######## mem_stage_handshake ########
### Sizing map, mem_stage_handshake

(3 px per um)
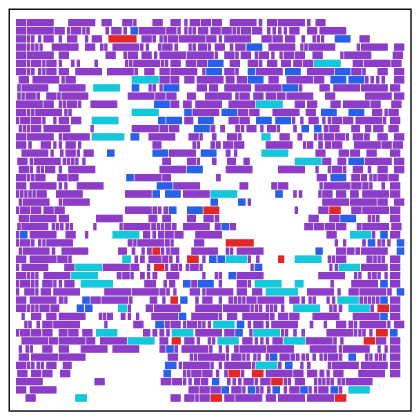
## config.mk

```make
export PLATFORM = sky130hd
export DESIGN_NAME = mem_stage_handshake
export DESIGN_NICKNAME = d
export VERILOG_FILES = /design/src/rtl/mem_stage_handshake.sv
export SDC_FILE = /design/constraint.sdc
export NUM_CORES = 1
export LEC_CHECK = 0
export CORE_MARGIN = 1.5
export CORE_UTILIZATION = 45
export CTS_CLUSTER_SIZE = 16
export DETAILED_ROUTE_END_ITERATION = 7
export MAX_ROUTING_LAYER = met4
export PLACE_DENSITY = 0.92
export SYNTH_ARGS = -nofsm -noshare
export SYNTH_HDL_FRONTEND = slang
export SYNTH_SLANG_ARGS = --single-unit
export TNS_END_PERCENT = 10
```

## constraint.sdc

```tcl
create_clock -name clk -period 3.8 [get_ports clk]
set_clock_uncertainty 0.2 [all_clocks]
set_input_delay 0.76 -clock clk [delete_from_list [all_inputs] [get_ports clk]]
set_output_delay 0.76 -clock clk [all_outputs]
set_load 0.1 [all_outputs]
```

## src/rtl/mem_stage_handshake.sv

```systemverilog
// MIPS memory stage: EX/MEM register, sub-word load extraction and store lane steering,
// with valid/ready to EX/WB, a req/ack data-memory port, misalignment trap and ack timeout.
module mem_stage_handshake #(
    parameter int                ADDR_W   = 32,
    parameter int                DATA_W   = 32,
    parameter int                REG_W    = 5,
    parameter int                PASS_W   = 2,
    parameter logic [PASS_W-1:0] PASS_RST = PASS_W'(2'b01),
    parameter int                TIMEOUT  = 255
) (
    input  logic                  clk,
    input  logic                  reset,

    input  logic                  in_valid,
    output logic                  in_ready,
    input  logic                  in_skip_ram,
    input  logic                  in_signed,
    input  logic [1:0]            in_size,
    input  logic                  in_re,
    input  logic                  in_we,
    input  logic [PASS_W-1:0]     in_pass,
    input  logic [ADDR_W-1:0]     in_addr,
    input  logic [DATA_W-1:0]     in_wdata,
    input  logic [ADDR_W-1:0]     in_pc_seq,
    input  logic [REG_W-1:0]      in_write_reg,

    output logic                  mem_req,
    output logic                  mem_we,
    output logic [ADDR_W-1:0]     mem_addr,
    output logic [DATA_W/8-1:0]   mem_be,
    output logic [DATA_W-1:0]     mem_wdata,
    input  logic                  mem_ack,
    input  logic [DATA_W-1:0]     mem_rdata,

    output logic                  out_valid,
    input  logic                  out_ready,
    output logic [DATA_W-1:0]     out_result,
    output logic [ADDR_W-1:0]     out_pc_seq,
    output logic [REG_W-1:0]      out_write_reg,
    output logic [PASS_W-1:0]     out_pass,
    output logic                  out_misalign,
    output logic                  out_timeout
);

    localparam int LANES = DATA_W / 8;
    localparam int LW    = $clog2(LANES);
    localparam int CNT_W = $clog2(TIMEOUT + 1);

    typedef enum logic [1:0] {
        IDLE,
        ACCESS,
        DONE
    } state_t;

    state_t              state_q, state_d;
    logic [ADDR_W-1:0]   addr_q, addr_d;
    logic [DATA_W-1:0]   wdata_q, wdata_d;
    logic [1:0]          size_q, size_d;
    logic                signed_q, signed_d;
    logic                skip_q, skip_d;
    logic                we_q, we_d;
    logic [ADDR_W-1:0]   pc_q, pc_d;
    logic [PASS_W-1:0]   pass_q, pass_d;
    logic [REG_W-1:0]    wreg_q, wreg_d;
    logic [DATA_W-1:0]   result_q, result_d;
    logic                misalign_q, misalign_d;
    logic                timeout_q, timeout_d;
    logic [CNT_W-1:0]    cnt_q, cnt_d;

    logic                in_mem;
    logic                in_misaligned;
    logic [LW-1:0]       lane;
    logic [DATA_W-1:0]   shifted;
    logic [DATA_W-1:0]   load_ext;
    logic [LANES-1:0]    be_base;
    logic [CNT_W-1:0]    cnt_inc;

    assign in_mem  = in_re | in_we;
    assign lane    = addr_q[LW-1:0];
    assign cnt_inc = cnt_q + 1'b1;

    // A doubleword access can never be aligned on a 32-bit data path.
    always_comb begin
        case (in_size)
            2'd0:    in_misaligned = 1'b0;
            2'd1:    in_misaligned = in_addr[0];
            2'd2:    in_misaligned = |in_addr[1:0];
            default: in_misaligned = (DATA_W == 32) || (|in_addr[2:0]);
        endcase
    end

    always_comb begin
        shifted  = mem_rdata >> {lane, 3'b000};
        load_ext = shifted;
        case (size_q)
            2'd0: load_ext = signed_q ? DATA_W'($signed(shifted[7:0]))
                                      : DATA_W'(shifted[7:0]);
            2'd1: load_ext = signed_q ? DATA_W'($signed(shifted[15:0]))
                                      : DATA_W'(shifted[15:0]);
            2'd2: load_ext = signed_q ? DATA_W'($signed(shifted[31:0]))
                                      : DATA_W'(shifted[31:0]);
            default: load_ext = shifted;
        endcase
    end

    always_comb begin
        case (size_q)
            2'd0:    be_base = LANES'(1);
            2'd1:    be_base = LANES'(3);
            2'd2:    be_base = LANES'(15);
            default: be_base = {LANES{1'b1}};
        endcase
    end

    always_comb begin
        case (size_q)
            2'd0:    mem_wdata = {LANES{wdata_q[7:0]}};
            2'd1:    mem_wdata = {(LANES / 2){wdata_q[15:0]}};
            2'd2:    mem_wdata = {(LANES / 4){wdata_q[31:0]}};
            default: mem_wdata = wdata_q;
        endcase
    end

    assign mem_req  = (state_q == ACCESS);
    assign mem_we   = we_q;
    assign mem_addr = {addr_q[ADDR_W-1:LW], {LW{1'b0}}};
    assign mem_be   = be_base << lane;

    always_comb begin
        state_d    = state_q;
        addr_d     = addr_q;
        wdata_d    = wdata_q;
        size_d     = size_q;
        signed_d   = signed_q;
        skip_d     = skip_q;
        we_d       = we_q;
        pc_d       = pc_q;
        pass_d     = pass_q;
        wreg_d     = wreg_q;
        result_d   = result_q;
        misalign_d = misalign_q;
        timeout_d  = timeout_q;
        cnt_d      = cnt_q;

        case (state_q)
            IDLE: begin
                if (in_valid) begin
                    addr_d     = in_addr;
                    wdata_d    = in_wdata;
                    size_d     = in_size;
                    signed_d   = in_signed;
                    skip_d     = in_skip_ram;
                    we_d       = in_we;
                    pc_d       = in_pc_seq;
                    pass_d     = in_pass;
                    wreg_d     = in_write_reg;
                    misalign_d = 1'b0;
                    timeout_d  = 1'b0;
                    cnt_d      = '0;
                    result_d   = in_skip_ram ? DATA_W'(in_addr) : '0;
                    if (in_mem && in_misaligned) begin
                        misalign_d = 1'b1;
                        result_d   = '0;
                        wreg_d     = '0;
                        state_d    = DONE;
                    end else if (in_mem) begin
                        state_d = ACCESS;
                    end else begin
                        state_d = DONE;
                    end
                end
            end
            ACCESS: begin
                // An ack arriving on the last allowed cycle still completes the access.
                if (mem_ack) begin
                    if (!we_q && !skip_q) begin
                        result_d = load_ext;
                    end
                    state_d = DONE;
                end else begin
                    cnt_d = cnt_inc;
                    if (cnt_inc == CNT_W'(TIMEOUT)) begin
                        timeout_d = 1'b1;
                        result_d  = '0;
                        wreg_d    = '0;
                        state_d   = DONE;
                    end
                end
            end
            DONE: begin
                if (out_ready) begin
                    state_d = IDLE;
                end
            end
            default: state_d = IDLE;
        endcase
    end

    always_ff @(posedge clk or negedge reset) begin
        if (!reset) begin
            state_q    <= IDLE;
            addr_q     <= '0;
            wdata_q    <= '0;
            size_q     <= '0;
            signed_q   <= 1'b0;
            skip_q     <= 1'b0;
            we_q       <= 1'b0;
            pc_q       <= '0;
            pass_q     <= PASS_RST;
            wreg_q     <= '0;
            result_q   <= '0;
            misalign_q <= 1'b0;
            timeout_q  <= 1'b0;
            cnt_q      <= '0;
        end else begin
            state_q    <= state_d;
            addr_q     <= addr_d;
            wdata_q    <= wdata_d;
            size_q     <= size_d;
            signed_q   <= signed_d;
            skip_q     <= skip_d;
            we_q       <= we_d;
            pc_q       <= pc_d;
            pass_q     <= pass_d;
            wreg_q     <= wreg_d;
            result_q   <= result_d;
            misalign_q <= misalign_d;
            timeout_q  <= timeout_d;
            cnt_q      <= cnt_d;
        end
    end

    assign in_ready      = (state_q == IDLE);
    assign out_valid     = (state_q == DONE);
    assign out_result    = result_q;
    assign out_pc_seq    = pc_q;
    assign out_write_reg = wreg_q;
    assign out_pass      = pass_q;
    assign out_misalign  = misalign_q;
    assign out_timeout   = timeout_q;

endmodule
```

==> impl_metrics.json <==
{
  "crit_fanout": 32,
  "status": "finished clean",
  "synthTopLogicFamily": "simple AND/OR/NAND/NOR gates",
  "crit_end": "out_result[5]$_DFFE_PN0P_",
  "syn_area_per_cell_sq_um": 9.12,
  "die_h_um": 133,
  "rsz0062_at_grt": "no",
  "ys_sh_simple_pct": 21.5,
  "antenna_left": 0,
  "ys_sh_mux_pct": 10.9,
  "place_inst": 1271,
  "flop_cell": "dfrtp_1",
  "grt_max_degree": 65,
  "ys_seq_share_pct": 49.7,
  "grt_pass1_wl_um": 37500,
  "grt_antenna_before_repair": 0,
  "synthTopCellsByCount": "nand2_1, dfrtp_1, buf_4",
  "vias_per_cell": 5.21,
  "buf_share_pct": 27.5,
  "lay_top_cells": "nand2_1, clkdlybuf4s50_1, dfrtp_1",
  "seq_area_sq_um": 3810,
  "drcViolationCount": 0,
  "cp.arrival_ns": 3.36,
  "clockBufferDepth": 2,
  "hold_class": "in2async",
  "largest_class": "flip-flops and latches",
  "critPathCaptureType": "register",
  "grt_use_total_pct": 28.2,
  "syn-cell-area_sq_um": 7650,
  "cap_violations": 0,
  "seq_cells": 152,
  "final_core_util_pct": 66.5,
  "cts.reportedPaths.clkPinSlew_ns": 0.06,
  "die_w_um": 133,
  "multi_input_comb_cells": 590,
  "hold_buffers": 0,
  "fp_util_pct": 46.1,
  "drt-met1-wl_um": 9950,
  "area_leaders": "dfrtp_1, nand2_1, mux2_4, buf_4, mux2i_1",
  "wl_met3_um": 1520,
  "ioPinCount": 291,
  "vias": 6795,
  "core_sq_um": 16600,
  "r2r-end": "out_result[5]$_DFFE_PN0P_",
  "use_met3_pct": 6.77,
  "yosysUniqueCellTypes": 49
}
Notes on 'Sizing map' of mem_stage_handshake above:
| color | size | cells | share | most used |
|---|---|---|---|---|
| cyan | drive 6 and up | 37 | 3.4% | clkbuf_16 |
| purple | drive 1 or less | 946 | 87% | nand2_1 |
| blue | drive 3 to 4 | 82 | 7.6% | buf_4 |
| red | drive 2 | 18 | 1.7% | mux2_2 |


######## pulse_channel_flat ########
### Sizing map, pulse_channel_flat

(4 px per um)
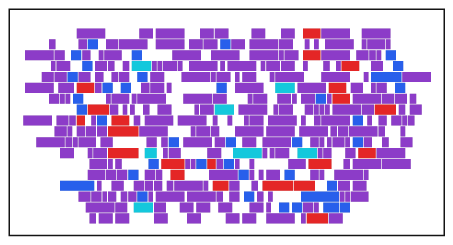
### Cell classes on the final placement, pulse_channel_flat

(4 px per um) Fill, decap, tap and diode cells in gray.
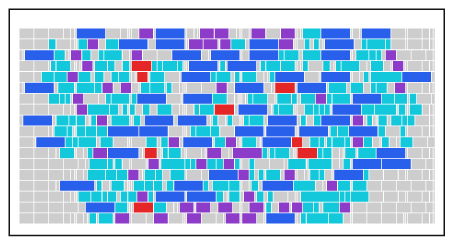
--- src/rtl/pulse_channel_if.sv ---
// Register write port, envelope/length strobes and sample output of one pulse voice.
// The controller side drives the strobes and writes; the channel returns sample and active.
interface pulse_channel_if;
  logic       quarter_tick;
  logic       half_tick;
  logic       reg_we;
  logic [1:0] reg_addr;
  logic [7:0] reg_data;
  logic [3:0] sample;
  logic       active;

  modport master (
    output quarter_tick, half_tick, reg_we, reg_addr, reg_data,
    input  sample, active
  );

  modport slave (
    input  quarter_tick, half_tick, reg_we, reg_addr, reg_data,
    output sample, active
  );
endinterface

--- src/rtl/pulse_channel.sv ---
// Square-wave voice: period timer, 8-step duty sequencer, decaying envelope and length counter.
// Produces a registered 4-bit amplitude every clock.
module pulse_channel #(
  parameter int TIMER_WIDTH = 11,
  parameter int MIN_PERIOD  = 8
) (
  input logic             clk,
  input logic             rst,
  pulse_channel_if.slave  bus
);

  logic [1:0]             duty;
  logic                   halt;
  logic                   const_vol;
  logic [3:0]             vol;
  logic [TIMER_WIDTH-1:0] period;
  logic                   enable;
  logic [TIMER_WIDTH-1:0] timer;
  logic [2:0]             step;
  logic                   start;
  logic [3:0]             divider;
  logic [3:0]             decay;
  logic [5:0]             length;

  logic                   wr0, wr1, wr2, wr3;
  logic [7:0]             pattern;
  logic [3:0]             level;

  assign wr0 = bus.reg_we && (bus.reg_addr == 2'd0);
  assign wr1 = bus.reg_we && (bus.reg_addr == 2'd1);
  assign wr2 = bus.reg_we && (bus.reg_addr == 2'd2);
  assign wr3 = bus.reg_we && (bus.reg_addr == 2'd3);

  always_comb begin
    pattern = 8'b0000_0010;
    case (duty)
      2'd0: pattern = 8'b0000_0010;
      2'd1: pattern = 8'b0000_0110;
      2'd2: pattern = 8'b0001_1110;
      2'd3: pattern = 8'b1111_1001;
      default: pattern = 8'b0000_0010;
    endcase
  end

  // Short periods are muted but the timer and sequencer keep running.
  always_comb begin
    level = 4'd0;
    if (length != 6'd0 && period >= TIMER_WIDTH'(MIN_PERIOD) && pattern[step])
      level = const_vol ? vol : decay;
  end

  always_ff @(posedge clk) begin
    if (rst) begin
      duty       <= 2'd0;
      halt       <= 1'b0;
      const_vol  <= 1'b0;
      vol        <= 4'd0;
      period     <= '0;
      enable     <= 1'b0;
      timer      <= '0;
      step       <= 3'd0;
      start      <= 1'b0;
      divider    <= 4'd0;
      decay      <= 4'd0;
      length     <= 6'd0;
      bus.sample <= 4'd0;
      bus.active <= 1'b0;
    end else begin
      if (wr0) {duty, halt, const_vol, vol} <= bus.reg_data;
      if (wr1) period[7:0] <= bus.reg_data;
      if (wr2) period[TIMER_WIDTH-1:8] <= bus.reg_data[TIMER_WIDTH-9:0];
      if (wr3) enable <= bus.reg_data[0];

      // A period change only lands at the next reload.
      if (timer == '0) timer <= period;
      else             timer <= timer - TIMER_WIDTH'(1);

      if (wr2)               step <= 3'd0;
      else if (timer == '0)  step <= step + 3'd1;

      // The envelope sees the start flag as it was before this cycle's write.
      if (bus.quarter_tick) begin
        if (start) begin
          decay   <= 4'd15;
          divider <= vol;
        end else if (divider == 4'd0) begin
          divider <= vol;
          if (decay != 4'd0) decay <= decay - 4'd1;
          else if (halt)     decay <= 4'd15;
        end else begin
          divider <= divider - 4'd1;
        end
      end

      if (wr2)                                start <= 1'b1;
      else if (bus.quarter_tick && start)     start <= 1'b0;

      if (wr3 && !bus.reg_data[0])            length <= 6'd0;
      else if (wr2 && enable)                 length <= {bus.reg_data[7:3], 1'b1};
      else if (bus.half_tick && length != 6'd0 && !halt)
                                              length <= length - 6'd1;

      bus.sample <= level;
      bus.active <= (length != 6'd0);
    end
  end

endmodule

--- src/flat_wrapper.sv ---
// flat-port wrapper written by rule: the top's interface ports become plain ports
module pulse_channel_flat 
#(
  parameter int TIMER_WIDTH = 11,
  parameter int MIN_PERIOD  = 8
)
  (clk, rst, bus_quarter_tick, bus_half_tick, bus_reg_we, bus_reg_addr, bus_reg_data, bus_sample, bus_active);
  pulse_channel_if bus_i ();
  input logic clk;
  input logic rst;
  input wire logic [$bits(bus_i.quarter_tick)-1:0] bus_quarter_tick;
  input wire logic [$bits(bus_i.half_tick)-1:0] bus_half_tick;
  input wire logic [$bits(bus_i.reg_we)-1:0] bus_reg_we;
  input wire logic [$bits(bus_i.reg_addr)-1:0] bus_reg_addr;
  input wire logic [$bits(bus_i.reg_data)-1:0] bus_reg_data;
  output wire logic [$bits(bus_i.sample)-1:0] bus_sample;
  output wire logic [$bits(bus_i.active)-1:0] bus_active;
  assign bus_i.quarter_tick = bus_quarter_tick;
  assign bus_i.half_tick = bus_half_tick;
  assign bus_i.reg_we = bus_reg_we;
  assign bus_i.reg_addr = bus_reg_addr;
  assign bus_i.reg_data = bus_reg_data;
  assign bus_sample = bus_i.sample;
  assign bus_active = bus_i.active;
  pulse_channel #(.TIMER_WIDTH(TIMER_WIDTH), .MIN_PERIOD(MIN_PERIOD)) u_core (.clk(clk), .rst(rst), .bus(bus_i));
endmodule
--- config.mk ---
export PLATFORM = sky130hd
export DESIGN_NAME = pulse_channel_flat
export DESIGN_NICKNAME = d
export VERILOG_FILES = /design/src/rtl/pulse_channel_if.sv /design/src/rtl/pulse_channel.sv /design/src/flat_wrapper.sv
export SDC_FILE = /design/constraint.sdc
export NUM_CORES = 1
export LEC_CHECK = 0
export CAP_MARGIN = 10
export CORE_ASPECT_RATIO = 0.5
export CORE_MARGIN = 2
export CORE_UTILIZATION = 48
export DETAILED_ROUTE_END_ITERATION = 16
export MAX_ROUTING_LAYER = met4
export PLACE_DENSITY = 0.7
export SLEW_MARGIN = 10
export SYNTH_ARGS = -nofsm -noshare
export SYNTH_HDL_FRONTEND = slang
export SYNTH_SLANG_ARGS = --single-unit
--- constraint.sdc ---
create_clock -name clk -period 1.8 [get_ports clk]
set_clock_uncertainty 0.15 [all_clocks]
set_input_delay 0.36 -clock clk [delete_from_list [all_inputs] [get_ports clk]]
set_output_delay 0.36 -clock clk [all_outputs]
set_load 0.02 [all_outputs]
==> impl_metrics.json <==
{
  "status": "finished clean",
  "crit_end": "u_core.length[3]$_SDFFE_PP0P_",
  "nWellTaps": 70,
  "drcViolationCount": 0,
  "top_area_share_pct": 41.4,
  "cts.reportedPaths.clkPinSlew_ns": 0.10,
  "pwr-share-clk_pct": 16.1,
  "clock_area_share_pct": 2.85,
  "synth_adder_area_share_pct": 4.79,
  "postCtsSetupBuffers": 1,
  "final_core_util_pct": 63.8,
  "wl_per_cell_um": 14.2,
  "ys_warn_count": 0,
  "max_stage_delay_ns": 0.48,
  "pg_seq_uw": 1690,
  "lay_top_cells": "nor2_1, dfxtp_1, buf_4",
  "die_area_sq_um": 6090,
  "synth-compound-area-share_pct": 14.0,
  "worstSkewPairLatency_ns": 0.32,
  "tns_ns": 0,
  "comb_share_pct": 45.1,
  "layout.nets": 355,
  "timing.final.crit_share_pct": 99.8,
  "clockBufferDepth": 2,
  "r2r_start": "u_core.length[0]$_SDFFE_PP0P_",
  "power.switching_uw": 1650,
  "ys_sh_mux_pct": 9.19,
  "syn-cell-area_sq_um": 2610,
  "ioPinCount": 20,
  "cp.arrival_ns": 1.88,
  "whs_ns": 0.334,
  "ys_cells": 284,
  "topRoutingLayerUsed": "met4"
}
## Picture notes: 'Sizing map' of pulse_channel_flat
| color | size | cells | share |
|---|---|---|---|
| cyan | drive 6 and up | 7 | 2.1% |
| red | drive 2 | 21 | 6.3% |
| purple | drive 1 or less | 265 | 80% |
| blue | drive 3 to 4 | 38 | 11% |

## Picture notes: 'Cell classes on the final placement' of pulse_channel_flat
| color | class | cells |
|---|---|---|
| red | clock drivers and dummy loads | 8 |
| blue | flip-flops | 54 |
| purple | other buffers and delay cells | 52 |
| cyan | all other logic | 217 |


######## btn_cond_multi ########
### Cell classes on the final placement, btn_cond_multi

(4 px per um) Fill, decap, tap and diode cells in gray.
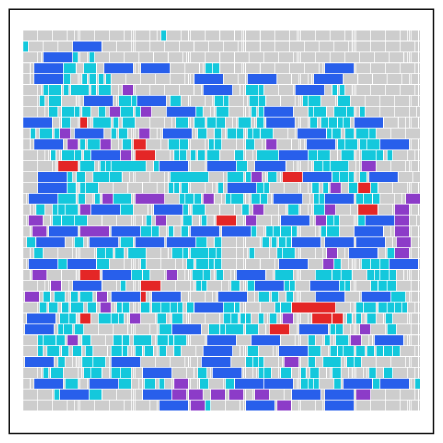
### Signal wires on met3, btn_cond_multi

(4 px per um)
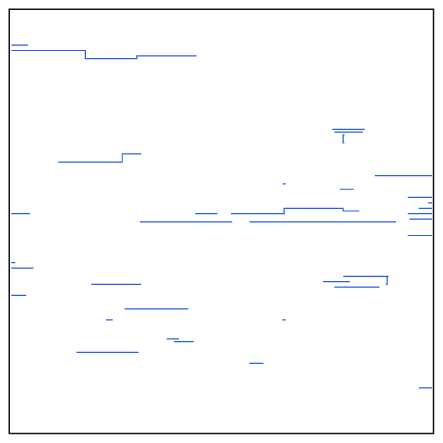
**src/rtl/btn_cond_multi.sv**
```systemverilog
// Multi-channel button conditioner: synchroniser, tick-sampled debounce, press/long/repeat classifier.
// Optional feature macro: BTN_REPEAT_EN compiles the auto-repeat counter; without it o_repeat is tied low.
module btn_cond_multi #(
    parameter int NUM_CH       = 4,
    parameter int SYNC_STAGES  = 2,
    parameter int DIV_TICK     = 100000,
    parameter int DEB_SAMPLES  = 4,
    parameter int HOLD_TICKS   = 1000,
    parameter int REPEAT_TICKS = 200
) (
    input  logic              clk,
    input  logic              rst_n,
    input  logic [NUM_CH-1:0] i_btn,
    output logic [NUM_CH-1:0] o_level,
    output logic [NUM_CH-1:0] o_press,
    output logic [NUM_CH-1:0] o_release,
    output logic [NUM_CH-1:0] o_long,
    output logic [NUM_CH-1:0] o_repeat
);
    localparam int TC_W   = $clog2(DIV_TICK);
    localparam int DC_W   = $clog2(DEB_SAMPLES);
    localparam int HC_MAX = (HOLD_TICKS > REPEAT_TICKS) ? HOLD_TICKS : REPEAT_TICKS;
    localparam int HC_W   = (HC_MAX > 1) ? $clog2(HC_MAX) : 1;

    localparam logic [TC_W-1:0] TC_LAST   = TC_W'(DIV_TICK - 1);
    localparam logic [DC_W-1:0] DC_LAST   = DC_W'(DEB_SAMPLES - 1);
    localparam logic [HC_W-1:0] HOLD_LAST = HC_W'(HOLD_TICKS - 1);
`ifdef BTN_REPEAT_EN
    localparam logic [HC_W-1:0] REP_LAST  = HC_W'(REPEAT_TICKS - 1);
`endif

    typedef enum logic [1:0] {
        ST_IDLE,
        ST_PRESSED,
        ST_HELD
    } state_t;

    // Shared sample-tick divider; all channels sample on the same tick.
    logic [TC_W-1:0] tick_cnt_reg;
    logic            tick;

    assign tick = (tick_cnt_reg == TC_LAST);

    always_ff @(posedge clk) begin
        if (!rst_n) begin
            tick_cnt_reg <= '0;
        end else if (tick) begin
            tick_cnt_reg <= '0;
        end else begin
            tick_cnt_reg <= tick_cnt_reg + TC_W'(1);
        end
    end

    genvar gi;
    generate
        for (gi = 0; gi < NUM_CH; gi++) begin : g_ch
            logic [SYNC_STAGES-1:0] sync_reg;
            logic                   s;
            logic [DC_W-1:0]        dc_reg;
            logic                   level_reg;
            logic                   press_reg;
            logic                   release_reg;
            logic                   deb_expire;
            logic                   press_ev;
            logic                   release_ev;
            state_t                 state_reg;
            state_t                 state_next;
            logic [HC_W-1:0]        hc_reg;
            logic [HC_W-1:0]        hc_next;
            logic                   long_reg;
            logic                   long_next;
`ifdef BTN_REPEAT_EN
            logic                   repeat_reg;
            logic                   repeat_next;
`endif

            always_ff @(posedge clk) begin
                if (!rst_n) begin
                    sync_reg <= '0;
                end else begin
                    sync_reg <= {sync_reg[SYNC_STAGES-2:0], i_btn[gi]};
                end
            end

            assign s = sync_reg[SYNC_STAGES-1];

            // The debounced level flips on the tick that completes the disagreeing run.
            assign deb_expire = tick && (s != level_reg) && (dc_reg == DC_LAST);
            assign press_ev   = deb_expire && s;
            assign release_ev = deb_expire && !s;

            always_ff @(posedge clk) begin
                if (!rst_n) begin
                    dc_reg      <= '0;
                    level_reg   <= 1'b0;
                    press_reg   <= 1'b0;
                    release_reg <= 1'b0;
                end else begin
                    press_reg   <= press_ev;
                    release_reg <= release_ev;
                    if (tick) begin
                        if (s == level_reg) begin
                            dc_reg <= '0;
                        end else if (dc_reg == DC_LAST) begin
                            level_reg <= s;
                            dc_reg    <= '0;
                        end else begin
                            dc_reg <= dc_reg + DC_W'(1);
                        end
                    end
                end
            end

            always_ff @(posedge clk) begin
                if (!rst_n) begin
                    state_reg  <= ST_IDLE;
                    hc_reg     <= '0;
                    long_reg   <= 1'b0;
`ifdef BTN_REPEAT_EN
                    repeat_reg <= 1'b0;
`endif
                end else begin
                    state_reg  <= state_next;
                    hc_reg     <= hc_next;
                    long_reg   <= long_next;
`ifdef BTN_REPEAT_EN
                    repeat_reg <= repeat_next;
`endif
                end
            end

            // Release is checked first so it overrides a coincident long/repeat expiry.
            always_comb begin
                state_next  = state_reg;
                hc_next     = hc_reg;
                long_next   = 1'b0;
`ifdef BTN_REPEAT_EN
                repeat_next = 1'b0;
`endif
                if (release_ev) begin
                    state_next = ST_IDLE;
                    hc_next    = '0;
                end else if (press_ev) begin
                    state_next = ST_PRESSED;
                    hc_next    = '0;
                end else if (tick) begin
                    case (state_reg)
                        ST_PRESSED: begin
                            if (hc_reg == HOLD_LAST) begin
                                long_next  = 1'b1;
                                state_next = ST_HELD;
                                hc_next    = '0;
                            end else begin
                                hc_next = hc_reg + HC_W'(1);
                            end
                        end
                        ST_HELD: begin
`ifdef BTN_REPEAT_EN
                            if (hc_reg == REP_LAST) begin
                                repeat_next = 1'b1;
                                hc_next     = '0;
                            end else begin
                                hc_next = hc_reg + HC_W'(1);
                            end
`endif
                        end
                        default: ;
                    endcase
                end
            end

            assign o_level[gi]   = level_reg;
            assign o_press[gi]   = press_reg;
            assign o_release[gi] = release_reg;
            assign o_long[gi]    = long_reg;
`ifdef BTN_REPEAT_EN
            assign o_repeat[gi]  = repeat_reg;
`endif
        end
    endgenerate

`ifndef BTN_REPEAT_EN
    assign o_repeat = '0;
`endif

endmodule

```
**config.mk**
```make
export PLATFORM = sky130hd
export DESIGN_NAME = btn_cond_multi
export DESIGN_NICKNAME = d
export VERILOG_FILES = /design/src/rtl/btn_cond_multi.sv
export SDC_FILE = /design/constraint.sdc
export NUM_CORES = 1
export LEC_CHECK = 0
export CAP_MARGIN = 20
export CELL_PAD_IN_SITES_DETAIL_PLACEMENT = 0
export CELL_PAD_IN_SITES_GLOBAL_PLACEMENT = 1
export CORE_MARGIN = 3
export CORE_UTILIZATION = 45
export CTS_BUF_LIST = sky130_fd_sc_hd__clkbuf_8
export DETAILED_ROUTE_END_ITERATION = 10
export PLACE_DENSITY_LB_ADDON = 0.3
export SLEW_MARGIN = 20
export SYNTH_ARGS = -nofsm -noshare
export SYNTH_HDL_FRONTEND = slang
export SYNTH_SLANG_ARGS = --single-unit
export TNS_END_PERCENT = 20
```
**constraint.sdc**
```tcl
create_clock -name clk -period 2.1 [get_ports clk]
set_input_delay 0.42 -clock clk [delete_from_list [all_inputs] [get_ports clk]]
set_output_delay 0.42 -clock clk [all_outputs]
set_load 0.005 [all_outputs]
```
==> impl_metrics.json <==
{
  "hp-start": "g_ch[3].sync_reg[0]$_SDFF_PN0_",
  "post_dp_cell_area_sq_um": 4890,
  "max_freq_mhz": 500,
  "fin_crit_ns": 2.00,
  "r2r-end": "g_ch[1].hc_reg[6]$_SDFFE_PP0N_",
  "tritoncts": "built",
  "grtUsageMet2_pct": 28.3,
  "ctsResizeCount": 1,
  "critPathKind": "reg2reg",
  "cp.arrival_ns": 2.26,
  "io_buffers": 21,
  "fin_skew_ns": 0.0116,
  "layout_setup_ws_ns": 0.0988,
  "power.switching_uw": 720,
  "hold_end": "g_ch[3].sync_reg[1]$_SDFF_PN0_",
  "multi_input_comb_cells": 373,
  "power.density_nw_per_um2": 621,
  "layout.area.comb_sq_um": 2280,
  "finalNonFillerCells": 679,
  "area_leaders": "dfxtp_1, nor2_1, nand3_1, buf_4, nand2_1",
  "core_sq_um": 9460,
  "die_w_um": 106,
  "critical_path_required_ns": 2.36,
  "n_clock_buffer": 9,
  "worstSkewPairLatency_ns": 0.36,
  "p_int_uw": 2440,
  "busiest_layer": "met2",
  "largest_area_cell": "dfxtp_1",
  "top_area_share_pct": 43.4,
  "holdPathStages": 1,
  "status": "finished clean",
  "place_inst": 663,
  "htreeDepth": 3,
  "hold_buffers": 0,
  "most_common_cell": "dfxtp_1",
  "signal_buffers": 53,
  "tns_ns": 0,
  "setup_viol": 0,
  "seq_area_sq_um": 1940,
  "diodes": 0,
  "maxSlewHeadroom_pct": 67.0,
  "rrSetupSlack_ns": 0.1,
  "ys_sh_xor_pct": 6.86,
  "maxPowerGroup": "sequential cells",
  "synthTopLogicFamily": "simple AND/OR/NAND/NOR gates",
  "seq_cells": 97,
  "core.rowCount": 35,
  "ys_sh_simple_pct": 30.3,
  "topRoutingLayerUsed": "met4",
  "crit_chain": "ha_2 -> inv_1 -> or4_4 -> o311ai_4 -> o21ai_0 -> a21o_1",
  "pg_seq_uw": 1870,
  "lay_top_count": "dfxtp_1",
  "drive_gt1_share_pct": 11.1,
  "grt_pass1_vias": 3470,
  "grt_max_degree": 45,
  "warnings": 27,
  "postCtsSetupBuffers": 0,
  "ys_warn_count": 0,
  "pwr-share-clk_pct": 38.3,
  "dr_wl_met2_um": 4200,
  "startpoint_type": "register",
  "grt_use_total_pct": 16.7,
  "fin_total_pwr_uw": 3160,
  "final_core_util_pct": 53.9,
  "largest_class": "combinational gates",
  "synth_adder_area_share_pct": 2.52,
  "nWellTaps": 129,
  "cap_violations": 0,
  "grt_antenna_before_repair": 0,
  "worst_pin_slew_ns": 0.492
}
About 'Cell classes on the final placement' of btn_cond_multi:
| color | class | cells |
|---|---|---|
| blue | flip-flops | 97 |
| purple | other buffers and delay cells | 53 |
| cyan | all other logic | 384 |
| red | clock drivers and dummy loads | 16 |

About 'Signal wires on met3' of btn_cond_multi:
wire length on this layer: 337 um
nets with wire on the layer: 28
main direction: horizontal
longest straight run: 36.3 um


######## fifo_uart_tx ########
[src/rtl/uart_pkg.sv]
// Shared UART types, line levels and parity helper for the serial path.
package uart_pkg;

  localparam logic UART_IDLE_LEVEL  = 1'b1;
  localparam logic UART_START_LEVEL = 1'b0;

  // Widest word parity_bit accepts; callers zero-extend narrower words.
  localparam int unsigned UART_MAX_DATA_WIDTH = 64;

  typedef enum logic [2:0] {
    ST_IDLE,
    ST_FETCH,
    ST_LATCH,
    ST_START,
    ST_DATA,
    ST_PARITY,
    ST_STOP
  } tx_state_t;

  function automatic logic parity_bit(input logic [UART_MAX_DATA_WIDTH-1:0] data,
                                      input logic odd);
    return (^data) ^ odd;
  endfunction

endpackage

[src/rtl/baud_gen.sv]
// Bit-period counter with synchronous clear; tick marks the last cycle of a bit period.
module baud_gen #(
  parameter int unsigned CLKS_PER_BIT = 868
) (
  input  logic clk,
  input  logic rst,
  input  logic clear,
  output logic tick,
  output logic pre_tick_c
);

  localparam int unsigned CW = $clog2(CLKS_PER_BIT);
  localparam logic [CW-1:0] LAST     = CW'(CLKS_PER_BIT - 1);
  localparam logic [CW-1:0] PRE_LAST = CW'(CLKS_PER_BIT - 2);

  logic [CW-1:0] cnt_q;
  logic [CW-1:0] cnt_d;

  always_comb begin
    cnt_d = cnt_q + CW'(1);
    if (clear || (cnt_q == LAST)) begin
      cnt_d = '0;
    end
  end

  always_ff @(posedge clk) begin
    if (rst) begin
      cnt_q <= '0;
    end else begin
      cnt_q <= cnt_d;
    end
  end

  // pre_tick_c lets callers register strobes that must coincide with tick.
  assign tick       = (cnt_q == LAST);
  assign pre_tick_c = (cnt_q == PRE_LAST);

endmodule

[src/rtl/fifo_uart_tx.sv]
// UART transmitter draining the upstream FIFO one word per frame.
// Optional parity bit compiled in with UART_TX_PARITY_EN (adds PARITY_ODD).
module fifo_uart_tx
  import uart_pkg::*;
#(
  parameter int unsigned DATA_WIDTH   = 8,
  parameter int unsigned CLKS_PER_BIT = 868,
  parameter int unsigned STOP_BITS    = 1
`ifdef UART_TX_PARITY_EN
  ,
  parameter bit PARITY_ODD = 1'b0
`endif
) (
  input  logic                  clk,
  input  logic                  rst,
  input  logic                  tx_en,
  input  logic                  fifo_empty,
  output logic                  fifo_rd_en,
  input  logic [DATA_WIDTH-1:0] fifo_data,
  output logic                  tx,
  output logic                  busy,
  output logic                  frame_done
);

  localparam int unsigned IW = $clog2(DATA_WIDTH + 1);
  localparam logic [IW-1:0] LAST_DATA_IDX = IW'(DATA_WIDTH - 1);
  localparam logic [IW-1:0] LAST_STOP_IDX = IW'(STOP_BITS - 1);

`ifdef UART_TX_PARITY_EN
  localparam tx_state_t AFTER_DATA = ST_PARITY;
`else
  localparam tx_state_t AFTER_DATA = ST_STOP;
`endif

  tx_state_t             state_q, state_d;
  logic [IW-1:0]         bit_idx_q, bit_idx_d;
  logic [DATA_WIDTH-1:0] shift_q, shift_d;
  logic                  tx_q, tx_d;
  logic                  busy_q, busy_d;
  logic                  rd_en_q, rd_en_d;
  logic                  frame_done_q, frame_done_d;
  logic                  baud_clear_c;
  logic                  bit_tick_c;
  logic                  pre_tick_c;
`ifdef UART_TX_PARITY_EN
  logic                  parity_q, parity_d;
`endif

  baud_gen #(
    .CLKS_PER_BIT(CLKS_PER_BIT)
  ) u_baud_gen (
    .clk       (clk),
    .rst       (rst),
    .clear     (baud_clear_c),
    .tick      (bit_tick_c),
    .pre_tick_c(pre_tick_c)
  );

  // Next-state logic; outputs are derived from the next state so they register in step with it.
  always_comb begin
    state_d   = state_q;
    bit_idx_d = bit_idx_q;
    shift_d   = shift_q;
`ifdef UART_TX_PARITY_EN
    parity_d  = parity_q;
`endif

    case (state_q)
      ST_IDLE: begin
        if (tx_en && !fifo_empty) begin
          state_d = ST_FETCH;
        end
      end
      ST_FETCH: begin
        state_d = ST_LATCH;
      end
      ST_LATCH: begin
        shift_d = fifo_data;
`ifdef UART_TX_PARITY_EN
        parity_d = parity_bit(UART_MAX_DATA_WIDTH'(fifo_data), PARITY_ODD);
`endif
        state_d = ST_START;
      end
      ST_START: begin
        if (bit_tick_c) begin
          state_d   = ST_DATA;
          bit_idx_d = '0;
        end
      end
      ST_DATA: begin
        if (bit_tick_c) begin
          shift_d = shift_q >> 1;
          if (bit_idx_q == LAST_DATA_IDX) begin
            state_d   = AFTER_DATA;
            bit_idx_d = '0;
          end else begin
            bit_idx_d = bit_idx_q + IW'(1);
          end
        end
      end
      ST_PARITY: begin
        if (bit_tick_c) begin
          state_d = ST_STOP;
        end
      end
      ST_STOP: begin
        if (bit_tick_c) begin
          if (bit_idx_q == LAST_STOP_IDX) begin
            bit_idx_d = '0;
            state_d   = (tx_en && !fifo_empty) ? ST_FETCH : ST_IDLE;
          end else begin
            bit_idx_d = bit_idx_q + IW'(1);
          end
        end
      end
      default: begin
        state_d = ST_IDLE;
      end
    endcase

    baud_clear_c = (state_d != state_q);
    rd_en_d      = (state_d == ST_FETCH);
    busy_d       = (state_d != ST_IDLE);
    frame_done_d = (state_q == ST_STOP) && (bit_idx_q == LAST_STOP_IDX) && pre_tick_c;

    case (state_d)
      ST_START: tx_d = UART_START_LEVEL;
      ST_DATA:  tx_d = shift_d[0];
`ifdef UART_TX_PARITY_EN
      ST_PARITY: tx_d = parity_d;
`endif
      default:  tx_d = UART_IDLE_LEVEL;
    endcase
  end

  always_ff @(posedge clk) begin
    if (rst) begin
      state_q      <= ST_IDLE;
      bit_idx_q    <= '0;
      shift_q      <= '0;
      tx_q         <= UART_IDLE_LEVEL;
      busy_q       <= 1'b0;
      rd_en_q      <= 1'b0;
      frame_done_q <= 1'b0;
`ifdef UART_TX_PARITY_EN
      parity_q     <= 1'b0;
`endif
    end else begin
      state_q      <= state_d;
      bit_idx_q    <= bit_idx_d;
      shift_q      <= shift_d;
      tx_q         <= tx_d;
      busy_q       <= busy_d;
      rd_en_q      <= rd_en_d;
      frame_done_q <= frame_done_d;
`ifdef UART_TX_PARITY_EN
      parity_q     <= parity_d;
`endif
    end
  end

  assign tx         = tx_q;
  assign busy       = busy_q;
  assign fifo_rd_en = rd_en_q;
  assign frame_done = frame_done_q;

endmodule

[config.mk]
export PLATFORM = sky130hd
export DESIGN_NAME = fifo_uart_tx
export DESIGN_NICKNAME = d
export VERILOG_FILES = /design/src/rtl/uart_pkg.sv /design/src/rtl/baud_gen.sv /design/src/rtl/fifo_uart_tx.sv
export SDC_FILE = /design/constraint.sdc
export NUM_CORES = 1
export LEC_CHECK = 0
export ABC_AREA = 1
export CORE_MARGIN = 2
export CORE_UTILIZATION = 45
export DETAILED_ROUTE_END_ITERATION = 7
export PLACE_DENSITY = 0.75
export SYNTH_ARGS = -nofsm -noshare
export SYNTH_HDL_FRONTEND = slang
export SYNTH_SLANG_ARGS = --single-unit
[constraint.sdc]
create_clock -name clk -period 2.3 [get_ports clk]
set_input_delay 0.575 -clock clk [delete_from_list [all_inputs] [get_ports clk]]
set_output_delay 0.575 -clock clk [all_outputs]
set_load 0.05 [all_outputs]
==> impl_metrics.json <==
{
  "status": "finished clean",
  "hold_viol": 0,
  "largest_register_ffs": 10,
  "core_sq_um": 3420,
  "grt_max_degree": 11,
  "ctsResizeCount": 0,
  "htreeDepth": 2,
  "cts.reportedPaths.clkPinSlew_ns": 0.09,
  "routed_wl_um": 3030,
  "reg.largest.list": "u_baud_gen.cnt_q x10, shift_q x8, bit_idx_q x4",
  "cp_num_buf_inv": 1,
  "synthToLayoutAreaGrowth_pct": 16.3,
  "critPathCaptureType": "primary output",
  "sh_seq_area_pct": 30.6,
  "signal_buffers": 16,
  "gr-total-overflow": 0,
  "n_clock_buffer": 7,
  "synthTopCellsByCount": "nand2_1, dfxtp_1, inv_1",
  "pwr-share-clk_pct": 33.5,
  "ioPinCount": 16,
  "r2r-end": "u_baud_gen.cnt_q[2]$_SDFF_PP0_",
  "inv_count": 34,
  "largest_area_cell": "dfxtp_1",
  "ys_sh_mux_pct": 0,
  "whs_ns": 0.475,
  "post_dp_cell_area_sq_um": 1830,
  "cap_violations": 0,
  "flop_cell": "dfxtp_1",
  "lay_top_cells": "nand2_1, dfxtp_1, inv_1",
  "worst-path-stages": 1,
  "cts.sink_count": 29,
  "ys_sh_simple_pct": 40.0,
  "pg_seq_uw": 540,
  "layout.nets": 264,
  "tns_ns": 0,
  "seq_area_sq_um": 581,
  "crit_end": "frame_done",
  "rr_worst_depth": 10,
  "power.density_nw_per_um2": 552,
  "worst_pin_slew_ns": 0.488,
  "syn-cell-area_sq_um": 1630,
  "place_congestion": 0.834,
  "diodes": 0,
  "syn_nets": 244,
  "ys_seq_share_pct": 35.6,
  "maxSlewHeadroom_pct": 67.4,
  "grt_use_total_pct": 17.5,
  "drive_gt1_share_pct": 19.3,
  "hold_end": "shift_q[7]$_SDFFE_PP0P_",
  "lay_top_count": "nand2_1",
  "grt_pass1_wl_um": 5670,
  "r2r_start": "u_baud_gen.cnt_q[0]$_SDFF_PP0_",
  "critPathKind": "reg2out",
  "use_met1_pct": 22.3,
  "comb-power_uw": 156,
  "synth-compound-area-share_pct": 8.06,
  "topRoutingLayerUsed": "met4",
  "holdPathStages": 2,
  "power.switching_uw": 286,
  "use_met3_pct": 5.28,
  "clk-power_uw": 350,
  "busiest_layer": "met2",
  "clockBufferDepth": 2
}
### Sizing map, fifo_uart_tx

(6 px per um)
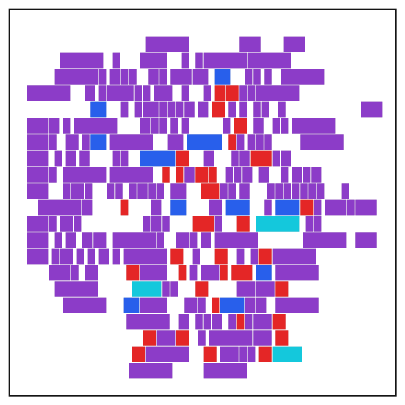
| color | size | cells | share | most used |
|---|---|---|---|---|
| purple | drive 1 or less | 201 | 81% | nand2_1 |
| blue | drive 3 to 4 | 11 | 4.4% | clkbuf_4 |
| cyan | drive 6 and up | 3 | 1.2% | clkbuf_8 |
| red | drive 2 | 34 | 14% | nor2_2 |

### Gate-type map, fifo_uart_tx

(6 px per um)
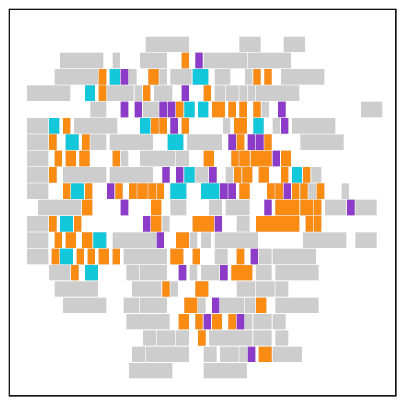
| color | family | cells | most used |
|---|---|---|---|
| orange | NAND gates | 86 | nand2_1 |
| cyan | inverting AOI/OAI gates | 19 | a31oi_1 |
| purple | inverters | 34 | inv_1 |

### Cell classes on the final placement, fifo_uart_tx

(6 px per um) Fill, decap, tap and diode cells in gray.
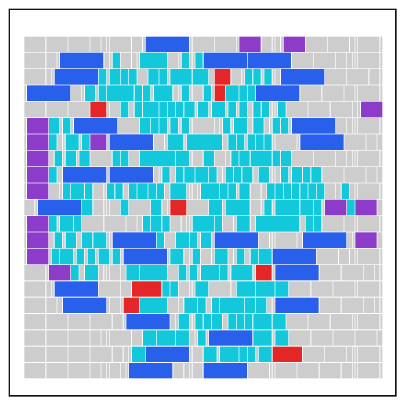
| color | class | cells |
|---|---|---|
| cyan | all other logic | 196 |
| red | clock drivers and dummy loads | 8 |
| blue | flip-flops | 29 |
| purple | other buffers and delay cells | 16 |


######## jk_mod_counter ########
### Gate-type map, jk_mod_counter

(10 px per um)
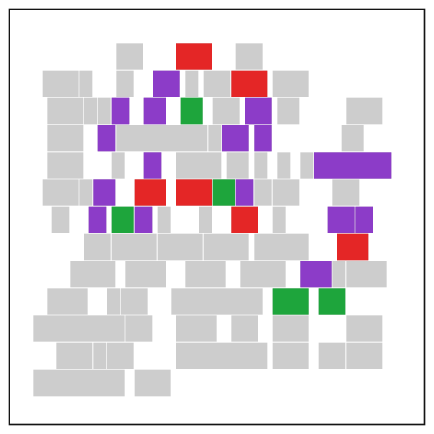
### Signal wires on met3, jk_mod_counter

(12 px per um)
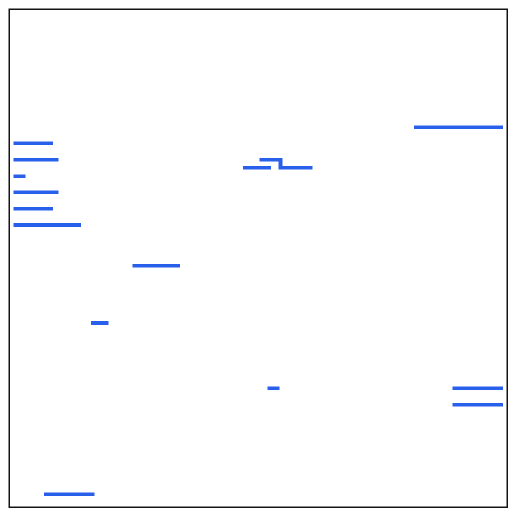
### Cell classes on the final placement, jk_mod_counter

(10 px per um) Fill, decap, tap and diode cells in gray.
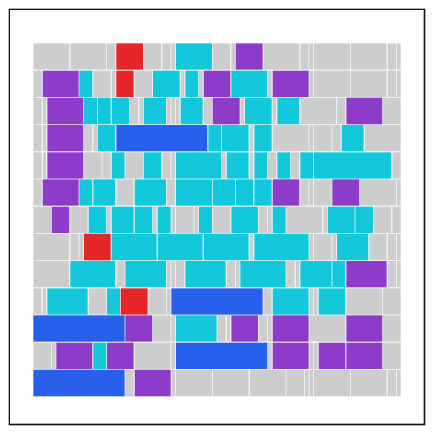
`src/rtl/jk_pkg.sv`:
```
// Shared JK flip-flop definitions: per-bit command encoding and the excitation
// function that maps a (current, next) bit pair onto a J/K command.
package jk_pkg;

  // Encoded as {J, K} so a command can drive a JK cell directly.
  typedef enum logic [1:0] {
    JK_HOLD   = 2'b00,
    JK_RESET  = 2'b01,
    JK_SET    = 2'b10,
    JK_TOGGLE = 2'b11
  } jk_cmd_t;

  // Minimal excitation for one bit: only drive J or K when the bit must move.
  // Toggle is never produced, so J and K are never high together.
  function automatic jk_cmd_t jk_excite(input logic q, input logic n);
    jk_cmd_t cmd;
    case ({q, n})
      2'b01:   cmd = JK_SET;
      2'b10:   cmd = JK_RESET;
      default: cmd = JK_HOLD;
    endcase
    return cmd;
  endfunction

endpackage

```
`src/rtl/jk_cell.sv`:
```
// Single JK flip-flop with asynchronous active-high reset to 0.
module jk_cell
  import jk_pkg::*;
(
  input  logic clk_i,
  input  logic rst_i,
  input  logic j_i,
  input  logic k_i,
  output logic q_o
);

  logic    q_q;
  jk_cmd_t cmd;

  assign cmd = jk_cmd_t'({j_i, k_i});
  assign q_o = q_q;

  // JK truth table: hold, reset, set, toggle.
  always_ff @(posedge clk_i or posedge rst_i) begin
    if (rst_i) begin
      q_q <= 1'b0;
    end else begin
      case (cmd)
        JK_HOLD:   q_q <= q_q;
        JK_RESET:  q_q <= 1'b0;
        JK_SET:    q_q <= 1'b1;
        JK_TOGGLE: q_q <= ~q_q;
        default:   q_q <= q_q;
      endcase
    end
  end

endmodule

```
`src/rtl/jk_mod_counter.sv`:
```
// Modulo-MOD up/down counter with parallel load, built from one JK cell per
// state bit. The desired next count is computed arithmetically and converted
// to J/K excitation per bit; terminal count is combinational and the wrap
// indication is a registered one-cycle pulse.
module jk_mod_counter
  import jk_pkg::*;
#(
  parameter int WIDTH = 4,
  parameter int MOD   = 10
) (
  input  logic             clk_i,
  input  logic             rst_i,
  input  logic             en_i,
  input  logic             up_i,
  input  logic             ld_i,
  input  logic [WIDTH-1:0] d_i,
  output logic [WIDTH-1:0] q_o,
  output logic             tc_o,
  output logic             wrap_o
);

  // Reject moduli the counter cannot represent.
  if (MOD < 2 || MOD > (1 << WIDTH)) begin : g_bad_mod
    $error("jk_mod_counter: MOD must lie in 2..2**WIDTH");
  end

  // One extra bit so that MOD == 2**WIDTH still compares correctly.
  localparam logic [WIDTH:0]   MOD_W  = (WIDTH+1)'(MOD);
  localparam logic [WIDTH:0]   LAST_W = (WIDTH+1)'(MOD - 1);
  localparam logic [WIDTH-1:0] LAST_N = LAST_W[WIDTH-1:0];
  localparam logic [WIDTH-1:0] ONE    = WIDTH'(1);

  logic [WIDTH-1:0] count_q;
  logic [WIDTH-1:0] count_d;
  logic [WIDTH:0]   q_ext;
  logic [WIDTH:0]   d_ext;
  logic             wrap_q;
  logic             wrap_d;
  logic [WIDTH-1:0] j_w;
  logic [WIDTH-1:0] k_w;

  assign q_ext = {1'b0, count_q};
  assign d_ext = {1'b0, d_i};

  // Next count and wrap event: load beats count beats hold; loads never wrap.
  always_comb begin
    count_d = count_q;
    wrap_d  = 1'b0;
    if (ld_i) begin
      count_d = (d_ext >= MOD_W) ? LAST_N : d_i;
    end else if (en_i) begin
      if (up_i) begin
        if (q_ext == LAST_W) begin
          count_d = '0;
          wrap_d  = 1'b1;
        end else begin
          count_d = count_q + ONE;
        end
      end else begin
        if (q_ext == '0) begin
          count_d = LAST_N;
          wrap_d  = 1'b1;
        end else begin
          count_d = count_q - ONE;
        end
      end
    end
  end

  // One JK cell per state bit, excited from the (current, next) bit pair.
  for (genvar gi = 0; gi < WIDTH; gi++) begin : g_bit
    jk_cmd_t cmd;
    assign cmd     = jk_excite(count_q[gi], count_d[gi]);
    assign j_w[gi] = cmd[1];
    assign k_w[gi] = cmd[0];

    jk_cell u_cell (
      .clk_i (clk_i),
      .rst_i (rst_i),
      .j_i   (j_w[gi]),
      .k_i   (k_w[gi]),
      .q_o   (count_q[gi])
    );
  end

  // Wrap pulse: set on a counting wrap edge, cleared on the following edge.
  always_ff @(posedge clk_i or posedge rst_i) begin
    if (rst_i) begin
      wrap_q <= 1'b0;
    end else begin
      wrap_q <= wrap_d;
    end
  end

  assign q_o    = count_q;
  assign wrap_o = wrap_q;
  assign tc_o   = en_i & (up_i ? (q_ext == LAST_W) : (q_ext == '0));

endmodule

```
`config.mk`:
```
export PLATFORM = sky130hd
export DESIGN_NAME = jk_mod_counter
export DESIGN_NICKNAME = d
export VERILOG_FILES = /design/src/rtl/jk_pkg.sv /design/src/rtl/jk_cell.sv /design/src/rtl/jk_mod_counter.sv
export SDC_FILE = /design/constraint.sdc
export NUM_CORES = 1
export LEC_CHECK = 0
export ABC_CLOCK_PERIOD_IN_PS = 2200
export CAP_MARGIN = 20
export CORE_MARGIN = 2
export CORE_UTILIZATION = 42
export DETAILED_ROUTE_END_ITERATION = 12
export GPL_ROUTABILITY_DRIVEN = 1
export PLACE_DENSITY_LB_ADDON = 0.1
export SYNTH_ARGS = -nofsm -noshare
export SYNTH_HDL_FRONTEND = slang
export SYNTH_SLANG_ARGS = --single-unit
```
`constraint.sdc`:
```
create_clock -name clk_i -period 2.2 [get_ports clk_i]
set_input_delay 0.44 -clock clk_i [delete_from_list [all_inputs] [get_ports clk_i]]
set_output_delay 0.44 -clock clk_i [all_outputs]
set_load 0.01 [all_outputs]
```
==> impl_metrics.json <==
{
  "use_met1_pct": 24.4,
  "ys_sh_simple_pct": 14.7,
  "seqPwrFrac_pct": 16.9,
  "n_clock_buffer": 3,
  "drive_gt1_share_pct": 24.2,
  "lay_top_cells": "clkdlybuf4s50_1, inv_1, buf_4",
  "topRoutingLayerUsed": "met4",
  "synthCells": 70,
  "cts_root_buf": "clkbuf_4",
  "power.switching_uw": 375,
  "critPathLaunch": "up_i",
  "hold_class": "in2async",
  "ctsResizeCount": 1,
  "power.density_nw_per_um2": 1110,
  "ys_sh_xor_pct": 0,
  "crit_chain": "clkdlybuf4s50_1 -> nand2b_1 -> o311a_1 -> a21o_1 -> o21ai_1 -> ha_1 -> mux2_2",
  "multi_input_comb_cells": 49,
  "layout_setup_ws_ns": 0.0880,
  "worst_pin_slew_ns": 0.297,
  "maxSlewViolCount": 0,
  "status": "finished clean",
  "cap_violations": 0,
  "whs_ns": 0.391,
  "swShare_pct": 41.9,
  "synth-compound-area-share_pct": 27.1,
  "synth_adder_area_share_pct": 14.9,
  "synthTopCellsByCount": "inv_1, ha_1, nor2_1",
  "clk-power_uw": 109,
  "drt-met1-wl_um": 655,
  "syn_area_per_cell_sq_um": 8.38,
  "seq_area_sq_um": 125,
  "maxPowerGroup": "combinational logic",
  "vias": 600,
  "place_ws_ns": -0.216
}
About 'Gate-type map' of jk_mod_counter:
| color | family | cells | most used |
|---|---|---|---|
| purple | inverting AOI/OAI gates | 16 | o21ai_0 |
| red | AND-OR and OR-AND gates | 6 | o311a_1 |
| green | AND and OR gates | 5 | and3_1 |

About 'Signal wires on met3' of jk_mod_counter:
share of all routed wire: 3.4%
wire length on this layer: 50.1 um
nets with wire on the layer: 13

About 'Cell classes on the final placement' of jk_mod_counter:
| color | class | cells |
|---|---|---|
| purple | other buffers and delay cells | 24 |
| blue | flip-flops | 5 |
| red | clock drivers and dummy loads | 4 |
| cyan | all other logic | 58 |


######## cr_branch_eval ########
### Signal wires on met3, cr_branch_eval

(4 px per um)
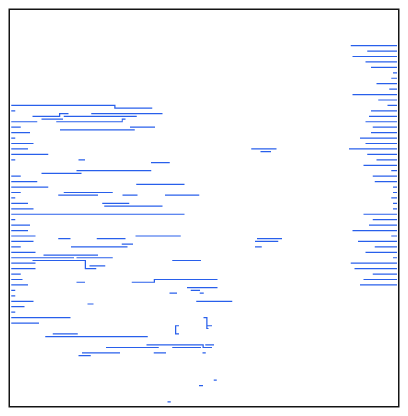
### Gate-type map, cr_branch_eval

(4 px per um)
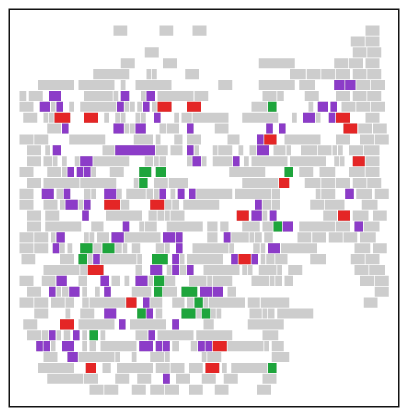
==> src/rtl/cr_branch_eval.sv <==
// rtl/cr_branch_eval.sv - BO/BI branch-condition evaluator with CTR ownership and CR-writer scoreboard.
// Optional build macro: CR_BRANCH_BYPASS_EN (evaluate on cr_wd when the last awaited writer commits).
module cr_branch_eval #(
    parameter int CR_WIDTH  = 32,
    parameter int CR_DEPTH  = 5,
    parameter int CTR_WIDTH = 32,
    parameter int PEND_MAX  = 7
) (
    input  logic                 clk,
    input  logic                 rst_n,
    input  logic [CR_WIDTH-1:0]  cr_rd,
    input  logic                 cr_wr,
    input  logic [CR_WIDTH-1:0]  cr_wd,
    input  logic                 cr_issue,
    output logic                 cr_issue_ready,
    input  logic                 req_valid,
    output logic                 req_ready,
    input  logic [4:0]           req_bo,
    input  logic [CR_DEPTH-1:0]  req_bi,
    input  logic                 ctr_wr,
    input  logic [CTR_WIDTH-1:0] ctr_wd,
    output logic [CTR_WIDTH-1:0] ctr_rd,
    output logic                 resp_valid,
    input  logic                 resp_ready,
    output logic                 resp_taken
);

    localparam int PW = $clog2(PEND_MAX + 1);

    typedef enum logic [1:0] {IDLE, WAIT_CR, RESP} state_t;

    state_t               state, state_nxt;
    logic [PW-1:0]        pend_cnt;
    logic [PW-1:0]        wait_cnt;
    logic [CTR_WIDTH-1:0] ctr_q;
    logic [CR_DEPTH-1:0]  bi_q;
    logic                 bo1_q;
    logic                 ctr_ok_q;
    logic                 taken_q;

    // BO is big-endian: BO[n] lives at req_bo[4-n]; BO[4] is a hint and ignored
    logic bo0, bo1, bo2, bo3;
    logic unused_hint;
    assign bo0 = req_bo[4];
    assign bo1 = req_bo[3];
    assign bo2 = req_bo[2];
    assign bo3 = req_bo[1];
    assign unused_hint = req_bo[0];

    logic accept;
    logic issue_acc, wr_acc;
    logic [CTR_WIDTH-1:0] ctr_m;
    logic ctr_ok_now;

    assign req_ready      = (state == IDLE) && !(ctr_wr && !bo2);
    assign accept         = req_valid && req_ready;
    assign cr_issue_ready = (pend_cnt != PW'(PEND_MAX));
    assign issue_acc      = cr_issue && cr_issue_ready;
    assign wr_acc         = cr_wr && (pend_cnt != '0);
    assign ctr_m          = bo2 ? ctr_q : (ctr_q - CTR_WIDTH'(1));
    assign ctr_ok_now     = bo2 || ((ctr_m != '0) ^ bo3);

    assign ctr_rd     = ctr_q;
    assign resp_valid = (state == RESP);
    assign resp_taken = (state == RESP) && taken_q;

    // CR bit 0 is the MSB, so shift the selected bit up to the top
    function automatic logic cr_bit(input logic [CR_WIDTH-1:0] cr, input logic [CR_DEPTH-1:0] bi);
        logic [CR_WIDTH-1:0] sh;
        sh = cr << bi;
        return sh[CR_WIDTH-1];
    endfunction

    logic                eval_en;
    logic                wait_load;
    logic [CR_WIDTH-1:0] eval_src;
    logic [CR_DEPTH-1:0] eval_bi;
    logic                eval_bo0;
    logic                eval_bo1;
    logic                eval_ctr_ok;
    logic                taken_nxt;

    always_comb begin
        state_nxt   = state;
        eval_en     = 1'b0;
        wait_load   = 1'b0;
        eval_src    = cr_rd;
        eval_bi     = req_bi;
        eval_bo0    = bo0;
        eval_bo1    = bo1;
        eval_ctr_ok = ctr_ok_now;
        case (state)
            IDLE: begin
                if (accept) begin
                    if (bo0 || (pend_cnt == '0)) begin
                        state_nxt = RESP;
                        eval_en   = 1'b1;
                    end
`ifdef CR_BRANCH_BYPASS_EN
                    else if ((pend_cnt == PW'(1)) && cr_wr) begin
                        state_nxt = RESP;
                        eval_en   = 1'b1;
                        eval_src  = cr_wd;
                    end
`endif
                    else begin
                        state_nxt = WAIT_CR;
                        wait_load = 1'b1;
                    end
                end
            end
            WAIT_CR: begin
                eval_bi     = bi_q;
                eval_bo0    = 1'b0;
                eval_bo1    = bo1_q;
                eval_ctr_ok = ctr_ok_q;
                if (wait_cnt == '0) begin
                    state_nxt = RESP;
                    eval_en   = 1'b1;
                end
`ifdef CR_BRANCH_BYPASS_EN
                else if (cr_wr && (wait_cnt == PW'(1))) begin
                    state_nxt = RESP;
                    eval_en   = 1'b1;
                    eval_src  = cr_wd;
                end
`endif
            end
            RESP: begin
                if (resp_ready) begin
                    state_nxt = IDLE;
                end
            end
            default: state_nxt = IDLE;
        endcase
        taken_nxt = eval_ctr_ok && (eval_bo0 || (cr_bit(eval_src, eval_bi) == eval_bo1));
    end

    always_ff @(posedge clk or negedge rst_n) begin
        if (!rst_n) begin
            state <= IDLE;
        end else begin
            state <= state_nxt;
        end
    end

    // Outstanding CR writers; a simultaneous issue and commit cancel out
    always_ff @(posedge clk or negedge rst_n) begin
        if (!rst_n) begin
            pend_cnt <= '0;
        end else if (issue_acc && !wr_acc) begin
            pend_cnt <= pend_cnt + PW'(1);
        end else if (wr_acc && !issue_acc) begin
            pend_cnt <= pend_cnt - PW'(1);
        end
    end

    // A decrementing branch and an mtctr never share a cycle (req_ready blocks it)
    always_ff @(posedge clk or negedge rst_n) begin
        if (!rst_n) begin
            ctr_q <= '0;
        end else if (accept && !bo2) begin
            ctr_q <= ctr_m;
        end else if (ctr_wr) begin
            ctr_q <= ctr_wd;
        end
    end

    // Only writers older than the branch are counted; younger issues never touch wait_cnt
    always_ff @(posedge clk or negedge rst_n) begin
        if (!rst_n) begin
            wait_cnt <= '0;
            bi_q     <= '0;
            bo1_q    <= 1'b0;
            ctr_ok_q <= 1'b0;
        end else if (wait_load) begin
            wait_cnt <= pend_cnt - {{(PW-1){1'b0}}, cr_wr};
            bi_q     <= req_bi;
            bo1_q    <= bo1;
            ctr_ok_q <= ctr_ok_now;
        end else if ((state == WAIT_CR) && cr_wr && (wait_cnt != '0)) begin
            wait_cnt <= wait_cnt - PW'(1);
        end
    end

    always_ff @(posedge clk or negedge rst_n) begin
        if (!rst_n) begin
            taken_q <= 1'b0;
        end else if (eval_en) begin
            taken_q <= taken_nxt;
        end
    end

endmodule

==> config.mk <==
export PLATFORM = sky130hd
export DESIGN_NAME = cr_branch_eval
export DESIGN_NICKNAME = d
export VERILOG_FILES = /design/src/rtl/cr_branch_eval.sv
export SDC_FILE = /design/constraint.sdc
export NUM_CORES = 1
export LEC_CHECK = 0
export CAP_MARGIN = 20
export CORE_AREA = 2 2 95 97
export DETAILED_ROUTE_END_ITERATION = 16
export DIE_AREA = 0 0 97 99
export PLACE_DENSITY = 0.8
export SLEW_MARGIN = 0
export SYNTH_ARGS = -nofsm -noshare
export SYNTH_HDL_FRONTEND = slang
export SYNTH_SLANG_ARGS = --single-unit
==> constraint.sdc <==
create_clock -name clk -period 6.7 [get_ports clk]
set_input_delay 1.005 -clock clk [delete_from_list [all_inputs] [get_ports clk]]
set_output_delay 1.005 -clock clk [all_outputs]
set_load 0.1 [all_outputs]
==> impl_metrics.json <==
{
  "core_sq_um": 8550,
  "use_met3_pct": 5.18,
  "final_core_util_pct": 55.2,
  "edf_count": 0,
  "tritoncts": "built",
  "syn-cell-area_sq_um": 3370,
  "layout_setup_ws_ns": 1.88,
  "ys_sh_mux_pct": 9.51,
  "lay_top_cells": "clkdlybuf4s50_1, dfrtp_1, nand2_1",
  "sh_seq_area_pct": 25.5,
  "warnings": 60,
  "use_met1_pct": 27.1,
  "firstDrtPassIters": 5,
  "die_h_um": 99,
  "hold_buffers": 0,
  "topRoutingLayerUsed": "met4",
  "seq_cells": 48,
  "place_inst": 599,
  "lay_top_count": "clkdlybuf4s50_1",
  "rr_worst_depth": 11,
  "most_common_cell": "dfrtp_1",
  "synthTopCellsByCount": "dfrtp_1, nand2_1, nor2_1",
  "grt_pass1_wl_um": 16800,
  "cts_root_buf": "clkbuf_8",
  "flop_cell": "dfrtp_1",
  "synthTopLogicFamily": "AND-OR/OR-AND gates",
  "setup_viol": 0,
  "synth-seq-cells": 48,
  "crit_end": "req_ready",
  "die_area_sq_um": 9600,
  "vias": 3544,
  "drive_gt1_share_pct": 6.80,
  "maxSlewHeadroom_pct": 31.6,
  "dp_hpwl_um": 7590,
  "hold_class": "reg2reg",
  "comb-power_uw": 822,
  "cpMostUsedCell": "clkdlybuf4s50_1",
  "die_w_um": 97,
  "p_int_uw": 740,
  "pg_seq_uw": 465,
  "whs_ns": 0.498,
  "max_freq_mhz": 207,
  "vias_per_cell": 5.83,
  "n_clock_buffer": 8,
  "pwr-share-clk_pct": 12.3,
  "grt_pass1_vias": 3424,
  "wl_per_cell_um": 16.9,
  "rsz0062_at_grt": "no",
  "place_congestion": 0.889,
  "postCtsSetupBuffers": 0,
  "power_frac_comb_pct": 56.0,
  "status": "finished clean",
  "buf_share_pct": 25.4,
  "ys_cells": 389,
  "critical_path_required_ns": 5.69,
  "swShare_pct": 49.6
}
## Picture notes: 'Signal wires on met3' of cr_branch_eval
nets with wire on the layer: 114
main direction: horizontal
share of all routed wire: 9.2%

## Picture notes: 'Gate-type map' of cr_branch_eval
| color | family | cells | most used |
|---|---|---|---|
| red | AND-OR and OR-AND gates | 20 | a221o_1 |
| green | AND and OR gates | 19 | and2_1 |
| purple | inverting AOI/OAI gates | 88 | a21oi_1 |


######## intpol2_iq_fifo ########
<file path="src/rtl/intpol2_iq_fifo.sv">
// Dual-channel I/Q synchronous FIFO between the quadratic interpolator core
// and the stream/DMA read side. I and Q share one storage word and one pair
// of pointers, so the two channels can never slip against each other.
module intpol2_iq_fifo #(
    parameter int DATA_WIDTH   = 32,
    parameter int ADDR_WIDTH   = 4,
    parameter int AFULL_THRESH = 12
) (
    input  logic                  clk,
    input  logic                  rstn,
    input  logic                  clear,
    input  logic                  wr_en_i,
    input  logic [DATA_WIDTH-1:0] data_I_i,
    input  logic [DATA_WIDTH-1:0] data_Q_i,
    input  logic                  rd_en_i,
    output logic [DATA_WIDTH-1:0] data_I_o,
    output logic [DATA_WIDTH-1:0] data_Q_o,
    output logic                  Empty_o,
    output logic                  Full_o,
    output logic                  Afull_o,
    output logic [ADDR_WIDTH:0]   count_o,
    output logic                  ovf_o,
    output logic                  udf_o
);

    localparam int DEPTH = 1 << ADDR_WIDTH;
    localparam logic [ADDR_WIDTH:0]   DEPTH_C = (ADDR_WIDTH+1)'(DEPTH);
    localparam logic [ADDR_WIDTH:0]   AFULL_C = (ADDR_WIDTH+1)'(AFULL_THRESH);
    localparam logic [ADDR_WIDTH-1:0] PTR_ONE = {{(ADDR_WIDTH-1){1'b0}}, 1'b1};
    localparam logic [ADDR_WIDTH:0]   CNT_ONE = {{ADDR_WIDTH{1'b0}}, 1'b1};

    // Storage word: Q in the high half, I in the low half.
    logic [2*DATA_WIDTH-1:0] r_mem [0:DEPTH-1];

    logic [ADDR_WIDTH-1:0] r_wr_ptr;
    logic [ADDR_WIDTH-1:0] r_rd_ptr;
    logic [ADDR_WIDTH:0]   r_count;
    logic [DATA_WIDTH-1:0] r_data_i;
    logic [DATA_WIDTH-1:0] r_data_q;
    logic                  r_ovf;
    logic                  r_udf;

    logic                  w_empty;
    logic                  w_full;
    logic                  w_afull;
    logic                  w_rd_acc;
    logic                  w_wr_acc;
    logic                  w_wr_store;
    logic [ADDR_WIDTH:0]   w_count_nxt;

    // Status decoded only from the registered count, so flags move with count_o.
    assign w_empty = (r_count == {(ADDR_WIDTH+1){1'b0}});
    assign w_full  = (r_count == DEPTH_C);
    assign w_afull = (r_count >= AFULL_C);

    // A read frees a slot in the same cycle, so a write at full still lands.
    assign w_rd_acc   = rd_en_i & ~w_empty;
    assign w_wr_acc   = wr_en_i & (~w_full | w_rd_acc);
    assign w_wr_store = w_wr_acc & ~clear;

    // Occupancy change: +1 on write only, -1 on read only, else unchanged.
    always_comb begin
        w_count_nxt = r_count;
        case ({w_wr_acc, w_rd_acc})
            2'b10:   w_count_nxt = r_count + CNT_ONE;
            2'b01:   w_count_nxt = r_count - CNT_ONE;
            default: w_count_nxt = r_count;
        endcase
    end

    // Storage array write; contents are don't-care after reset so no reset here.
    always_ff @(posedge clk) begin
        if (w_wr_store) begin
            r_mem[r_wr_ptr] <= {data_Q_i, data_I_i};
        end
    end

    // Pointers, count, sticky error flags and registered read data.
    always_ff @(posedge clk or negedge rstn) begin
        if (!rstn) begin
            r_wr_ptr <= {ADDR_WIDTH{1'b0}};
            r_rd_ptr <= {ADDR_WIDTH{1'b0}};
            r_count  <= {(ADDR_WIDTH+1){1'b0}};
            r_data_i <= {DATA_WIDTH{1'b0}};
            r_data_q <= {DATA_WIDTH{1'b0}};
            r_ovf    <= 1'b0;
            r_udf    <= 1'b0;
        end else if (clear) begin
            // Flush wins over any request; read data deliberately holds.
            r_wr_ptr <= {ADDR_WIDTH{1'b0}};
            r_rd_ptr <= {ADDR_WIDTH{1'b0}};
            r_count  <= {(ADDR_WIDTH+1){1'b0}};
            r_ovf    <= 1'b0;
            r_udf    <= 1'b0;
        end else begin
            if (w_wr_acc) begin
                r_wr_ptr <= r_wr_ptr + PTR_ONE;
            end
            if (w_rd_acc) begin
                r_rd_ptr <= r_rd_ptr + PTR_ONE;
                r_data_i <= r_mem[r_rd_ptr][DATA_WIDTH-1:0];
                r_data_q <= r_mem[r_rd_ptr][2*DATA_WIDTH-1:DATA_WIDTH];
            end
            r_count <= w_count_nxt;
            r_ovf   <= r_ovf | (wr_en_i & ~w_wr_acc);
            r_udf   <= r_udf | (rd_en_i & ~w_rd_acc);
        end
    end

    assign data_I_o = r_data_i;
    assign data_Q_o = r_data_q;
    assign Empty_o  = w_empty;
    assign Full_o   = w_full;
    assign Afull_o  = w_afull;
    assign count_o  = r_count;
    assign ovf_o    = r_ovf;
    assign udf_o    = r_udf;

endmodule

</file>
<file path="config.mk">
export PLATFORM = sky130hd
export DESIGN_NAME = intpol2_iq_fifo
export DESIGN_NICKNAME = d
export VERILOG_FILES = /design/src/rtl/intpol2_iq_fifo.sv
export SDC_FILE = /design/constraint.sdc
export NUM_CORES = 1
export LEC_CHECK = 0
export CELL_PAD_IN_SITES_DETAIL_PLACEMENT = 2
export CELL_PAD_IN_SITES_GLOBAL_PLACEMENT = 2
export CORE_UTILIZATION = 45
export CTS_BUF_LIST = sky130_fd_sc_hd__clkbuf_8
export DETAILED_ROUTE_END_ITERATION = 7
export PLACE_DENSITY = 0.73
export SETUP_SLACK_MARGIN = 0.2
export SYNTH_ARGS = -nofsm -noshare
export SYNTH_HDL_FRONTEND = slang
export SYNTH_SLANG_ARGS = --single-unit
</file>
<file path="constraint.sdc">
create_clock -name clk -period 4.7 [get_ports clk]
set_clock_uncertainty 0.2 [all_clocks]
set_input_delay 0.705 -clock clk [delete_from_list [all_inputs] [get_ports clk]]
set_output_delay 0.705 -clock clk [all_outputs]
set_load 0.02 [all_outputs]
</file>
==> impl_metrics.json <==
{
  "inv_count": 9,
  "cts_buffers": 177,
  "clock_area_share_pct": 6.98,
  "critPathKind": "reg2out",
  "status": "finished clean",
  "synthToLayoutAreaGrowth_pct": 15.6,
  "ys_sh_mux_pct": 16.7,
  "most_common_cell": "edfxtp_1",
  "flop_cell": "edfxtp_1",
  "path_delay_family": "simple AND/OR/NAND/NOR gates",
  "pwr-share-clk_pct": 33.6,
  "ys_sh_xor_pct": 0.186,
  "max_stage_delay_ns": 0.65,
  "comb_share_pct": 18.4,
  "rr_worst_depth": 4,
  "die_h_um": 309,
  "grt_pass1_wl_um": 168000
}
### Track usage over the die, intpol2_iq_fifo

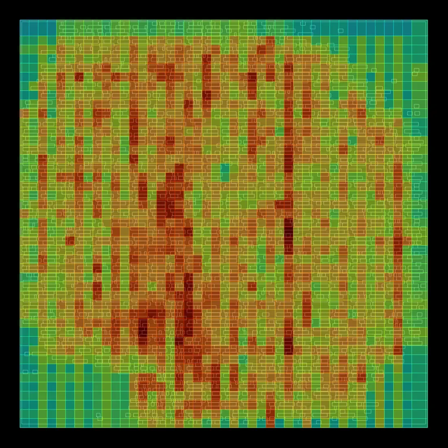
fin util: 52.5%
gr usage total: 25.0%
wire per inst: 33.0 um
grt met1 use: 30.2%
met3 usage: 4.00%

### Signal wires on met3, intpol2_iq_fifo

(1.5 px per um)
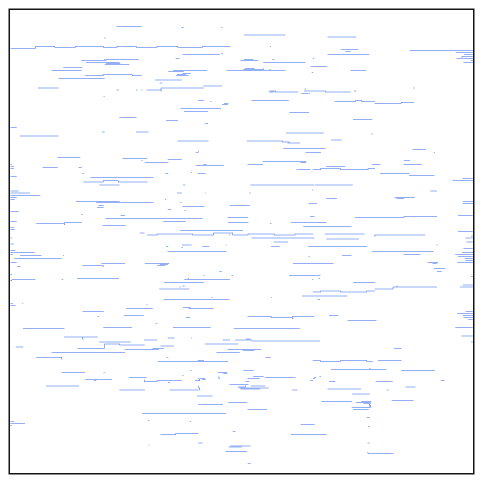
nets with wire on the layer: 191
wire length on this layer: 4710 um
longest straight run: 64.6 um
main direction: horizontal
share of all routed wire: 4.1%


######## fetch_queue ########
### Gate-type map, fetch_queue

(2 px per um)
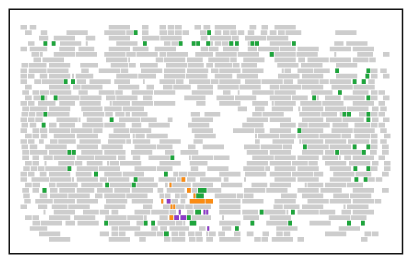
--- src/rtl/fetch_queue.sv ---
// fetch_queue: instruction-fetch FIFO between the PC register and decode.
// Tracks one in-flight memory request and stalls the PC when the buffer plus in-flight capacity is full.
module fetch_queue #(
  parameter int DEPTH = 4,
  parameter int CW    = $clog2(DEPTH) + 1
) (
  input  logic          FQ_clk_F_i,
  input  logic          FQ_rstn_F_i,
  input  logic [31:0]   FQ_pc_F_i,
  output logic          FQ_stall_F_o,
  input  logic          FQ_flush_F_i,
  output logic          FQ_imreq_F_o,
  output logic [31:0]   FQ_imaddr_F_o,
  input  logic          FQ_imvalid_F_i,
  input  logic [31:0]   FQ_imrdata_F_i,
  output logic          FQ_valid_D_o,
  input  logic          FQ_ready_D_i,
  output logic [31:0]   FQ_instr_D_o,
  output logic [31:0]   FQ_pc_D_o,
  output logic [CW-1:0] FQ_count_F_o
);
  localparam int AW = $clog2(DEPTH);
  logic [31:0]   pc_mem_q  [DEPTH];
  logic [31:0]   ins_mem_q [DEPTH];
  logic [AW-1:0] head_q, head_d, tail_q, tail_d;
  logic [CW-1:0] count_q, count_d;
  logic          ifv_q, ifv_d;
  logic [31:0]   ifpc_q, ifpc_d;
  logic [CW:0]   occ;
  logic          issue, push, pop;
  // Issue ignores a same-cycle pop so the check never relies on decode accepting.
  always_comb begin
    occ     = {1'b0, count_q} + {{CW{1'b0}}, ifv_q};
    issue   = FQ_rstn_F_i & ~FQ_flush_F_i & (occ < (CW+1)'(DEPTH));
    push    = FQ_imvalid_F_i & ifv_q & ~FQ_flush_F_i;
    pop     = FQ_valid_D_o & FQ_ready_D_i & ~FQ_flush_F_i;
    head_d  = FQ_flush_F_i ? '0 : head_q + AW'(pop);
    tail_d  = FQ_flush_F_i ? '0 : tail_q + AW'(push);
    count_d = FQ_flush_F_i ? '0 : count_q + CW'(push) - CW'(pop);
    ifv_d   = issue;
    ifpc_d  = issue ? FQ_pc_F_i : ifpc_q;
  end
  assign FQ_imreq_F_o  = issue;
  assign FQ_imaddr_F_o = FQ_pc_F_i;
  assign FQ_stall_F_o  = FQ_rstn_F_i & ~FQ_flush_F_i & ~issue;
  assign FQ_valid_D_o  = FQ_rstn_F_i & (count_q != '0);
  assign FQ_pc_D_o     = FQ_valid_D_o ? pc_mem_q[head_q] : '0;
  assign FQ_instr_D_o  = FQ_valid_D_o ? ins_mem_q[head_q] : '0;
  assign FQ_count_F_o  = count_q;
  always_ff @(posedge FQ_clk_F_i or negedge FQ_rstn_F_i) begin
    if (!FQ_rstn_F_i) begin
      head_q  <= '0;
      tail_q  <= '0;
      count_q <= '0;
      ifv_q   <= 1'b0;
      ifpc_q  <= '0;
    end else begin
      head_q  <= head_d;
      tail_q  <= tail_d;
      count_q <= count_d;
      ifv_q   <= ifv_d;
      ifpc_q  <= ifpc_d;
    end
  end
  always_ff @(posedge FQ_clk_F_i) begin
    if (push) begin
      pc_mem_q[tail_q]  <= ifpc_q;
      ins_mem_q[tail_q] <= FQ_imrdata_F_i;
    end
  end
endmodule
--- config.mk ---
export PLATFORM = sky130hd
export DESIGN_NAME = fetch_queue
export DESIGN_NICKNAME = d
export VERILOG_FILES = /design/src/rtl/fetch_queue.sv
export SDC_FILE = /design/constraint.sdc
export NUM_CORES = 1
export LEC_CHECK = 0
export CAP_MARGIN = 20
export CORE_ASPECT_RATIO = 0.6
export CORE_MARGIN = 5
export CORE_UTILIZATION = 56
export CTS_BUF_LIST = sky130_fd_sc_hd__clkbuf_8
export DETAILED_ROUTE_END_ITERATION = 16
export PLACE_DENSITY = 0.87
export SYNTH_ARGS = -nofsm -noshare
export SYNTH_HDL_FRONTEND = slang
export SYNTH_SLANG_ARGS = --single-unit
--- constraint.sdc ---
create_clock -name FQ_clk_F_i -period 8.6 [get_ports FQ_clk_F_i]
set_clock_uncertainty 0.15 [all_clocks]
set_input_delay 1.72 -clock FQ_clk_F_i [delete_from_list [all_inputs] [get_ports FQ_clk_F_i]]
set_output_delay 1.72 -clock FQ_clk_F_i [all_outputs]
set_load 0.05 [all_outputs]
==> impl_metrics.json <==
{
  "lay_top_count": "edfxtp_1",
  "ys_warn_count": 0,
  "fin_crit_ns": 6.26,
  "gr-total-overflow": 0,
  "pg_seq_uw": 1670,
  "use_met1_pct": 28.2,
  "grt_pass1_wl_um": 35900,
  "ys_seq_share_pct": 74.9,
  "clk-power_uw": 970,
  "vias": 5805,
  "fp_util_pct": 57.5,
  "flop_cell": "edfxtp_1",
  "firstDrtPassIters": 5,
  "maxSlewHeadroom_pct": 34.1,
  "largest_class": "flip-flops and latches",
  "die_area_sq_um": 23800,
  "critPathLaunch": "FQ_flush_F_i",
  "critical_path_required_ns": 6.73,
  "async_flop_share_pct": 13.5,
  "clock_area_share_pct": 5.35,
  "hold_buffers": 0,
  "routed_wl_um": 22800,
  "place_congestion": 0.783,
  "syn-cell-area_sq_um": 11600,
  "worstSkewPairLatency_ns": 0.52,
  "busiest_layer": "met2",
  "warnings": 26,
  "crit_end": "FQ_imreq_F_o",
  "status": "finished clean",
  "signal_buffers": 179,
  "startpoint_type": "primary input",
  "layout_setup_ws_ns": 2.34,
  "r2r_start": "FQ_count_F_o[1]$_DFF_PN0_",
  "tritoncts": "built",
  "power.switching_uw": 709,
  "place_inst": 943,
  "max_freq_mhz": 160,
  "buf_share_pct": 12.7,
  "ys_sh_xor_pct": 0.226,
  "synthTopLogicFamily": "multiplexers",
  "diodes": 0,
  "maxSlewViolCount": 0,
  "rr_worst_depth": 9,
  "post_dp_cell_area_sq_um": 13300,
  "comb_share_pct": 17.8,
  "ys_sh_mux_pct": 15.6,
  "ioPinCount": 171,
  "swShare_pct": 24.1,
  "nFillCells": 1220,
  "synthTopCellsByCount": "edfxtp_1, and3_1, mux4_2",
  "seq_cells": 296,
  "antenna_left": 0,
  "synthCells": 557,
  "hold_class": "reg2reg",
  "power_frac_comb_pct": 10.2,
  "topRoutingLayerUsed": "met4",
  "dr_wl_met2_um": 10800,
  "multi_input_comb_cells": 195,
  "top_area_share_pct": 66.3,
  "synth-compound-area-share_pct": 0.377,
  "htreeDepth": 2,
  "grtUsageMet2_pct": 30.6,
  "fin_area_sq_um": 14100,
  "slowest_stage": "clkdlybuf4s50_1",
  "clockBufferDepth": 3,
  "whs_ns": 0.362
}
## Picture notes: 'Gate-type map' of fetch_queue
| color | family | cells | most used | where |
|---|---|---|---|---|
| purple | NAND gates | 7 | nand2_1 | south |
| orange | NOR gates | 10 | nor2_1 | south |
| green | AND and OR gates | 70 | and3_1 | all over the die |


######## fb_write_scheduler_flat ########
### Sizing map, fb_write_scheduler_flat

(4 px per um)
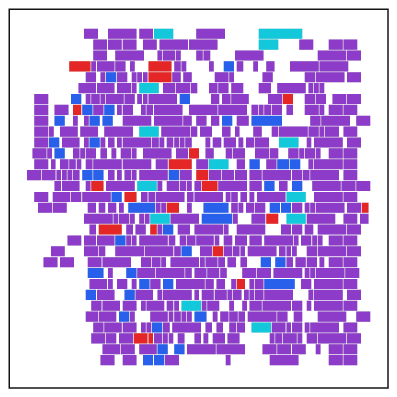
### Signal wires on met3, fb_write_scheduler_flat

(4 px per um)
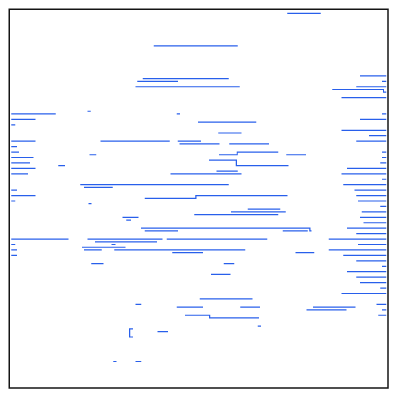
### Cell classes on the final placement, fb_write_scheduler_flat

(4 px per um) Fill, decap, tap and diode cells in gray.
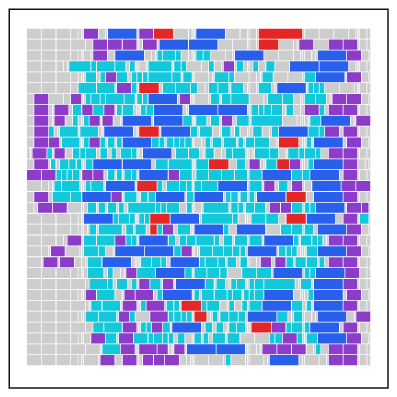
**src/rtl/fb_write_scheduler_pkg.sv**
```systemverilog
// Shared widths and types for the frame-buffer write-port scheduler.
package fb_pkg;

   localparam int XBits     = 9;
   localparam int YBits     = 8;
   localparam int ValueBits = 8;

   typedef enum logic [1:0] {
      IDLE = 2'd0,
      FILL = 2'd1,
      DONE = 2'd2
   } fill_state_t;

   // value is sized for the widest supported pixel; the top uses the low COLOR_BITS
   typedef struct packed {
      logic [XBits-1:0]     x;
      logic [YBits-1:0]     y;
      logic [ValueBits-1:0] value;
      logic                 enable;
   } write_beat_t;

endpackage

```
**src/rtl/fb_write_scheduler_if.sv**
```systemverilog
// Core pixel port, fill command port and memory write port of the scheduler.
interface fb_write_scheduler_if
   import fb_pkg::*;
#(
   parameter int COLOR_BITS = 3
) ();

   logic                  px_valid;
   logic                  px_ready;
   logic [XBits-1:0]      px_x;
   logic [YBits-1:0]      px_y;
   logic [COLOR_BITS-1:0] px_color;

   logic                  fill_start;
   logic [XBits-1:0]      fill_x0;
   logic [XBits-1:0]      fill_x1;
   logic [YBits-1:0]      fill_y0;
   logic [YBits-1:0]      fill_y1;
   logic [COLOR_BITS-1:0] fill_color;
   logic                  fill_busy;
   logic                  fill_done;

   logic [XBits-1:0]      x_write;
   logic [YBits-1:0]      y_write;
   logic [COLOR_BITS-1:0] write_value;
   logic                  write_enable;

   modport master (
      output px_valid, px_x, px_y, px_color,
      output fill_start, fill_x0, fill_x1, fill_y0, fill_y1, fill_color,
      input  px_ready, fill_busy, fill_done,
      input  x_write, y_write, write_value, write_enable
   );

   modport slave (
      input  px_valid, px_x, px_y, px_color,
      input  fill_start, fill_x0, fill_x1, fill_y0, fill_y1, fill_color,
      output px_ready, fill_busy, fill_done,
      output x_write, y_write, write_value, write_enable
   );

endinterface

```
**src/rtl/fb_rect_walker.sv**
```systemverilog
// Raster walker over an inclusive rectangle: x runs fastest, wrapping to x0 and bumping y.
module fb_rect_walker
   import fb_pkg::*;
(
   input  logic             clk,
   input  logic             rst,
   input  logic             load,
   input  logic             advance,
   input  logic [XBits-1:0] x0,
   input  logic [XBits-1:0] x1,
   input  logic [YBits-1:0] y0,
   input  logic [YBits-1:0] y1,
   output logic [XBits-1:0] x,
   output logic [YBits-1:0] y,
   output logic             last
);

   logic [XBits-1:0] x0_q;
   logic [XBits-1:0] x1_q;
   logic [YBits-1:0] y1_q;

   always_ff @(posedge clk) begin
      if (rst) begin
         x    <= '0;
         y    <= '0;
         x0_q <= '0;
         x1_q <= '0;
         y1_q <= '0;
      end else if (load) begin
         x    <= x0;
         y    <= y0;
         x0_q <= x0;
         x1_q <= x1;
         y1_q <= y1;
      end else if (advance) begin
         if (x == x1_q) begin
            x <= x0_q;
            y <= y + 1'b1;
         end else begin
            x <= x + 1'b1;
         end
      end
   end

   assign last = (x == x1_q) && (y == y1_q);

endmodule

```
**src/rtl/fb_write_scheduler.sv**
```systemverilog
// Owns the frame-buffer write port: in-range core pixel writes take priority,
// otherwise the rectangle-fill sequencer issues one pixel per cycle.
//
// state | meaning
// IDLE  | no fill in progress; fill_start latches and clamps a new rectangle
// FILL  | walker issues one pixel on each cycle the core does not write
// DONE  | one-cycle fill_done pulse, then back to IDLE
module fb_write_scheduler
   import fb_pkg::*;
#(
   parameter int WIDTH      = 320,
   parameter int HEIGHT     = 240,
   parameter int COLOR_BITS = 3
) (
   input logic                 clk,
   input logic                 rst,
   fb_write_scheduler_if.slave bus
);

   localparam logic [XBits:0]   X_LIMIT = WIDTH[XBits:0];
   localparam logic [YBits:0]   Y_LIMIT = HEIGHT[YBits:0];
   localparam int               X_MAX_I = WIDTH - 1;
   localparam int               Y_MAX_I = HEIGHT - 1;
   localparam logic [XBits-1:0] X_MAX   = X_MAX_I[XBits-1:0];
   localparam logic [YBits-1:0] Y_MAX   = Y_MAX_I[YBits-1:0];

   fill_state_t           state;
   write_beat_t           beat_d;
   write_beat_t           beat_q;
   logic [COLOR_BITS-1:0] color_q;
   logic                  fill_busy_q;
   logic                  fill_done_q;

   logic [XBits-1:0]      x1_clamp;
   logic [YBits-1:0]      y1_clamp;
   logic [XBits-1:0]      walk_x;
   logic [YBits-1:0]      walk_y;
   logic                  walk_last;
   logic                  rect_empty;
   logic                  start_load;
   logic                  core_hit;
   logic                  fill_go;
   logic                  unused_value_bits;

   assign bus.px_ready = !rst;

   // out-of-range core writes are accepted but neither written nor allowed to stall the fill
   assign core_hit = bus.px_valid && bus.px_ready
                     && ({1'b0, bus.px_x} < X_LIMIT)
                     && ({1'b0, bus.px_y} < Y_LIMIT);

   assign x1_clamp   = (bus.fill_x1 > X_MAX) ? X_MAX : bus.fill_x1;
   assign y1_clamp   = (bus.fill_y1 > Y_MAX) ? Y_MAX : bus.fill_y1;
   assign rect_empty = (bus.fill_x0 > x1_clamp) || (bus.fill_y0 > y1_clamp);
   assign start_load = (state == IDLE) && bus.fill_start;
   assign fill_go    = (state == FILL) && !core_hit;

   fb_rect_walker u_walker (
      .clk     (clk),
      .rst     (rst),
      .load    (start_load),
      .advance (fill_go),
      .x0      (bus.fill_x0),
      .x1      (x1_clamp),
      .y0      (bus.fill_y0),
      .y1      (y1_clamp),
      .x       (walk_x),
      .y       (walk_y),
      .last    (walk_last)
   );

   always_comb begin
      beat_d = '0;
      if (core_hit) begin
         beat_d.x      = bus.px_x;
         beat_d.y      = bus.px_y;
         beat_d.value  = ValueBits'(bus.px_color);
         beat_d.enable = 1'b1;
      end else if (fill_go) begin
         beat_d.x      = walk_x;
         beat_d.y      = walk_y;
         beat_d.value  = ValueBits'(color_q);
         beat_d.enable = 1'b1;
      end
   end

   always_ff @(posedge clk) begin
      if (rst) begin
         state       <= IDLE;
         beat_q      <= '0;
         color_q     <= '0;
         fill_busy_q <= 1'b0;
         fill_done_q <= 1'b0;
      end else begin
         beat_q      <= beat_d;
         fill_done_q <= 1'b0;
         case (state)
            IDLE: begin
               if (bus.fill_start) begin
                  color_q     <= bus.fill_color;
                  fill_busy_q <= 1'b1;
                  if (rect_empty) begin
                     state       <= DONE;
                     fill_done_q <= 1'b1;
                  end else begin
                     state <= FILL;
                  end
               end
            end
            FILL: begin
               if (fill_go && walk_last) begin
                  state       <= DONE;
                  fill_done_q <= 1'b1;
               end
            end
            DONE: begin
               state       <= IDLE;
               fill_busy_q <= 1'b0;
            end
            default: begin
               state       <= IDLE;
               fill_busy_q <= 1'b0;
            end
         endcase
      end
   end

   assign bus.x_write      = beat_q.x;
   assign bus.y_write      = beat_q.y;
   assign bus.write_value  = beat_q.value[COLOR_BITS-1:0];
   assign bus.write_enable = beat_q.enable;
   assign bus.fill_busy    = fill_busy_q;
   assign bus.fill_done    = fill_done_q;

   assign unused_value_bits = ^beat_q.value;

endmodule

```
**src/flat_wrapper.sv**
```systemverilog
// flat-port wrapper written by rule: the top's interface ports become plain ports
module fb_write_scheduler_flat import fb_pkg::*;
#(
   parameter int WIDTH      = 320,
   parameter int HEIGHT     = 240,
   parameter int COLOR_BITS = 3
)
  (clk, rst, bus_px_valid, bus_px_x, bus_px_y, bus_px_color, bus_fill_start, bus_fill_x0, bus_fill_x1, bus_fill_y0, bus_fill_y1, bus_fill_color, bus_px_ready, bus_fill_busy, bus_fill_done, bus_x_write, bus_y_write, bus_write_value, bus_write_enable);
  fb_write_scheduler_if #(.COLOR_BITS(COLOR_BITS)) bus_i ();
  input logic clk;
  input logic rst;
  input wire logic [$bits(bus_i.px_valid)-1:0] bus_px_valid;
  input wire logic [$bits(bus_i.px_x)-1:0] bus_px_x;
  input wire logic [$bits(bus_i.px_y)-1:0] bus_px_y;
  input wire logic [$bits(bus_i.px_color)-1:0] bus_px_color;
  input wire logic [$bits(bus_i.fill_start)-1:0] bus_fill_start;
  input wire logic [$bits(bus_i.fill_x0)-1:0] bus_fill_x0;
  input wire logic [$bits(bus_i.fill_x1)-1:0] bus_fill_x1;
  input wire logic [$bits(bus_i.fill_y0)-1:0] bus_fill_y0;
  input wire logic [$bits(bus_i.fill_y1)-1:0] bus_fill_y1;
  input wire logic [$bits(bus_i.fill_color)-1:0] bus_fill_color;
  output wire logic [$bits(bus_i.px_ready)-1:0] bus_px_ready;
  output wire logic [$bits(bus_i.fill_busy)-1:0] bus_fill_busy;
  output wire logic [$bits(bus_i.fill_done)-1:0] bus_fill_done;
  output wire logic [$bits(bus_i.x_write)-1:0] bus_x_write;
  output wire logic [$bits(bus_i.y_write)-1:0] bus_y_write;
  output wire logic [$bits(bus_i.write_value)-1:0] bus_write_value;
  output wire logic [$bits(bus_i.write_enable)-1:0] bus_write_enable;
  assign bus_i.px_valid = bus_px_valid;
  assign bus_i.px_x = bus_px_x;
  assign bus_i.px_y = bus_px_y;
  assign bus_i.px_color = bus_px_color;
  assign bus_i.fill_start = bus_fill_start;
  assign bus_i.fill_x0 = bus_fill_x0;
  assign bus_i.fill_x1 = bus_fill_x1;
  assign bus_i.fill_y0 = bus_fill_y0;
  assign bus_i.fill_y1 = bus_fill_y1;
  assign bus_i.fill_color = bus_fill_color;
  assign bus_px_ready = bus_i.px_ready;
  assign bus_fill_busy = bus_i.fill_busy;
  assign bus_fill_done = bus_i.fill_done;
  assign bus_x_write = bus_i.x_write;
  assign bus_y_write = bus_i.y_write;
  assign bus_write_value = bus_i.write_value;
  assign bus_write_enable = bus_i.write_enable;
  fb_write_scheduler #(.WIDTH(WIDTH), .HEIGHT(HEIGHT), .COLOR_BITS(COLOR_BITS)) u_core (.clk(clk), .rst(rst), .bus(bus_i));
endmodule
```
**config.mk**
```make
export PLATFORM = sky130hd
export DESIGN_NAME = fb_write_scheduler_flat
export DESIGN_NICKNAME = d
export VERILOG_FILES = /design/src/rtl/fb_write_scheduler_pkg.sv /design/src/rtl/fb_write_scheduler_if.sv /design/src/rtl/fb_rect_walker.sv /design/src/rtl/fb_write_scheduler.sv /design/src/flat_wrapper.sv
export SDC_FILE = /design/constraint.sdc
export NUM_CORES = 1
export LEC_CHECK = 0
export CAP_MARGIN = 25
export CORE_MARGIN = 4
export CORE_UTILIZATION = 51
export CTS_CLUSTER_SIZE = 28
export DETAILED_ROUTE_END_ITERATION = 16
export PLACE_DENSITY = 0.92
export SYNTH_ARGS = -nofsm -noshare
export SYNTH_HDL_FRONTEND = slang
export SYNTH_SLANG_ARGS = --single-unit
```
**constraint.sdc**
```tcl
create_clock -name clk -period 2.5 [get_ports clk]
set_input_delay 0.375 -clock clk [delete_from_list [all_inputs] [get_ports clk]]
set_output_delay 0.375 -clock clk [all_outputs]
set_load 0.05 [all_outputs]
```
==> impl_metrics.json <==
{
  "status": "finished clean",
  "hold_viol": 0,
  "critPathLaunch": "bus_fill_x1[8]",
  "max_stage_delay_ns": 0.47,
  "io_buffers": 84,
  "cp.arrival_ns": 2.65,
  "power.switching_uw": 1040,
  "r2r_start": "u_core.u_walker.x[6]$_SDFFE_PP0P_",
  "worst_pin_slew_ns": 0.604,
  "lay_top_count": "clkdlybuf4s50_1",
  "layout_setup_ws_ns": 0.139,
  "r2r-end": "u_core.u_walker.y[5]$_SDFFE_PP0P_",
  "grt_max_degree": 43,
  "layout.nets": 626,
  "cap_violations": 0,
  "final_core_util_pct": 70.3,
  "synthTopCellsByCount": "dfxtp_1, nor2_1, nand2_1",
  "synthToLayoutAreaGrowth_pct": 34.2,
  "drt-met1-wl_um": 4400,
  "area_leaders": "dfxtp_1, ha_1, nor2_1, nand2_1, a22oi_1",
  "power_frac_comb_pct": 28.3,
  "wl_per_cell_um": 16.2,
  "worst-path-stages": 12,
  "tritoncts": "built",
  "comb-power_uw": 907,
  "power.density_nw_per_um2": 629,
  "place_congestion": 0.847,
  "maxPowerGroup": "sequential cells",
  "setup_viol": 0,
  "routed_wl_um": 10500,
  "cts_root_buf": "clkbuf_8",
  "comb_share_pct": 42.4,
  "crit_end": "u_core.state[1]$_SDFFE_PP0P_",
  "die_area_sq_um": 8900,
  "seq_cells": 71,
  "yosysUniqueCellTypes": 61,
  "grt_use_total_pct": 24.7,
  "warnings": 26,
  "path_delay_family": "simple AND/OR/NAND/NOR gates",
  "cp_num_buf_inv": 4,
  "vias_per_cell": 5.78,
  "max_freq_mhz": 424,
  "pwr-share-clk_pct": 30.2,
  "htreeDepth": 3,
  "hold_buffers": 0,
  "drt_iter0_markers": 247,
  "critPathCaptureType": "register",
  "timing.final.crit_share_pct": 94.4,
  "multi_input_comb_cells": 330
}
## Picture notes: 'Sizing map' of fb_write_scheduler_flat
| color | size | cells | share | most used |
|---|---|---|---|---|
| cyan | drive 6 and up | 13 | 2.4% | clkbuf_8 |
| red | drive 2 | 20 | 3.6% | xnor2_2 |
| blue | drive 3 to 4 | 47 | 8.5% | buf_4 |
| purple | drive 1 or less | 471 | 85% | clkdlybuf4s50_1 |

## Picture notes: 'Signal wires on met3' of fb_write_scheduler_flat
share of all routed wire: 8.7%
wire length on this layer: 918 um
main direction: horizontal

## Picture notes: 'Cell classes on the final placement' of fb_write_scheduler_flat
| color | class | cells |
|---|---|---|
| cyan | all other logic | 342 |
| red | clock drivers and dummy loads | 16 |
| blue | flip-flops | 71 |
| purple | other buffers and delay cells | 122 |


######## vfu_mask_router ########
### src/rtl/ara_pkg.sv
// Shared types and constants for the vector mask-unit operand router.
//   mask_fu_idx_t / mask_fu_e : index of a functional unit feeding the mask unit
//   MaskRouterDepth           : default entries per per-FU operand buffer
//   NrMaskFUs                 : default number of FUs feeding the mask unit
//   wrap_inc                  : pointer increment with wrap at an arbitrary depth
package ara_pkg;

  typedef logic [1:0] mask_fu_idx_t;

  typedef enum mask_fu_idx_t {
    MaskFUAlu   = 2'd0,
    MaskFUMFpu  = 2'd1,
    MaskFUSlide = 2'd2
  } mask_fu_e;

  localparam int unsigned MaskRouterDepth = 2;
  localparam int unsigned NrMaskFUs       = 3;

  // Increment a buffer pointer, wrapping to 0 after depth-1 (any depth, not just powers of two).
  function automatic int unsigned wrap_inc(input int unsigned ptr, input int unsigned depth);
    return ((ptr + 1) >= depth) ? 0 : (ptr + 1);
  endfunction

endpackage

### src/rtl/vfu_mask_fifo.sv
// Single-channel operand FIFO with occupancy count.
// Ports:
//   clk_i, rst_i      : clock, asynchronous active-high reset
//   flush_i           : synchronous clear, wins over push/pop
//   push_i, data_i    : write one entry (caller guarantees not full)
//   pop_i             : drop head entry (caller guarantees not empty)
//   data_o            : current head entry (registered storage, no fall-through)
//   count_o, full_o   : occupancy 0..Depth and full flag
module vfu_mask_fifo
  import ara_pkg::*;
#(
  parameter int unsigned Depth     = MaskRouterDepth,
  parameter int unsigned DataWidth = 64,
  localparam int unsigned PtrW     = (Depth > 1) ? $clog2(Depth) : 1,
  localparam int unsigned CntW     = $clog2(Depth + 1)
) (
  input  logic                 clk_i,
  input  logic                 rst_i,
  input  logic                 flush_i,
  input  logic                 push_i,
  input  logic [DataWidth-1:0] data_i,
  input  logic                 pop_i,
  output logic [DataWidth-1:0] data_o,
  output logic [CntW-1:0]      count_o,
  output logic                 full_o
);

  logic [DataWidth-1:0] mem_q [Depth];
  logic [DataWidth-1:0] mem_d [Depth];
  logic [PtrW-1:0]      wr_ptr_q, wr_ptr_d;
  logic [PtrW-1:0]      rd_ptr_q, rd_ptr_d;
  logic [CntW-1:0]      count_q, count_d;

  // Next-state: flush clears pointers and count; otherwise push/pop update independently.
  always_comb begin
    mem_d    = mem_q;
    wr_ptr_d = wr_ptr_q;
    rd_ptr_d = rd_ptr_q;
    count_d  = count_q;
    if (flush_i) begin
      wr_ptr_d = '0;
      rd_ptr_d = '0;
      count_d  = '0;
    end else begin
      if (push_i) begin
        mem_d[wr_ptr_q] = data_i;
        wr_ptr_d        = PtrW'(wrap_inc(32'(wr_ptr_q), Depth));
      end
      if (pop_i) begin
        rd_ptr_d = PtrW'(wrap_inc(32'(rd_ptr_q), Depth));
      end
      if (push_i && !pop_i) begin
        count_d = count_q + CntW'(1);
      end else if (!push_i && pop_i) begin
        count_d = count_q - CntW'(1);
      end
    end
  end

  // Control state: pointers and occupancy.
  always_ff @(posedge clk_i or posedge rst_i) begin
    if (rst_i) begin
      wr_ptr_q <= '0;
      rd_ptr_q <= '0;
      count_q  <= '0;
    end else begin
      wr_ptr_q <= wr_ptr_d;
      rd_ptr_q <= rd_ptr_d;
      count_q  <= count_d;
    end
  end

  // Payload storage needs no reset: the count gates every read.
  always_ff @(posedge clk_i) begin
    mem_q <= mem_d;
  end

  assign data_o  = mem_q[rd_ptr_q];
  assign count_o = count_q;
  assign full_o  = (count_q == CntW'(Depth));

endmodule

### src/rtl/vfu_mask_router.sv
// Routes result operands from NrFUs functional units to the mask unit.
// Each FU owns a Depth-entry FIFO; the mask unit selects which FIFO it drains.
// Ports:
//   clk_i, rst_i                          : clock, asynchronous active-high reset
//   fu_operand_i / _valid_i / _ready_o    : per-FU operand push handshake
//   mask_operand_fu_i                     : FU index the mask unit is waiting on
//   mask_operand_o / _valid_o / _ready_i  : operand stream to the mask unit
//   flush_i                               : synchronous clear of all FIFOs
//   fu_mask_ready_i, mask_ready_o         : per-FU mask readiness, OR-ed back
//   starve_cnt_o                          : cycles the mask unit waited on an empty
//                                           channel; only counts when the macro
//                                           VFU_MASK_ROUTER_STATS_EN is defined,
//                                           otherwise tied to 0
module vfu_mask_router
  import ara_pkg::*;
#(
  parameter int unsigned NrFUs     = NrMaskFUs,
  parameter int unsigned Depth     = MaskRouterDepth,
  parameter int unsigned DataWidth = 64,
  localparam int unsigned SelW     = (NrFUs > 1) ? $clog2(NrFUs) : 1
) (
  input  logic                            clk_i,
  input  logic                            rst_i,
  input  logic [NrFUs-1:0][DataWidth-1:0] fu_operand_i,
  input  logic [NrFUs-1:0]                fu_operand_valid_i,
  output logic [NrFUs-1:0]                fu_operand_ready_o,
  input  logic [SelW-1:0]                 mask_operand_fu_i,
  output logic [DataWidth-1:0]            mask_operand_o,
  output logic                            mask_operand_valid_o,
  input  logic                            mask_operand_ready_i,
  input  logic                            flush_i,
  input  logic [NrFUs-1:0]                fu_mask_ready_i,
  output logic                            mask_ready_o,
  output logic [31:0]                     starve_cnt_o
);

  localparam int unsigned CntW = $clog2(Depth + 1);

  logic [DataWidth-1:0] head  [NrFUs];
  logic [CntW-1:0]      count [NrFUs];
  logic [NrFUs-1:0]     full;
  logic [NrFUs-1:0]     push;
  logic [NrFUs-1:0]     pop;

  for (genvar g = 0; g < NrFUs; g++) begin : gen_fifo
    vfu_mask_fifo #(
      .Depth     (Depth),
      .DataWidth (DataWidth)
    ) i_fifo (
      .clk_i   (clk_i),
      .rst_i   (rst_i),
      .flush_i (flush_i),
      .push_i  (push[g]),
      .data_i  (fu_operand_i[g]),
      .pop_i   (pop[g]),
      .data_o  (head[g]),
      .count_o (count[g]),
      .full_o  (full[g])
    );
  end

  // Push side: accept while not full; flush and reset both block new entries.
  always_comb begin
    fu_operand_ready_o = '0;
    push               = '0;
    for (int i = 0; i < NrFUs; i++) begin
      fu_operand_ready_o[i] = !full[i] && !flush_i && !rst_i;
      push[i]               = fu_operand_valid_i[i] && fu_operand_ready_o[i];
    end
  end

  // Pop side: only the addressed FIFO is visible or popped; an out-of-range index matches nothing.
  always_comb begin
    mask_operand_valid_o = 1'b0;
    mask_operand_o       = '0;
    pop                  = '0;
    for (int i = 0; i < NrFUs; i++) begin
      if ((mask_operand_fu_i == SelW'(i)) && (count[i] != '0) && !rst_i) begin
        mask_operand_valid_o = 1'b1;
        mask_operand_o       = head[i];
        pop[i]               = mask_operand_ready_i && !flush_i;
      end
    end
  end

  assign mask_ready_o = |fu_mask_ready_i;

`ifdef VFU_MASK_ROUTER_STATS_EN
  logic [31:0] starve_cnt_q, starve_cnt_d;

  // Count cycles the mask unit is ready but has nothing to consume; saturates.
  always_comb begin
    starve_cnt_d = starve_cnt_q;
    if (mask_operand_ready_i && !mask_operand_valid_o && (starve_cnt_q != 32'hFFFF_FFFF)) begin
      starve_cnt_d = starve_cnt_q + 32'd1;
    end
  end

  always_ff @(posedge clk_i or posedge rst_i) begin
    if (rst_i) begin
      starve_cnt_q <= '0;
    end else begin
      starve_cnt_q <= starve_cnt_d;
    end
  end

  assign starve_cnt_o = starve_cnt_q;
`else
  assign starve_cnt_o = '0;
`endif

endmodule

### config.mk
export PLATFORM = sky130hd
export DESIGN_NAME = vfu_mask_router
export DESIGN_NICKNAME = d
export VERILOG_FILES = /design/src/rtl/ara_pkg.sv /design/src/rtl/vfu_mask_fifo.sv /design/src/rtl/vfu_mask_router.sv
export SDC_FILE = /design/constraint.sdc
export NUM_CORES = 1
export LEC_CHECK = 0
export ABC_AREA = 1
export CAP_MARGIN = 5
export CORE_ASPECT_RATIO = 1.1
export CORE_MARGIN = 4
export CORE_UTILIZATION = 50
export DETAILED_ROUTE_END_ITERATION = 10
export MAX_ROUTING_LAYER = met4
export PLACE_DENSITY_LB_ADDON = 0.25
export SYNTH_ARGS = -nofsm -noshare
export SYNTH_HDL_FRONTEND = slang
export SYNTH_SLANG_ARGS = --single-unit
export TNS_END_PERCENT = 5
### constraint.sdc
create_clock -name clk_i -period 4.82 [get_ports clk_i]
set_input_delay 1.446 -clock clk_i [delete_from_list [all_inputs] [get_ports clk_i]]
set_output_delay 1.446 -clock clk_i [all_outputs]
set_load 0.1 [all_outputs]
==> impl_metrics.json <==
{
  "grt_antenna_before_repair": 6,
  "critical_path_required_ns": 3.37,
  "ys_cells": 1121,
  "ys_warn_count": 0,
  "synthCells": 1121,
  "final_core_util_pct": 67.1,
  "pg_seq_uw": 3960,
  "clock_area_share_pct": 5.79,
  "fin_area_sq_um": 21200,
  "ioPinCount": 305,
  "p_int_uw": 6150,
  "worst-path-stages": 8,
  "nWellTaps": 420,
  "synth_adder_area_share_pct": 0,
  "signal_buffers": 301,
  "crit_chain": "clkdlybuf4s50_1 -> nor2_4 -> nand2_2 -> nor2_4 -> buf_12 -> o211ai_2 -> nand3_1 -> buf_12",
  "status": "finished clean",
  "cts.reportedPaths.clkPinSlew_ns": 0.06,
  "synthTopCellsByCount": "edfxtp_1, o211ai_1, or2_2",
  "inv_count": 84,
  "hp-start": "gen_fifo[2].i_fifo.count_o[1]$_DFFE_PP0P_",
  "fin_total_pwr_uw": 8320,
  "worstSkewPairLatency_ns": 0.52,
  "grtUsageMet2_pct": 42.1,
  "slowest_stage": "clkdlybuf4s50_1",
  "pwr-share-clk_pct": 35.5,
  "grt_pass1_wl_um": 62200,
  "grt_max_degree": 87,
  "vias_per_cell": 5.46,
  "dp_hpwl_um": 25500,
  "crit_fanout": 30,
  "most_common_cell": "edfxtp_1",
  "max_stage_delay_ns": 0.55,
  "edf_count": 384,
  "wl_per_cell_um": 22.0,
  "drcViolationCount": 0,
  "gr-total-overflow": 0,
  "firstDrtPassIters": 5,
  "use_met3_pct": 5.09,
  "power.switching_uw": 2180,
  "drt-met1-wl_um": 15800,
  "yosysUniqueCellTypes": 26,
  "whs_ns": 0.568,
  "path_delay_family": "buffers and inverters",
  "ys_sh_mux_pct": 0,
  "ys_chip_area_sq_um": 16200,
  "ir_drop_v": 0.000303,
  "hold_buffers": 0,
  "diodes": 6,
  "regMostFlops": "gen_fifo.i_fifo.mem_q",
  "place_inst": 1778,
  "die_w_um": 180,
  "ctsResizeCount": 0,
  "seqPwrFrac_pct": 47.5,
  "grt_use_total_pct": 23.5,
  "maxSlewViolCount": 0,
  "power_frac_comb_pct": 17.0,
  "setup_viol": 0,
  "max_freq_mhz": 211,
  "area_leaders": "edfxtp_1, o211ai_1, or2_2, nand3_1, o211ai_2",
  "dr_wl_met2_um": 21500,
  "comb_share_pct": 16.9,
  "lay_top_cells": "edfxtp_1, clkdlybuf4s50_1, o211ai_1",
  "largest_class": "flip-flops and latches",
  "core_sq_um": 31700,
  "busiest_layer": "met2",
  "multi_input_comb_cells": 577,
  "synthTopLogicFamily": "simple AND/OR/NAND/NOR gates"
}
### Signal wires on met3, vfu_mask_router

(2 px per um)
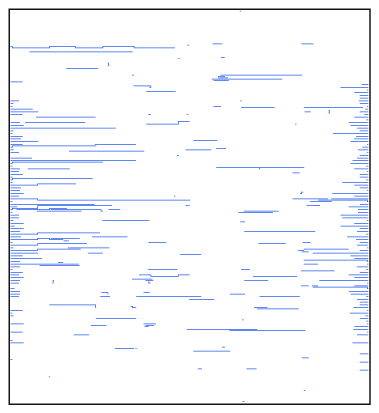
wire length on this layer: 2910 um
share of all routed wire: 7.1%
main direction: horizontal


######## inst_fetch_seq_flat ########
### Cell classes on the final placement, inst_fetch_seq_flat

(4 px per um) Fill, decap, tap and diode cells in gray.
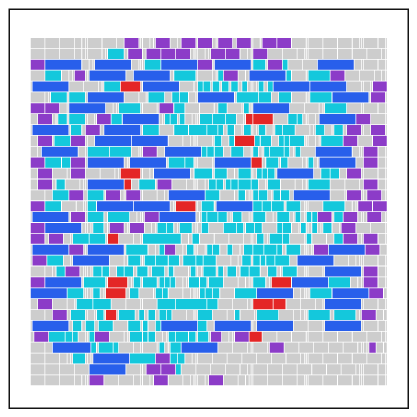
### Gate-type map, inst_fetch_seq_flat

(4 px per um)
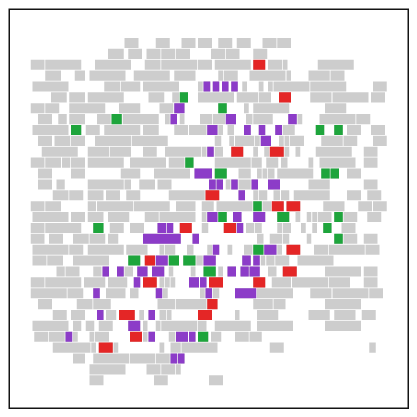
**src/rtl/inst_fetch_seq_if.sv**
```systemverilog
// Fetch-sequencer bus: memory read port, decoder length loop,
// instruction hand-off to execute and redirect requests.
interface inst_fetch_seq_if;
    logic [15:0] mem_addr;
    logic        mem_rd;
    logic [7:0]  mem_rdata;
    logic        mem_ready;
    logic [7:0]  dec_opcode;
    logic [1:0]  dec_inst_len;
    logic        inst_valid;
    logic [15:0] inst_pc;
    logic [15:0] inst_operand;
    logic [1:0]  inst_len;
    logic        inst_ack;
    logic        redir_valid;
    logic [15:0] redir_pc;

    modport master (
        output mem_addr, mem_rd, dec_opcode,
        output inst_valid, inst_pc, inst_operand, inst_len,
        input  mem_rdata, mem_ready, dec_inst_len,
        input  inst_ack, redir_valid, redir_pc
    );

    modport slave (
        input  mem_addr, mem_rd, dec_opcode,
        input  inst_valid, inst_pc, inst_operand, inst_len,
        output mem_rdata, mem_ready, dec_inst_len,
        output inst_ack, redir_valid, redir_pc
    );
endinterface

```
**src/rtl/inst_fetch_seq.sv**
```systemverilog
// Instruction fetch sequencer: reset vector load, opcode/operand
// fetch, instruction hold for execute and redirect handling.
module inst_fetch_seq #(
    parameter logic [15:0] VEC_ADDR = 16'hFFFC
) (
    input  logic            clk,
    input  logic            rst_n,
    inst_fetch_seq_if.master bus
);

    typedef enum logic [2:0] {
        RST, VEC_LO, VEC_HI, OP, OPR_LO, OPR_HI, HOLD
    } state_t;

    state_t      state_q, state_d;
    logic [15:0] pc_q;
    logic        lo_first_q;
    logic [7:0]  opc_q;
    logic [15:0] ipc_q;
    logic [15:0] opr_q;
    logic [1:0]  len_q;
    logic [1:0]  len_samp;
    logic [1:0]  len_eff;
    logic [15:0] addr;
    logic        rd;
    logic        redir;
    logic        done;

    assign len_samp = (bus.dec_inst_len == 2'd0) ? 2'd1 : bus.dec_inst_len;
    // length only trusted from the decoder on the OPR_LO entry cycle
    assign len_eff  = lo_first_q ? len_samp : len_q;

    assign redir = bus.redir_valid &&
                   (state_q == OP || state_q == OPR_LO ||
                    state_q == OPR_HI || state_q == HOLD);
    assign done  = rd && bus.mem_ready && !redir;

    always_comb begin
        state_d = state_q;
        rd      = 1'b0;
        addr    = pc_q;
        unique case (state_q)
            RST: begin
                addr    = VEC_ADDR;
                state_d = VEC_LO;
            end
            VEC_LO: begin
                rd   = 1'b1;
                addr = VEC_ADDR;
                if (bus.mem_ready) state_d = VEC_HI;
            end
            VEC_HI: begin
                rd   = 1'b1;
                addr = VEC_ADDR + 16'd1;
                if (bus.mem_ready) state_d = OP;
            end
            OP: begin
                rd = 1'b1;
                if (bus.mem_ready) state_d = OPR_LO;
            end
            OPR_LO: begin
                if (len_eff < 2'd2) begin
                    state_d = HOLD;
                end else begin
                    rd = 1'b1;
                    if (bus.mem_ready)
                        state_d = (len_eff == 2'd3) ? OPR_HI : HOLD;
                end
            end
            OPR_HI: begin
                rd = 1'b1;
                if (bus.mem_ready) state_d = HOLD;
            end
            HOLD: begin
                if (bus.inst_ack) state_d = OP;
            end
            default: state_d = RST;
        endcase
        if (redir) state_d = OP;
    end

    always_ff @(posedge clk or negedge rst_n) begin
        if (!rst_n) begin
            state_q    <= RST;
            pc_q       <= 16'h0000;
            lo_first_q <= 1'b0;
            opc_q      <= 8'h00;
            ipc_q      <= 16'h0000;
            opr_q      <= 16'h0000;
            len_q      <= 2'd1;
        end else begin
            state_q    <= state_d;
            lo_first_q <= (state_d == OPR_LO) && (state_q != OPR_LO);
            if (state_q == OPR_LO && lo_first_q)
                len_q <= len_samp;
            if (redir) begin
                pc_q <= bus.redir_pc;
            end else if (done) begin
                if (state_q == VEC_LO) begin
                    pc_q[7:0] <= bus.mem_rdata;
                end else if (state_q == VEC_HI) begin
                    pc_q[15:8] <= bus.mem_rdata;
                end else if (state_q == OP) begin
                    opc_q <= bus.mem_rdata;
                    ipc_q <= pc_q;
                    opr_q <= 16'h0000;
                    pc_q  <= pc_q + 16'd1;
                end else if (state_q == OPR_LO) begin
                    opr_q[7:0] <= bus.mem_rdata;
                    pc_q       <= pc_q + 16'd1;
                end else if (state_q == OPR_HI) begin
                    opr_q[15:8] <= bus.mem_rdata;
                    pc_q        <= pc_q + 16'd1;
                end
            end
        end
    end

    assign bus.mem_addr     = addr;
    assign bus.mem_rd       = rd;
    assign bus.dec_opcode   = opc_q;
    assign bus.inst_valid   = (state_q == HOLD);
    assign bus.inst_pc      = ipc_q;
    assign bus.inst_operand = opr_q;
    assign bus.inst_len     = len_q;

endmodule

```
**src/flat_wrapper.sv**
```systemverilog
// flat-port wrapper written by rule: the top's interface ports become plain ports
module inst_fetch_seq_flat 
#(
    parameter logic [15:0] VEC_ADDR = 16'hFFFC
)
  (clk, rst_n, bus_mem_addr, bus_mem_rd, bus_dec_opcode, bus_inst_valid, bus_inst_pc, bus_inst_operand, bus_inst_len, bus_mem_rdata, bus_mem_ready, bus_dec_inst_len, bus_inst_ack, bus_redir_valid, bus_redir_pc);
  inst_fetch_seq_if bus_i ();
  input  logic clk;
  input  logic rst_n;
  output wire logic [$bits(bus_i.mem_addr)-1:0] bus_mem_addr;
  output wire logic [$bits(bus_i.mem_rd)-1:0] bus_mem_rd;
  output wire logic [$bits(bus_i.dec_opcode)-1:0] bus_dec_opcode;
  output wire logic [$bits(bus_i.inst_valid)-1:0] bus_inst_valid;
  output wire logic [$bits(bus_i.inst_pc)-1:0] bus_inst_pc;
  output wire logic [$bits(bus_i.inst_operand)-1:0] bus_inst_operand;
  output wire logic [$bits(bus_i.inst_len)-1:0] bus_inst_len;
  input wire logic [$bits(bus_i.mem_rdata)-1:0] bus_mem_rdata;
  input wire logic [$bits(bus_i.mem_ready)-1:0] bus_mem_ready;
  input wire logic [$bits(bus_i.dec_inst_len)-1:0] bus_dec_inst_len;
  input wire logic [$bits(bus_i.inst_ack)-1:0] bus_inst_ack;
  input wire logic [$bits(bus_i.redir_valid)-1:0] bus_redir_valid;
  input wire logic [$bits(bus_i.redir_pc)-1:0] bus_redir_pc;
  assign bus_mem_addr = bus_i.mem_addr;
  assign bus_mem_rd = bus_i.mem_rd;
  assign bus_dec_opcode = bus_i.dec_opcode;
  assign bus_inst_valid = bus_i.inst_valid;
  assign bus_inst_pc = bus_i.inst_pc;
  assign bus_inst_operand = bus_i.inst_operand;
  assign bus_inst_len = bus_i.inst_len;
  assign bus_i.mem_rdata = bus_mem_rdata;
  assign bus_i.mem_ready = bus_mem_ready;
  assign bus_i.dec_inst_len = bus_dec_inst_len;
  assign bus_i.inst_ack = bus_inst_ack;
  assign bus_i.redir_valid = bus_redir_valid;
  assign bus_i.redir_pc = bus_redir_pc;
  inst_fetch_seq #(.VEC_ADDR(VEC_ADDR)) u_core (.clk(clk), .rst_n(rst_n), .bus(bus_i));
endmodule
```
**config.mk**
```make
export PLATFORM = sky130hd
export DESIGN_NAME = inst_fetch_seq_flat
export DESIGN_NICKNAME = d
export VERILOG_FILES = /design/src/rtl/inst_fetch_seq_if.sv /design/src/rtl/inst_fetch_seq.sv /design/src/flat_wrapper.sv
export SDC_FILE = /design/constraint.sdc
export NUM_CORES = 1
export LEC_CHECK = 0
export CORE_MARGIN = 5
export CORE_UTILIZATION = 46
export DETAILED_ROUTE_END_ITERATION = 8
export PLACE_DENSITY = 0.75
export SLEW_MARGIN = 20
export SYNTH_ARGS = -nofsm -noshare
export SYNTH_HDL_FRONTEND = slang
export SYNTH_SLANG_ARGS = --single-unit
```
**constraint.sdc**
```tcl
create_clock -name clk -period 4.8 [get_ports clk]
set_clock_uncertainty 0.2 [all_clocks]
set_input_delay 1.2 -clock clk [delete_from_list [all_inputs] [get_ports clk]]
set_output_delay 1.2 -clock clk [all_outputs]
set_load 0.02 [all_outputs]
```
==> impl_metrics.json <==
{
  "worst_pin_slew_ns": 0.916,
  "synth-compound-area-share_pct": 15.5,
  "layout_setup_ws_ns": 0.544,
  "power_frac_comb_pct": 58.5,
  "largest_area_cell": "dfrtp_1",
  "clockBufferDepth": 2,
  "fin_area_sq_um": 4700,
  "ys_warn_count": 0,
  "holdPathStages": 1,
  "drcViolationCount": 0,
  "htreeDepth": 3,
  "cp.arrival_ns": 2.86,
  "power.density_nw_per_um2": 726,
  "most_common_cell": "dfrtp_1",
  "layout.area.comb_sq_um": 1880,
  "setup_viol": 0,
  "ys_sh_xor_pct": 1.91,
  "largest_class": "combinational gates",
  "grt_pass1_wl_um": 16100,
  "status": "finished clean"
}
Notes on 'Cell classes on the final placement' of inst_fetch_seq_flat above:
| color | class | cells |
|---|---|---|
| purple | other buffers and delay cells | 93 |
| red | clock drivers and dummy loads | 16 |
| blue | flip-flops | 62 |
| cyan | all other logic | 258 |

Notes on 'Gate-type map' of inst_fetch_seq_flat above:
| color | family | cells | most used |
|---|---|---|---|
| red | AND-OR and OR-AND gates | 20 | a221o_1 |
| green | AND and OR gates | 23 | or3_1 |
| purple | inverting AOI/OAI gates | 58 | a21oi_1 |


######## out_decimal_tx ########
### Signal wires on met3, out_decimal_tx

(4 px per um)
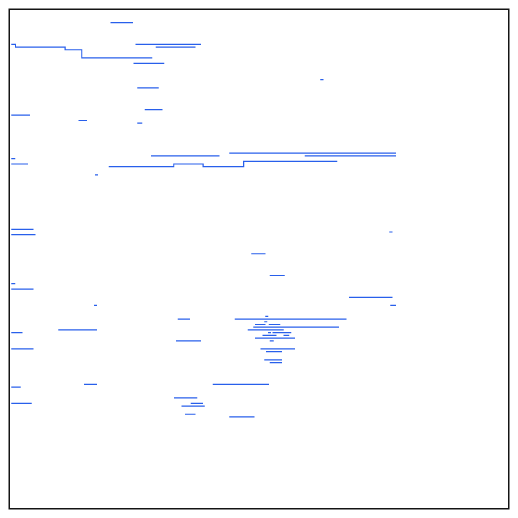
### Track usage over the die, out_decimal_tx

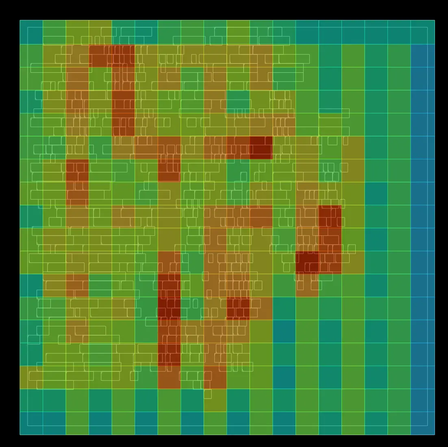
### Sizing map, out_decimal_tx

(3 px per um)
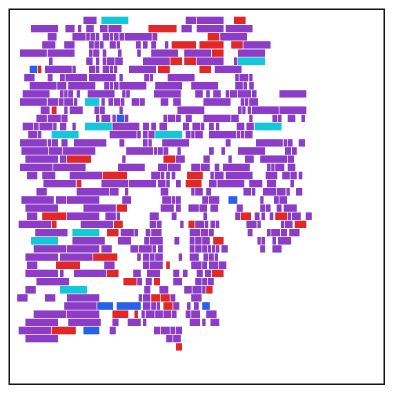
===== src/rtl/out_tx_pkg.sv =====
// Shared constants, formatter state encoding and decimal digit split for the
// out_decimal_tx console sink.
package out_tx_pkg;

   localparam logic [7:0] ASCII_ZERO = 8'h30;
   localparam logic [7:0] ASCII_NL   = 8'h0A;
   localparam int         FRAME_BITS = 10;

   typedef enum logic [2:0] {
      IDLE,
      D2,
      D1,
      D0,
      NL
   } fmt_state_t;

   typedef struct packed {
      logic [7:0] h;
      logic [7:0] t;
      logic [7:0] o;
   } digits_t;

   function automatic digits_t split_digits(input logic [7:0] v);
      digits_t d;
      d.h = v / 8'd100;
      d.t = (v / 8'd10) % 8'd10;
      d.o = v % 8'd10;
      return d;
   endfunction

endpackage


===== src/rtl/uart_tx_bit.sv =====
// 8N1 UART serializer: start bit, eight data bits LSB first, stop bit, each
// held CLKS_PER_BIT cycles. Ready during the last stop cycle so frames abut.
module uart_tx_bit
   import out_tx_pkg::*;
#(
   parameter int CLKS_PER_BIT = 4
) (
   input  logic       clk,
   input  logic       reset,
   input  logic       load,
   input  logic [7:0] data,
   output logic       ready,
   output logic       active,
   output logic       tx
);

   localparam int               CNT_W     = (CLKS_PER_BIT > 1) ? $clog2(CLKS_PER_BIT) : 1;
   localparam logic [CNT_W-1:0] CNT_LAST  = CNT_W'(CLKS_PER_BIT - 1);
   localparam logic [3:0]       IDX_LAST  = 4'(FRAME_BITS - 1);
   localparam logic [3:0]       IDX_LAST_DATA = 4'(FRAME_BITS - 2);

   logic [CNT_W-1:0] cnt_q;
   logic [3:0]       idx_q;
   logic [7:0]       data_q;
   logic             active_q;
   logic             tx_q;
   logic             bit_end;
   logic             frame_end;

   assign bit_end   = (cnt_q == CNT_LAST);
   assign frame_end = active_q && bit_end && (idx_q == IDX_LAST);
   assign ready     = !active_q || frame_end;
   assign active    = active_q;
   assign tx        = tx_q;

   always_ff @(posedge clk or posedge reset) begin
      if (reset) begin
         cnt_q    <= '0;
         idx_q    <= '0;
         data_q   <= '0;
         active_q <= 1'b0;
         tx_q     <= 1'b1;
      end else if (load && ready) begin
         cnt_q    <= '0;
         idx_q    <= '0;
         data_q   <= data;
         active_q <= 1'b1;
         tx_q     <= 1'b0;
      end else if (active_q) begin
         if (bit_end) begin
            cnt_q <= '0;
            if (idx_q == IDX_LAST) begin
               active_q <= 1'b0;
               tx_q     <= 1'b1;
            end else begin
               idx_q <= idx_q + 4'd1;
               // Line value for bit idx_q+1: data bit idx_q, or the stop bit after bit 7.
               tx_q  <= (idx_q == IDX_LAST_DATA) ? 1'b1 : data_q[idx_q[2:0]];
            end
         end else begin
            cnt_q <= cnt_q + CNT_W'(1);
         end
      end
   end

endmodule


===== src/rtl/out_decimal_tx.sv =====
// nic8 OUT-port sink: buffers dbus on doOut and transmits each byte as
// three zero-padded decimal digits plus newline over UART 8N1.
//
// state | meaning
// IDLE  | waiting for a buffered byte; pops and splits it into digits
// D2    | hundreds digit offered to the serializer
// D1    | tens digit offered to the serializer
// D0    | ones digit offered to the serializer
// NL    | newline offered to the serializer
module out_decimal_tx
   import out_tx_pkg::*;
#(
   parameter int CLKS_PER_BIT = 4,
   parameter int FIFO_DEPTH   = 4
) (
   input  logic       clk,
   input  logic       reset,
   input  logic       doOut,
   input  logic [7:0] dbus,
   output logic       tx,
   output logic       busy,
   output logic       overflow
);

   localparam int             PTR_W   = $clog2(FIFO_DEPTH);
   localparam int             CNT_W   = PTR_W + 1;
   localparam logic [CNT_W-1:0] DEPTH_C = CNT_W'(FIFO_DEPTH);

   logic [7:0]       mem_q [FIFO_DEPTH];
   logic [PTR_W-1:0] wr_ptr_q;
   logic [PTR_W-1:0] rd_ptr_q;
   logic [CNT_W-1:0] count_q;
   logic             overflow_q;

   fmt_state_t       state_q;
   logic [7:0]       char_q;
   logic [7:0]       tens_q;
   logic [7:0]       ones_q;

   logic             fifo_empty;
   logic             fifo_full;
   logic             pop;
   logic             push;
   logic             ser_ready;
   logic             ser_active;
   logic             ser_load;
   digits_t          head_digits;

   assign fifo_empty  = (count_q == '0);
   assign fifo_full   = (count_q == DEPTH_C);
   assign pop         = (state_q == IDLE) && !fifo_empty;
   // A pop on the same edge frees the slot, so a full FIFO still accepts.
   assign push        = doOut && (!fifo_full || pop);
   assign head_digits = split_digits(mem_q[rd_ptr_q]);
   assign ser_load    = (state_q != IDLE) && ser_ready;

   assign busy     = !fifo_empty || (state_q != IDLE) || ser_active;
   assign overflow = overflow_q;

   always_ff @(posedge clk) begin
      if (push) begin
         mem_q[wr_ptr_q] <= dbus;
      end
   end

   always_ff @(posedge clk or posedge reset) begin
      if (reset) begin
         wr_ptr_q   <= '0;
         rd_ptr_q   <= '0;
         count_q    <= '0;
         overflow_q <= 1'b0;
      end else begin
         if (push) begin
            wr_ptr_q <= wr_ptr_q + PTR_W'(1);
         end
         if (pop) begin
            rd_ptr_q <= rd_ptr_q + PTR_W'(1);
         end
         case ({push, pop})
            2'b10:   count_q <= count_q + CNT_W'(1);
            2'b01:   count_q <= count_q - CNT_W'(1);
            default: count_q <= count_q;
         endcase
         if (doOut && fifo_full && !pop) begin
            overflow_q <= 1'b1;
         end
      end
   end

   always_ff @(posedge clk or posedge reset) begin
      if (reset) begin
         state_q <= IDLE;
         char_q  <= '0;
         tens_q  <= '0;
         ones_q  <= '0;
      end else begin
         case (state_q)
            IDLE: begin
               if (pop) begin
                  char_q  <= ASCII_ZERO + head_digits.h;
                  tens_q  <= head_digits.t;
                  ones_q  <= head_digits.o;
                  state_q <= D2;
               end
            end
            D2: begin
               if (ser_ready) begin
                  char_q  <= ASCII_ZERO + tens_q;
                  state_q <= D1;
               end
            end
            D1: begin
               if (ser_ready) begin
                  char_q  <= ASCII_ZERO + ones_q;
                  state_q <= D0;
               end
            end
            D0: begin
               if (ser_ready) begin
                  char_q  <= ASCII_NL;
                  state_q <= NL;
               end
            end
            NL: begin
               if (ser_ready) begin
                  state_q <= IDLE;
               end
            end
            default: state_q <= IDLE;
         endcase
      end
   end

   uart_tx_bit #(
      .CLKS_PER_BIT(CLKS_PER_BIT)
   ) u_uart (
      .clk   (clk),
      .reset (reset),
      .load  (ser_load),
      .data  (char_q),
      .ready (ser_ready),
      .active(ser_active),
      .tx    (tx)
   );

endmodule


===== config.mk =====
export PLATFORM = sky130hd
export DESIGN_NAME = out_decimal_tx
export DESIGN_NICKNAME = d
export VERILOG_FILES = /design/src/rtl/out_tx_pkg.sv /design/src/rtl/uart_tx_bit.sv /design/src/rtl/out_decimal_tx.sv
export SDC_FILE = /design/constraint.sdc
export NUM_CORES = 1
export LEC_CHECK = 0
export CAP_MARGIN = 25
export CORE_MARGIN = 2
export CORE_UTILIZATION = 35
export DETAILED_ROUTE_END_ITERATION = 10
export HOLD_SLACK_MARGIN = 0.08
export MAX_ROUTING_LAYER = met4
export SLEW_MARGIN = 20
export SYNTH_ARGS = -nofsm -noshare
export SYNTH_HDL_FRONTEND = slang
export SYNTH_SLANG_ARGS = --single-unit

===== constraint.sdc =====
create_clock -name clk -period 11.8 [get_ports clk]
set_input_delay 1.77 -clock clk [delete_from_list [all_inputs] [get_ports clk]]
set_output_delay 1.77 -clock clk [all_outputs]
set_load 0.05 [all_outputs]

==> impl_metrics.json <==
{
  "status": "finished clean",
  "max_freq_mhz": 176,
  "hold_end": "overflow$_DFFE_PP0P_",
  "die_w_um": 125,
  "ys_sh_mux_pct": 8.02,
  "drcViolationCount": 0,
  "comb_share_pct": 46.6,
  "clock_area_share_pct": 4.73,
  "path_delay_family": "AND-OR/OR-AND gates",
  "tritoncts": "built",
  "top_area_share_pct": 24.6,
  "grt_pass1_vias": 3702,
  "largest_register_ffs": 32,
  "multi_input_comb_cells": 362,
  "synth-seq-cells": 83,
  "grt_antenna_before_repair": 0,
  "dr_wl_met2_um": 5130,
  "core_sq_um": 14400,
  "slowest_stage": "dfrtp_1",
  "fin_crit_ns": 5.67,
  "rr_worst_depth": 18,
  "lay_top_count": "dfrtp_1",
  "cts.reportedPaths.clkPinSlew_ns": 0.06,
  "antenna_left": 0,
  "wl_met3_um": 446,
  "drt_iter0_markers": 285,
  "synthToLayoutAreaGrowth_pct": 10.3,
  "synth_adder_area_share_pct": 6.05,
  "max_stage_delay_ns": 0.82,
  "layout.area.comb_sq_um": 2610,
  "most_common_cell": "dfrtp_1",
  "nWellTaps": 184,
  "cap_violations": 0,
  "inv_count": 28,
  "gr-total-overflow": 0,
  "busiest_layer": "met2",
  "hold_viol": 0,
  "die_h_um": 125
}
## Picture notes: 'Signal wires on met3' of out_decimal_tx
wire length on this layer: 447 um
main direction: horizontal
share of all routed wire: 4.2%
nets with wire on the layer: 47
longest straight run: 41.4 um

## Picture notes: 'Track usage over the die' of out_decimal_tx
grt met1 use: 19.9%
fin util: 39.0%
GR Util met2: 23.4%
met3 usage: 2.62%

## Picture notes: 'Sizing map' of out_decimal_tx
| color | size | cells | share | most used |
|---|---|---|---|---|
| cyan | drive 6 and up | 10 | 2.0% | clkbuf_16 |
| blue | drive 3 to 4 | 7 | 1.4% | buf_4 |
| red | drive 2 | 44 | 8.7% | mux2_2 |
| purple | drive 1 or less | 444 | 88% | dfrtp_1 |


######## bcd_serial_adder ########
### src/rtl/bcd_serial_adder.sv
// Digit-serial N-digit BCD adder/subtractor.
// Operands are captured on an accepted start and consumed one BCD digit per
// clock, least-significant digit first. The result, final carry and the
// invalid-digit flag are registered on the last digit cycle and held until
// the next completed operation; done pulses for one cycle when they change.
module bcd_serial_adder #(
    parameter int DIGITS = 4
) (
    input  logic                  i_clk,
    input  logic                  i_rst,
    input  logic                  i_start,
    input  logic                  i_sub,
    input  logic                  i_cin,
    input  logic [4*DIGITS-1:0]   i_a,
    input  logic [4*DIGITS-1:0]   i_b,
    output logic [4*DIGITS-1:0]   o_s,
    output logic                  o_cout,
    output logic                  o_busy,
    output logic                  o_done,
    output logic                  o_invalid
);

    localparam int W  = 4 * DIGITS;
    localparam int CW = (DIGITS > 1) ? $clog2(DIGITS) : 1;
    localparam logic [CW-1:0] LAST_DIGIT = CW'(DIGITS - 1);

    typedef enum logic [1:0] {
        S_IDLE,
        S_RUN,
        S_DONE
    } state_t;

    state_t          r_state;
    state_t          w_state_next;

    // Operand shift registers and per-operation context
    logic [W-1:0]    r_a;
    logic [W-1:0]    r_b;
    logic            r_sub;
    logic            r_c;
    logic [CW-1:0]   r_cnt;
    logic            r_inv;

    // Held outputs
    logic [W-1:0]    r_s;
    logic            r_cout;
    logic            r_invalid;

    // Digit-slice signals
    logic            w_accept;
    logic            w_last;
    logic [3:0]      w_a_dig;
    logic [3:0]      w_b_dig;
    logic [3:0]      w_b_eff;
    logic [4:0]      w_sum;
    logic [3:0]      w_adj;
    logic [3:0]      w_digit;
    logic            w_carry;
    logic            w_inv_next;
    logic [W-1:0]    w_res_next;

    // A new operation may begin only from IDLE or DONE; start during RUN is dropped.
    assign w_accept = i_start && ((r_state == S_IDLE) || (r_state == S_DONE));
    assign w_last   = (r_state == S_RUN) && (r_cnt == LAST_DIGIT);

    // State register
    always_ff @(posedge i_clk) begin
        // NOTE: sequential state uses non-blocking assignments so every register
        // samples pre-edge values regardless of block ordering.
        if (i_rst) begin
            r_state <= S_IDLE;
        end else begin
            r_state <= w_state_next;
        end
    end

    // Next-state and status outputs
    always_comb begin
        // NOTE: every combinational output gets a default first so no path
        // through the case leaves it unassigned (which would infer a latch).
        w_state_next = r_state;
        o_busy       = 1'b0;
        o_done       = 1'b0;
        case (r_state)
            S_IDLE: begin
                if (i_start) begin
                    w_state_next = S_RUN;
                end
            end
            S_RUN: begin
                o_busy = 1'b1;
                if (r_cnt == LAST_DIGIT) begin
                    w_state_next = S_DONE;
                end
            end
            S_DONE: begin
                o_done       = 1'b1;
                w_state_next = i_start ? S_RUN : S_IDLE;
            end
            default: begin
                w_state_next = S_IDLE;
            end
        endcase
    end

    // One BCD digit slice: complement for subtract, add, decimal-correct
    always_comb begin
        w_a_dig = r_a[3:0];
        w_b_dig = r_b[3:0];
        w_b_eff = r_sub ? (4'd9 - w_b_dig) : w_b_dig;
        w_sum   = {1'b0, w_a_dig} + {1'b0, w_b_eff} + {4'b0000, r_c};
        w_adj   = w_sum[3:0] + 4'd6;
        if (w_sum > 5'd9) begin
            w_digit = w_adj;
            w_carry = 1'b1;
        end else begin
            w_digit = w_sum[3:0];
            w_carry = 1'b0;
        end
        // Range check uses the raw B digit, before nine's complementing.
        w_inv_next = r_inv || (w_a_dig > 4'd9) || (w_b_dig > 4'd9);
    end

    // Result accumulator: digits enter at the MS end, so after DIGITS cycles
    // the first digit has travelled to the LS position. The final digit is
    // merged combinationally, leaving only DIGITS-1 digits to store.
    generate
        if (DIGITS > 1) begin : g_multi
            logic [W-5:0] r_res;

            // Shift the newly computed digit into the partial result
            always_ff @(posedge i_clk) begin
                // NOTE: r_res is pure datapath that is completely overwritten
                // before it is ever observed, so it carries no reset.
                if (r_state == S_RUN) begin
                    r_res <= w_res_next[W-1:4];
                end
            end

            assign w_res_next = {w_digit, r_res};
        end else begin : g_single
            assign w_res_next = w_digit;
        end
    endgenerate

    // Operand capture and per-digit sequencing
    always_ff @(posedge i_clk) begin
        if (i_rst) begin
            r_a   <= '0;
            r_b   <= '0;
            r_sub <= 1'b0;
            r_c   <= 1'b0;
            r_cnt <= '0;
            r_inv <= 1'b0;
        end else if (w_accept) begin
            r_a   <= i_a;
            r_b   <= i_b;
            r_sub <= i_sub;
            // Ten's complement subtract: a borrow-in becomes a missing +1.
            r_c   <= i_sub ? ~i_cin : i_cin;
            r_cnt <= '0;
            r_inv <= 1'b0;
        end else if (r_state == S_RUN) begin
            r_a   <= r_a >> 4;
            r_b   <= r_b >> 4;
            r_c   <= w_carry;
            r_inv <= w_inv_next;
            // Counter parks at the last digit rather than wrapping.
            if (!w_last) begin
                r_cnt <= r_cnt + CW'(1);
            end
        end
    end

    // Output registers, loaded on the final digit so they change with done
    always_ff @(posedge i_clk) begin
        if (i_rst) begin
            r_s       <= '0;
            r_cout    <= 1'b0;
            r_invalid <= 1'b0;
        end else if (w_last) begin
            r_invalid <= w_inv_next;
            if (w_inv_next) begin
                r_s    <= '0;
                r_cout <= 1'b0;
            end else begin
                r_s    <= w_res_next;
                r_cout <= w_carry;
            end
        end
    end

    assign o_s       = r_s;
    assign o_cout    = r_cout;
    assign o_invalid = r_invalid;

endmodule
### config.mk
export PLATFORM = sky130hd
export DESIGN_NAME = bcd_serial_adder
export DESIGN_NICKNAME = d
export VERILOG_FILES = /design/src/rtl/bcd_serial_adder.sv
export SDC_FILE = /design/constraint.sdc
export NUM_CORES = 1
export LEC_CHECK = 0
export CAP_MARGIN = 20
export CORE_MARGIN = 8
export CORE_UTILIZATION = 51
export DETAILED_ROUTE_END_ITERATION = 8
export PLACE_DENSITY = 0.78
export SYNTH_ARGS = -nofsm -noshare
export SYNTH_HDL_FRONTEND = slang
export SYNTH_SLANG_ARGS = --single-unit
### constraint.sdc
create_clock -name i_clk -period 3.6 [get_ports i_clk]
set_input_delay 1.08 -clock i_clk [delete_from_list [all_inputs] [get_ports i_clk]]
set_output_delay 1.08 -clock i_clk [all_outputs]
set_load 0.01 [all_outputs]
==> impl_metrics.json <==
{
  "inv_count": 10,
  "ctsResizeCount": 0,
  "dr_wl_met2_um": 2960,
  "layout.nets": 389,
  "ys_sh_simple_pct": 12.3,
  "dp_hpwl_um": 4340,
  "maxSlewViolCount": 0,
  "cp.arrival_ns": 3.36,
  "synth_adder_area_share_pct": 4.06,
  "power_frac_comb_pct": 15.0,
  "async_flop_share_pct": 0,
  "nFillCells": 451,
  "swShare_pct": 24.8,
  "worst-path-stages": 12,
  "firstDrtPassIters": 5,
  "status": "finished clean",
  "die_area_sq_um": 8200,
  "tritoncts": "built",
  "critPathCaptureType": "register",
  "max_freq_mhz": 324,
  "syn-cell-area_sq_um": 2840,
  "synthTopLogicFamily": "AND-OR/OR-AND gates",
  "rr_worst_depth": 12,
  "seqPwrFrac_pct": 50.3,
  "drt_iter0_markers": 181,
  "antenna_left": 0,
  "drcViolationCount": 0,
  "layout.area.comb_sq_um": 1220,
  "seq_cells": 69,
  "routed_wl_um": 6350,
  "multi_input_comb_cells": 192,
  "comb-power_uw": 257,
  "hold_buffers": 0,
  "comb_share_pct": 33.5
}
### Signal wires on met3, bcd_serial_adder

(4 px per um)
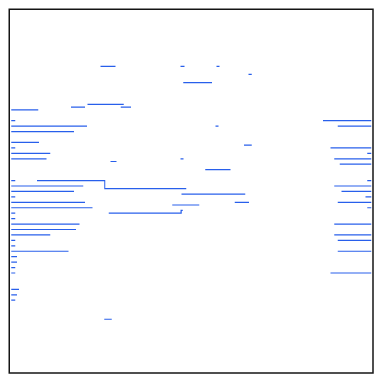
wire length on this layer: 443 um
main direction: horizontal
nets with wire on the layer: 55
longest straight run: 20.2 um
share of all routed wire: 7.0%

### Track usage over the die, bcd_serial_adder

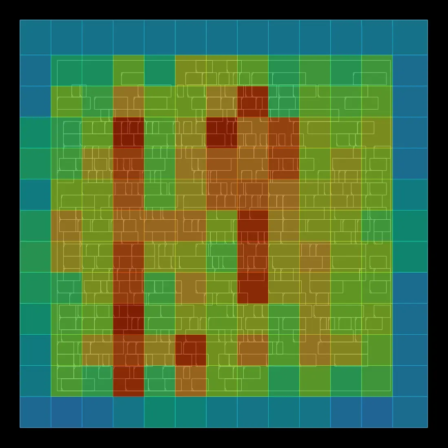
wire per inst: 15.1 um
grt met1 use: 18.0%
fin util: 67.0%
met3 usage: 5.65%
gr usage total: 15.9%


######## playback_arbiter ########
### Cell classes on the final placement, playback_arbiter

(4 px per um) Fill, decap, tap and diode cells in gray.
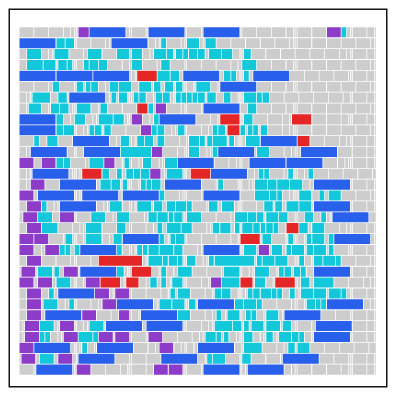
### Sizing map, playback_arbiter

(4 px per um)
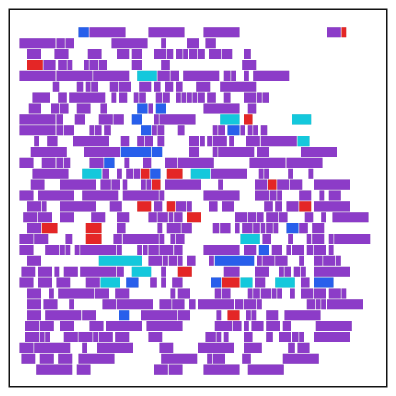
### Track usage over the die, playback_arbiter

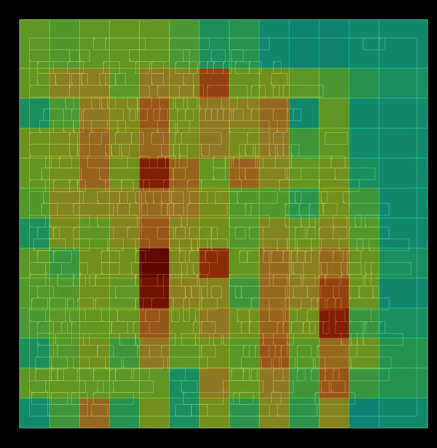
File: src/rtl/playback_arbiter.sv
// playback_arbiter: debounced mode select with a muted guard gap on every hand-over.
// Optional KEY_PREEMPT_EN: keyboard pre-empts the auto player without a guard gap.
module playback_arbiter #(
  parameter int CNT_W = 20,
  parameter logic [CNT_W-1:0] DEBOUNCE_CYC = CNT_W'(1_000_000),
  parameter logic [CNT_W-1:0] GUARD_CYC = CNT_W'(500_000)
) (
  input  logic       clk,
  input  logic       rst_n,
  input  logic [2:0] mode_sw,
  input  logic [6:0] key,
  input  logic       spk_auto,
  input  logic       spk_key,
  input  logic       spk_learn,
  input  logic [7:0] led_auto,
  input  logic [7:0] led_learn,
  output logic       speaker,
  output logic [7:0] led,
  output logic [2:0] src_en,
  output logic [1:0] sel,
  output logic [1:0] msg_id,
  output logic       busy
);

  typedef enum logic {GRANT, MUTE} state_t;

  localparam logic [CNT_W-1:0] DB_LAST = DEBOUNCE_CYC - CNT_W'(1);
  localparam logic [CNT_W-1:0] GD_LAST = GUARD_CYC - CNT_W'(1);

  state_t state, state_nxt;

  logic [2:0] samp;
  logic [CNT_W-1:0] db_cnt, db_nxt;
  logic [CNT_W-1:0] gd_cnt, gd_nxt;
  logic [1:0] tgt, acc, acc_nxt;
  logic [1:0] pend, pend_nxt;
  logic fire;

  logic speaker_nxt, busy_nxt;
  logic [7:0] led_nxt;
  logic [2:0] src_nxt;
  logic [1:0] sel_nxt, msg_nxt;
  logic pre_hold, pre_nxt;

  always_comb begin
    unique case (1'b1)
      (mode_sw == 3'b011): tgt = 2'd1;
      (mode_sw == 3'b001): tgt = 2'd2;
      (mode_sw == 3'b111): tgt = 2'd3;
      default:             tgt = 2'd0;
    endcase
  end

  // fire is a one-cycle strobe on the edge the stable run reaches its length
  always_comb begin
    db_nxt = db_cnt;
    fire = 1'b0;
    if (mode_sw != samp) begin
      db_nxt = '0;
    end else if (db_cnt != DB_LAST) begin
      db_nxt = db_cnt + CNT_W'(1);
      fire = (db_nxt == DB_LAST);
    end
    acc_nxt = fire ? tgt : acc;
  end

`ifdef KEY_PREEMPT_EN
  logic [6:0] key_s1, key_s2;
  logic [CNT_W-1:0] kc;
  logic pre, key_any, key_rel;

  assign key_any = |key_s2;
  assign key_rel = !key_any && (kc == DB_LAST);
  assign pre_hold = (sel == 2'd1) && (key_any || (pre && !key_rel));

  always_ff @(posedge clk or posedge rst_n) begin
    if (rst_n) begin
      key_s1 <= '0;
      key_s2 <= '0;
      kc <= '0;
      pre <= 1'b0;
    end else begin
      key_s1 <= key;
      key_s2 <= key_s1;
      pre <= pre_nxt;
      if (key_any)
        kc <= '0;
      else if (kc != DB_LAST)
        kc <= kc + CNT_W'(1);
    end
  end
`else
  logic unused_key;
  assign unused_key = ^key;
  assign pre_hold = 1'b0;
`endif

  always_comb begin
    state_nxt = state;
    gd_nxt = gd_cnt;
    pend_nxt = pend;
    sel_nxt = sel;
    msg_nxt = msg_id;
    src_nxt = src_en;
    busy_nxt = busy;
    speaker_nxt = 1'b0;
    led_nxt = 8'h00;
    pre_nxt = 1'b0;
    unique case (state)
      GRANT: begin
        if (acc_nxt != sel) begin
          state_nxt = MUTE;
          gd_nxt = '0;
          pend_nxt = acc_nxt;
          src_nxt = 3'b000;
          busy_nxt = 1'b1;
        end else begin
          pre_nxt = pre_hold;
          unique case (sel)
            2'd1: begin
              speaker_nxt = pre_nxt ? spk_key : spk_auto;
              led_nxt = pre_nxt ? led : led_auto;
              src_nxt = pre_nxt ? 3'b010 : 3'b001;
            end
            2'd2: speaker_nxt = spk_key;
            2'd3: begin
              speaker_nxt = spk_learn;
              led_nxt = led_learn;
            end
            default: ;
          endcase
        end
      end
      MUTE: begin
        if (acc_nxt != pend) begin
          pend_nxt = acc_nxt;
          gd_nxt = '0;
        end else if (gd_cnt == GD_LAST) begin
          state_nxt = GRANT;
          sel_nxt = pend;
          msg_nxt = pend;
          busy_nxt = 1'b0;
          unique case (pend)
            2'd1: src_nxt = 3'b001;
            2'd2: src_nxt = 3'b010;
            2'd3: src_nxt = 3'b100;
            default: src_nxt = 3'b000;
          endcase
        end else begin
          gd_nxt = gd_cnt + CNT_W'(1);
        end
      end
      default: ;
    endcase
  end

  always_ff @(posedge clk or posedge rst_n) begin
    if (rst_n) begin
      state <= GRANT;
      samp <= '0;
      db_cnt <= '0;
      gd_cnt <= '0;
      acc <= '0;
      pend <= '0;
      speaker <= 1'b0;
      led <= '0;
      src_en <= '0;
      sel <= '0;
      msg_id <= '0;
      busy <= 1'b0;
    end else begin
      state <= state_nxt;
      samp <= mode_sw;
      db_cnt <= db_nxt;
      gd_cnt <= gd_nxt;
      acc <= acc_nxt;
      pend <= pend_nxt;
      speaker <= speaker_nxt;
      led <= led_nxt;
      src_en <= src_nxt;
      sel <= sel_nxt;
      msg_id <= msg_nxt;
      busy <= busy_nxt;
    end
  end

endmodule

File: config.mk
export PLATFORM = sky130hd
export DESIGN_NAME = playback_arbiter
export DESIGN_NICKNAME = d
export VERILOG_FILES = /design/src/rtl/playback_arbiter.sv
export SDC_FILE = /design/constraint.sdc
export NUM_CORES = 1
export LEC_CHECK = 0
export CORE_MARGIN = 2
export CORE_UTILIZATION = 45
export CTS_CLUSTER_DIAMETER = 100
export DETAILED_ROUTE_END_ITERATION = 8
export PLACE_DENSITY = 0.67
export SLEW_MARGIN = 20
export SYNTH_ARGS = -nofsm -noshare
export SYNTH_HDL_FRONTEND = slang
export SYNTH_SLANG_ARGS = --single-unit
File: constraint.sdc
create_clock -name clk -period 4.2 [get_ports clk]
set_input_delay 0.84 -clock clk [delete_from_list [all_inputs] [get_ports clk]]
set_output_delay 0.84 -clock clk [all_outputs]
set_load 0.05 [all_outputs]
==> impl_metrics.json <==
{
  "fp_util_pct": 46.9,
  "synthTopCellsByCount": "dfrtp_1, nor2_1, nand2_1",
  "most_common_cell": "dfrtp_1",
  "syn_nets": 424,
  "tns_ns": 0,
  "ioPinCount": 48,
  "cts.sink_count": 63,
  "reg.largest.list": "db_cnt x20, gd_cnt x20, led x8",
  "signal_buffers": 50,
  "diodes": 0,
  "postCtsSetupBuffers": 0,
  "grtUsageMet2_pct": 31.7,
  "final_core_util_pct": 55.8,
  "finalNonFillerCells": 536,
  "cts_buffers": 9,
  "startpoint_type": "register",
  "yosysUniqueCellTypes": 58,
  "power.density_nw_per_um2": 279,
  "drt-met1-wl_um": 3830,
  "worstSkewPairLatency_ns": 0.34,
  "timing.final.crit_share_pct": 87.1,
  "layout_setup_ws_ns": 0.541,
  "top_area_share_pct": 43.3,
  "synth-seq-cells": 63,
  "grt_antenna_before_repair": 0,
  "synthToLayoutAreaGrowth_pct": 19.0,
  "syn-cell-area_sq_um": 3640,
  "inv_count": 11,
  "vias": 3006,
  "leakagePower_uw": 0.00178,
  "hold_viol": 0,
  "power.switching_uw": 294,
  "worst_pin_slew_ns": 0.801,
  "die_h_um": 94.0,
  "rrSetupSlack_ns": 0.54,
  "ys_chip_area_sq_um": 3640,
  "synth-compound-area-share_pct": 12.6,
  "setup_viol": 0,
  "whs_ns": 0.488,
  "cts.reportedPaths.clkPinSlew_ns": 0.08,
  "synth_adder_area_share_pct": 1.03,
  "io_buffers": 40,
  "max_stage_delay_ns": 0.58,
  "pwr-share-clk_pct": 45.2,
  "grt_pass1_vias": 2938,
  "ys_cells": 390,
  "tritoncts": "built",
  "drcViolationCount": 0,
  "dp_hpwl_um": 5560,
  "drive_gt1_share_pct": 10.6,
  "swShare_pct": 24.3,
  "maxSlewHeadroom_pct": 46.6,
  "crit_chain": "or4b_4 -> or4_1 -> o41a_2 -> a2111o_1 -> or4_1 -> nand3_2 -> nor3_2 -> or2_1 -> buf_4 -> a221o_1",
  "lay_top_count": "dfrtp_1",
  "fin_crit_ns": 3.66,
  "clockBufferDepth": 2,
  "flop_cell": "dfrtp_1",
  "status": "finished clean",
  "largest_area_cell": "dfrtp_1",
  "ys_warn_count": 0
}
Notes on 'Cell classes on the final placement' of playback_arbiter above:
| color | class | cells |
|---|---|---|
| red | clock drivers and dummy loads | 16 |
| purple | other buffers and delay cells | 50 |
| cyan | all other logic | 305 |
| blue | flip-flops | 63 |

Notes on 'Sizing map' of playback_arbiter above:
| color | size | cells | share |
|---|---|---|---|
| blue | drive 3 to 4 | 17 | 3.9% |
| cyan | drive 6 and up | 12 | 2.8% |
| red | drive 2 | 17 | 3.9% |
| purple | drive 1 or less | 388 | 89% |

Notes on 'Track usage over the die' of playback_arbiter above:
GRT busiest layer: met2
wire per inst: 14.7 um
grt met1 use: 25.9%
met3 usage: 6.02%


######## axil_arbiter_2to1 ########
### Cell classes on the final placement, axil_arbiter_2to1

(3 px per um) Fill, decap, tap and diode cells in gray.
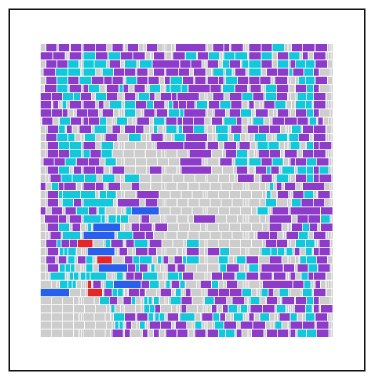
### Signal wires on met3, axil_arbiter_2to1

(4 px per um)
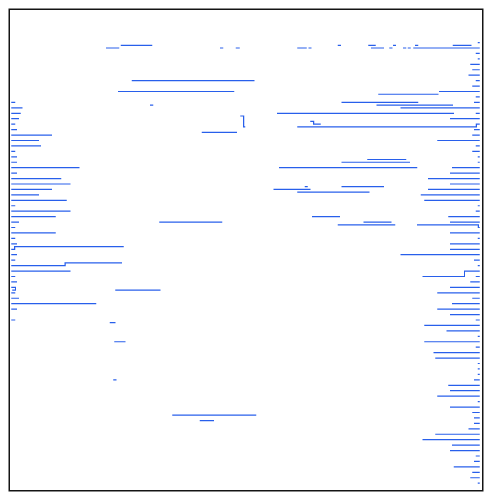
$ cat src/rtl/axil_arbiter_pkg.sv
// rtl/axil_arbiter_pkg.sv - shared types and constants for the 2:1 AXI-Lite arbiter
package axil_arbiter_pkg;

  typedef enum logic [2:0] {
    ST_IDLE    = 3'd0,
    ST_WR_ADDR = 3'd1,
    ST_WR_RESP = 3'd2,
    ST_RD_ADDR = 3'd3,
    ST_RD_DATA = 3'd4
  } arb_state_t;

  localparam logic [1:0] RESP_OKAY   = 2'b00;
  localparam logic [1:0] RESP_SLVERR = 2'b10;

endpackage

$ cat src/rtl/rr_arbiter2.sv
// rtl/rr_arbiter2.sv - two-requester round-robin grant selection
module rr_arbiter2 (
  input  logic [1:0] req,
  input  logic       last_grant,
  output logic       grant,
  output logic       valid
);

  // On contention the requester that did not win last time takes the grant
  always_comb begin
    grant = 1'b0;
    valid = |req;
    if (req == 2'b11) begin
      grant = ~last_grant;
    end else if (req[1]) begin
      grant = 1'b1;
    end
  end

endmodule

$ cat src/rtl/axil_arbiter_2to1.sv
// rtl/axil_arbiter_2to1.sv - round-robin 2:1 AXI-Lite arbiter, one transaction in flight
module axil_arbiter_2to1 #(
  parameter int DATA_WIDTH = 32,
  parameter int ADDR_WIDTH = 8
) (
  input  logic                      axi_aclk,
  input  logic                      axi_areset,
  input  logic [ADDR_WIDTH-1:0]     s0_axi_awaddr,
  input  logic                      s0_axi_awvalid,
  output logic                      s0_axi_awready,
  input  logic [DATA_WIDTH-1:0]     s0_axi_wdata,
  input  logic [DATA_WIDTH/8-1:0]   s0_axi_wstrb,
  input  logic                      s0_axi_wvalid,
  output logic                      s0_axi_wready,
  output logic [1:0]                s0_axi_bresp,
  output logic                      s0_axi_bvalid,
  input  logic                      s0_axi_bready,
  input  logic [ADDR_WIDTH-1:0]     s0_axi_araddr,
  input  logic                      s0_axi_arvalid,
  output logic                      s0_axi_arready,
  output logic [DATA_WIDTH-1:0]     s0_axi_rdata,
  output logic [1:0]                s0_axi_rresp,
  output logic                      s0_axi_rvalid,
  input  logic                      s0_axi_rready,
  input  logic [ADDR_WIDTH-1:0]     s1_axi_awaddr,
  input  logic                      s1_axi_awvalid,
  output logic                      s1_axi_awready,
  input  logic [DATA_WIDTH-1:0]     s1_axi_wdata,
  input  logic [DATA_WIDTH/8-1:0]   s1_axi_wstrb,
  input  logic                      s1_axi_wvalid,
  output logic                      s1_axi_wready,
  output logic [1:0]                s1_axi_bresp,
  output logic                      s1_axi_bvalid,
  input  logic                      s1_axi_bready,
  input  logic [ADDR_WIDTH-1:0]     s1_axi_araddr,
  input  logic                      s1_axi_arvalid,
  output logic                      s1_axi_arready,
  output logic [DATA_WIDTH-1:0]     s1_axi_rdata,
  output logic [1:0]                s1_axi_rresp,
  output logic                      s1_axi_rvalid,
  input  logic                      s1_axi_rready,
  output logic [ADDR_WIDTH-1:0]     m0_axi_awaddr,
  output logic                      m0_axi_awvalid,
  input  logic                      m0_axi_awready,
  output logic [DATA_WIDTH-1:0]     m0_axi_wdata,
  output logic [DATA_WIDTH/8-1:0]   m0_axi_wstrb,
  output logic                      m0_axi_wvalid,
  input  logic                      m0_axi_wready,
  input  logic [1:0]                m0_axi_bresp,
  input  logic                      m0_axi_bvalid,
  output logic                      m0_axi_bready,
  output logic [ADDR_WIDTH-1:0]     m0_axi_araddr,
  output logic                      m0_axi_arvalid,
  input  logic                      m0_axi_arready,
  input  logic [DATA_WIDTH-1:0]     m0_axi_rdata,
  input  logic [1:0]                m0_axi_rresp,
  input  logic                      m0_axi_rvalid,
  output logic                      m0_axi_rready,
  output logic                      grant_id,
  output logic                      busy
);
  import axil_arbiter_pkg::*;

  arb_state_t state_q, state_d;
  logic       grant_q, last_grant_q;
  logic       aw_done_q, w_done_q, aw_done_d, w_done_d;
  logic [1:0] req;
  logic       arb_grant, arb_valid, win_awvalid;
  logic       fwd_aw, fwd_w, fwd_b, fwd_ar, fwd_r, to_s0, to_s1;
  logic       aw_hs, w_hs, b_hs, ar_hs, r_hs;

  assign req = {s1_axi_awvalid | s1_axi_arvalid, s0_axi_awvalid | s0_axi_arvalid};

  rr_arbiter2 u_rr (
    .req        (req),
    .last_grant (last_grant_q),
    .grant      (arb_grant),
    .valid      (arb_valid)
  );

  assign win_awvalid = arb_grant ? s1_axi_awvalid : s0_axi_awvalid;

  // Channel forwarding enables derived purely from registered state
  assign fwd_aw = (state_q == ST_WR_ADDR) && !aw_done_q;
  assign fwd_w  = (state_q == ST_WR_ADDR) && !w_done_q;
  assign fwd_b  = (state_q == ST_WR_RESP);
  assign fwd_ar = (state_q == ST_RD_ADDR);
  assign fwd_r  = (state_q == ST_RD_DATA);
  assign to_s0  = ~grant_q;
  assign to_s1  = grant_q;

  // Downstream side: granted master's request channels, zeroed when not forwarded
  assign m0_axi_awvalid = fwd_aw & (grant_q ? s1_axi_awvalid : s0_axi_awvalid);
  assign m0_axi_awaddr  = fwd_aw ? (grant_q ? s1_axi_awaddr : s0_axi_awaddr) : '0;
  assign m0_axi_wvalid  = fwd_w & (grant_q ? s1_axi_wvalid : s0_axi_wvalid);
  assign m0_axi_wdata   = fwd_w ? (grant_q ? s1_axi_wdata : s0_axi_wdata) : '0;
  assign m0_axi_wstrb   = fwd_w ? (grant_q ? s1_axi_wstrb : s0_axi_wstrb) : '0;
  assign m0_axi_bready  = fwd_b & (grant_q ? s1_axi_bready : s0_axi_bready);
  assign m0_axi_arvalid = fwd_ar & (grant_q ? s1_axi_arvalid : s0_axi_arvalid);
  assign m0_axi_araddr  = fwd_ar ? (grant_q ? s1_axi_araddr : s0_axi_araddr) : '0;
  assign m0_axi_rready  = fwd_r & (grant_q ? s1_axi_rready : s0_axi_rready);

  // Upstream side: only the granted master ever sees ready/valid/response
  assign s0_axi_awready = fwd_aw & to_s0 & m0_axi_awready;
  assign s0_axi_wready  = fwd_w & to_s0 & m0_axi_wready;
  assign s0_axi_bvalid  = fwd_b & to_s0 & m0_axi_bvalid;
  assign s0_axi_bresp   = (fwd_b & to_s0) ? m0_axi_bresp : '0;
  assign s0_axi_arready = fwd_ar & to_s0 & m0_axi_arready;
  assign s0_axi_rvalid  = fwd_r & to_s0 & m0_axi_rvalid;
  assign s0_axi_rdata   = (fwd_r & to_s0) ? m0_axi_rdata : '0;
  assign s0_axi_rresp   = (fwd_r & to_s0) ? m0_axi_rresp : '0;
  assign s1_axi_awready = fwd_aw & to_s1 & m0_axi_awready;
  assign s1_axi_wready  = fwd_w & to_s1 & m0_axi_wready;
  assign s1_axi_bvalid  = fwd_b & to_s1 & m0_axi_bvalid;
  assign s1_axi_bresp   = (fwd_b & to_s1) ? m0_axi_bresp : '0;
  assign s1_axi_arready = fwd_ar & to_s1 & m0_axi_arready;
  assign s1_axi_rvalid  = fwd_r & to_s1 & m0_axi_rvalid;
  assign s1_axi_rdata   = (fwd_r & to_s1) ? m0_axi_rdata : '0;
  assign s1_axi_rresp   = (fwd_r & to_s1) ? m0_axi_rresp : '0;

  assign aw_hs = m0_axi_awvalid & m0_axi_awready;
  assign w_hs  = m0_axi_wvalid & m0_axi_wready;
  assign b_hs  = m0_axi_bvalid & m0_axi_bready;
  assign ar_hs = m0_axi_arvalid & m0_axi_arready;
  assign r_hs  = m0_axi_rvalid & m0_axi_rready;

  assign busy     = (state_q != ST_IDLE);
  assign grant_id = grant_q;

  // Next-state logic; AW and W completion tracked independently in any order
  always_comb begin
    state_d   = state_q;
    aw_done_d = aw_done_q;
    w_done_d  = w_done_q;
    case (state_q)
      ST_IDLE: begin
        if (arb_valid) begin
          state_d = win_awvalid ? ST_WR_ADDR : ST_RD_ADDR;
        end
      end
      ST_WR_ADDR: begin
        aw_done_d = aw_done_q | aw_hs;
        w_done_d  = w_done_q | w_hs;
        if (aw_done_d && w_done_d) begin
          state_d   = ST_WR_RESP;
          aw_done_d = 1'b0;
          w_done_d  = 1'b0;
        end
      end
      ST_WR_RESP: if (b_hs)  state_d = ST_IDLE;
      ST_RD_ADDR: if (ar_hs) state_d = ST_RD_DATA;
      ST_RD_DATA: if (r_hs)  state_d = ST_IDLE;
      default:               state_d = ST_IDLE;
    endcase
  end

  // State, grant ownership and handshake flags; last_grant=1 lets master 0 win first
  always_ff @(posedge axi_aclk or posedge axi_areset) begin
    if (axi_areset) begin
      state_q      <= ST_IDLE;
      grant_q      <= 1'b0;
      last_grant_q <= 1'b1;
      aw_done_q    <= 1'b0;
      w_done_q     <= 1'b0;
    end else begin
      state_q   <= state_d;
      aw_done_q <= aw_done_d;
      w_done_q  <= w_done_d;
      if (state_q == ST_IDLE && arb_valid) begin
        grant_q      <= arb_grant;
        last_grant_q <= arb_grant;
      end
    end
  end

endmodule

$ cat config.mk
export PLATFORM = sky130hd
export DESIGN_NAME = axil_arbiter_2to1
export DESIGN_NICKNAME = d
export VERILOG_FILES = /design/src/rtl/axil_arbiter_pkg.sv /design/src/rtl/rr_arbiter2.sv /design/src/rtl/axil_arbiter_2to1.sv
export SDC_FILE = /design/constraint.sdc
export NUM_CORES = 1
export LEC_CHECK = 0
export CAP_MARGIN = 20
export CORE_AREA = 10 10 108 110
export CTS_CLUSTER_SIZE = 12
export DETAILED_ROUTE_END_ITERATION = 8
export DIE_AREA = 0 0 118 120
export PLACE_DENSITY = 0.73
export SYNTH_ARGS = -nofsm -noshare
export SYNTH_HDL_FRONTEND = slang
export SYNTH_SLANG_ARGS = --single-unit
$ cat constraint.sdc
create_clock -name axi_aclk -period 2.07 [get_ports axi_aclk]
set_clock_uncertainty 0.05 [all_clocks]
set_input_delay 0.414 -clock axi_aclk [delete_from_list [all_inputs] [get_ports axi_aclk]]
set_output_delay 0.414 -clock axi_aclk [all_outputs]
set_load 0.01 [all_outputs]
==> impl_metrics.json <==
{
  "pg_seq_uw": 295,
  "place_ws_ns": -0.285,
  "post_dp_cell_area_sq_um": 5320,
  "startpoint_type": "register",
  "multi_input_comb_cells": 247,
  "hold_buffers": 0,
  "die_area_sq_um": 14200,
  "worstSkewPairLatency_ns": 0.23,
  "hold_viol": 0,
  "use_met1_pct": 22.5,
  "layout_setup_ws_ns": -0.210,
  "cpMostUsedCell": "buf_12",
  "seq_area_sq_um": 181,
  "cts_root_buf": "clkbuf_8",
  "power.density_nw_per_um2": 866,
  "top_area_share_pct": 29.7,
  "syn_area_per_cell_sq_um": 6.83,
  "status": "complete, but fails checks",
  "worst_pin_slew_ns": 0.350,
  "largest_area_cell": "mux2i_1",
  "crit_fanout": 5,
  "fin_area_sq_um": 6240,
  "buf_share_pct": 60.3,
  "vias": 3493,
  "use_met3_pct": 5.44,
  "gr-total-overflow": 0,
  "seq_cells": 7,
  "cts_buffers": 3,
  "synth_adder_area_share_pct": 0,
  "violations": "negative setup slack",
  "max_freq_mhz": 439,
  "r2r_start": "state_q[0]$_DFFE_PP0P_",
  "swShare_pct": 43.6,
  "seqPwrFrac_pct": 5.5,
  "ys_sh_xor_pct": 0,
  "setup_viol": 116,
  "regMostFlops": "state_q",
  "power_frac_comb_pct": 90.9,
  "synth-seq-cells": 7,
  "final_core_util_pct": 65.4,
  "finalNonFillerCells": 772,
  "slowest_stage": "or3b_4",
  "yosysUniqueCellTypes": 35,
  "inv_count": 5,
  "synthTopCellsByCount": "and2_1, nor2_1, mux2i_1"
}
About 'Cell classes on the final placement' of axil_arbiter_2to1:
| color | class | cells |
|---|---|---|
| blue | flip-flops | 7 |
| cyan | all other logic | 252 |
| red | clock drivers and dummy loads | 4 |
| purple | other buffers and delay cells | 376 |

About 'Signal wires on met3' of axil_arbiter_2to1:
longest straight run: 44.6 um
main direction: horizontal
share of all routed wire: 6.7%
nets with wire on the layer: 145


######## bxu_data_unit ########
### src/rtl/bxu_data_unit.sv
// BXU data-operation unit: NOP/MOD/SET/GET/PUT on the current cell under a valid/ready command handshake.
// Define BXU_DATA_SAT_EN to make MOD saturate instead of wrapping.
module bxu_data_unit #(
  parameter int DATA_BITWIDTH = 8,
  parameter int CODE_BITWIDTH = 16,
  parameter int IMM_BITWIDTH  = 8
) (
  input  logic                     clk,
  input  logic                     rst_n,
  input  logic                     op_valid,
  output logic                     op_ready,
  input  logic [2:0]               op,
  input  logic [CODE_BITWIDTH-1:0] code,
  input  logic [DATA_BITWIDTH-1:0] data,
  input  logic                     abort,
  input  logic [DATA_BITWIDTH-1:0] in_data,
  input  logic                     in_valid,
  output logic                     in_ready,
  output logic [DATA_BITWIDTH-1:0] out_data,
  output logic                     out_valid,
  input  logic                     out_ready,
  output logic [DATA_BITWIDTH-1:0] data_out,
  output logic                     data_wr,
  output logic                     done
);

  typedef enum logic [1:0] {IDLE, GET_WAIT, PUT_WAIT, FIN} state_t;

  localparam logic [2:0] OP_MOD = 3'd1;
  localparam logic [2:0] OP_SET = 3'd2;
  localparam logic [2:0] OP_GET = 3'd3;
  localparam logic [2:0] OP_PUT = 3'd4;

  state_t                   r_state, w_state_next;
  logic [DATA_BITWIDTH-1:0] r_data_out, w_data_out_next;
  logic [DATA_BITWIDTH-1:0] r_out_data, w_out_data_next;
  logic                     r_wr_pend, w_wr_pend_next;

  logic [DATA_BITWIDTH-1:0] w_imm;
  logic                     w_pn;
  logic                     w_mem;
  logic [DATA_BITWIDTH:0]   w_sum;
  logic [DATA_BITWIDTH:0]   w_diff;
  logic [DATA_BITWIDTH-1:0] w_mod_result;
  logic                     w_accept;
  logic                     w_unused;

  assign w_pn     = code[CODE_BITWIDTH-1];
  assign w_mem    = code[CODE_BITWIDTH-3];
  assign w_unused = ^code;
  assign w_accept = op_valid && (r_state == IDLE);

  always_comb begin
    w_imm = '0;
    w_imm[IMM_BITWIDTH-1:0] = code[IMM_BITWIDTH+3:4];
  end

  // One extra bit catches carry-out on add and borrow on subtract.
  assign w_sum  = {1'b0, data} + {1'b0, w_imm};
  assign w_diff = {1'b0, data} - {1'b0, w_imm};

  always_comb begin
`ifdef BXU_DATA_SAT_EN
    if (w_pn)
      w_mod_result = w_diff[DATA_BITWIDTH] ? '0 : w_diff[DATA_BITWIDTH-1:0];
    else
      w_mod_result = w_sum[DATA_BITWIDTH] ? '1 : w_sum[DATA_BITWIDTH-1:0];
`else
    w_mod_result = w_pn ? w_diff[DATA_BITWIDTH-1:0] : w_sum[DATA_BITWIDTH-1:0];
`endif
  end

  always_comb begin
    w_state_next    = r_state;
    w_data_out_next = r_data_out;
    w_out_data_next = r_out_data;
    w_wr_pend_next  = r_wr_pend;
    case (r_state)
      IDLE: begin
        if (w_accept) begin
          case (op)
            OP_MOD: begin
              w_data_out_next = w_mod_result;
              w_wr_pend_next  = 1'b1;
              w_state_next    = FIN;
            end
            OP_SET: begin
              w_data_out_next = w_mem ? data : w_imm;
              w_wr_pend_next  = 1'b1;
              w_state_next    = FIN;
            end
            OP_GET: w_state_next = GET_WAIT;
            OP_PUT: begin
              w_out_data_next = data;
              w_state_next    = PUT_WAIT;
            end
            default: begin
              w_wr_pend_next = 1'b0;
              w_state_next   = FIN;
            end
          endcase
        end
      end
      GET_WAIT: begin
        if (abort) begin
          w_state_next = IDLE;
        end else if (in_valid) begin
          w_data_out_next = in_data;
          w_wr_pend_next  = 1'b1;
          w_state_next    = FIN;
        end
      end
      // Abort takes priority over a simultaneous out_ready.
      PUT_WAIT: begin
        if (abort) begin
          w_state_next = IDLE;
        end else if (out_ready) begin
          w_wr_pend_next = 1'b0;
          w_state_next   = FIN;
        end
      end
      FIN:     w_state_next = IDLE;
      default: w_state_next = IDLE;
    endcase
  end

  always_ff @(posedge clk or negedge rst_n) begin
    if (!rst_n) begin
      r_state    <= IDLE;
      r_data_out <= '0;
      r_out_data <= '0;
      r_wr_pend  <= 1'b0;
    end else begin
      r_state    <= w_state_next;
      r_data_out <= w_data_out_next;
      r_out_data <= w_out_data_next;
      r_wr_pend  <= w_wr_pend_next;
    end
  end

  assign op_ready  = (r_state == IDLE);
  assign in_ready  = (r_state == GET_WAIT) && !abort;
  assign out_valid = (r_state == PUT_WAIT);
  assign done      = (r_state == FIN);
  assign data_wr   = (r_state == FIN) && r_wr_pend;
  assign data_out  = r_data_out;
  assign out_data  = r_out_data;

endmodule

### config.mk
export PLATFORM = sky130hd
export DESIGN_NAME = bxu_data_unit
export DESIGN_NICKNAME = d
export VERILOG_FILES = /design/src/rtl/bxu_data_unit.sv
export SDC_FILE = /design/constraint.sdc
export NUM_CORES = 1
export LEC_CHECK = 0
export ABC_AREA = 1
export CAP_MARGIN = 40
export CORE_UTILIZATION = 45
export CTS_BUF_LIST = sky130_fd_sc_hd__clkbuf_16
export DETAILED_ROUTE_END_ITERATION = 10
export PLACE_DENSITY = 0.88
export SLEW_MARGIN = 20
export SYNTH_ARGS = -nofsm -noshare
export SYNTH_HDL_FRONTEND = slang
export SYNTH_SLANG_ARGS = --single-unit
### constraint.sdc
create_clock -name clk -period 1.9 [get_ports clk]
set_input_delay 0.19 -clock clk [delete_from_list [all_inputs] [get_ports clk]]
set_output_delay 0.19 -clock clk [all_outputs]
set_load 0.03 [all_outputs]
### Cell classes on the final placement, bxu_data_unit

(6 px per um) Fill, decap, tap and diode cells in gray.
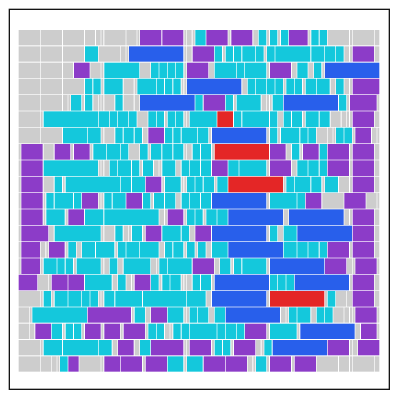
| color | class | cells |
|---|---|---|
| purple | other buffers and delay cells | 81 |
| red | clock drivers and dummy loads | 4 |
| cyan | all other logic | 227 |
| blue | flip-flops | 19 |

### Signal wires on met3, bxu_data_unit

(8 px per um)
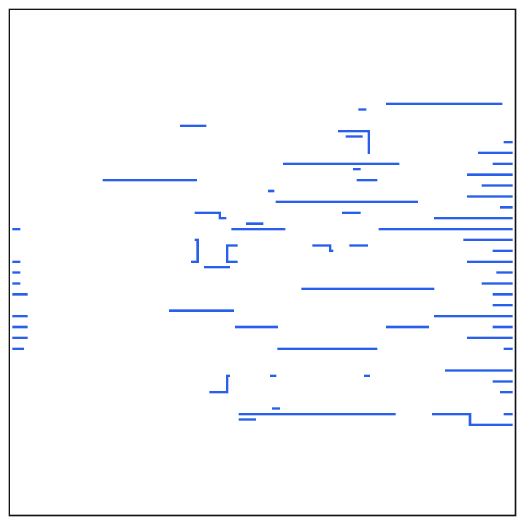
share of all routed wire: 5.7%
nets with wire on the layer: 56
longest straight run: 19.3 um
wire length on this layer: 300 um

==> impl_metrics.json <==
{
  "async_flop_share_pct": 100,
  "hold_buffers": 0,
  "place_inst": 371,
  "ys_sh_mux_pct": 1.34,
  "seq_cells": 19,
  "yosysUniqueCellTypes": 31,
  "sh_seq_area_pct": 17.4,
  "status": "finished clean",
  "cts_root_buf": "clkbuf_16",
  "grt_antenna_before_repair": 0,
  "layout.nets": 386,
  "synthTopLogicFamily": "simple AND/OR/NAND/NOR gates",
  "ys_seq_share_pct": 28.3,
  "vias": 2023,
  "topRoutingLayerUsed": "met4",
  "inv_count": 41,
  "place_ws_ns": -0.744,
  "slowest_stage": "ha_4",
  "grtUsageMet2_pct": 49.5,
  "grt_max_degree": 20,
  "largest_area_cell": "dfrtp_1",
  "synthCells": 250,
  "cp_num_buf_inv": 5,
  "seq_area_sq_um": 475,
  "hold_viol": 0,
  "most_common_cell": "nand2_1",
  "cp.arrival_ns": 2.04,
  "buf_share_pct": 27.7,
  "critical_path_required_ns": 2.05,
  "multi_input_comb_cells": 186,
  "fin_total_pwr_uw": 3430,
  "area_leaders": "dfrtp_1, nand2_1, ha_1, inv_1, a21oi_1",
  "gr-total-overflow": 0,
  "ctsResizeCount": 25,
  "timing.final.crit_share_pct": 99.6,
  "critPathLaunch": "code[4]",
  "cts_buffers": 3,
  "synthToLayoutAreaGrowth_pct": 62.4,
  "clk-power_uw": 441,
  "power.density_nw_per_um2": 1260,
  "comb_share_pct": 43.1,
  "comb-power_uw": 2260,
  "nWellTaps": 46,
  "crit_fanout": 4,
  "rr_worst_depth": 10,
  "flop_cell": "dfrtp_1",
  "ys_cells": 250,
  "ys_warn_count": 0,
  "ys_chip_area_sq_um": 1680,
  "syn-cell-area_sq_um": 1680,
  "grt_use_total_pct": 27.8,
  "fp_util_pct": 48.8,
  "drcViolationCount": 0,
  "syn_nets": 304,
  "swShare_pct": 47.0,
  "seqPwrFrac_pct": 21.4,
  "largest_class": "combinational gates",
  "ioPinCount": 62,
  "setup_viol": 0,
  "fin_crit_ns": 1.89,
  "whs_ns": 0.277,
  "use_met3_pct": 4.53,
  "crit_end": "data_out[7]$_DFFE_PN0P_",
  "htreeDepth": 1,
  "use_met1_pct": 33.8,
  "maxPowerGroup": "combinational logic",
  "synthTopCellsByCount": "nand2_1, inv_1, nor2_1",
  "dr_wl_met2_um": 2740,
  "finalNonFillerCells": 377,
  "clockBufferDepth": 2
}

######## lsu_mem_port ########
**src/rtl/lsu_pkg.sv**
```systemverilog
// Shared types and helper functions for the load/store memory port:
// FSM states, access sizes, error codes, byte-mask and load-lane helpers.
package lsu_pkg;

  typedef enum logic [1:0] {IDLE, ISSUE, WAIT, RESP} state_e;

  typedef enum logic [1:0] {SZ_B = 2'b00, SZ_H = 2'b01, SZ_W = 2'b10, SZ_ILL = 2'b11} size_e;

  typedef enum logic [1:0] {
    ERR_NONE     = 2'b00,
    ERR_MISALIGN = 2'b01,
    ERR_TIMEOUT  = 2'b10,
    ERR_SIZE     = 2'b11
  } err_e;

  function automatic logic [3:0] gen_mask(input size_e size, input logic [1:0] off);
    case (size)
      SZ_B:    return 4'b0001 << off;
      SZ_H:    return 4'b0011 << off;
      SZ_W:    return 4'b1111;
      default: return 4'b0000;
    endcase
  endfunction

  // Replicating the store data lets the RAM pick whichever lanes the mask enables.
  function automatic logic [31:0] gen_wdata(input size_e size, input logic [31:0] wdata);
    case (size)
      SZ_B:    return {4{wdata[7:0]}};
      SZ_H:    return {2{wdata[15:0]}};
      default: return wdata;
    endcase
  endfunction

  function automatic logic is_misaligned(input size_e size, input logic [1:0] off);
    return ((size == SZ_H) && off[0]) || ((size == SZ_W) && (off != 2'b00));
  endfunction

  function automatic logic [31:0] load_extract(input logic [31:0] word, input logic [1:0] off,
                                               input size_e size, input logic uns);
    logic [31:0] sh;
    sh = word >> {off, 3'b000};
    case (size)
      SZ_B:    return uns ? {24'h0, sh[7:0]}   : {{24{sh[7]}}, sh[7:0]};
      SZ_H:    return uns ? {16'h0, sh[15:0]}  : {{16{sh[15]}}, sh[15:0]};
      default: return word;
    endcase
  endfunction

endpackage

```
**src/rtl/lsu_load_align.sv**
```systemverilog
// Load-result formatter: selects the byte/halfword lane at the request
// offset and sign- or zero-extends it to 32 bits.
module lsu_load_align
  import lsu_pkg::*;
(
  input  logic [31:0] data_i,
  input  logic [1:0]  off_i,
  input  size_e       size_i,
  input  logic        unsigned_i,
  output logic [31:0] result_o
);

  assign result_o = load_extract(data_i, off_i, size_i, unsigned_i);

endmodule

```
**src/rtl/lsu_mem_port.sv**
```systemverilog
// Single-outstanding load/store port: turns core byte/half/word requests into
// masked word accesses on a valid/we/mask/resp RAM and formats the response.
module lsu_mem_port #(
  parameter int ADDRW   = 32,
  parameter int TIMEOUT = 16
) (
  input  logic             clk_i,
  input  logic             rst_i,
  input  logic             req_valid_i,
  output logic             req_ready_o,
  input  logic             req_we_i,
  input  logic [ADDRW-1:0] req_addr_i,
  input  logic [1:0]       req_size_i,
  input  logic             req_unsigned_i,
  input  logic [31:0]      req_wdata_i,
  output logic             rsp_valid_o,
  output logic [31:0]      rsp_rdata_o,
  output logic [1:0]       rsp_err_o,
  output logic             mem_valid_o,
  output logic             mem_we_o,
  output logic [ADDRW-1:0] mem_addr_o,
  output logic [31:0]      mem_data_o,
  output logic [3:0]       mem_mask_o,
  input  logic [31:0]      mem_data_i,
  input  logic             mem_resp_i
);
  import lsu_pkg::*;

  localparam int CNT_W = $clog2(TIMEOUT);
  localparam logic [CNT_W-1:0] CNT_LAST = CNT_W'(TIMEOUT - 1);

  state_e           state_q, state_d;
  logic [CNT_W-1:0] cnt_q, cnt_d;
  err_e             rsp_err_q, rsp_err_d;
  logic [31:0]      rsp_rdata_q, rsp_rdata_d;

  logic [ADDRW-1:0] addr_q;
  logic             we_q;
  size_e            size_q;
  logic             uns_q;
  logic [3:0]       mask_q;
  logic [31:0]      wdata_q;

  size_e       req_size;
  logic        accept;
  logic [31:0] load_data;
  logic [31:0] done_rdata;

  assign req_size   = size_e'(req_size_i);
  assign accept     = (state_q == IDLE) && req_valid_i;
  assign done_rdata = we_q ? 32'h0 : load_data;

  lsu_load_align u_align (
    .data_i     (mem_data_i),
    .off_i      (addr_q[1:0]),
    .size_i     (size_q),
    .unsigned_i (uns_q),
    .result_o   (load_data)
  );

  // NOTE: every variable gets its hold value first so no path through the case infers a latch.
  always_comb begin
    state_d     = state_q;
    cnt_d       = cnt_q;
    rsp_err_d   = rsp_err_q;
    rsp_rdata_d = rsp_rdata_q;
    unique case (state_q)
      IDLE: begin
        if (req_valid_i) begin
          rsp_err_d   = ERR_NONE;
          rsp_rdata_d = 32'h0;
          if (req_size == SZ_ILL) begin
            state_d   = RESP;
            rsp_err_d = ERR_SIZE;
          end else if (is_misaligned(req_size, req_addr_i[1:0])) begin
            state_d   = RESP;
            rsp_err_d = ERR_MISALIGN;
          end else begin
            state_d = ISSUE;
          end
        end
      end
      ISSUE: begin
        cnt_d = '0;
        if (mem_resp_i) begin
          state_d     = RESP;
          rsp_rdata_d = done_rdata;
        end else begin
          state_d = WAIT;
        end
      end
      WAIT: begin
        if (mem_resp_i) begin
          state_d     = RESP;
          rsp_rdata_d = done_rdata;
        end else if (cnt_q == CNT_LAST) begin
          state_d   = RESP;
          rsp_err_d = ERR_TIMEOUT;
        end else begin
          cnt_d = cnt_q + 1'b1;
        end
      end
      RESP: begin
        state_d     = IDLE;
        rsp_err_d   = ERR_NONE;
        rsp_rdata_d = 32'h0;
      end
      default: state_d = IDLE;
    endcase
  end

  // NOTE: sequential state uses non-blocking assignments so all registers see pre-edge values.
  always_ff @(posedge clk_i or posedge rst_i) begin
    if (rst_i) begin
      state_q     <= IDLE;
      cnt_q       <= '0;
      rsp_err_q   <= ERR_NONE;
      rsp_rdata_q <= 32'h0;
    end else begin
      state_q     <= state_d;
      cnt_q       <= cnt_d;
      rsp_err_q   <= rsp_err_d;
      rsp_rdata_q <= rsp_rdata_d;
    end
  end

  // Request fields are captured once on accept and drive the RAM side unchanged until the next accept.
  always_ff @(posedge clk_i or posedge rst_i) begin
    if (rst_i) begin
      addr_q  <= '0;
      we_q    <= 1'b0;
      size_q  <= SZ_B;
      uns_q   <= 1'b0;
      mask_q  <= 4'h0;
      wdata_q <= 32'h0;
    end else if (accept) begin
      addr_q  <= req_addr_i;
      we_q    <= req_we_i;
      size_q  <= req_size;
      uns_q   <= req_unsigned_i;
      mask_q  <= gen_mask(req_size, req_addr_i[1:0]);
      wdata_q <= gen_wdata(req_size, req_wdata_i);
    end
  end

  // Ready is forced low while reset is held so nothing is accepted during reset.
  assign req_ready_o = (state_q == IDLE) && !rst_i;
  assign rsp_valid_o = (state_q == RESP);
  assign rsp_rdata_o = rsp_rdata_q;
  assign rsp_err_o   = rsp_err_q;
  assign mem_valid_o = (state_q == ISSUE);
  assign mem_we_o    = we_q;
  assign mem_addr_o  = addr_q;
  assign mem_data_o  = wdata_q;
  assign mem_mask_o  = mask_q;

endmodule

```
**config.mk**
```make
export PLATFORM = sky130hd
export DESIGN_NAME = lsu_mem_port
export DESIGN_NICKNAME = d
export VERILOG_FILES = /design/src/rtl/lsu_pkg.sv /design/src/rtl/lsu_load_align.sv /design/src/rtl/lsu_mem_port.sv
export SDC_FILE = /design/constraint.sdc
export NUM_CORES = 1
export LEC_CHECK = 0
export ABC_AREA = 1
export CAP_MARGIN = 25
export CORE_AREA = 2 2 104 126
export DETAILED_ROUTE_END_ITERATION = 7
export DIE_AREA = 0 0 106 128
export GPL_TIMING_DRIVEN = 1
export PLACE_DENSITY = 0.79
export SYNTH_ARGS = -nofsm -noshare
export SYNTH_HDL_FRONTEND = slang
export SYNTH_SLANG_ARGS = --single-unit
```
**constraint.sdc**
```tcl
create_clock -name clk_i -period 5.3 [get_ports clk_i]
set_input_delay 1.06 -clock clk_i [delete_from_list [all_inputs] [get_ports clk_i]]
set_output_delay 1.06 -clock clk_i [all_outputs]
set_load 0.01 [all_outputs]
```
### Sizing map, lsu_mem_port

(3 px per um)
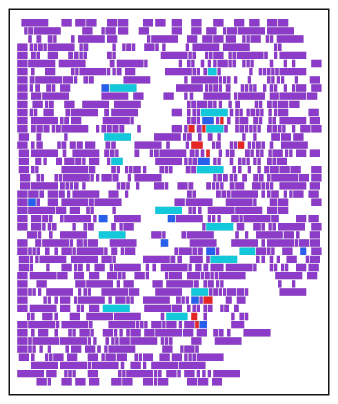
| color | size | cells | share | most used |
|---|---|---|---|---|
| blue | drive 3 to 4 | 11 | 1.2% | buf_4 |
| cyan | drive 6 and up | 15 | 1.7% | clkbuf_16 |
| red | drive 2 | 9 | 1.0% | inv_2 |
| purple | drive 1 or less | 859 | 96% | nand2_1 |

### Track usage over the die, lsu_mem_port

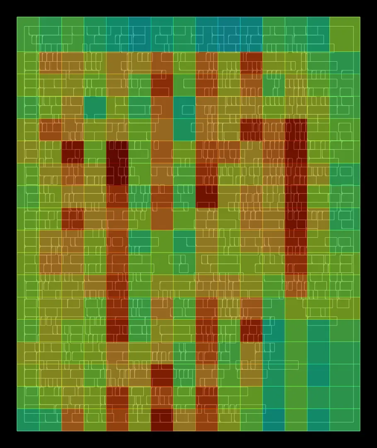
GR Util met2: 39.5%
gr usage total: 24.1%
GRT busiest layer: met2

==> impl_metrics.json <==
{
  "post_dp_cell_area_sq_um": 7550,
  "htreeDepth": 3,
  "leakagePower_uw": 0.00373,
  "use_met1_pct": 30.2,
  "ys_warn_count": 0,
  "ys_cells": 697,
  "power.switching_uw": 1790,
  "finalNonFillerCells": 1059,
  "die_area_sq_um": 13600,
  "syn_nets": 807,
  "maxSlewHeadroom_pct": 46.4,
  "comb_share_pct": 28.5,
  "rsz0062_at_grt": "no",
  "grt_pass1_wl_um": 25800,
  "buf_share_pct": 27.5,
  "grt_pass1_vias": 5149,
  "r2r_start": "mem_addr_o[1]$_DFFE_PP0P_",
  "hold_end": "rsp_rdata_o[17]$_DFFE_PP0P_",
  "timing.final.crit_share_pct": 60.9,
  "layout.nets": 999,
  "fin_skew_ns": 0.00885,
  "gr-total-overflow": 0,
  "largest_area_cell": "dfrtp_1",
  "synth-seq-cells": 112,
  "max_stage_delay_ns": 0.53,
  "layout.area.comb_sq_um": 2240,
  "slowest_stage": "clkdlybuf4s50_1",
  "dr_wl_met2_um": 7780,
  "maxPowerGroup": "combinational logic",
  "hold_viol": 0,
  "status": "finished clean",
  "crit_fanout": 2,
  "ys_sh_simple_pct": 29.3,
  "r2r-end": "rsp_rdata_o[1]$_DFFE_PP0P_",
  "drcViolationCount": 0,
  "top_area_share_pct": 52.4,
  "p_int_uw": 2680,
  "seq_cells": 112,
  "ys_sh_xor_pct": 0.328,
  "worstSkewPairLatency_ns": 0.35,
  "seqPwrFrac_pct": 35.0,
  "multi_input_comb_cells": 510,
  "synthTopCellsByCount": "nand2_1, dfrtp_1, nor2_1",
  "place_ws_ns": 2.07,
  "critPathCaptureType": "primary output",
  "ys_seq_share_pct": 52.4,
  "ys_sh_mux_pct": 0,
  "nFillCells": 1044,
  "largest_class": "flip-flops and latches",
  "grt_max_degree": 74,
  "ys_chip_area_sq_um": 5350,
  "die_h_um": 128,
  "lay_top_count": "nand2_1",
  "syn-cell-area_sq_um": 5350
}

######## r_change_bank ########
### Sizing map, r_change_bank

(2 px per um)
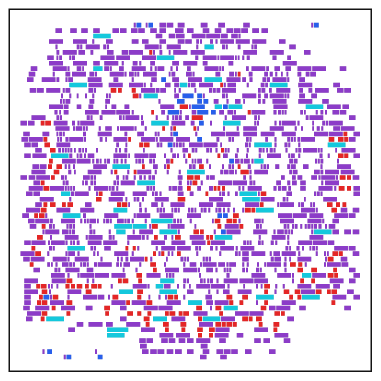
### Cell classes on the final placement, r_change_bank

(2 px per um) Fill, decap, tap and diode cells in gray.
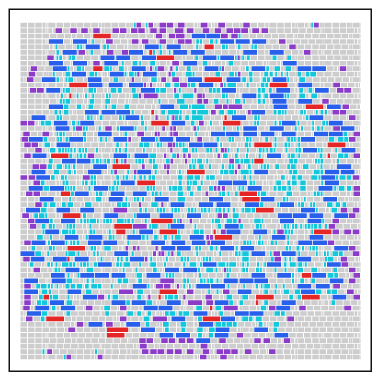
==> src/rtl/r_change_pkg.sv <==
// Shared register-map helpers, CTRL/STATUS bit positions and the commit FSM state type.
package r_change_pkg;

  localparam int CTRL_COMMIT_BIT = 0;
  localparam int CTRL_AUTO_BIT   = 1;
  localparam int STATUS_PEND_BIT = 0;
  localparam int STATUS_CNT_LSB  = 8;
  localparam int STATUS_CNT_W    = 8;

  typedef enum logic {
    ST_IDLE  = 1'b0,
    ST_ARMED = 1'b1
  } state_e;

  // Control registers sit directly above the per-channel shadow words.
  function automatic int ctrl_offset(input int nch);
    return nch;
  endfunction

  function automatic int status_offset(input int nch);
    return nch + 1;
  endfunction

endpackage

==> src/rtl/r_change_chan.sv <==
// One channel: host-written shadow value plus the active copy that is loaded on transfer.
module r_change_chan #(
  parameter int WIDTH = 26
) (
  input  logic             clk,
  input  logic             reset,
  input  logic             wr_en_i,
  input  logic [WIDTH-1:0] wr_dat_i,
  input  logic             xfer_i,
  output logic [WIDTH-1:0] shadow_o,
  output logic [WIDTH-1:0] active_o
);

  logic [WIDTH-1:0] shadow_q;
  logic [WIDTH-1:0] active_q;

  // Transfer samples the pre-write shadow, so a coincident host write waits for the next commit.
  always_ff @(posedge clk) begin
    if (reset) begin
      shadow_q <= '0;
      active_q <= '0;
    end else begin
      if (wr_en_i) shadow_q <= wr_dat_i;
      if (xfer_i)  active_q <= shadow_q;
    end
  end

  assign shadow_o = shadow_q;
  assign active_o = active_q;

endmodule

==> src/rtl/r_change_bank.sv <==
// Avalon-MM bank of double-buffered channel values, committed immediately or on the next line_sync.
module r_change_bank
  import r_change_pkg::*;
#(
  parameter int NCH   = 4,
  parameter int WIDTH = 26,
  parameter int AW    = 5
) (
  input  logic                 clk,
  input  logic                 reset,
  input  logic [AW-1:0]        avs_s0_address,
  input  logic                 avs_s0_read,
  input  logic                 avs_s0_write,
  input  logic [31:0]          avs_s0_writedata,
  output logic [31:0]          avs_s0_readdata,
  output logic                 avs_s0_readdatavalid,
  input  logic                 line_sync,
  output logic [NCH*WIDTH-1:0] r_change_on_off,
  output logic                 apply_pulse
);

  localparam logic [AW-1:0] CTRL_A = AW'(ctrl_offset(NCH));
  localparam logic [AW-1:0] STAT_A = AW'(status_offset(NCH));

  logic [WIDTH-1:0] shadow_w [NCH];
  logic [WIDTH-1:0] active_w [NCH];

  state_e                  state_q, state_d;
  logic                    auto_q, auto_d;
  logic                    pending_q, pending_d;
  logic                    apply_q;
  logic [STATUS_CNT_W-1:0] cnt_q;
  logic [31:0]             rdata_q, rdata_d;
  logic                    rvld_q;

  logic ctrl_wr, commit_wr, shadow_wr, xfer;
  logic unused_wdata;

  assign ctrl_wr   = avs_s0_write && (avs_s0_address == CTRL_A);
  assign commit_wr = ctrl_wr && avs_s0_writedata[CTRL_COMMIT_BIT];
  assign shadow_wr = avs_s0_write && (avs_s0_address < AW'(NCH));
  assign unused_wdata = ^avs_s0_writedata;

  // The AUTO value being written decides whether this COMMIT fires now or arms.
  always_comb begin
    state_d = state_q;
    auto_d  = auto_q;
    xfer    = 1'b0;
    if (ctrl_wr) auto_d = avs_s0_writedata[CTRL_AUTO_BIT];
    unique case (state_q)
      ST_IDLE: begin
        if (commit_wr) begin
          if (auto_d) state_d = ST_ARMED;
          else        xfer    = 1'b1;
        end
      end
      ST_ARMED: begin
        if (!auto_d) begin
          state_d = ST_IDLE;
          xfer    = commit_wr;
        end else if (line_sync) begin
          xfer    = 1'b1;
          state_d = commit_wr ? ST_ARMED : ST_IDLE;
        end
      end
    endcase
  end

  always_comb begin
    pending_d = pending_q;
    if (xfer)      pending_d = 1'b0;
    if (shadow_wr) pending_d = 1'b1;
  end

  always_comb begin
    rdata_d = '0;
    for (int i = 0; i < NCH; i++) begin
      if (avs_s0_address == AW'(i)) rdata_d = 32'(shadow_w[i]);
    end
    if (avs_s0_address == CTRL_A) rdata_d[CTRL_AUTO_BIT] = auto_q;
    if (avs_s0_address == STAT_A) begin
      rdata_d[STATUS_PEND_BIT]                   = pending_q;
      rdata_d[STATUS_CNT_LSB +: STATUS_CNT_W]    = cnt_q;
    end
  end

  always_ff @(posedge clk) begin
    if (reset) begin
      state_q   <= ST_IDLE;
      auto_q    <= 1'b0;
      pending_q <= 1'b0;
      apply_q   <= 1'b0;
      cnt_q     <= '0;
      rdata_q   <= '0;
      rvld_q    <= 1'b0;
    end else begin
      state_q   <= state_d;
      auto_q    <= auto_d;
      pending_q <= pending_d;
      apply_q   <= xfer;
      if (xfer) cnt_q <= cnt_q + 1'b1;
      rvld_q    <= avs_s0_read;
      if (avs_s0_read) rdata_q <= rdata_d;
    end
  end

  for (genvar g = 0; g < NCH; g++) begin : g_chan
    r_change_chan #(
      .WIDTH(WIDTH)
    ) u_chan (
      .clk      (clk),
      .reset    (reset),
      .wr_en_i  (shadow_wr && (avs_s0_address == AW'(g))),
      .wr_dat_i (avs_s0_writedata[WIDTH-1:0]),
      .xfer_i   (xfer),
      .shadow_o (shadow_w[g]),
      .active_o (active_w[g])
    );
    assign r_change_on_off[g*WIDTH +: WIDTH] = active_w[g];
  end

  assign avs_s0_readdata      = rdata_q;
  assign avs_s0_readdatavalid = rvld_q;
  assign apply_pulse          = apply_q;

endmodule
==> config.mk <==
export PLATFORM = sky130hd
export DESIGN_NAME = r_change_bank
export DESIGN_NICKNAME = d
export VERILOG_FILES = /design/src/rtl/r_change_pkg.sv /design/src/rtl/r_change_chan.sv /design/src/rtl/r_change_bank.sv
export SDC_FILE = /design/constraint.sdc
export NUM_CORES = 1
export LEC_CHECK = 0
export CAP_MARGIN = 10
export CORE_MARGIN = 5
export CORE_UTILIZATION = 35
export DETAILED_ROUTE_END_ITERATION = 10
export GPL_TIMING_DRIVEN = 0
export PLACE_DENSITY_LB_ADDON = 0.12
export SLEW_MARGIN = 20
export SYNTH_ARGS = -nofsm -noshare
export SYNTH_HDL_FRONTEND = slang
export SYNTH_SLANG_ARGS = --single-unit
==> constraint.sdc <==
create_clock -name clk -period 2.4 [get_ports clk]
set_input_delay 0.72 -clock clk [delete_from_list [all_inputs] [get_ports clk]]
set_output_delay 0.72 -clock clk [all_outputs]
set_load 0.01 [all_outputs]
==> impl_metrics.json <==
{
  "status": "finished clean",
  "largest_class": "flip-flops and latches",
  "most_common_cell": "nand2_1",
  "clk-power_uw": 4290,
  "synth-seq-cells": 247,
  "vias_per_cell": 4.98,
  "dp_hpwl_um": 26500,
  "power_frac_comb_pct": 5.0,
  "ir_drop_v": 0.000444,
  "comb_share_pct": 35.0,
  "hold_viol": 0,
  "cap_violations": 0,
  "io_buffers": 166,
  "hold_end": "g_chan[0].u_chan.active_o[8]$_SDFFE_PP0P_",
  "use_met3_pct": 3.73,
  "fin_skew_ns": 0.0152,
  "flop_cell": "dfxtp_1",
  "cpMostUsedCell": "buf_12",
  "crit_chain": "clkdlybuf4s50_1 -> nor3b_2 -> o211ai_1 -> buf_4 -> a21o_1 -> buf_6 -> buf_12 -> buf_12 -> nand2_2 -> a21oi_2",
  "rr_worst_depth": 5,
  "r2r-end": "cnt_q[7]$_SDFFE_PP0P_",
  "vias": 9055,
  "hold_class": "reg2reg",
  "fin_area_sq_um": 13400,
  "inv_count": 3,
  "worstSkewPairLatency_ns": 0.55,
  "swShare_pct": 22.5,
  "tns_ns": 0,
  "die_h_um": 180,
  "rsz0062_at_grt": "no",
  "nWellTaps": 384,
  "power.switching_uw": 2000,
  "nFillCells": 2898,
  "drt_iter0_markers": 544,
  "busiest_layer": "met2",
  "place_inst": 1769,
  "fin_total_pwr_uw": 8880,
  "use_met1_pct": 26.0,
  "multi_input_comb_cells": 868,
  "syn_area_per_cell_sq_um": 8.36,
  "final_core_util_pct": 46.6,
  "antenna_left": 0,
  "startpoint_type": "primary input",
  "syn-cell-area_sq_um": 10200,
  "core.rowCount": 62,
  "crit_fanout": 10,
  "n_clock_buffer": 44,
  "fin_crit_ns": 2.36,
  "area_leaders": "dfxtp_1, nand2_1, a21oi_2, a21oi_1, nand2_2",
  "cp.arrival_ns": 2.73
}
About 'Sizing map' of r_change_bank:
| color | size | cells | share | most used |
|---|---|---|---|---|
| red | drive 2 | 199 | 14% | nand2_2 |
| blue | drive 3 to 4 | 26 | 1.8% | buf_4 |
| cyan | drive 6 and up | 49 | 3.4% | clkbuf_16 |
| purple | drive 1 or less | 1162 | 81% | nand2_1 |

About 'Cell classes on the final placement' of r_change_bank:
| color | class | cells |
|---|---|---|
| cyan | all other logic | 871 |
| red | clock drivers and dummy loads | 49 |
| purple | other buffers and delay cells | 269 |
| blue | flip-flops | 247 |


######## aes_round_scheduler_flat ########
### Cell classes on the final placement, aes_round_scheduler_flat

(6 px per um) Fill, decap, tap and diode cells in gray.
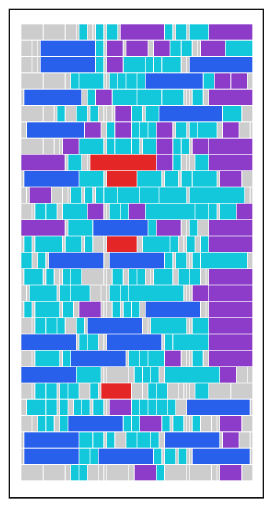
### Gate-type map, aes_round_scheduler_flat

(6 px per um)
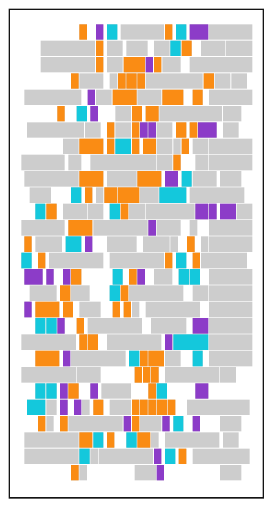
<file path="config.mk">
export PLATFORM = sky130hd
export DESIGN_NAME = aes_round_scheduler_flat
export DESIGN_NICKNAME = d
export VERILOG_FILES = /design/src/rtl/aes_pkg.sv /design/src/rtl/aes_round_scheduler_if.sv /design/src/rtl/aes_timeout_counter.sv /design/src/rtl/aes_round_scheduler.sv /design/src/flat_wrapper.sv
export SDC_FILE = /design/constraint.sdc
export NUM_CORES = 1
export LEC_CHECK = 0
export ABC_AREA = 1
export CORE_ASPECT_RATIO = 2
export CORE_MARGIN = 1.5
export CORE_UTILIZATION = 51
export DETAILED_ROUTE_END_ITERATION = 8
export PLACE_DENSITY = 0.77
export SYNTH_ARGS = -nofsm -noshare
export SYNTH_HDL_FRONTEND = slang
export SYNTH_SLANG_ARGS = --single-unit
</file>
<file path="constraint.sdc">
create_clock -name clk -period 2.3 [get_ports clk]
set_input_delay 0.69 -clock clk [delete_from_list [all_inputs] [get_ports clk]]
set_output_delay 0.69 -clock clk [all_outputs]
set_load 0.1 [all_outputs]
</file>
<file path="src/rtl/aes_pkg.sv">
// Shared definitions for the AES round scheduler: FSM states, key-size
// encodings and round counts.
package aes_pkg;

  typedef enum logic [2:0] {
    IDLE,
    KEYEXP,
    KEYWAIT,
    ISSUE,
    RWAIT,
    FINISH,
    ERR
  } schedState_t;

  localparam logic [2:0] KEY_SIZE_128 = 3'b001;
  localparam logic [2:0] KEY_SIZE_192 = 3'b010;
  localparam logic [2:0] KEY_SIZE_256 = 3'b100;

  localparam logic [3:0] NR_128 = 4'd10;
  localparam logic [3:0] NR_192 = 4'd12;
  localparam logic [3:0] NR_256 = 4'd14;

  // Any encoding other than 192/256 is treated as a 128-bit key.
  function automatic logic [3:0] roundsFor(input logic [2:0] keySize);
    case (keySize)
      KEY_SIZE_256: return NR_256;
      KEY_SIZE_192: return NR_192;
      default:      return NR_128;
    endcase
  endfunction

endpackage

</file>
<file path="src/rtl/aes_round_scheduler_if.sv">
// Control handshake between a block requester, the key expander, the round
// engine and the round scheduler.
interface aes_round_scheduler_if;
  logic       start;
  logic       enc_or_dec;
  logic [2:0] key_size;
  logic       key_reload;
  logic       keyexp_start;
  logic       keyexp_done;
  logic       round_start;
  logic       round_done;
  logic [3:0] round_idx;
  logic [3:0] key_sel;
  logic       initial_round;
  logic       final_round;
  logic       load_msg;
  logic       capture_out;
  logic       busy;
  logic       done;
  logic       error;

  modport slave (
    input  start, enc_or_dec, key_size, key_reload, keyexp_done, round_done,
    output keyexp_start, round_start, round_idx, key_sel, initial_round,
           final_round, load_msg, capture_out, busy, done, error
  );

  modport master (
    output start, enc_or_dec, key_size, key_reload, keyexp_done, round_done,
    input  keyexp_start, round_start, round_idx, key_sel, initial_round,
           final_round, load_msg, capture_out, busy, done, error
  );
endinterface

</file>
<file path="src/rtl/aes_timeout_counter.sv">
// Handshake watchdog: counts wait cycles and flags expiry at TIMEOUT_CYCLES-1.
module aes_timeout_counter #(
  parameter int TIMEOUT_CYCLES = 255
) (
  input  logic clk,
  input  logic rst,
  input  logic clear,
  input  logic enable,
  output logic expired
);

  localparam int CntW = (TIMEOUT_CYCLES > 1) ? $clog2(TIMEOUT_CYCLES) : 1;
  localparam logic [CntW-1:0] LastCount = CntW'(TIMEOUT_CYCLES - 1);

  logic [CntW-1:0] count;

  assign expired = enable && (count == LastCount);

  // Saturates at the terminal count so a held enable cannot wrap around.
  always_ff @(posedge clk or negedge rst) begin
    if (!rst) begin
      count <= '0;
    end else if (clear) begin
      count <= '0;
    end else if (enable && (count != LastCount)) begin
      count <= count + CntW'(1);
    end
  end

endmodule

</file>
<file path="src/rtl/aes_round_scheduler.sv">
// Sequences key expansion and Nr+1 round issues for one AES block.
// state   | meaning
// IDLE    | waiting for start
// KEYEXP  | pulse keyexp_start
// KEYWAIT | waiting for keyexp_done
// ISSUE   | pulse round_start for round_idx
// RWAIT   | waiting for round_done
// FINISH  | pulse done/capture_out
// ERR     | handshake timeout, flag error
module aes_round_scheduler
  import aes_pkg::*;
#(
  parameter int TIMEOUT_CYCLES = 255
) (
  input logic                  clk,
  input logic                  rst,
  aes_round_scheduler_if.slave bus
);

  schedState_t state, nextState;

  logic [3:0] roundIdx;
  logic [3:0] nrLat;
  logic [3:0] heldNr;
  logic       encLat;
  logic       keyValid;
  logic       errorFlag;
  logic       expired;
  logic       inRound;
  logic       needKeyExp;

  aes_timeout_counter #(.TIMEOUT_CYCLES(TIMEOUT_CYCLES)) uTimeout (
    .clk    (clk),
    .rst    (rst),
    .clear  ((state == KEYEXP) || (state == ISSUE)),
    .enable ((state == KEYWAIT) || (state == RWAIT)),
    .expired(expired)
  );

  assign needKeyExp = bus.key_reload || !keyValid || (roundsFor(bus.key_size) != heldNr);

  always_ff @(posedge clk or negedge rst) begin
    if (!rst) state <= IDLE;
    else      state <= nextState;
  end

  // A handshake on the expiry cycle takes priority over the timeout.
  always_comb begin
    nextState = state;
    case (state)
      IDLE:    if (bus.start) nextState = needKeyExp ? KEYEXP : ISSUE;
      KEYEXP:  nextState = KEYWAIT;
      KEYWAIT: begin
        if (bus.keyexp_done) nextState = ISSUE;
        else if (expired)    nextState = ERR;
      end
      ISSUE:   nextState = RWAIT;
      RWAIT: begin
        if (bus.round_done) nextState = (roundIdx == nrLat) ? FINISH : ISSUE;
        else if (expired)   nextState = ERR;
      end
      FINISH:  nextState = IDLE;
      ERR:     nextState = IDLE;
      default: nextState = IDLE;
    endcase
  end

  always_ff @(posedge clk or negedge rst) begin
    if (!rst) begin
      roundIdx  <= '0;
      nrLat     <= '0;
      heldNr    <= '0;
      encLat    <= 1'b0;
      keyValid  <= 1'b0;
      errorFlag <= 1'b0;
    end else begin
      case (state)
        IDLE: if (bus.start) begin
          encLat    <= bus.enc_or_dec;
          nrLat     <= roundsFor(bus.key_size);
          errorFlag <= 1'b0;
          roundIdx  <= '0;
        end
        KEYWAIT: if (bus.keyexp_done) begin
          keyValid <= 1'b1;
          heldNr   <= nrLat;
        end
        RWAIT: if (bus.round_done && (roundIdx != nrLat)) roundIdx <= roundIdx + 4'd1;
        FINISH: roundIdx <= '0;
        ERR: begin
          keyValid <= 1'b0;
          roundIdx <= '0;
        end
        default: ;
      endcase
      if (nextState == ERR) errorFlag <= 1'b1;
    end
  end

  // Round-type flags and key select are only meaningful while a round is live.
  assign inRound           = (state == ISSUE) || (state == RWAIT);
  assign bus.keyexp_start  = (state == KEYEXP);
  assign bus.round_start   = (state == ISSUE);
  assign bus.round_idx     = roundIdx;
  assign bus.key_sel       = !inRound ? 4'd0 : (encLat ? roundIdx : (nrLat - roundIdx));
  assign bus.initial_round = inRound && (roundIdx == 4'd0);
  assign bus.final_round   = inRound && (roundIdx == nrLat);
  assign bus.load_msg      = inRound && (roundIdx == 4'd0);
  assign bus.capture_out   = (state == FINISH);
  assign bus.done          = (state == FINISH);
  assign bus.busy          = (state != IDLE);
  assign bus.error         = errorFlag;

endmodule

</file>
<file path="src/flat_wrapper.sv">
// flat-port wrapper written by rule: the top's interface ports become plain ports
module aes_round_scheduler_flat import aes_pkg::*;
#(
  parameter int TIMEOUT_CYCLES = 255
)
  (clk, rst, bus_start, bus_enc_or_dec, bus_key_size, bus_key_reload, bus_keyexp_done, bus_round_done, bus_keyexp_start, bus_round_start, bus_round_idx, bus_key_sel, bus_initial_round, bus_final_round, bus_load_msg, bus_capture_out, bus_busy, bus_done, bus_error);
  aes_round_scheduler_if bus_i ();
  input logic clk;
  input logic rst;
  input wire logic [$bits(bus_i.start)-1:0] bus_start;
  input wire logic [$bits(bus_i.enc_or_dec)-1:0] bus_enc_or_dec;
  input wire logic [$bits(bus_i.key_size)-1:0] bus_key_size;
  input wire logic [$bits(bus_i.key_reload)-1:0] bus_key_reload;
  input wire logic [$bits(bus_i.keyexp_done)-1:0] bus_keyexp_done;
  input wire logic [$bits(bus_i.round_done)-1:0] bus_round_done;
  output wire logic [$bits(bus_i.keyexp_start)-1:0] bus_keyexp_start;
  output wire logic [$bits(bus_i.round_start)-1:0] bus_round_start;
  output wire logic [$bits(bus_i.round_idx)-1:0] bus_round_idx;
  output wire logic [$bits(bus_i.key_sel)-1:0] bus_key_sel;
  output wire logic [$bits(bus_i.initial_round)-1:0] bus_initial_round;
  output wire logic [$bits(bus_i.final_round)-1:0] bus_final_round;
  output wire logic [$bits(bus_i.load_msg)-1:0] bus_load_msg;
  output wire logic [$bits(bus_i.capture_out)-1:0] bus_capture_out;
  output wire logic [$bits(bus_i.busy)-1:0] bus_busy;
  output wire logic [$bits(bus_i.done)-1:0] bus_done;
  output wire logic [$bits(bus_i.error)-1:0] bus_error;
  assign bus_i.start = bus_start;
  assign bus_i.enc_or_dec = bus_enc_or_dec;
  assign bus_i.key_size = bus_key_size;
  assign bus_i.key_reload = bus_key_reload;
  assign bus_i.keyexp_done = bus_keyexp_done;
  assign bus_i.round_done = bus_round_done;
  assign bus_keyexp_start = bus_i.keyexp_start;
  assign bus_round_start = bus_i.round_start;
  assign bus_round_idx = bus_i.round_idx;
  assign bus_key_sel = bus_i.key_sel;
  assign bus_initial_round = bus_i.initial_round;
  assign bus_final_round = bus_i.final_round;
  assign bus_load_msg = bus_i.load_msg;
  assign bus_capture_out = bus_i.capture_out;
  assign bus_busy = bus_i.busy;
  assign bus_done = bus_i.done;
  assign bus_error = bus_i.error;
  aes_round_scheduler #(.TIMEOUT_CYCLES(TIMEOUT_CYCLES)) u_core (.clk(clk), .rst(rst), .bus(bus_i));
endmodule
</file>
==> impl_metrics.json <==
{
  "comb-power_uw": 2400,
  "layout.area.comb_sq_um": 913,
  "nWellTaps": 30,
  "layout_setup_ws_ns": -0.325,
  "hold_end": "u_core.bus.error$_DFFE_PN0P_",
  "power.density_nw_per_um2": 1460,
  "critPathLaunch": "u_core.bus.round_idx[1]$_DFFE_PN0P_",
  "inv_count": 33,
  "most_common_cell": "nand2_1",
  "clockBufferDepth": 2,
  "synthToLayoutAreaGrowth_pct": 52.1,
  "firstDrtPassIters": 4,
  "flop_cell": "dfrtp_1",
  "synth-seq-cells": 24,
  "pg_seq_uw": 676,
  "largest_register_ffs": 8,
  "drt-met1-wl_um": 1480,
  "multi_input_comb_cells": 140,
  "status": "complete, but fails checks",
  "holdPathStages": 2,
  "pwr-share-clk_pct": 11.1,
  "setup_viol": 6,
  "violations": "negative setup slack",
  "diodes": 0,
  "ys_seq_share_pct": 38.5,
  "p_int_uw": 1660
}
## Picture notes: 'Cell classes on the final placement' of aes_round_scheduler_flat
| color | class | cells |
|---|---|---|
| blue | flip-flops | 24 |
| cyan | all other logic | 173 |
| red | clock drivers and dummy loads | 4 |
| purple | other buffers and delay cells | 48 |

## Picture notes: 'Gate-type map' of aes_round_scheduler_flat
| color | family | cells | most used |
|---|---|---|---|
| orange | NAND gates | 74 | nand2_1 |
| purple | inverters | 33 | inv_1 |
| cyan | inverting AOI/OAI gates | 31 | o21ai_0 |


######## prewish_mask_blinker ########
==> src/rtl/prewish_mask_blinker_pkg.sv <==
// Shared definitions for the prewish mask blinker: FSM encoding and widths.
package prewish_pkg;

  typedef enum logic {
    IDLE = 1'b0,
    RUN  = 1'b1
  } state_t;

  localparam int MASK_W                = 8;
  localparam int IDX_W                 = 3;
  localparam int PRESCALE_BITS_DEFAULT = 21;

endpackage

==> src/rtl/prewish_mask_blinker_prescaler.sv <==
// Free-running step counter for the blinker; tick marks the last clock of a bit slot.
module prewish_prescaler #(
  parameter int WIDTH = 21
) (
  input  logic clk,
  input  logic clear,
  input  logic enable,
  output logic tick
);

  logic [WIDTH-1:0] count;

  // Count up while enabled; clear has priority so IDLE and reset hold the count at zero.
  always_ff @(posedge clk) begin
    if (clear) begin
      count <= '0;
    end else if (enable) begin
      count <= count + WIDTH'(1);
    end
  end

  assign tick = &count;

endmodule

==> src/rtl/prewish_mask_blinker.sv <==
// Plays an 8-bit mask MSB-first on one LED, one bit per prescaler step,
// with mid-pattern writes buffered until the next pattern boundary.
module prewish_mask_blinker
  import prewish_pkg::*;
#(
  parameter int PRESCALE_BITS = PRESCALE_BITS_DEFAULT
) (
  input  logic              CLK_I,
  input  logic              RST_I,
  input  logic              STB_I,
  input  logic [MASK_W-1:0] DAT_I,
  output logic              ACK_O,
  output logic              o_led,
  output logic              o_alive
);

  state_t            state, state_next;
  logic [MASK_W-1:0] mask_reg, mask_next;
  logic [MASK_W-1:0] pend_reg, pend_next;
  logic              pend_valid, pend_valid_next;
  logic [IDX_W-1:0]  idx, idx_next;
  logic              ack_reg;
  logic              alive_reg;
  logic              tick;
  logic              boundary;

  prewish_prescaler #(
    .WIDTH (PRESCALE_BITS)
  ) u_prescaler (
    .clk    (CLK_I),
    .clear  (!RST_I || (state == IDLE)),
    .enable (state == RUN),
    .tick   (tick)
  );

  assign boundary = (state == RUN) && tick && (idx == '0);

  // Next-state, mask buffering and bit index; a write on the boundary beats any pending mask.
  always_comb begin
    state_next      = state;
    mask_next       = mask_reg;
    pend_next       = pend_reg;
    pend_valid_next = pend_valid;
    idx_next        = idx;
    case (state)
      IDLE: begin
        if (STB_I) begin
          mask_next  = DAT_I;
          idx_next   = IDX_W'(MASK_W - 1);
          state_next = RUN;
        end
      end
      RUN: begin
        if (boundary) begin
          idx_next = IDX_W'(MASK_W - 1);
          if (STB_I) begin
            mask_next       = DAT_I;
            pend_valid_next = 1'b0;
          end else if (pend_valid) begin
            mask_next       = pend_reg;
            pend_valid_next = 1'b0;
          end
        end else begin
          if (tick) begin
            idx_next = idx - IDX_W'(1);
          end
          if (STB_I) begin
            pend_next       = DAT_I;
            pend_valid_next = 1'b1;
          end
        end
      end
      default: state_next = IDLE;
    endcase
  end

  // State register with synchronous active-low reset; every write is acked and toggles alive.
  always_ff @(posedge CLK_I) begin
    if (!RST_I) begin
      state      <= IDLE;
      mask_reg   <= '0;
      pend_reg   <= '0;
      pend_valid <= 1'b0;
      idx        <= IDX_W'(MASK_W - 1);
      ack_reg    <= 1'b0;
      alive_reg  <= 1'b0;
    end else begin
      state      <= state_next;
      mask_reg   <= mask_next;
      pend_reg   <= pend_next;
      pend_valid <= pend_valid_next;
      idx        <= idx_next;
      ack_reg    <= STB_I;
      alive_reg  <= alive_reg ^ STB_I;
    end
  end

  assign ACK_O   = ack_reg;
  assign o_alive = alive_reg;
  assign o_led   = (state == RUN) && mask_reg[idx];

endmodule
==> config.mk <==
export PLATFORM = sky130hd
export DESIGN_NAME = prewish_mask_blinker
export DESIGN_NICKNAME = d
export VERILOG_FILES = /design/src/rtl/prewish_mask_blinker_pkg.sv /design/src/rtl/prewish_mask_blinker_prescaler.sv /design/src/rtl/prewish_mask_blinker.sv
export SDC_FILE = /design/constraint.sdc
export NUM_CORES = 1
export LEC_CHECK = 0
export ABC_CLOCK_PERIOD_IN_PS = 4400
export CAP_MARGIN = 20
export CORE_MARGIN = 2
export CORE_UTILIZATION = 63
export DETAILED_ROUTE_END_ITERATION = 7
export PLACE_DENSITY = 0.9
export SYNTH_ARGS = -nofsm -noshare
export SYNTH_HDL_FRONTEND = slang
export SYNTH_SLANG_ARGS = --single-unit
==> constraint.sdc <==
create_clock -name CLK_I -period 4.4 [get_ports CLK_I]
set_input_delay 0.66 -clock CLK_I [delete_from_list [all_inputs] [get_ports CLK_I]]
set_output_delay 0.66 -clock CLK_I [all_outputs]
set_load 0.01 [all_outputs]
### Sizing map, prewish_mask_blinker

(6 px per um)
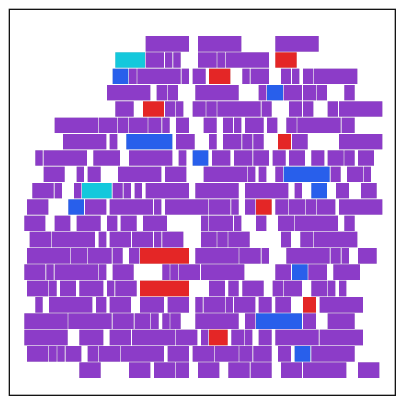
| color | size | cells | share |
|---|---|---|---|
| cyan | drive 6 and up | 2 | 0.78% |
| blue | drive 3 to 4 | 10 | 3.9% |
| red | drive 2 | 9 | 3.5% |
| purple | drive 1 or less | 237 | 92% |

### Signal wires on met3, prewish_mask_blinker

(8 px per um)
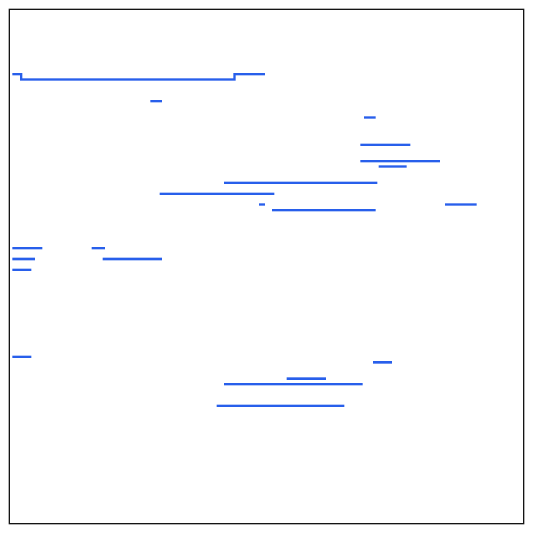
longest straight run: 26.7 um
main direction: horizontal
nets with wire on the layer: 15

==> impl_metrics.json <==
{
  "most_common_cell": "dfxtp_1",
  "fin_skew_ns": 0.0135,
  "critPathCaptureType": "primary output",
  "synthTopCellsByCount": "dfxtp_1, nand2_1, mux2i_1",
  "ctsResizeCount": 0,
  "multi_input_comb_cells": 185,
  "firstDrtPassIters": 4,
  "hold_end": "pend_reg[1]$_SDFFE_PN0P_",
  "postCtsSetupBuffers": 0,
  "slowest_stage": "mux4_2",
  "die_area_sq_um": 4110,
  "gr-total-overflow": 0,
  "cts.sink_count": 44,
  "nWellTaps": 46,
  "flop_cell": "dfxtp_1",
  "async_flop_share_pct": 0,
  "worst-path-stages": 4,
  "comb-power_uw": 70.2,
  "fin_crit_ns": 2.72,
  "tns_ns": 0,
  "rrSetupSlack_ns": 1.96,
  "ys_seq_share_pct": 38.7,
  "syn_area_per_cell_sq_um": 9.10,
  "grt_pass1_wl_um": 7860,
  "hold_class": "reg2reg",
  "post_dp_cell_area_sq_um": 2430,
  "synthCells": 250,
  "layout.nets": 272,
  "use_met3_pct": 4.75,
  "die_h_um": 64.1,
  "fin_area_sq_um": 2490,
  "crit_end": "o_led",
  "synthTopLogicFamily": "simple AND/OR/NAND/NOR gates",
  "cp_num_buf_inv": 1,
  "grt_pass1_vias": 1752,
  "drt_iter0_markers": 116,
  "ys_cells": 250,
  "nFillCells": 261,
  "path_delay_family": "multiplexers",
  "ir_drop_v": 0.000280,
  "buf_share_pct": 5.82,
  "layout_setup_ws_ns": 1.68,
  "grt_max_degree": 32,
  "status": "finished clean",
  "finalNonFillerCells": 304,
  "cts.reportedPaths.clkPinSlew_ns": 0.12,
  "top_area_share_pct": 38.7,
  "grt_use_total_pct": 24.3,
  "leakagePower_uw": 0.000942,
  "power_frac_comb_pct": 9.9,
  "rsz0062_at_grt": "no",
  "diodes": 0,
  "max_freq_mhz": 368,
  "ys_chip_area_sq_um": 2280,
  "htreeDepth": 2,
  "fp_util_pct": 66.6,
  "tritoncts": "built",
  "cts_buffers": 5,
  "dp_hpwl_um": 3070,
  "synth_adder_area_share_pct": 1.65,
  "r2r_start": "u_prescaler.count[0]$_SDFFE_PP0P_",
  "pg_seq_uw": 424,
  "crit_fanout": 5,
  "layout.area.comb_sq_um": 1320
}
### Gate-type map, prewish_mask_blinker

(6 px per um)
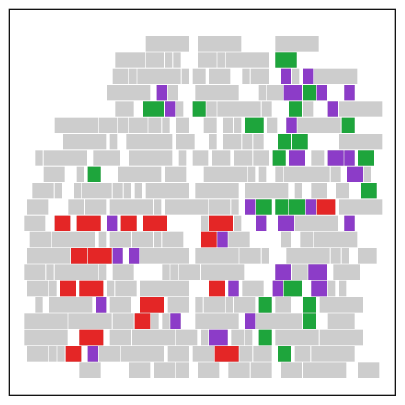
| color | family | cells |
|---|---|---|
| green | AND and OR gates | 22 |
| red | AND-OR and OR-AND gates | 17 |
| purple | inverting AOI/OAI gates | 32 |


######## operand_loader_flat ########
### Cell classes on the final placement, operand_loader_flat

(2 px per um) Fill, decap, tap and diode cells in gray.
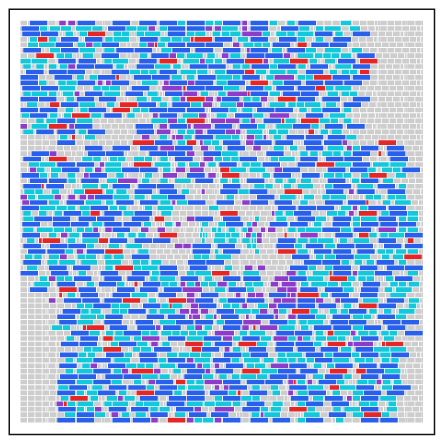
### Sizing map, operand_loader_flat

(2 px per um)
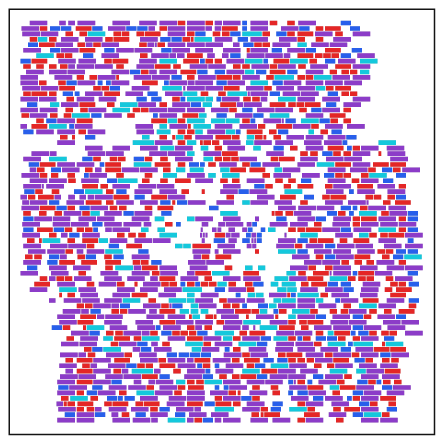
--- config.mk ---
export PLATFORM = sky130hd
export DESIGN_NAME = operand_loader_flat
export DESIGN_NICKNAME = d
export VERILOG_FILES = /design/src/rtl/operand_loader_if.sv /design/src/rtl/operand_loader.sv /design/src/flat_wrapper.sv
export SDC_FILE = /design/constraint.sdc
export NUM_CORES = 1
export LEC_CHECK = 0
export CAP_MARGIN = 30
export CORE_MARGIN = 5
export CORE_UTILIZATION = 58
export CTS_CLUSTER_SIZE = 25
export DETAILED_ROUTE_END_ITERATION = 7
export DONT_BUFFER_PORTS = 1
export GPL_TIMING_DRIVEN = 0
export PLACE_DENSITY = 0.8
export SLEW_MARGIN = 10
export SYNTH_ARGS = -nofsm -noshare
export SYNTH_HDL_FRONTEND = slang
export SYNTH_SLANG_ARGS = --single-unit
--- constraint.sdc ---
create_clock -name clk_i -period 2.5 [get_ports clk_i]
set_clock_uncertainty 0.15 [all_clocks]
set_input_delay 0.625 -clock clk_i [delete_from_list [all_inputs] [get_ports clk_i]]
set_output_delay 0.625 -clock clk_i [all_outputs]
set_load 0.01 [all_outputs]
--- src/rtl/operand_loader_if.sv ---
// Operand loader bus interface.
// Groups the load handshake, status and read-port signals of operand_loader.
//   start_i                 : single-cycle pulse that begins a load pass
//   in_valid_i / in_ready_o : operand-pair handshake
//   in_op1_i / in_op2_i     : operand write data
//   operand1_addr_i / operand2_addr_i : independent read addresses
//   operand1_o / operand2_o : combinational read data
//   busy_o / done_o         : LOAD / DONE status
//   load_count_o            : pairs accepted this pass (only with OPERAND_LOADER_CNT_EN)
// Modports: master drives the block (testbench/upstream), slave is the block.
interface operand_loader_if #(
  parameter int unsigned MEM_DEPTH = 8,
  parameter int unsigned MEM_WIDTH = 32
);
  localparam int unsigned AW = $clog2(MEM_DEPTH);

  logic                 start_i;
  logic                 in_valid_i;
  logic                 in_ready_o;
  logic [MEM_WIDTH-1:0] in_op1_i;
  logic [MEM_WIDTH-1:0] in_op2_i;
  logic [AW-1:0]        operand1_addr_i;
  logic [AW-1:0]        operand2_addr_i;
  logic [MEM_WIDTH-1:0] operand1_o;
  logic [MEM_WIDTH-1:0] operand2_o;
  logic                 busy_o;
  logic                 done_o;
`ifdef OPERAND_LOADER_CNT_EN
  logic [AW:0]          load_count_o;

  modport master (
    output start_i, in_valid_i, in_op1_i, in_op2_i, operand1_addr_i, operand2_addr_i,
    input  in_ready_o, operand1_o, operand2_o, busy_o, done_o, load_count_o
  );
  modport slave (
    input  start_i, in_valid_i, in_op1_i, in_op2_i, operand1_addr_i, operand2_addr_i,
    output in_ready_o, operand1_o, operand2_o, busy_o, done_o, load_count_o
  );
`else
  modport master (
    output start_i, in_valid_i, in_op1_i, in_op2_i, operand1_addr_i, operand2_addr_i,
    input  in_ready_o, operand1_o, operand2_o, busy_o, done_o
  );
  modport slave (
    input  start_i, in_valid_i, in_op1_i, in_op2_i, operand1_addr_i, operand2_addr_i,
    output in_ready_o, operand1_o, operand2_o, busy_o, done_o
  );
`endif
endinterface

--- src/rtl/operand_loader.sv ---
// Operand loader: fills two MEM_DEPTH x MEM_WIDTH operand arrays from a
// valid/ready stream of operand pairs, then holds them for a downstream stage
// that reads both arrays combinationally at independent addresses.
// Ports:
//   clk_i  : clock, rising edge
//   rst_ni : asynchronous active-low reset (clears FSM, pointer and arrays)
//   bus    : operand_loader_if.slave (handshake, read ports, status)
// Optional feature: define OPERAND_LOADER_CNT_EN to add bus.load_count_o,
// the number of pairs accepted in the current pass (saturates at MEM_DEPTH).
module operand_loader #(
  parameter int unsigned MEM_DEPTH = 8,
  parameter int unsigned MEM_WIDTH = 32
) (
  input  logic              clk_i,
  input  logic              rst_ni,
  operand_loader_if.slave   bus
);
  localparam int unsigned AW = $clog2(MEM_DEPTH);

  localparam logic [1:0] ST_IDLE = 2'd0;
  localparam logic [1:0] ST_LOAD = 2'd1;
  localparam logic [1:0] ST_DONE = 2'd2;

  logic [1:0]           state;
  logic [AW-1:0]        wr_ptr;
  logic [MEM_WIDTH-1:0] mem1 [MEM_DEPTH];
  logic [MEM_WIDTH-1:0] mem2 [MEM_DEPTH];
  logic                 fire;

  assign fire = bus.in_valid_i && (state == ST_LOAD);

  always_ff @(posedge clk_i or negedge rst_ni) begin
    if (!rst_ni) begin
      state  <= ST_IDLE;
      wr_ptr <= '0;
    end else begin
      case (state)
        ST_IDLE, ST_DONE: begin
          if (bus.start_i) begin
            state  <= ST_LOAD;
            wr_ptr <= '0;
          end
        end
        ST_LOAD: begin
          if (fire) begin
            // Power-of-two depth: the increment wraps to 0 on the last entry.
            wr_ptr <= wr_ptr + 1'b1;
            if (wr_ptr == AW'(MEM_DEPTH - 1)) state <= ST_DONE;
          end
        end
        default: state <= ST_IDLE;
      endcase
    end
  end

  always_ff @(posedge clk_i or negedge rst_ni) begin
    if (!rst_ni) begin
      for (int unsigned i = 0; i < MEM_DEPTH; i++) begin
        mem1[i] <= '0;
        mem2[i] <= '0;
      end
    end else if (fire) begin
      mem1[wr_ptr] <= bus.in_op1_i;
      mem2[wr_ptr] <= bus.in_op2_i;
    end
  end

  // Reads see the array before the current edge's write.
  assign bus.operand1_o = mem1[bus.operand1_addr_i];
  assign bus.operand2_o = mem2[bus.operand2_addr_i];
  assign bus.in_ready_o = (state == ST_LOAD);
  assign bus.busy_o     = (state == ST_LOAD);
  assign bus.done_o     = (state == ST_DONE);

`ifdef OPERAND_LOADER_CNT_EN
  logic [AW:0] load_count;

  always_ff @(posedge clk_i or negedge rst_ni) begin
    if (!rst_ni) begin
      load_count <= '0;
    end else if ((state != ST_LOAD) && bus.start_i) begin
      load_count <= '0;
    end else if (fire && (load_count != (AW+1)'(MEM_DEPTH))) begin
      load_count <= load_count + 1'b1;
    end
  end

  assign bus.load_count_o = load_count;
`endif
endmodule

--- src/flat_wrapper.sv ---
// flat-port wrapper written by rule: the top's interface ports become plain ports
module operand_loader_flat 
#(
  parameter int unsigned MEM_DEPTH = 8,
  parameter int unsigned MEM_WIDTH = 32
)
  (clk_i, rst_ni, bus_start_i, bus_in_valid_i, bus_in_op1_i, bus_in_op2_i, bus_operand1_addr_i, bus_operand2_addr_i, bus_in_ready_o, bus_operand1_o, bus_operand2_o, bus_busy_o, bus_done_o);
  operand_loader_if #(.MEM_DEPTH(MEM_DEPTH), .MEM_WIDTH(MEM_WIDTH)) bus_i ();
  input  logic clk_i;
  input  logic rst_ni;
  input wire logic [$bits(bus_i.start_i)-1:0] bus_start_i;
  input wire logic [$bits(bus_i.in_valid_i)-1:0] bus_in_valid_i;
  input wire logic [$bits(bus_i.in_op1_i)-1:0] bus_in_op1_i;
  input wire logic [$bits(bus_i.in_op2_i)-1:0] bus_in_op2_i;
  input wire logic [$bits(bus_i.operand1_addr_i)-1:0] bus_operand1_addr_i;
  input wire logic [$bits(bus_i.operand2_addr_i)-1:0] bus_operand2_addr_i;
  output wire logic [$bits(bus_i.in_ready_o)-1:0] bus_in_ready_o;
  output wire logic [$bits(bus_i.operand1_o)-1:0] bus_operand1_o;
  output wire logic [$bits(bus_i.operand2_o)-1:0] bus_operand2_o;
  output wire logic [$bits(bus_i.busy_o)-1:0] bus_busy_o;
  output wire logic [$bits(bus_i.done_o)-1:0] bus_done_o;
  assign bus_i.start_i = bus_start_i;
  assign bus_i.in_valid_i = bus_in_valid_i;
  assign bus_i.in_op1_i = bus_in_op1_i;
  assign bus_i.in_op2_i = bus_in_op2_i;
  assign bus_i.operand1_addr_i = bus_operand1_addr_i;
  assign bus_i.operand2_addr_i = bus_operand2_addr_i;
  assign bus_in_ready_o = bus_i.in_ready_o;
  assign bus_operand1_o = bus_i.operand1_o;
  assign bus_operand2_o = bus_i.operand2_o;
  assign bus_busy_o = bus_i.busy_o;
  assign bus_done_o = bus_i.done_o;
  operand_loader #(.MEM_DEPTH(MEM_DEPTH), .MEM_WIDTH(MEM_WIDTH)) u_core (.clk_i(clk_i), .rst_ni(rst_ni), .bus(bus_i));
endmodule
==> impl_metrics.json <==
{
  "maxSlewViolCount": 359,
  "layout_setup_ws_ns": -0.0956,
  "synthToLayoutAreaGrowth_pct": 17.8,
  "clk-power_uw": 8000,
  "fp_util_pct": 58.3,
  "firstDrtPassIters": 5,
  "violations": "negative hold slack, max-slew violations, negative setup slack",
  "flop_cell": "dfrtp_1",
  "comb-power_uw": 10600,
  "cap_violations": 0,
  "hold_viol": 241,
  "setup_viol": 64,
  "fin_total_pwr_uw": 32800,
  "whs_ns": -0.400,
  "grt_pass1_wl_um": 84400,
  "lay_top_count": "dfrtp_1",
  "cts.sink_count": 517,
  "status": "complete, but fails checks",
  "routed_wl_um": 54500
}
Notes on 'Cell classes on the final placement' of operand_loader_flat above:
| color | class | cells |
|---|---|---|
| cyan | all other logic | 731 |
| red | clock drivers and dummy loads | 98 |
| purple | other buffers and delay cells | 190 |
| blue | flip-flops | 517 |

Notes on 'Sizing map' of operand_loader_flat above:
| color | size | cells | share | most used |
|---|---|---|---|---|
| purple | drive 1 or less | 613 | 40% | dfrtp_1 |
| red | drive 2 | 530 | 35% | mux2_2 |
| blue | drive 3 to 4 | 242 | 16% | mux2_4 |
| cyan | drive 6 and up | 151 | 9.8% | clkbuf_16 |


######## ring_traffic_endpoint ########
### Track usage over the die, ring_traffic_endpoint

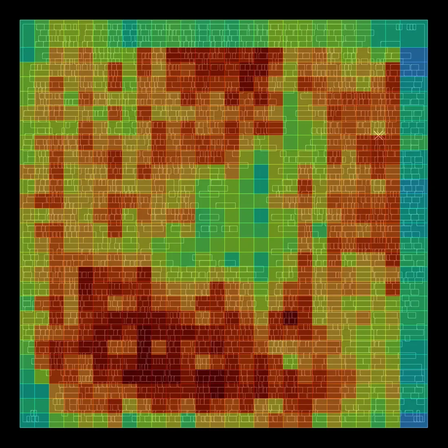
### Sizing map, ring_traffic_endpoint

(2 px per um)
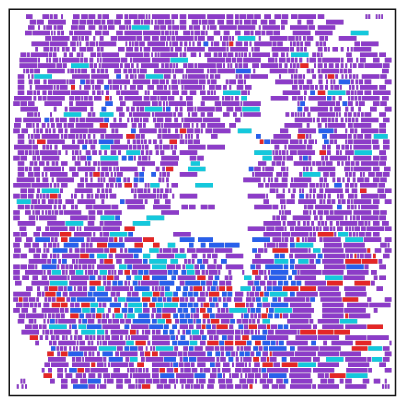
### Cell classes on the final placement, ring_traffic_endpoint

(2 px per um) Fill, decap, tap and diode cells in gray.
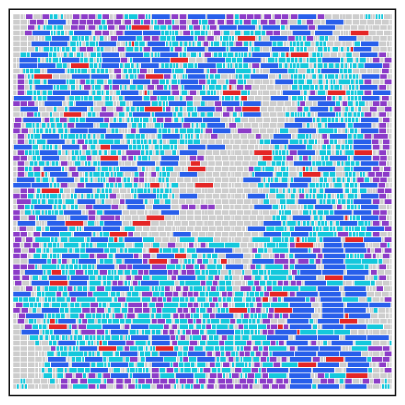
===== src/rtl/ring_traffic_endpoint.sv =====
// Ring NoC node endpoint: generates patterned traffic into a source queue, injects it
// under valid/ready, and sinks ejected packets while accumulating saturating statistics.
module ring_traffic_endpoint #(
  parameter int          NUM_NODES       = 8,
  parameter int          NODE_ID         = 0,
  parameter int          ID_WIDTH        = 16,
  parameter int          TS_WIDTH        = 16,
  parameter int          NUM_PACKETS     = 20,
  parameter int          QUEUE_DEPTH     = 4,
  parameter int          TRAFFIC_PATTERN = 0,
  parameter int          HOTSPOT_ID      = 0,
  parameter logic [15:0] LFSR_SEED       = 16'hACE1,
  localparam int         PACKET_SIZE     = 1 + TS_WIDTH + 2 * ID_WIDTH
) (
  input  logic                   clk,
  input  logic                   rst_n,
  input  logic                   start,
  input  logic [TS_WIDTH-1:0]    clk_counter,
  input  logic                   inject_tick,
  output logic [PACKET_SIZE-1:0] inj_pkt,
  input  logic                   inj_ready,
  input  logic [PACKET_SIZE-1:0] ej_pkt,
  output logic                   busy,
  output logic                   done,
  output logic [63:0]            total_packet_sent,
  output logic [63:0]            total_packet_recieve,
  output logic [63:0]            total_latency,
  output logic [31:0]            total_misroute,
  output logic [31:0]            total_inject_stall
);

  localparam int PTR_W = (QUEUE_DEPTH > 1) ? $clog2(QUEUE_DEPTH) : 1;
  localparam int CNT_W = $clog2(QUEUE_DEPTH + 1);
  localparam int GEN_W = (NUM_PACKETS > 1) ? $clog2(NUM_PACKETS + 1) : 1;

  typedef enum logic [1:0] {S_IDLE, S_RUN, S_DRAIN, S_DONE} state_t;

  state_t                 r_state;
  state_t                 w_state_nxt;
  logic [PACKET_SIZE-1:0] r_mem [QUEUE_DEPTH];
  logic [PTR_W-1:0]       r_wr_ptr;
  logic [PTR_W-1:0]       r_rd_ptr;
  logic [CNT_W-1:0]       r_count;
  logic [GEN_W-1:0]       r_gen;
  logic [15:0]            r_lfsr;
  logic [63:0]            r_sent;
  logic [63:0]            r_recv;
  logic [63:0]            r_lat;
  logic [31:0]            r_mis;
  logic [31:0]            r_stall;

  function automatic logic [ID_WIDTH-1:0] f_dest(input logic [15:0] lfsr);
    int d;
    case (TRAFFIC_PATTERN)
      1:       d = int'({16'd0, lfsr}) % NUM_NODES;
      2:       d = (NODE_ID + 1) % NUM_NODES;
      3:       d = (NODE_ID + (NUM_NODES + 1) / 2 - 1) % NUM_NODES;
      4:       d = HOTSPOT_ID;
      default: d = NUM_NODES - 1 - NODE_ID;
    endcase
    // A node never addresses itself; fall through to its downstream neighbour.
    if (d == NODE_ID) d = (NODE_ID + 1) % NUM_NODES;
    return ID_WIDTH'(d);
  endfunction

  function automatic logic [63:0] f_sat_add64(input logic [63:0] a, input logic [63:0] b);
    logic [64:0] s;
    s = {1'b0, a} + {1'b0, b};
    return s[64] ? '1 : s[63:0];
  endfunction

  function automatic logic [31:0] f_sat_inc32(input logic [31:0] a);
    return (&a) ? a : a + 32'd1;
  endfunction

  function automatic logic [PTR_W-1:0] f_ptr_inc(input logic [PTR_W-1:0] p);
    return (p == PTR_W'(QUEUE_DEPTH - 1)) ? '0 : p + PTR_W'(1);
  endfunction

  logic                   w_empty;
  logic                   w_full;
  logic                   w_gen_done;
  logic                   w_gen_ok;
  logic                   w_push;
  logic                   w_stall;
  logic                   w_pop;
  logic                   w_start;
  logic                   w_last_out;
  logic [PACKET_SIZE-1:0] w_new_pkt;
  logic                   w_ej_vld;
  logic [TS_WIDTH-1:0]    w_ej_ts;
  logic                   w_ej_hit;
  logic [TS_WIDTH-1:0]    w_lat;
  logic                   w_unused_ej_src;

  assign w_empty    = (r_count == '0);
  assign w_full     = (r_count == CNT_W'(QUEUE_DEPTH));
  assign w_gen_done = (r_gen == GEN_W'(NUM_PACKETS));
  assign w_gen_ok   = (r_state == S_RUN) && inject_tick && !w_gen_done;
  // Fullness uses registered occupancy only, so a same-cycle pop never frees a slot.
  assign w_push     = w_gen_ok && !w_full;
  assign w_stall    = w_gen_ok && w_full;
  assign w_pop      = !w_empty && inj_ready;
  assign w_start    = start && ((r_state == S_IDLE) || (r_state == S_DONE));
  assign w_last_out = w_empty || ((r_count == CNT_W'(1)) && w_pop);
  assign w_new_pkt  = {1'b1, clk_counter, ID_WIDTH'(NODE_ID), f_dest(r_lfsr)};

  assign w_ej_vld        = ej_pkt[PACKET_SIZE-1];
  assign w_ej_ts         = ej_pkt[PACKET_SIZE-2 -: TS_WIDTH];
  assign w_ej_hit        = (ej_pkt[ID_WIDTH-1:0] == ID_WIDTH'(NODE_ID));
  assign w_lat           = clk_counter - w_ej_ts;
  assign w_unused_ej_src = ^ej_pkt[2*ID_WIDTH-1:ID_WIDTH];

  always_ff @(posedge clk or negedge rst_n) begin
    if (!rst_n) r_state <= S_IDLE;
    else        r_state <= w_state_nxt;
  end

  always_comb begin
    w_state_nxt = r_state;
    case (r_state)
      S_IDLE, S_DONE: if (start) w_state_nxt = S_RUN;
      S_RUN:          if (w_gen_done) w_state_nxt = w_last_out ? S_DONE : S_DRAIN;
      S_DRAIN:        if (w_last_out) w_state_nxt = S_DONE;
      default:        w_state_nxt = S_IDLE;
    endcase
  end

  // Source queue: circular buffer, head shown combinationally, zero word when empty.
  always_ff @(posedge clk or negedge rst_n) begin
    if (!rst_n) begin
      r_wr_ptr <= '0;
      r_rd_ptr <= '0;
      r_count  <= '0;
    end else begin
      if (w_push) r_wr_ptr <= f_ptr_inc(r_wr_ptr);
      if (w_pop)  r_rd_ptr <= f_ptr_inc(r_rd_ptr);
      case ({w_push, w_pop})
        2'b10:   r_count <= r_count + CNT_W'(1);
        2'b01:   r_count <= r_count - CNT_W'(1);
        default: r_count <= r_count;
      endcase
    end
  end

  always_ff @(posedge clk) begin
    if (w_push) r_mem[r_wr_ptr] <= w_new_pkt;
  end

  assign inj_pkt = w_empty ? '0 : r_mem[r_rd_ptr];

  always_ff @(posedge clk or negedge rst_n) begin
    if (!rst_n) begin
      r_gen  <= '0;
      r_lfsr <= LFSR_SEED;
    end else if (w_start) begin
      r_gen  <= '0;
      r_lfsr <= LFSR_SEED;
    end else if (w_push) begin
      r_gen  <= r_gen + GEN_W'(1);
      r_lfsr <= {r_lfsr[14:0], r_lfsr[15] ^ r_lfsr[13] ^ r_lfsr[12] ^ r_lfsr[10]};
    end
  end

  // Statistics; ejection is counted regardless of FSM state.
  always_ff @(posedge clk or negedge rst_n) begin
    if (!rst_n) begin
      r_sent  <= '0;
      r_recv  <= '0;
      r_lat   <= '0;
      r_mis   <= '0;
      r_stall <= '0;
    end else if (w_start) begin
      r_sent  <= '0;
      r_recv  <= '0;
      r_lat   <= '0;
      r_mis   <= '0;
      r_stall <= '0;
    end else begin
      if (w_pop)   r_sent  <= f_sat_add64(r_sent, 64'd1);
      if (w_stall) r_stall <= f_sat_inc32(r_stall);
      if (w_ej_vld) begin
        if (w_ej_hit) begin
          r_recv <= f_sat_add64(r_recv, 64'd1);
          r_lat  <= f_sat_add64(r_lat, 64'(w_lat));
        end else begin
          r_mis  <= f_sat_inc32(r_mis);
        end
      end
    end
  end

  assign busy                 = (r_state == S_RUN) || (r_state == S_DRAIN);
  assign done                 = (r_state == S_DONE);
  assign total_packet_sent    = r_sent;
  assign total_packet_recieve = r_recv;
  assign total_latency        = r_lat;
  assign total_misroute       = r_mis;
  assign total_inject_stall   = r_stall;

endmodule

===== config.mk =====
export PLATFORM = sky130hd
export DESIGN_NAME = ring_traffic_endpoint
export DESIGN_NICKNAME = d
export VERILOG_FILES = /design/src/rtl/ring_traffic_endpoint.sv
export SDC_FILE = /design/constraint.sdc
export NUM_CORES = 1
export LEC_CHECK = 0
export CAP_MARGIN = 5
export CORE_UTILIZATION = 53
export DETAILED_ROUTE_END_ITERATION = 7
export GPL_ROUTABILITY_DRIVEN = 0
export PLACE_DENSITY = 0.84
export REMOVE_ABC_BUFFERS = 1
export SYNTH_ARGS = -nofsm -noshare
export SYNTH_HDL_FRONTEND = slang
export SYNTH_SLANG_ARGS = --single-unit

===== constraint.sdc =====
create_clock -name clk -period 3.5 [get_ports clk]
set_clock_uncertainty 0.2 [all_clocks]
set_input_delay 0.7 -clock clk [delete_from_list [all_inputs] [get_ports clk]]
set_output_delay 0.7 -clock clk [all_outputs]
set_load 0.01 [all_outputs]

==> impl_metrics.json <==
{
  "status": "complete, but fails checks",
  "violations": "design-rule violations, negative setup slack",
  "synthToLayoutAreaGrowth_pct": 37.5,
  "critPathCaptureType": "register",
  "synthTopCellsByCount": "dfrtp_1, nor2_1, nand2_1",
  "clk-power_uw": 3860,
  "power.switching_uw": 3610,
  "syn-cell-area_sq_um": 19200,
  "largest_class": "combinational gates",
  "sh_seq_area_pct": 32.9,
  "layout_setup_ws_ns": -0.922,
  "area_leaders": "dfrtp_1, edfxtp_1, nor2_1, a21oi_1, ha_1",
  "fp_util_pct": 54.0,
  "largest_area_cell": "dfrtp_1",
  "vias_per_cell": 6.59,
  "drcViolationCount": 6,
  "crit_chain": "buf_8 -> ha_4 -> nor2b_4 -> o31a_1 -> o31a_1 -> nor3_2 -> o311ai_2 -> buf_4 -> xor2_2 -> ha_1 -> buf_6 -> a21oi_2 -> nor2_1 -> nor2_2 -> o21ai_2 -> buf_6 -> o31a_1 -> buf_6 -> buf_12 -> nor4_4 -> a211oi_2",
  "synth_adder_area_share_pct": 3.47,
  "cts_buffers": 38,
  "finalNonFillerCells": 2990,
  "r2r_start": "total_latency[0]$_DFFE_PN0P_",
  "cts.reportedPaths.clkPinSlew_ns": 0.06,
  "pwr-share-clk_pct": 34.5,
  "synthCells": 2026,
  "grt_max_degree": 178,
  "flop_cell": "dfrtp_1",
  "use_met1_pct": 42.5,
  "seq_area_sq_um": 8680,
  "ioPinCount": 377,
  "rr_worst_depth": 13,
  "hold_viol": 0,
  "signal_buffers": 539,
  "async_flop_share_pct": 80.8,
  "clock_area_share_pct": 4.44,
  "setup_viol": 64,
  "worstSkewPairLatency_ns": 0.56,
  "max_freq_mhz": 226,
  "fin_crit_ns": 4.42,
  "antenna_left": 0,
  "synth-seq-cells": 334,
  "grt_pass1_wl_um": 99000,
  "ys_sh_mux_pct": 2.35,
  "diodes": 0,
  "rsz0062_at_grt": "yes"
}
## Picture notes: 'Track usage over the die' of ring_traffic_endpoint
fin util: 74.2%
GR Util met2: 54.5%
wire per inst: 21.8 um
met3 usage: 6.80%

## Picture notes: 'Sizing map' of ring_traffic_endpoint
| color | size | cells | share | most used |
|---|---|---|---|---|
| cyan | drive 6 and up | 95 | 3.8% | clkbuf_16 |
| blue | drive 3 to 4 | 231 | 9.1% | buf_4 |
| red | drive 2 | 115 | 4.5% | mux4_2 |
| purple | drive 1 or less | 2088 | 83% | clkdlybuf4s50_1 |

## Picture notes: 'Cell classes on the final placement' of ring_traffic_endpoint
| color | class | cells |
|---|---|---|
| purple | other buffers and delay cells | 539 |
| red | clock drivers and dummy loads | 64 |
| cyan | all other logic | 1592 |
| blue | flip-flops | 334 |


######## piso_shifter ########
### Gate-type map, piso_shifter

(10 px per um)
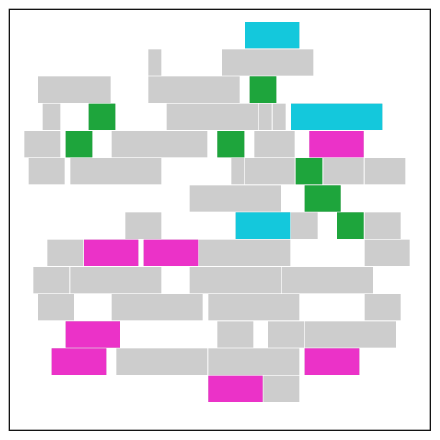
### Signal wires on met3, piso_shifter

(12 px per um)
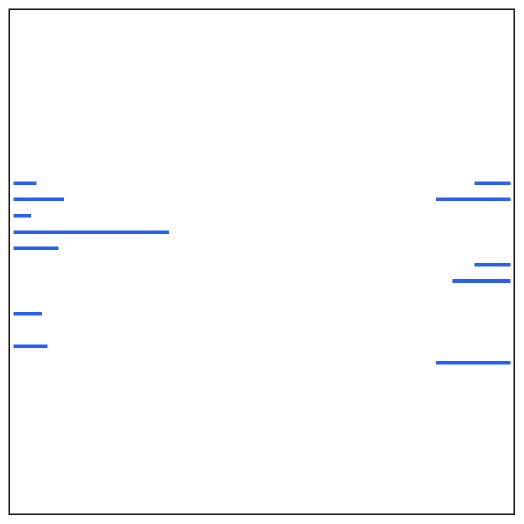
**src/rtl/piso_pkg.sv**
```systemverilog
// Shared types and helpers for the parallel-in/serial-out shifter.
package piso_pkg;

  typedef enum logic [1:0] {
    IDLE,
    SHIFT,
    PARITY
  } piso_state_t;

  // Bit-counter width for a given word width (at least one bit).
  function automatic int piso_cnt_w(input int width);
    return (width < 2) ? 1 : $clog2(width);
  endfunction

endpackage

```
**src/rtl/mux2.sv**
```systemverilog
// Gate-level 2:1 mux built from three NAND levels: not_sel -> d0_nand -> final_nand.
// nand_tpd is the NAND2 delay of the target cell; it has no effect on the logic function.
module mux2 #(
  parameter int nand_tpd = 1
) (
  input  logic sel,
  input  logic d0,
  input  logic d1,
  output logic y
);

  logic w_not_sel;
  logic w_d0_nand;
  logic w_d1_nand;

  assign w_not_sel = ~(sel & sel);
  assign w_d0_nand = ~(d0 & w_not_sel);
  assign w_d1_nand = ~(d1 & sel);
  assign y         = ~(w_d0_nand & w_d1_nand);

  if (nand_tpd < 0) begin : g_bad_tpd
    $error("mux2: nand_tpd must be non-negative");
  end

endmodule

```
**src/rtl/piso_shifter.sv**
```systemverilog
// Valid/ready word in, one bit per clock out (LSB first); each sr bit loads through a mux2.
// Optional macro PISO_PARITY_EN appends an even-parity bit as an extra final cycle.
// IDLE: no frame | SHIFT: data bit r_cnt on ser_out | PARITY: parity bit on ser_out
module piso_shifter
  import piso_pkg::*;
#(
  parameter int WIDTH    = 8,
  parameter int nand_tpd = 1
) (
  input  logic             clk,
  input  logic             rst_n,
  input  logic             load_valid,
  output logic             load_ready,
  input  logic [WIDTH-1:0] load_data,
  output logic             ser_out,
  output logic             ser_valid,
  output logic             ser_first,
  output logic             ser_last
);

  localparam int            CW       = piso_cnt_w(WIDTH);
  localparam logic [CW-1:0] LAST_CNT = CW'(WIDTH - 1);

  piso_state_t      r_state;
  piso_state_t      w_state_nxt;
  logic [WIDTH-1:0] r_sr;
  logic [WIDTH-1:0] w_sr_nxt;
  logic [WIDTH-1:0] w_shift;
  logic [CW-1:0]    r_cnt;
  logic [CW-1:0]    w_cnt_nxt;
  logic             w_accept;
  logic             w_last_bit;

  assign w_accept   = load_valid && load_ready;
  assign w_last_bit = (r_state == SHIFT) && (r_cnt == LAST_CNT);
  assign w_shift    = {1'b0, r_sr[WIDTH-1:1]};

  // Outside SHIFT the register is already all-zero, so shifting unconditionally is harmless.
  for (genvar gi = 0; gi < WIDTH; gi++) begin : g_bit
    mux2 #(.nand_tpd(nand_tpd)) u_mux (
      .sel(w_accept),
      .d0 (w_shift[gi]),
      .d1 (load_data[gi]),
      .y  (w_sr_nxt[gi])
    );
  end

  always_ff @(posedge clk or negedge rst_n) begin
    if (!rst_n) begin
      r_state <= IDLE;
      r_sr    <= '0;
      r_cnt   <= '0;
    end else begin
      r_state <= w_state_nxt;
      r_sr    <= w_sr_nxt;
      r_cnt   <= w_cnt_nxt;
    end
  end

  always_comb begin
    w_state_nxt = r_state;
    w_cnt_nxt   = r_cnt;
    case (r_state)
      IDLE: begin
        w_cnt_nxt = '0;
        if (w_accept) w_state_nxt = SHIFT;
      end
      SHIFT: begin
        if (r_cnt == LAST_CNT) begin
          w_cnt_nxt = '0;
`ifdef PISO_PARITY_EN
          w_state_nxt = PARITY;
`else
          w_state_nxt = w_accept ? SHIFT : IDLE;
`endif
        end else begin
          w_cnt_nxt = r_cnt + CW'(1);
        end
      end
      PARITY: begin
        w_cnt_nxt   = '0;
        w_state_nxt = w_accept ? SHIFT : IDLE;
      end
      default: begin
        w_cnt_nxt   = '0;
        w_state_nxt = IDLE;
      end
    endcase
  end

`ifdef PISO_PARITY_EN
  logic r_par;

  always_ff @(posedge clk or negedge rst_n) begin
    if (!rst_n)        r_par <= 1'b0;
    else if (w_accept) r_par <= ^load_data;
  end

  assign ser_last = (r_state == PARITY);
  assign ser_out  = (r_state == PARITY) ? r_par : ((r_state == SHIFT) && r_sr[0]);
`else
  assign ser_last = w_last_bit;
  assign ser_out  = (r_state == SHIFT) && r_sr[0];
`endif

  assign ser_valid  = (r_state == SHIFT) || (r_state == PARITY);
  assign ser_first  = (r_state == SHIFT) && (r_cnt == '0);
  assign load_ready = (r_state == IDLE) || ser_last;

endmodule

```
**config.mk**
```make
export PLATFORM = sky130hd
export DESIGN_NAME = piso_shifter
export DESIGN_NICKNAME = d
export VERILOG_FILES = /design/src/rtl/piso_pkg.sv /design/src/rtl/mux2.sv /design/src/rtl/piso_shifter.sv
export SDC_FILE = /design/constraint.sdc
export NUM_CORES = 1
export LEC_CHECK = 0
export CAP_MARGIN = 10
export CORE_MARGIN = 1
export CORE_UTILIZATION = 34
export CTS_BUF_LIST = sky130_fd_sc_hd__clkbuf_16
export DETAILED_ROUTE_END_ITERATION = 6
export GPL_TIMING_DRIVEN = 0
export REMOVE_ABC_BUFFERS = 1
export SKIP_CTS_REPAIR_TIMING = 1
export SYNTH_ARGS = -nofsm -noshare
export SYNTH_HDL_FRONTEND = slang
export SYNTH_SLANG_ARGS = --single-unit
```
**constraint.sdc**
```tcl
create_clock -name clk -period 1.8 [get_ports clk]
set_input_delay 0.54 -clock clk [delete_from_list [all_inputs] [get_ports clk]]
set_output_delay 0.54 -clock clk [all_outputs]
set_load 0.01 [all_outputs]
```
==> impl_metrics.json <==
{
  "power.switching_uw": 353,
  "largest_class": "flip-flops and latches",
  "yosysUniqueCellTypes": 11,
  "fin_crit_ns": 1.83,
  "seq_cells": 12,
  "power.density_nw_per_um2": 1650,
  "clk-power_uw": 395,
  "cts_root_buf": "clkbuf_16",
  "status": "complete, but fails checks",
  "fin_skew_ns": 0.00176,
  "synth-compound-area-share_pct": 0,
  "clockBufferDepth": 2,
  "layout.nets": 70,
  "p_int_uw": 1010,
  "rsz0062_at_grt": "yes",
  "wl_per_cell_um": 12.9,
  "hold_class": "reg2reg",
  "violations": "negative setup slack",
  "cp_num_buf_inv": 1,
  "vias_per_cell": 4.46,
  "core_sq_um": 1510,
  "ys_sh_mux_pct": 19.4,
  "worst_pin_slew_ns": 0.515,
  "io_buffers": 15,
  "worst-path-stages": 4,
  "nWellTaps": 16,
  "setup_viol": 2,
  "tns_ns": -0.0381,
  "crit_chain": "ha_2 -> ha_4 -> nand2b_4 -> clkbuf_2",
  "seqPwrFrac_pct": 32.1,
  "nFillCells": 124,
  "hold_end": "r_sr[1]$_DFF_PN0_",
  "ys_cells": 34,
  "gr-total-overflow": 0,
  "die_w_um": 42.0,
  "layout_setup_ws_ns": -0.0257,
  "cts.reportedPaths.clkPinSlew_ns": 0.04,
  "ys_warn_count": 0,
  "startpoint_type": "register",
  "place_ws_ns": -0.184,
  "use_met3_pct": 3.91,
  "worstSkewPairLatency_ns": 0.23,
  "diodes": 0,
  "cts_buffers": 3,
  "regMostFlops": "r_sr",
  "comb-power_uw": 531,
  "max_stage_delay_ns": 0.39,
  "inv_count": 2,
  "area_leaders": "dfrtp_1, mux2_4, ha_1, and2_2, nand2_8",
  "ys_sh_simple_pct": 17.1,
  "die_area_sq_um": 1760,
  "grt_max_degree": 13,
  "htreeDepth": 1,
  "fp_util_pct": 36.0,
  "async_flop_share_pct": 100,
  "max_freq_mhz": 548
}
About 'Gate-type map' of piso_shifter:
| color | family | cells | most used |
|---|---|---|---|
| cyan | adder and majority cells | 3 | ha_2 |
| green | AND and OR gates | 7 | and2_2 |
| magenta | multiplexers | 7 | mux2_4 |

About 'Signal wires on met3' of piso_shifter:
longest straight run: 12.6 um
main direction: horizontal


######## mmio_bus_controller ########
### Signal wires on met3, mmio_bus_controller

(4 px per um)
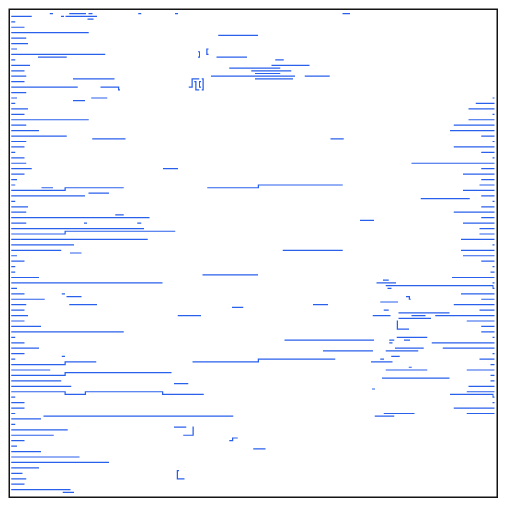
### Sizing map, mmio_bus_controller

(3 px per um)
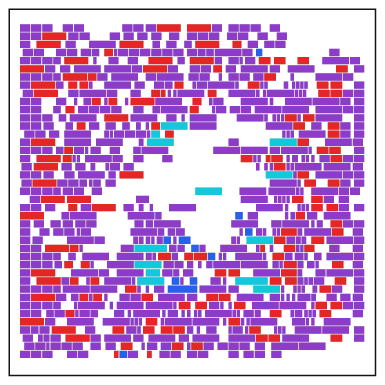
**config.mk**
```make
export PLATFORM = sky130hd
export DESIGN_NAME = mmio_bus_controller
export DESIGN_NICKNAME = d
export VERILOG_FILES = /design/src/rtl/mmio_pkg.sv /design/src/rtl/mmio_region_decode.sv /design/src/rtl/mmio_bus_controller.sv
export SDC_FILE = /design/constraint.sdc
export NUM_CORES = 1
export LEC_CHECK = 0
export CORE_MARGIN = 3
export CORE_UTILIZATION = 43
export CTS_CLUSTER_DIAMETER = 50
export DETAILED_ROUTE_END_ITERATION = 8
export PLACE_DENSITY = 0.86
export SYNTH_ARGS = -nofsm -noshare
export SYNTH_HDL_FRONTEND = slang
export SYNTH_HIERARCHICAL = 1
export SYNTH_SLANG_ARGS = --single-unit
```
**constraint.sdc**
```tcl
create_clock -name i_clk -period 7.2 [get_ports i_clk]
set_input_delay 1.44 -clock i_clk [delete_from_list [all_inputs] [get_ports i_clk]]
set_output_delay 1.44 -clock i_clk [all_outputs]
set_load 0.02 [all_outputs]
```
**src/rtl/mmio_pkg.sv**
```systemverilog
// mmio_pkg: shared types and constants for the tinymips MMIO bus controller.
//   state_t  - controller FSM states (IDLE, WAIT, RESP)
//   target_t - decoded access target (RAM, I/O port, unmapped)
//   DEFAULT_IO_BASE - default byte address of ioport0
package mmio_pkg;

    typedef enum logic [1:0] {
        IDLE = 2'd0,
        WAIT = 2'd1,
        RESP = 2'd2
    } state_t;

    typedef enum logic [1:0] {
        TGT_RAM  = 2'd0,
        TGT_PORT = 2'd1,
        TGT_NONE = 2'd2
    } target_t;

    localparam logic [31:0] DEFAULT_IO_BASE = 32'h0000_2000;

endpackage

```
**src/rtl/mmio_region_decode.sv**
```systemverilog
// mmio_region_decode: combinational address decoder.
//   i_addr       - CPU byte address
//   o_target     - TGT_RAM (aligned, below 2^RAM_AWIDTH), TGT_PORT (exact
//                  IO_BASE+4k, k<NUM_PORTS) or TGT_NONE (anything else,
//                  including misaligned addresses)
//   o_port_idx   - port index k, meaningful only when o_target==TGT_PORT
module mmio_region_decode
    import mmio_pkg::*;
#(
    parameter int          NUM_PORTS  = 4,
    parameter int          RAM_AWIDTH = 13,
    parameter logic [31:0] IO_BASE    = DEFAULT_IO_BASE,
    parameter int          PIDX_W     = 2
) (
    input  logic [31:0]       i_addr,
    output target_t           o_target,
    output logic [PIDX_W-1:0] o_port_idx
);

    logic [31:0] w_off;
    logic        w_is_ram;
    logic        w_is_port;

    // Offset into the I/O window; addresses below IO_BASE wrap to huge
    // values and therefore fail the word-index range check.
    assign w_off      = i_addr - IO_BASE;
    assign w_is_ram   = ((i_addr >> RAM_AWIDTH) == 32'd0) && (i_addr[1:0] == 2'b00);
    assign w_is_port  = (w_off[1:0] == 2'b00) && ({2'b00, w_off[31:2]} < 32'(NUM_PORTS));
    assign o_port_idx = w_off[PIDX_W+1:2];

    always_comb begin
        if (w_is_ram)       o_target = TGT_RAM;
        else if (w_is_port) o_target = TGT_PORT;
        else                o_target = TGT_NONE;
    end

endmodule

```
**src/rtl/mmio_bus_controller.sv**
```systemverilog
// mmio_bus_controller: bridges the tinymips data-memory port to the data RAM
// and NUM_PORTS I/O ports.
//   i_clk, i_reset                  - clock, async active-high reset
//   i_cpu_req/i_cpu_we/i_cpu_addr   - CPU access (sampled in IDLE only)
//   o_cpu_ready/o_cpu_rdata         - one-cycle completion pulse, read data
//   o_dataram_addr/o_dataram_we     - RAM address (held while waiting), strobe
//   i_dataram_rdata                 - RAM read data
//   o_ioport_we/i_ioport_rdata      - one-hot port strobes, packed port data
//   i_err_clr/o_bus_err/o_err_addr  - sticky unmapped-access error + address
module mmio_bus_controller
    import mmio_pkg::*;
#(
    parameter int          NUM_PORTS  = 4,
    parameter int          RAM_AWIDTH = 13,
    parameter logic [31:0] IO_BASE    = DEFAULT_IO_BASE,
    parameter int          RAM_WAIT   = 1
) (
    input  logic                      i_clk,
    input  logic                      i_reset,
    input  logic                      i_cpu_req,
    input  logic                      i_cpu_we,
    input  logic [31:0]               i_cpu_addr,
    output logic                      o_cpu_ready,
    output logic [31:0]               o_cpu_rdata,
    output logic [31:0]               o_dataram_addr,
    output logic                      o_dataram_we,
    input  logic [31:0]               i_dataram_rdata,
    output logic [NUM_PORTS-1:0]      o_ioport_we,
    input  logic [32*NUM_PORTS-1:0]   i_ioport_rdata,
    input  logic                      i_err_clr,
    output logic                      o_bus_err,
    output logic [31:0]               o_err_addr
);

    localparam int PIDX_W = (NUM_PORTS > 1) ? $clog2(NUM_PORTS) : 1;

    state_t              r_state;
    state_t              w_next;
    logic [2:0]          r_cnt;
    logic [31:0]         r_addr;
    logic [31:0]         r_rdata;
    logic                r_bus_err;
    logic [31:0]         r_err_addr;
    target_t             w_tgt;
    logic [PIDX_W-1:0]   w_pidx;
    logic                w_accept;
    logic                w_new_err;

    mmio_region_decode #(
        .NUM_PORTS  (NUM_PORTS),
        .RAM_AWIDTH (RAM_AWIDTH),
        .IO_BASE    (IO_BASE),
        .PIDX_W     (PIDX_W)
    ) u_decode (
        .i_addr     (i_cpu_addr),
        .o_target   (w_tgt),
        .o_port_idx (w_pidx)
    );

    assign w_accept  = (r_state == IDLE) && i_cpu_req;
    assign w_new_err = w_accept && (w_tgt == TGT_NONE);

    // State register
    always_ff @(posedge i_clk or posedge i_reset) begin
        if (i_reset) r_state <= IDLE;
        else         r_state <= w_next;
    end

    // Next state and write strobes; strobes only ever leave IDLE with the
    // accepting cycle, so at most one bit is high and only for one cycle.
    always_comb begin
        w_next       = r_state;
        o_dataram_we = 1'b0;
        o_ioport_we  = '0;
        case (r_state)
            IDLE: begin
                if (i_cpu_req) begin
                    if (w_tgt == TGT_RAM && !i_cpu_we) w_next = WAIT;
                    else                               w_next = RESP;
                    o_dataram_we = i_cpu_we && (w_tgt == TGT_RAM);
                    for (int k = 0; k < NUM_PORTS; k++)
                        o_ioport_we[k] = i_cpu_we && (w_tgt == TGT_PORT) &&
                                         (w_pidx == PIDX_W'(k));
                end
            end
            WAIT:    if (r_cnt == 3'd0) w_next = RESP;
            RESP:    w_next = IDLE;
            default: w_next = IDLE;
        endcase
    end

    // Captured address, wait counter and read-data register
    always_ff @(posedge i_clk or posedge i_reset) begin
        if (i_reset) begin
            r_addr  <= '0;
            r_cnt   <= '0;
            r_rdata <= '0;
        end else begin
            case (r_state)
                IDLE: begin
                    if (i_cpu_req) begin
                        r_addr <= i_cpu_addr;
                        if (!i_cpu_we) begin
                            case (w_tgt)
                                TGT_RAM:  r_cnt   <= 3'(RAM_WAIT - 1);
                                TGT_PORT: r_rdata <= i_ioport_rdata[32*w_pidx +: 32];
                                default:  r_rdata <= '0;
                            endcase
                        end
                    end
                end
                WAIT: begin
                    if (r_cnt == 3'd0) r_rdata <= i_dataram_rdata;
                    else               r_cnt   <= r_cnt - 3'd1;
                end
                default: ;
            endcase
        end
    end

    // Sticky error: a new fault only records its address when no fault is
    // pending, or when it coincides with a clear (the fault wins).
    always_ff @(posedge i_clk or posedge i_reset) begin
        if (i_reset) begin
            r_bus_err  <= 1'b0;
            r_err_addr <= '0;
        end else if (w_new_err && (!r_bus_err || i_err_clr)) begin
            r_bus_err  <= 1'b1;
            r_err_addr <= i_cpu_addr;
        end else if (i_err_clr && !w_new_err) begin
            r_bus_err  <= 1'b0;
        end
    end

    assign o_cpu_ready    = (r_state == RESP);
    assign o_cpu_rdata    = r_rdata;
    assign o_dataram_addr = (r_state == IDLE) ? i_cpu_addr : r_addr;
    assign o_bus_err      = r_bus_err;
    assign o_err_addr     = r_err_addr;

endmodule

```
==> impl_metrics.json <==
{
  "topRoutingLayerUsed": "met4",
  "seqPwrFrac_pct": 37.5,
  "ctsResizeCount": 0,
  "n_clock_buffer": 10,
  "lay_top_cells": "clkdlybuf4s50_1, dfrtp_1, nand2_1",
  "postCtsSetupBuffers": 0,
  "multi_input_comb_cells": 366,
  "vias": 5388,
  "die_w_um": 122,
  "cts_root_buf": "clkbuf_16",
  "clockBufferDepth": 2,
  "cap_violations": 0,
  "status": "finished clean",
  "grt_pass1_wl_um": 29900,
  "ys_sh_mux_pct": 25.3,
  "top_area_share_pct": 44.4,
  "comb-power_uw": 702,
  "ys_sh_simple_pct": 14.5,
  "critPathLaunch": "i_cpu_addr[13]",
  "synthTopCellsByCount": "dfrtp_1, nand2_1, mux2_2",
  "power_frac_comb_pct": 35.9,
  "worst_pin_slew_ns": 0.962,
  "crit_chain": "clkdlybuf4s50_1 -> inv_1 -> ha_1 -> nor4b_2 -> nand3_1 -> nor4b_1 -> o211ai_1 -> nor2_1 -> nand4b_1 -> nor3b_1 -> clkdlybuf4s50_1",
  "place_ws_ns": 1.01,
  "largest_area_cell": "dfrtp_1",
  "fin_total_pwr_uw": 1960,
  "seq_cells": 102,
  "ys_chip_area_sq_um": 5750,
  "signal_buffers": 307,
  "layout.nets": 993,
  "tns_ns": 0,
  "critical_path_required_ns": 5.76,
  "worst-path-stages": 11,
  "buf_share_pct": 33.2,
  "rrSetupSlack_ns": 4.99,
  "inv_count": 6,
  "synthToLayoutAreaGrowth_pct": 59.4,
  "ys_cells": 510,
  "holdPathStages": 2,
  "synth-compound-area-share_pct": 11.1,
  "pg_seq_uw": 733,
  "gr-total-overflow": 0,
  "warnings": 28,
  "finalNonFillerCells": 974,
  "ir_drop_v": 0.000112,
  "die_h_um": 122,
  "io_buffers": 299,
  "worstSkewPairLatency_ns": 0.33,
  "grt_use_total_pct": 26.2,
  "firstDrtPassIters": 5,
  "whs_ns": 0.477,
  "use_met3_pct": 7.85,
  "routed_wl_um": 19800,
  "edf_count": 0,
  "async_flop_share_pct": 100,
  "swShare_pct": 30.1,
  "synth-seq-cells": 102,
  "ys_seq_share_pct": 44.4,
  "power.density_nw_per_um2": 213,
  "setup_viol": 0,
  "maxSlewHeadroom_pct": 35.7,
  "cts_buffers": 9,
  "hold_end": "r_addr[26]$_DFFE_PP0P_",
  "dr_wl_met2_um": 10300,
  "drive_gt1_share_pct": 20.5,
  "diodes": 5,
  "fin_area_sq_um": 9170,
  "ioPinCount": 300
}
About 'Signal wires on met3' of mmio_bus_controller:
longest straight run: 47.1 um
main direction: horizontal
wire length on this layer: 1660 um
nets with wire on the layer: 209
share of all routed wire: 8.4%

About 'Sizing map' of mmio_bus_controller:
| color | size | cells | share | most used |
|---|---|---|---|---|
| blue | drive 3 to 4 | 11 | 1.4% | buf_4 |
| purple | drive 1 or less | 634 | 80% | clkdlybuf4s50_1 |
| red | drive 2 | 139 | 17% | mux2_2 |
| cyan | drive 6 and up | 13 | 1.6% | clkbuf_16 |



## Gallery

Track usage over the die.
(a)
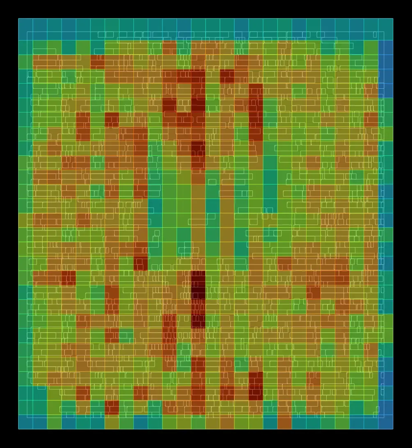
(b)
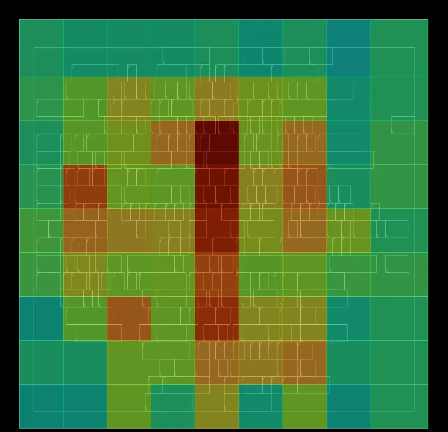
(c)
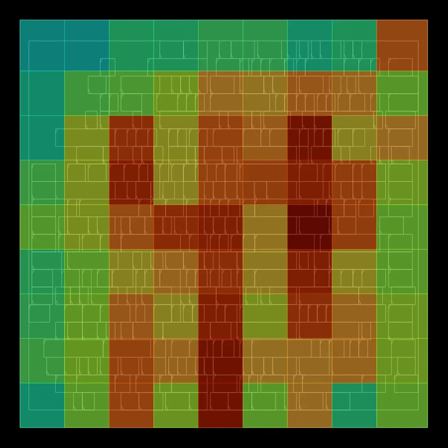
(d)
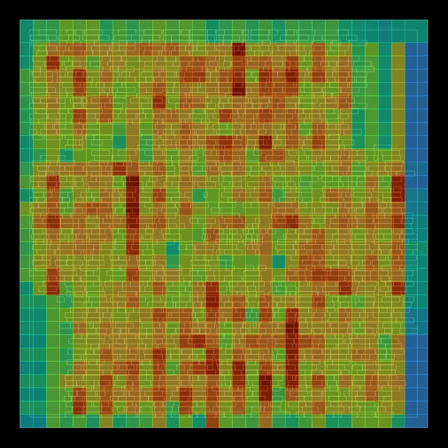
(e)
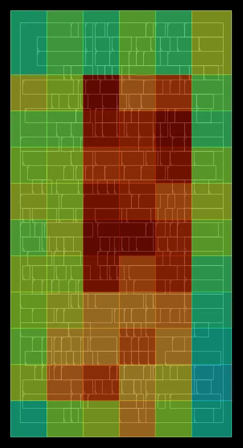
(f)
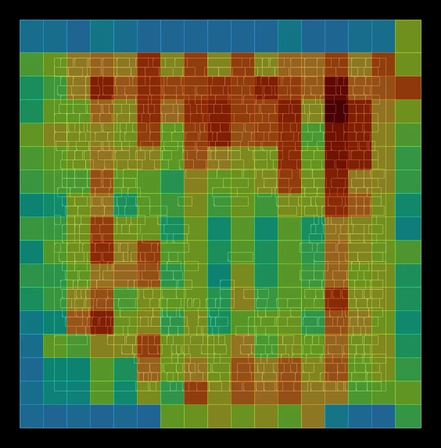
vfu_mask_router is (a).
bxu_data_unit is (c).
fifo_uart_tx is (b).
axil_arbiter_2to1 is (f).
aes_round_scheduler_flat is (e).
operand_loader_flat is (d).
- lowest utilization: (b)
- lowest track usage: (b)


==> notes/layouts.md <==
Pictures saved along the way, in no particular order.

Sizing map.
image #1
(2 px per um)
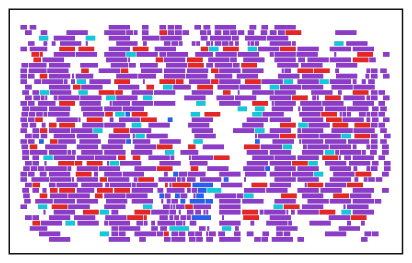
image #2
(4 px per um)
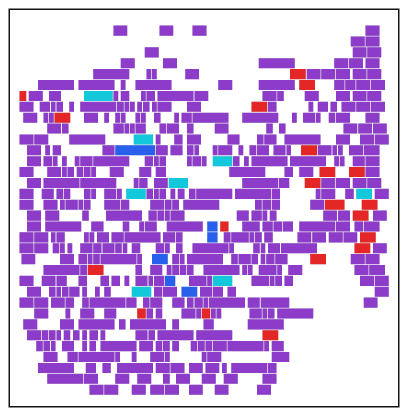
image #3
(10 px per um)
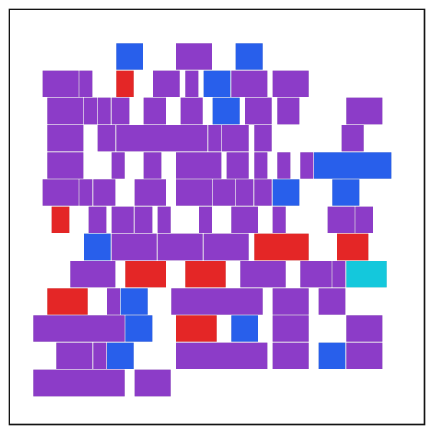
image #4
(4 px per um)
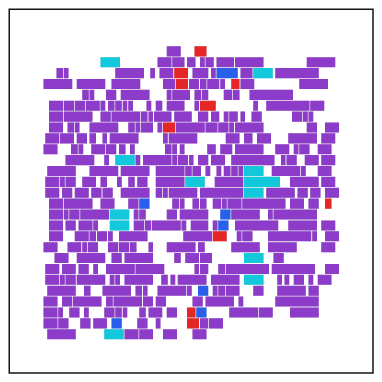
image #5
(4 px per um)
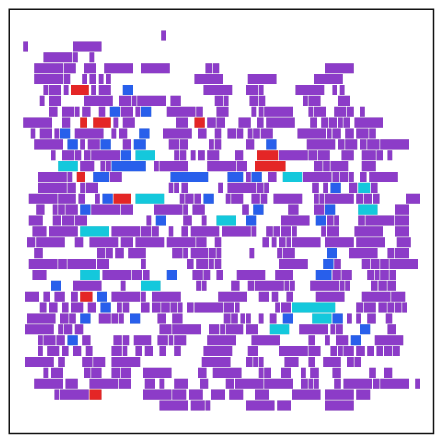
image #6
(6 px per um)
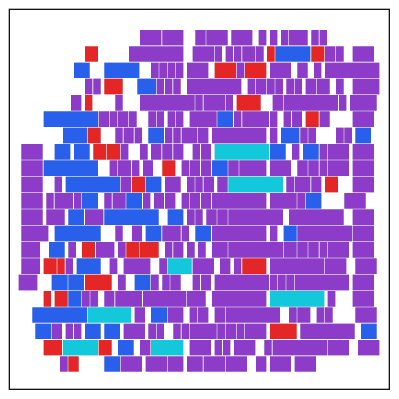
cr_branch_eval: image #2
bxu_data_unit: image #6
btn_cond_multi: image #5
bcd_serial_adder: image #4
jk_mod_counter: image #3
fetch_queue: image #1
- smallest die: image #3
- fewest cells: image #3

Power figures rest on the tool's default switching activity, not on a simulated workload.
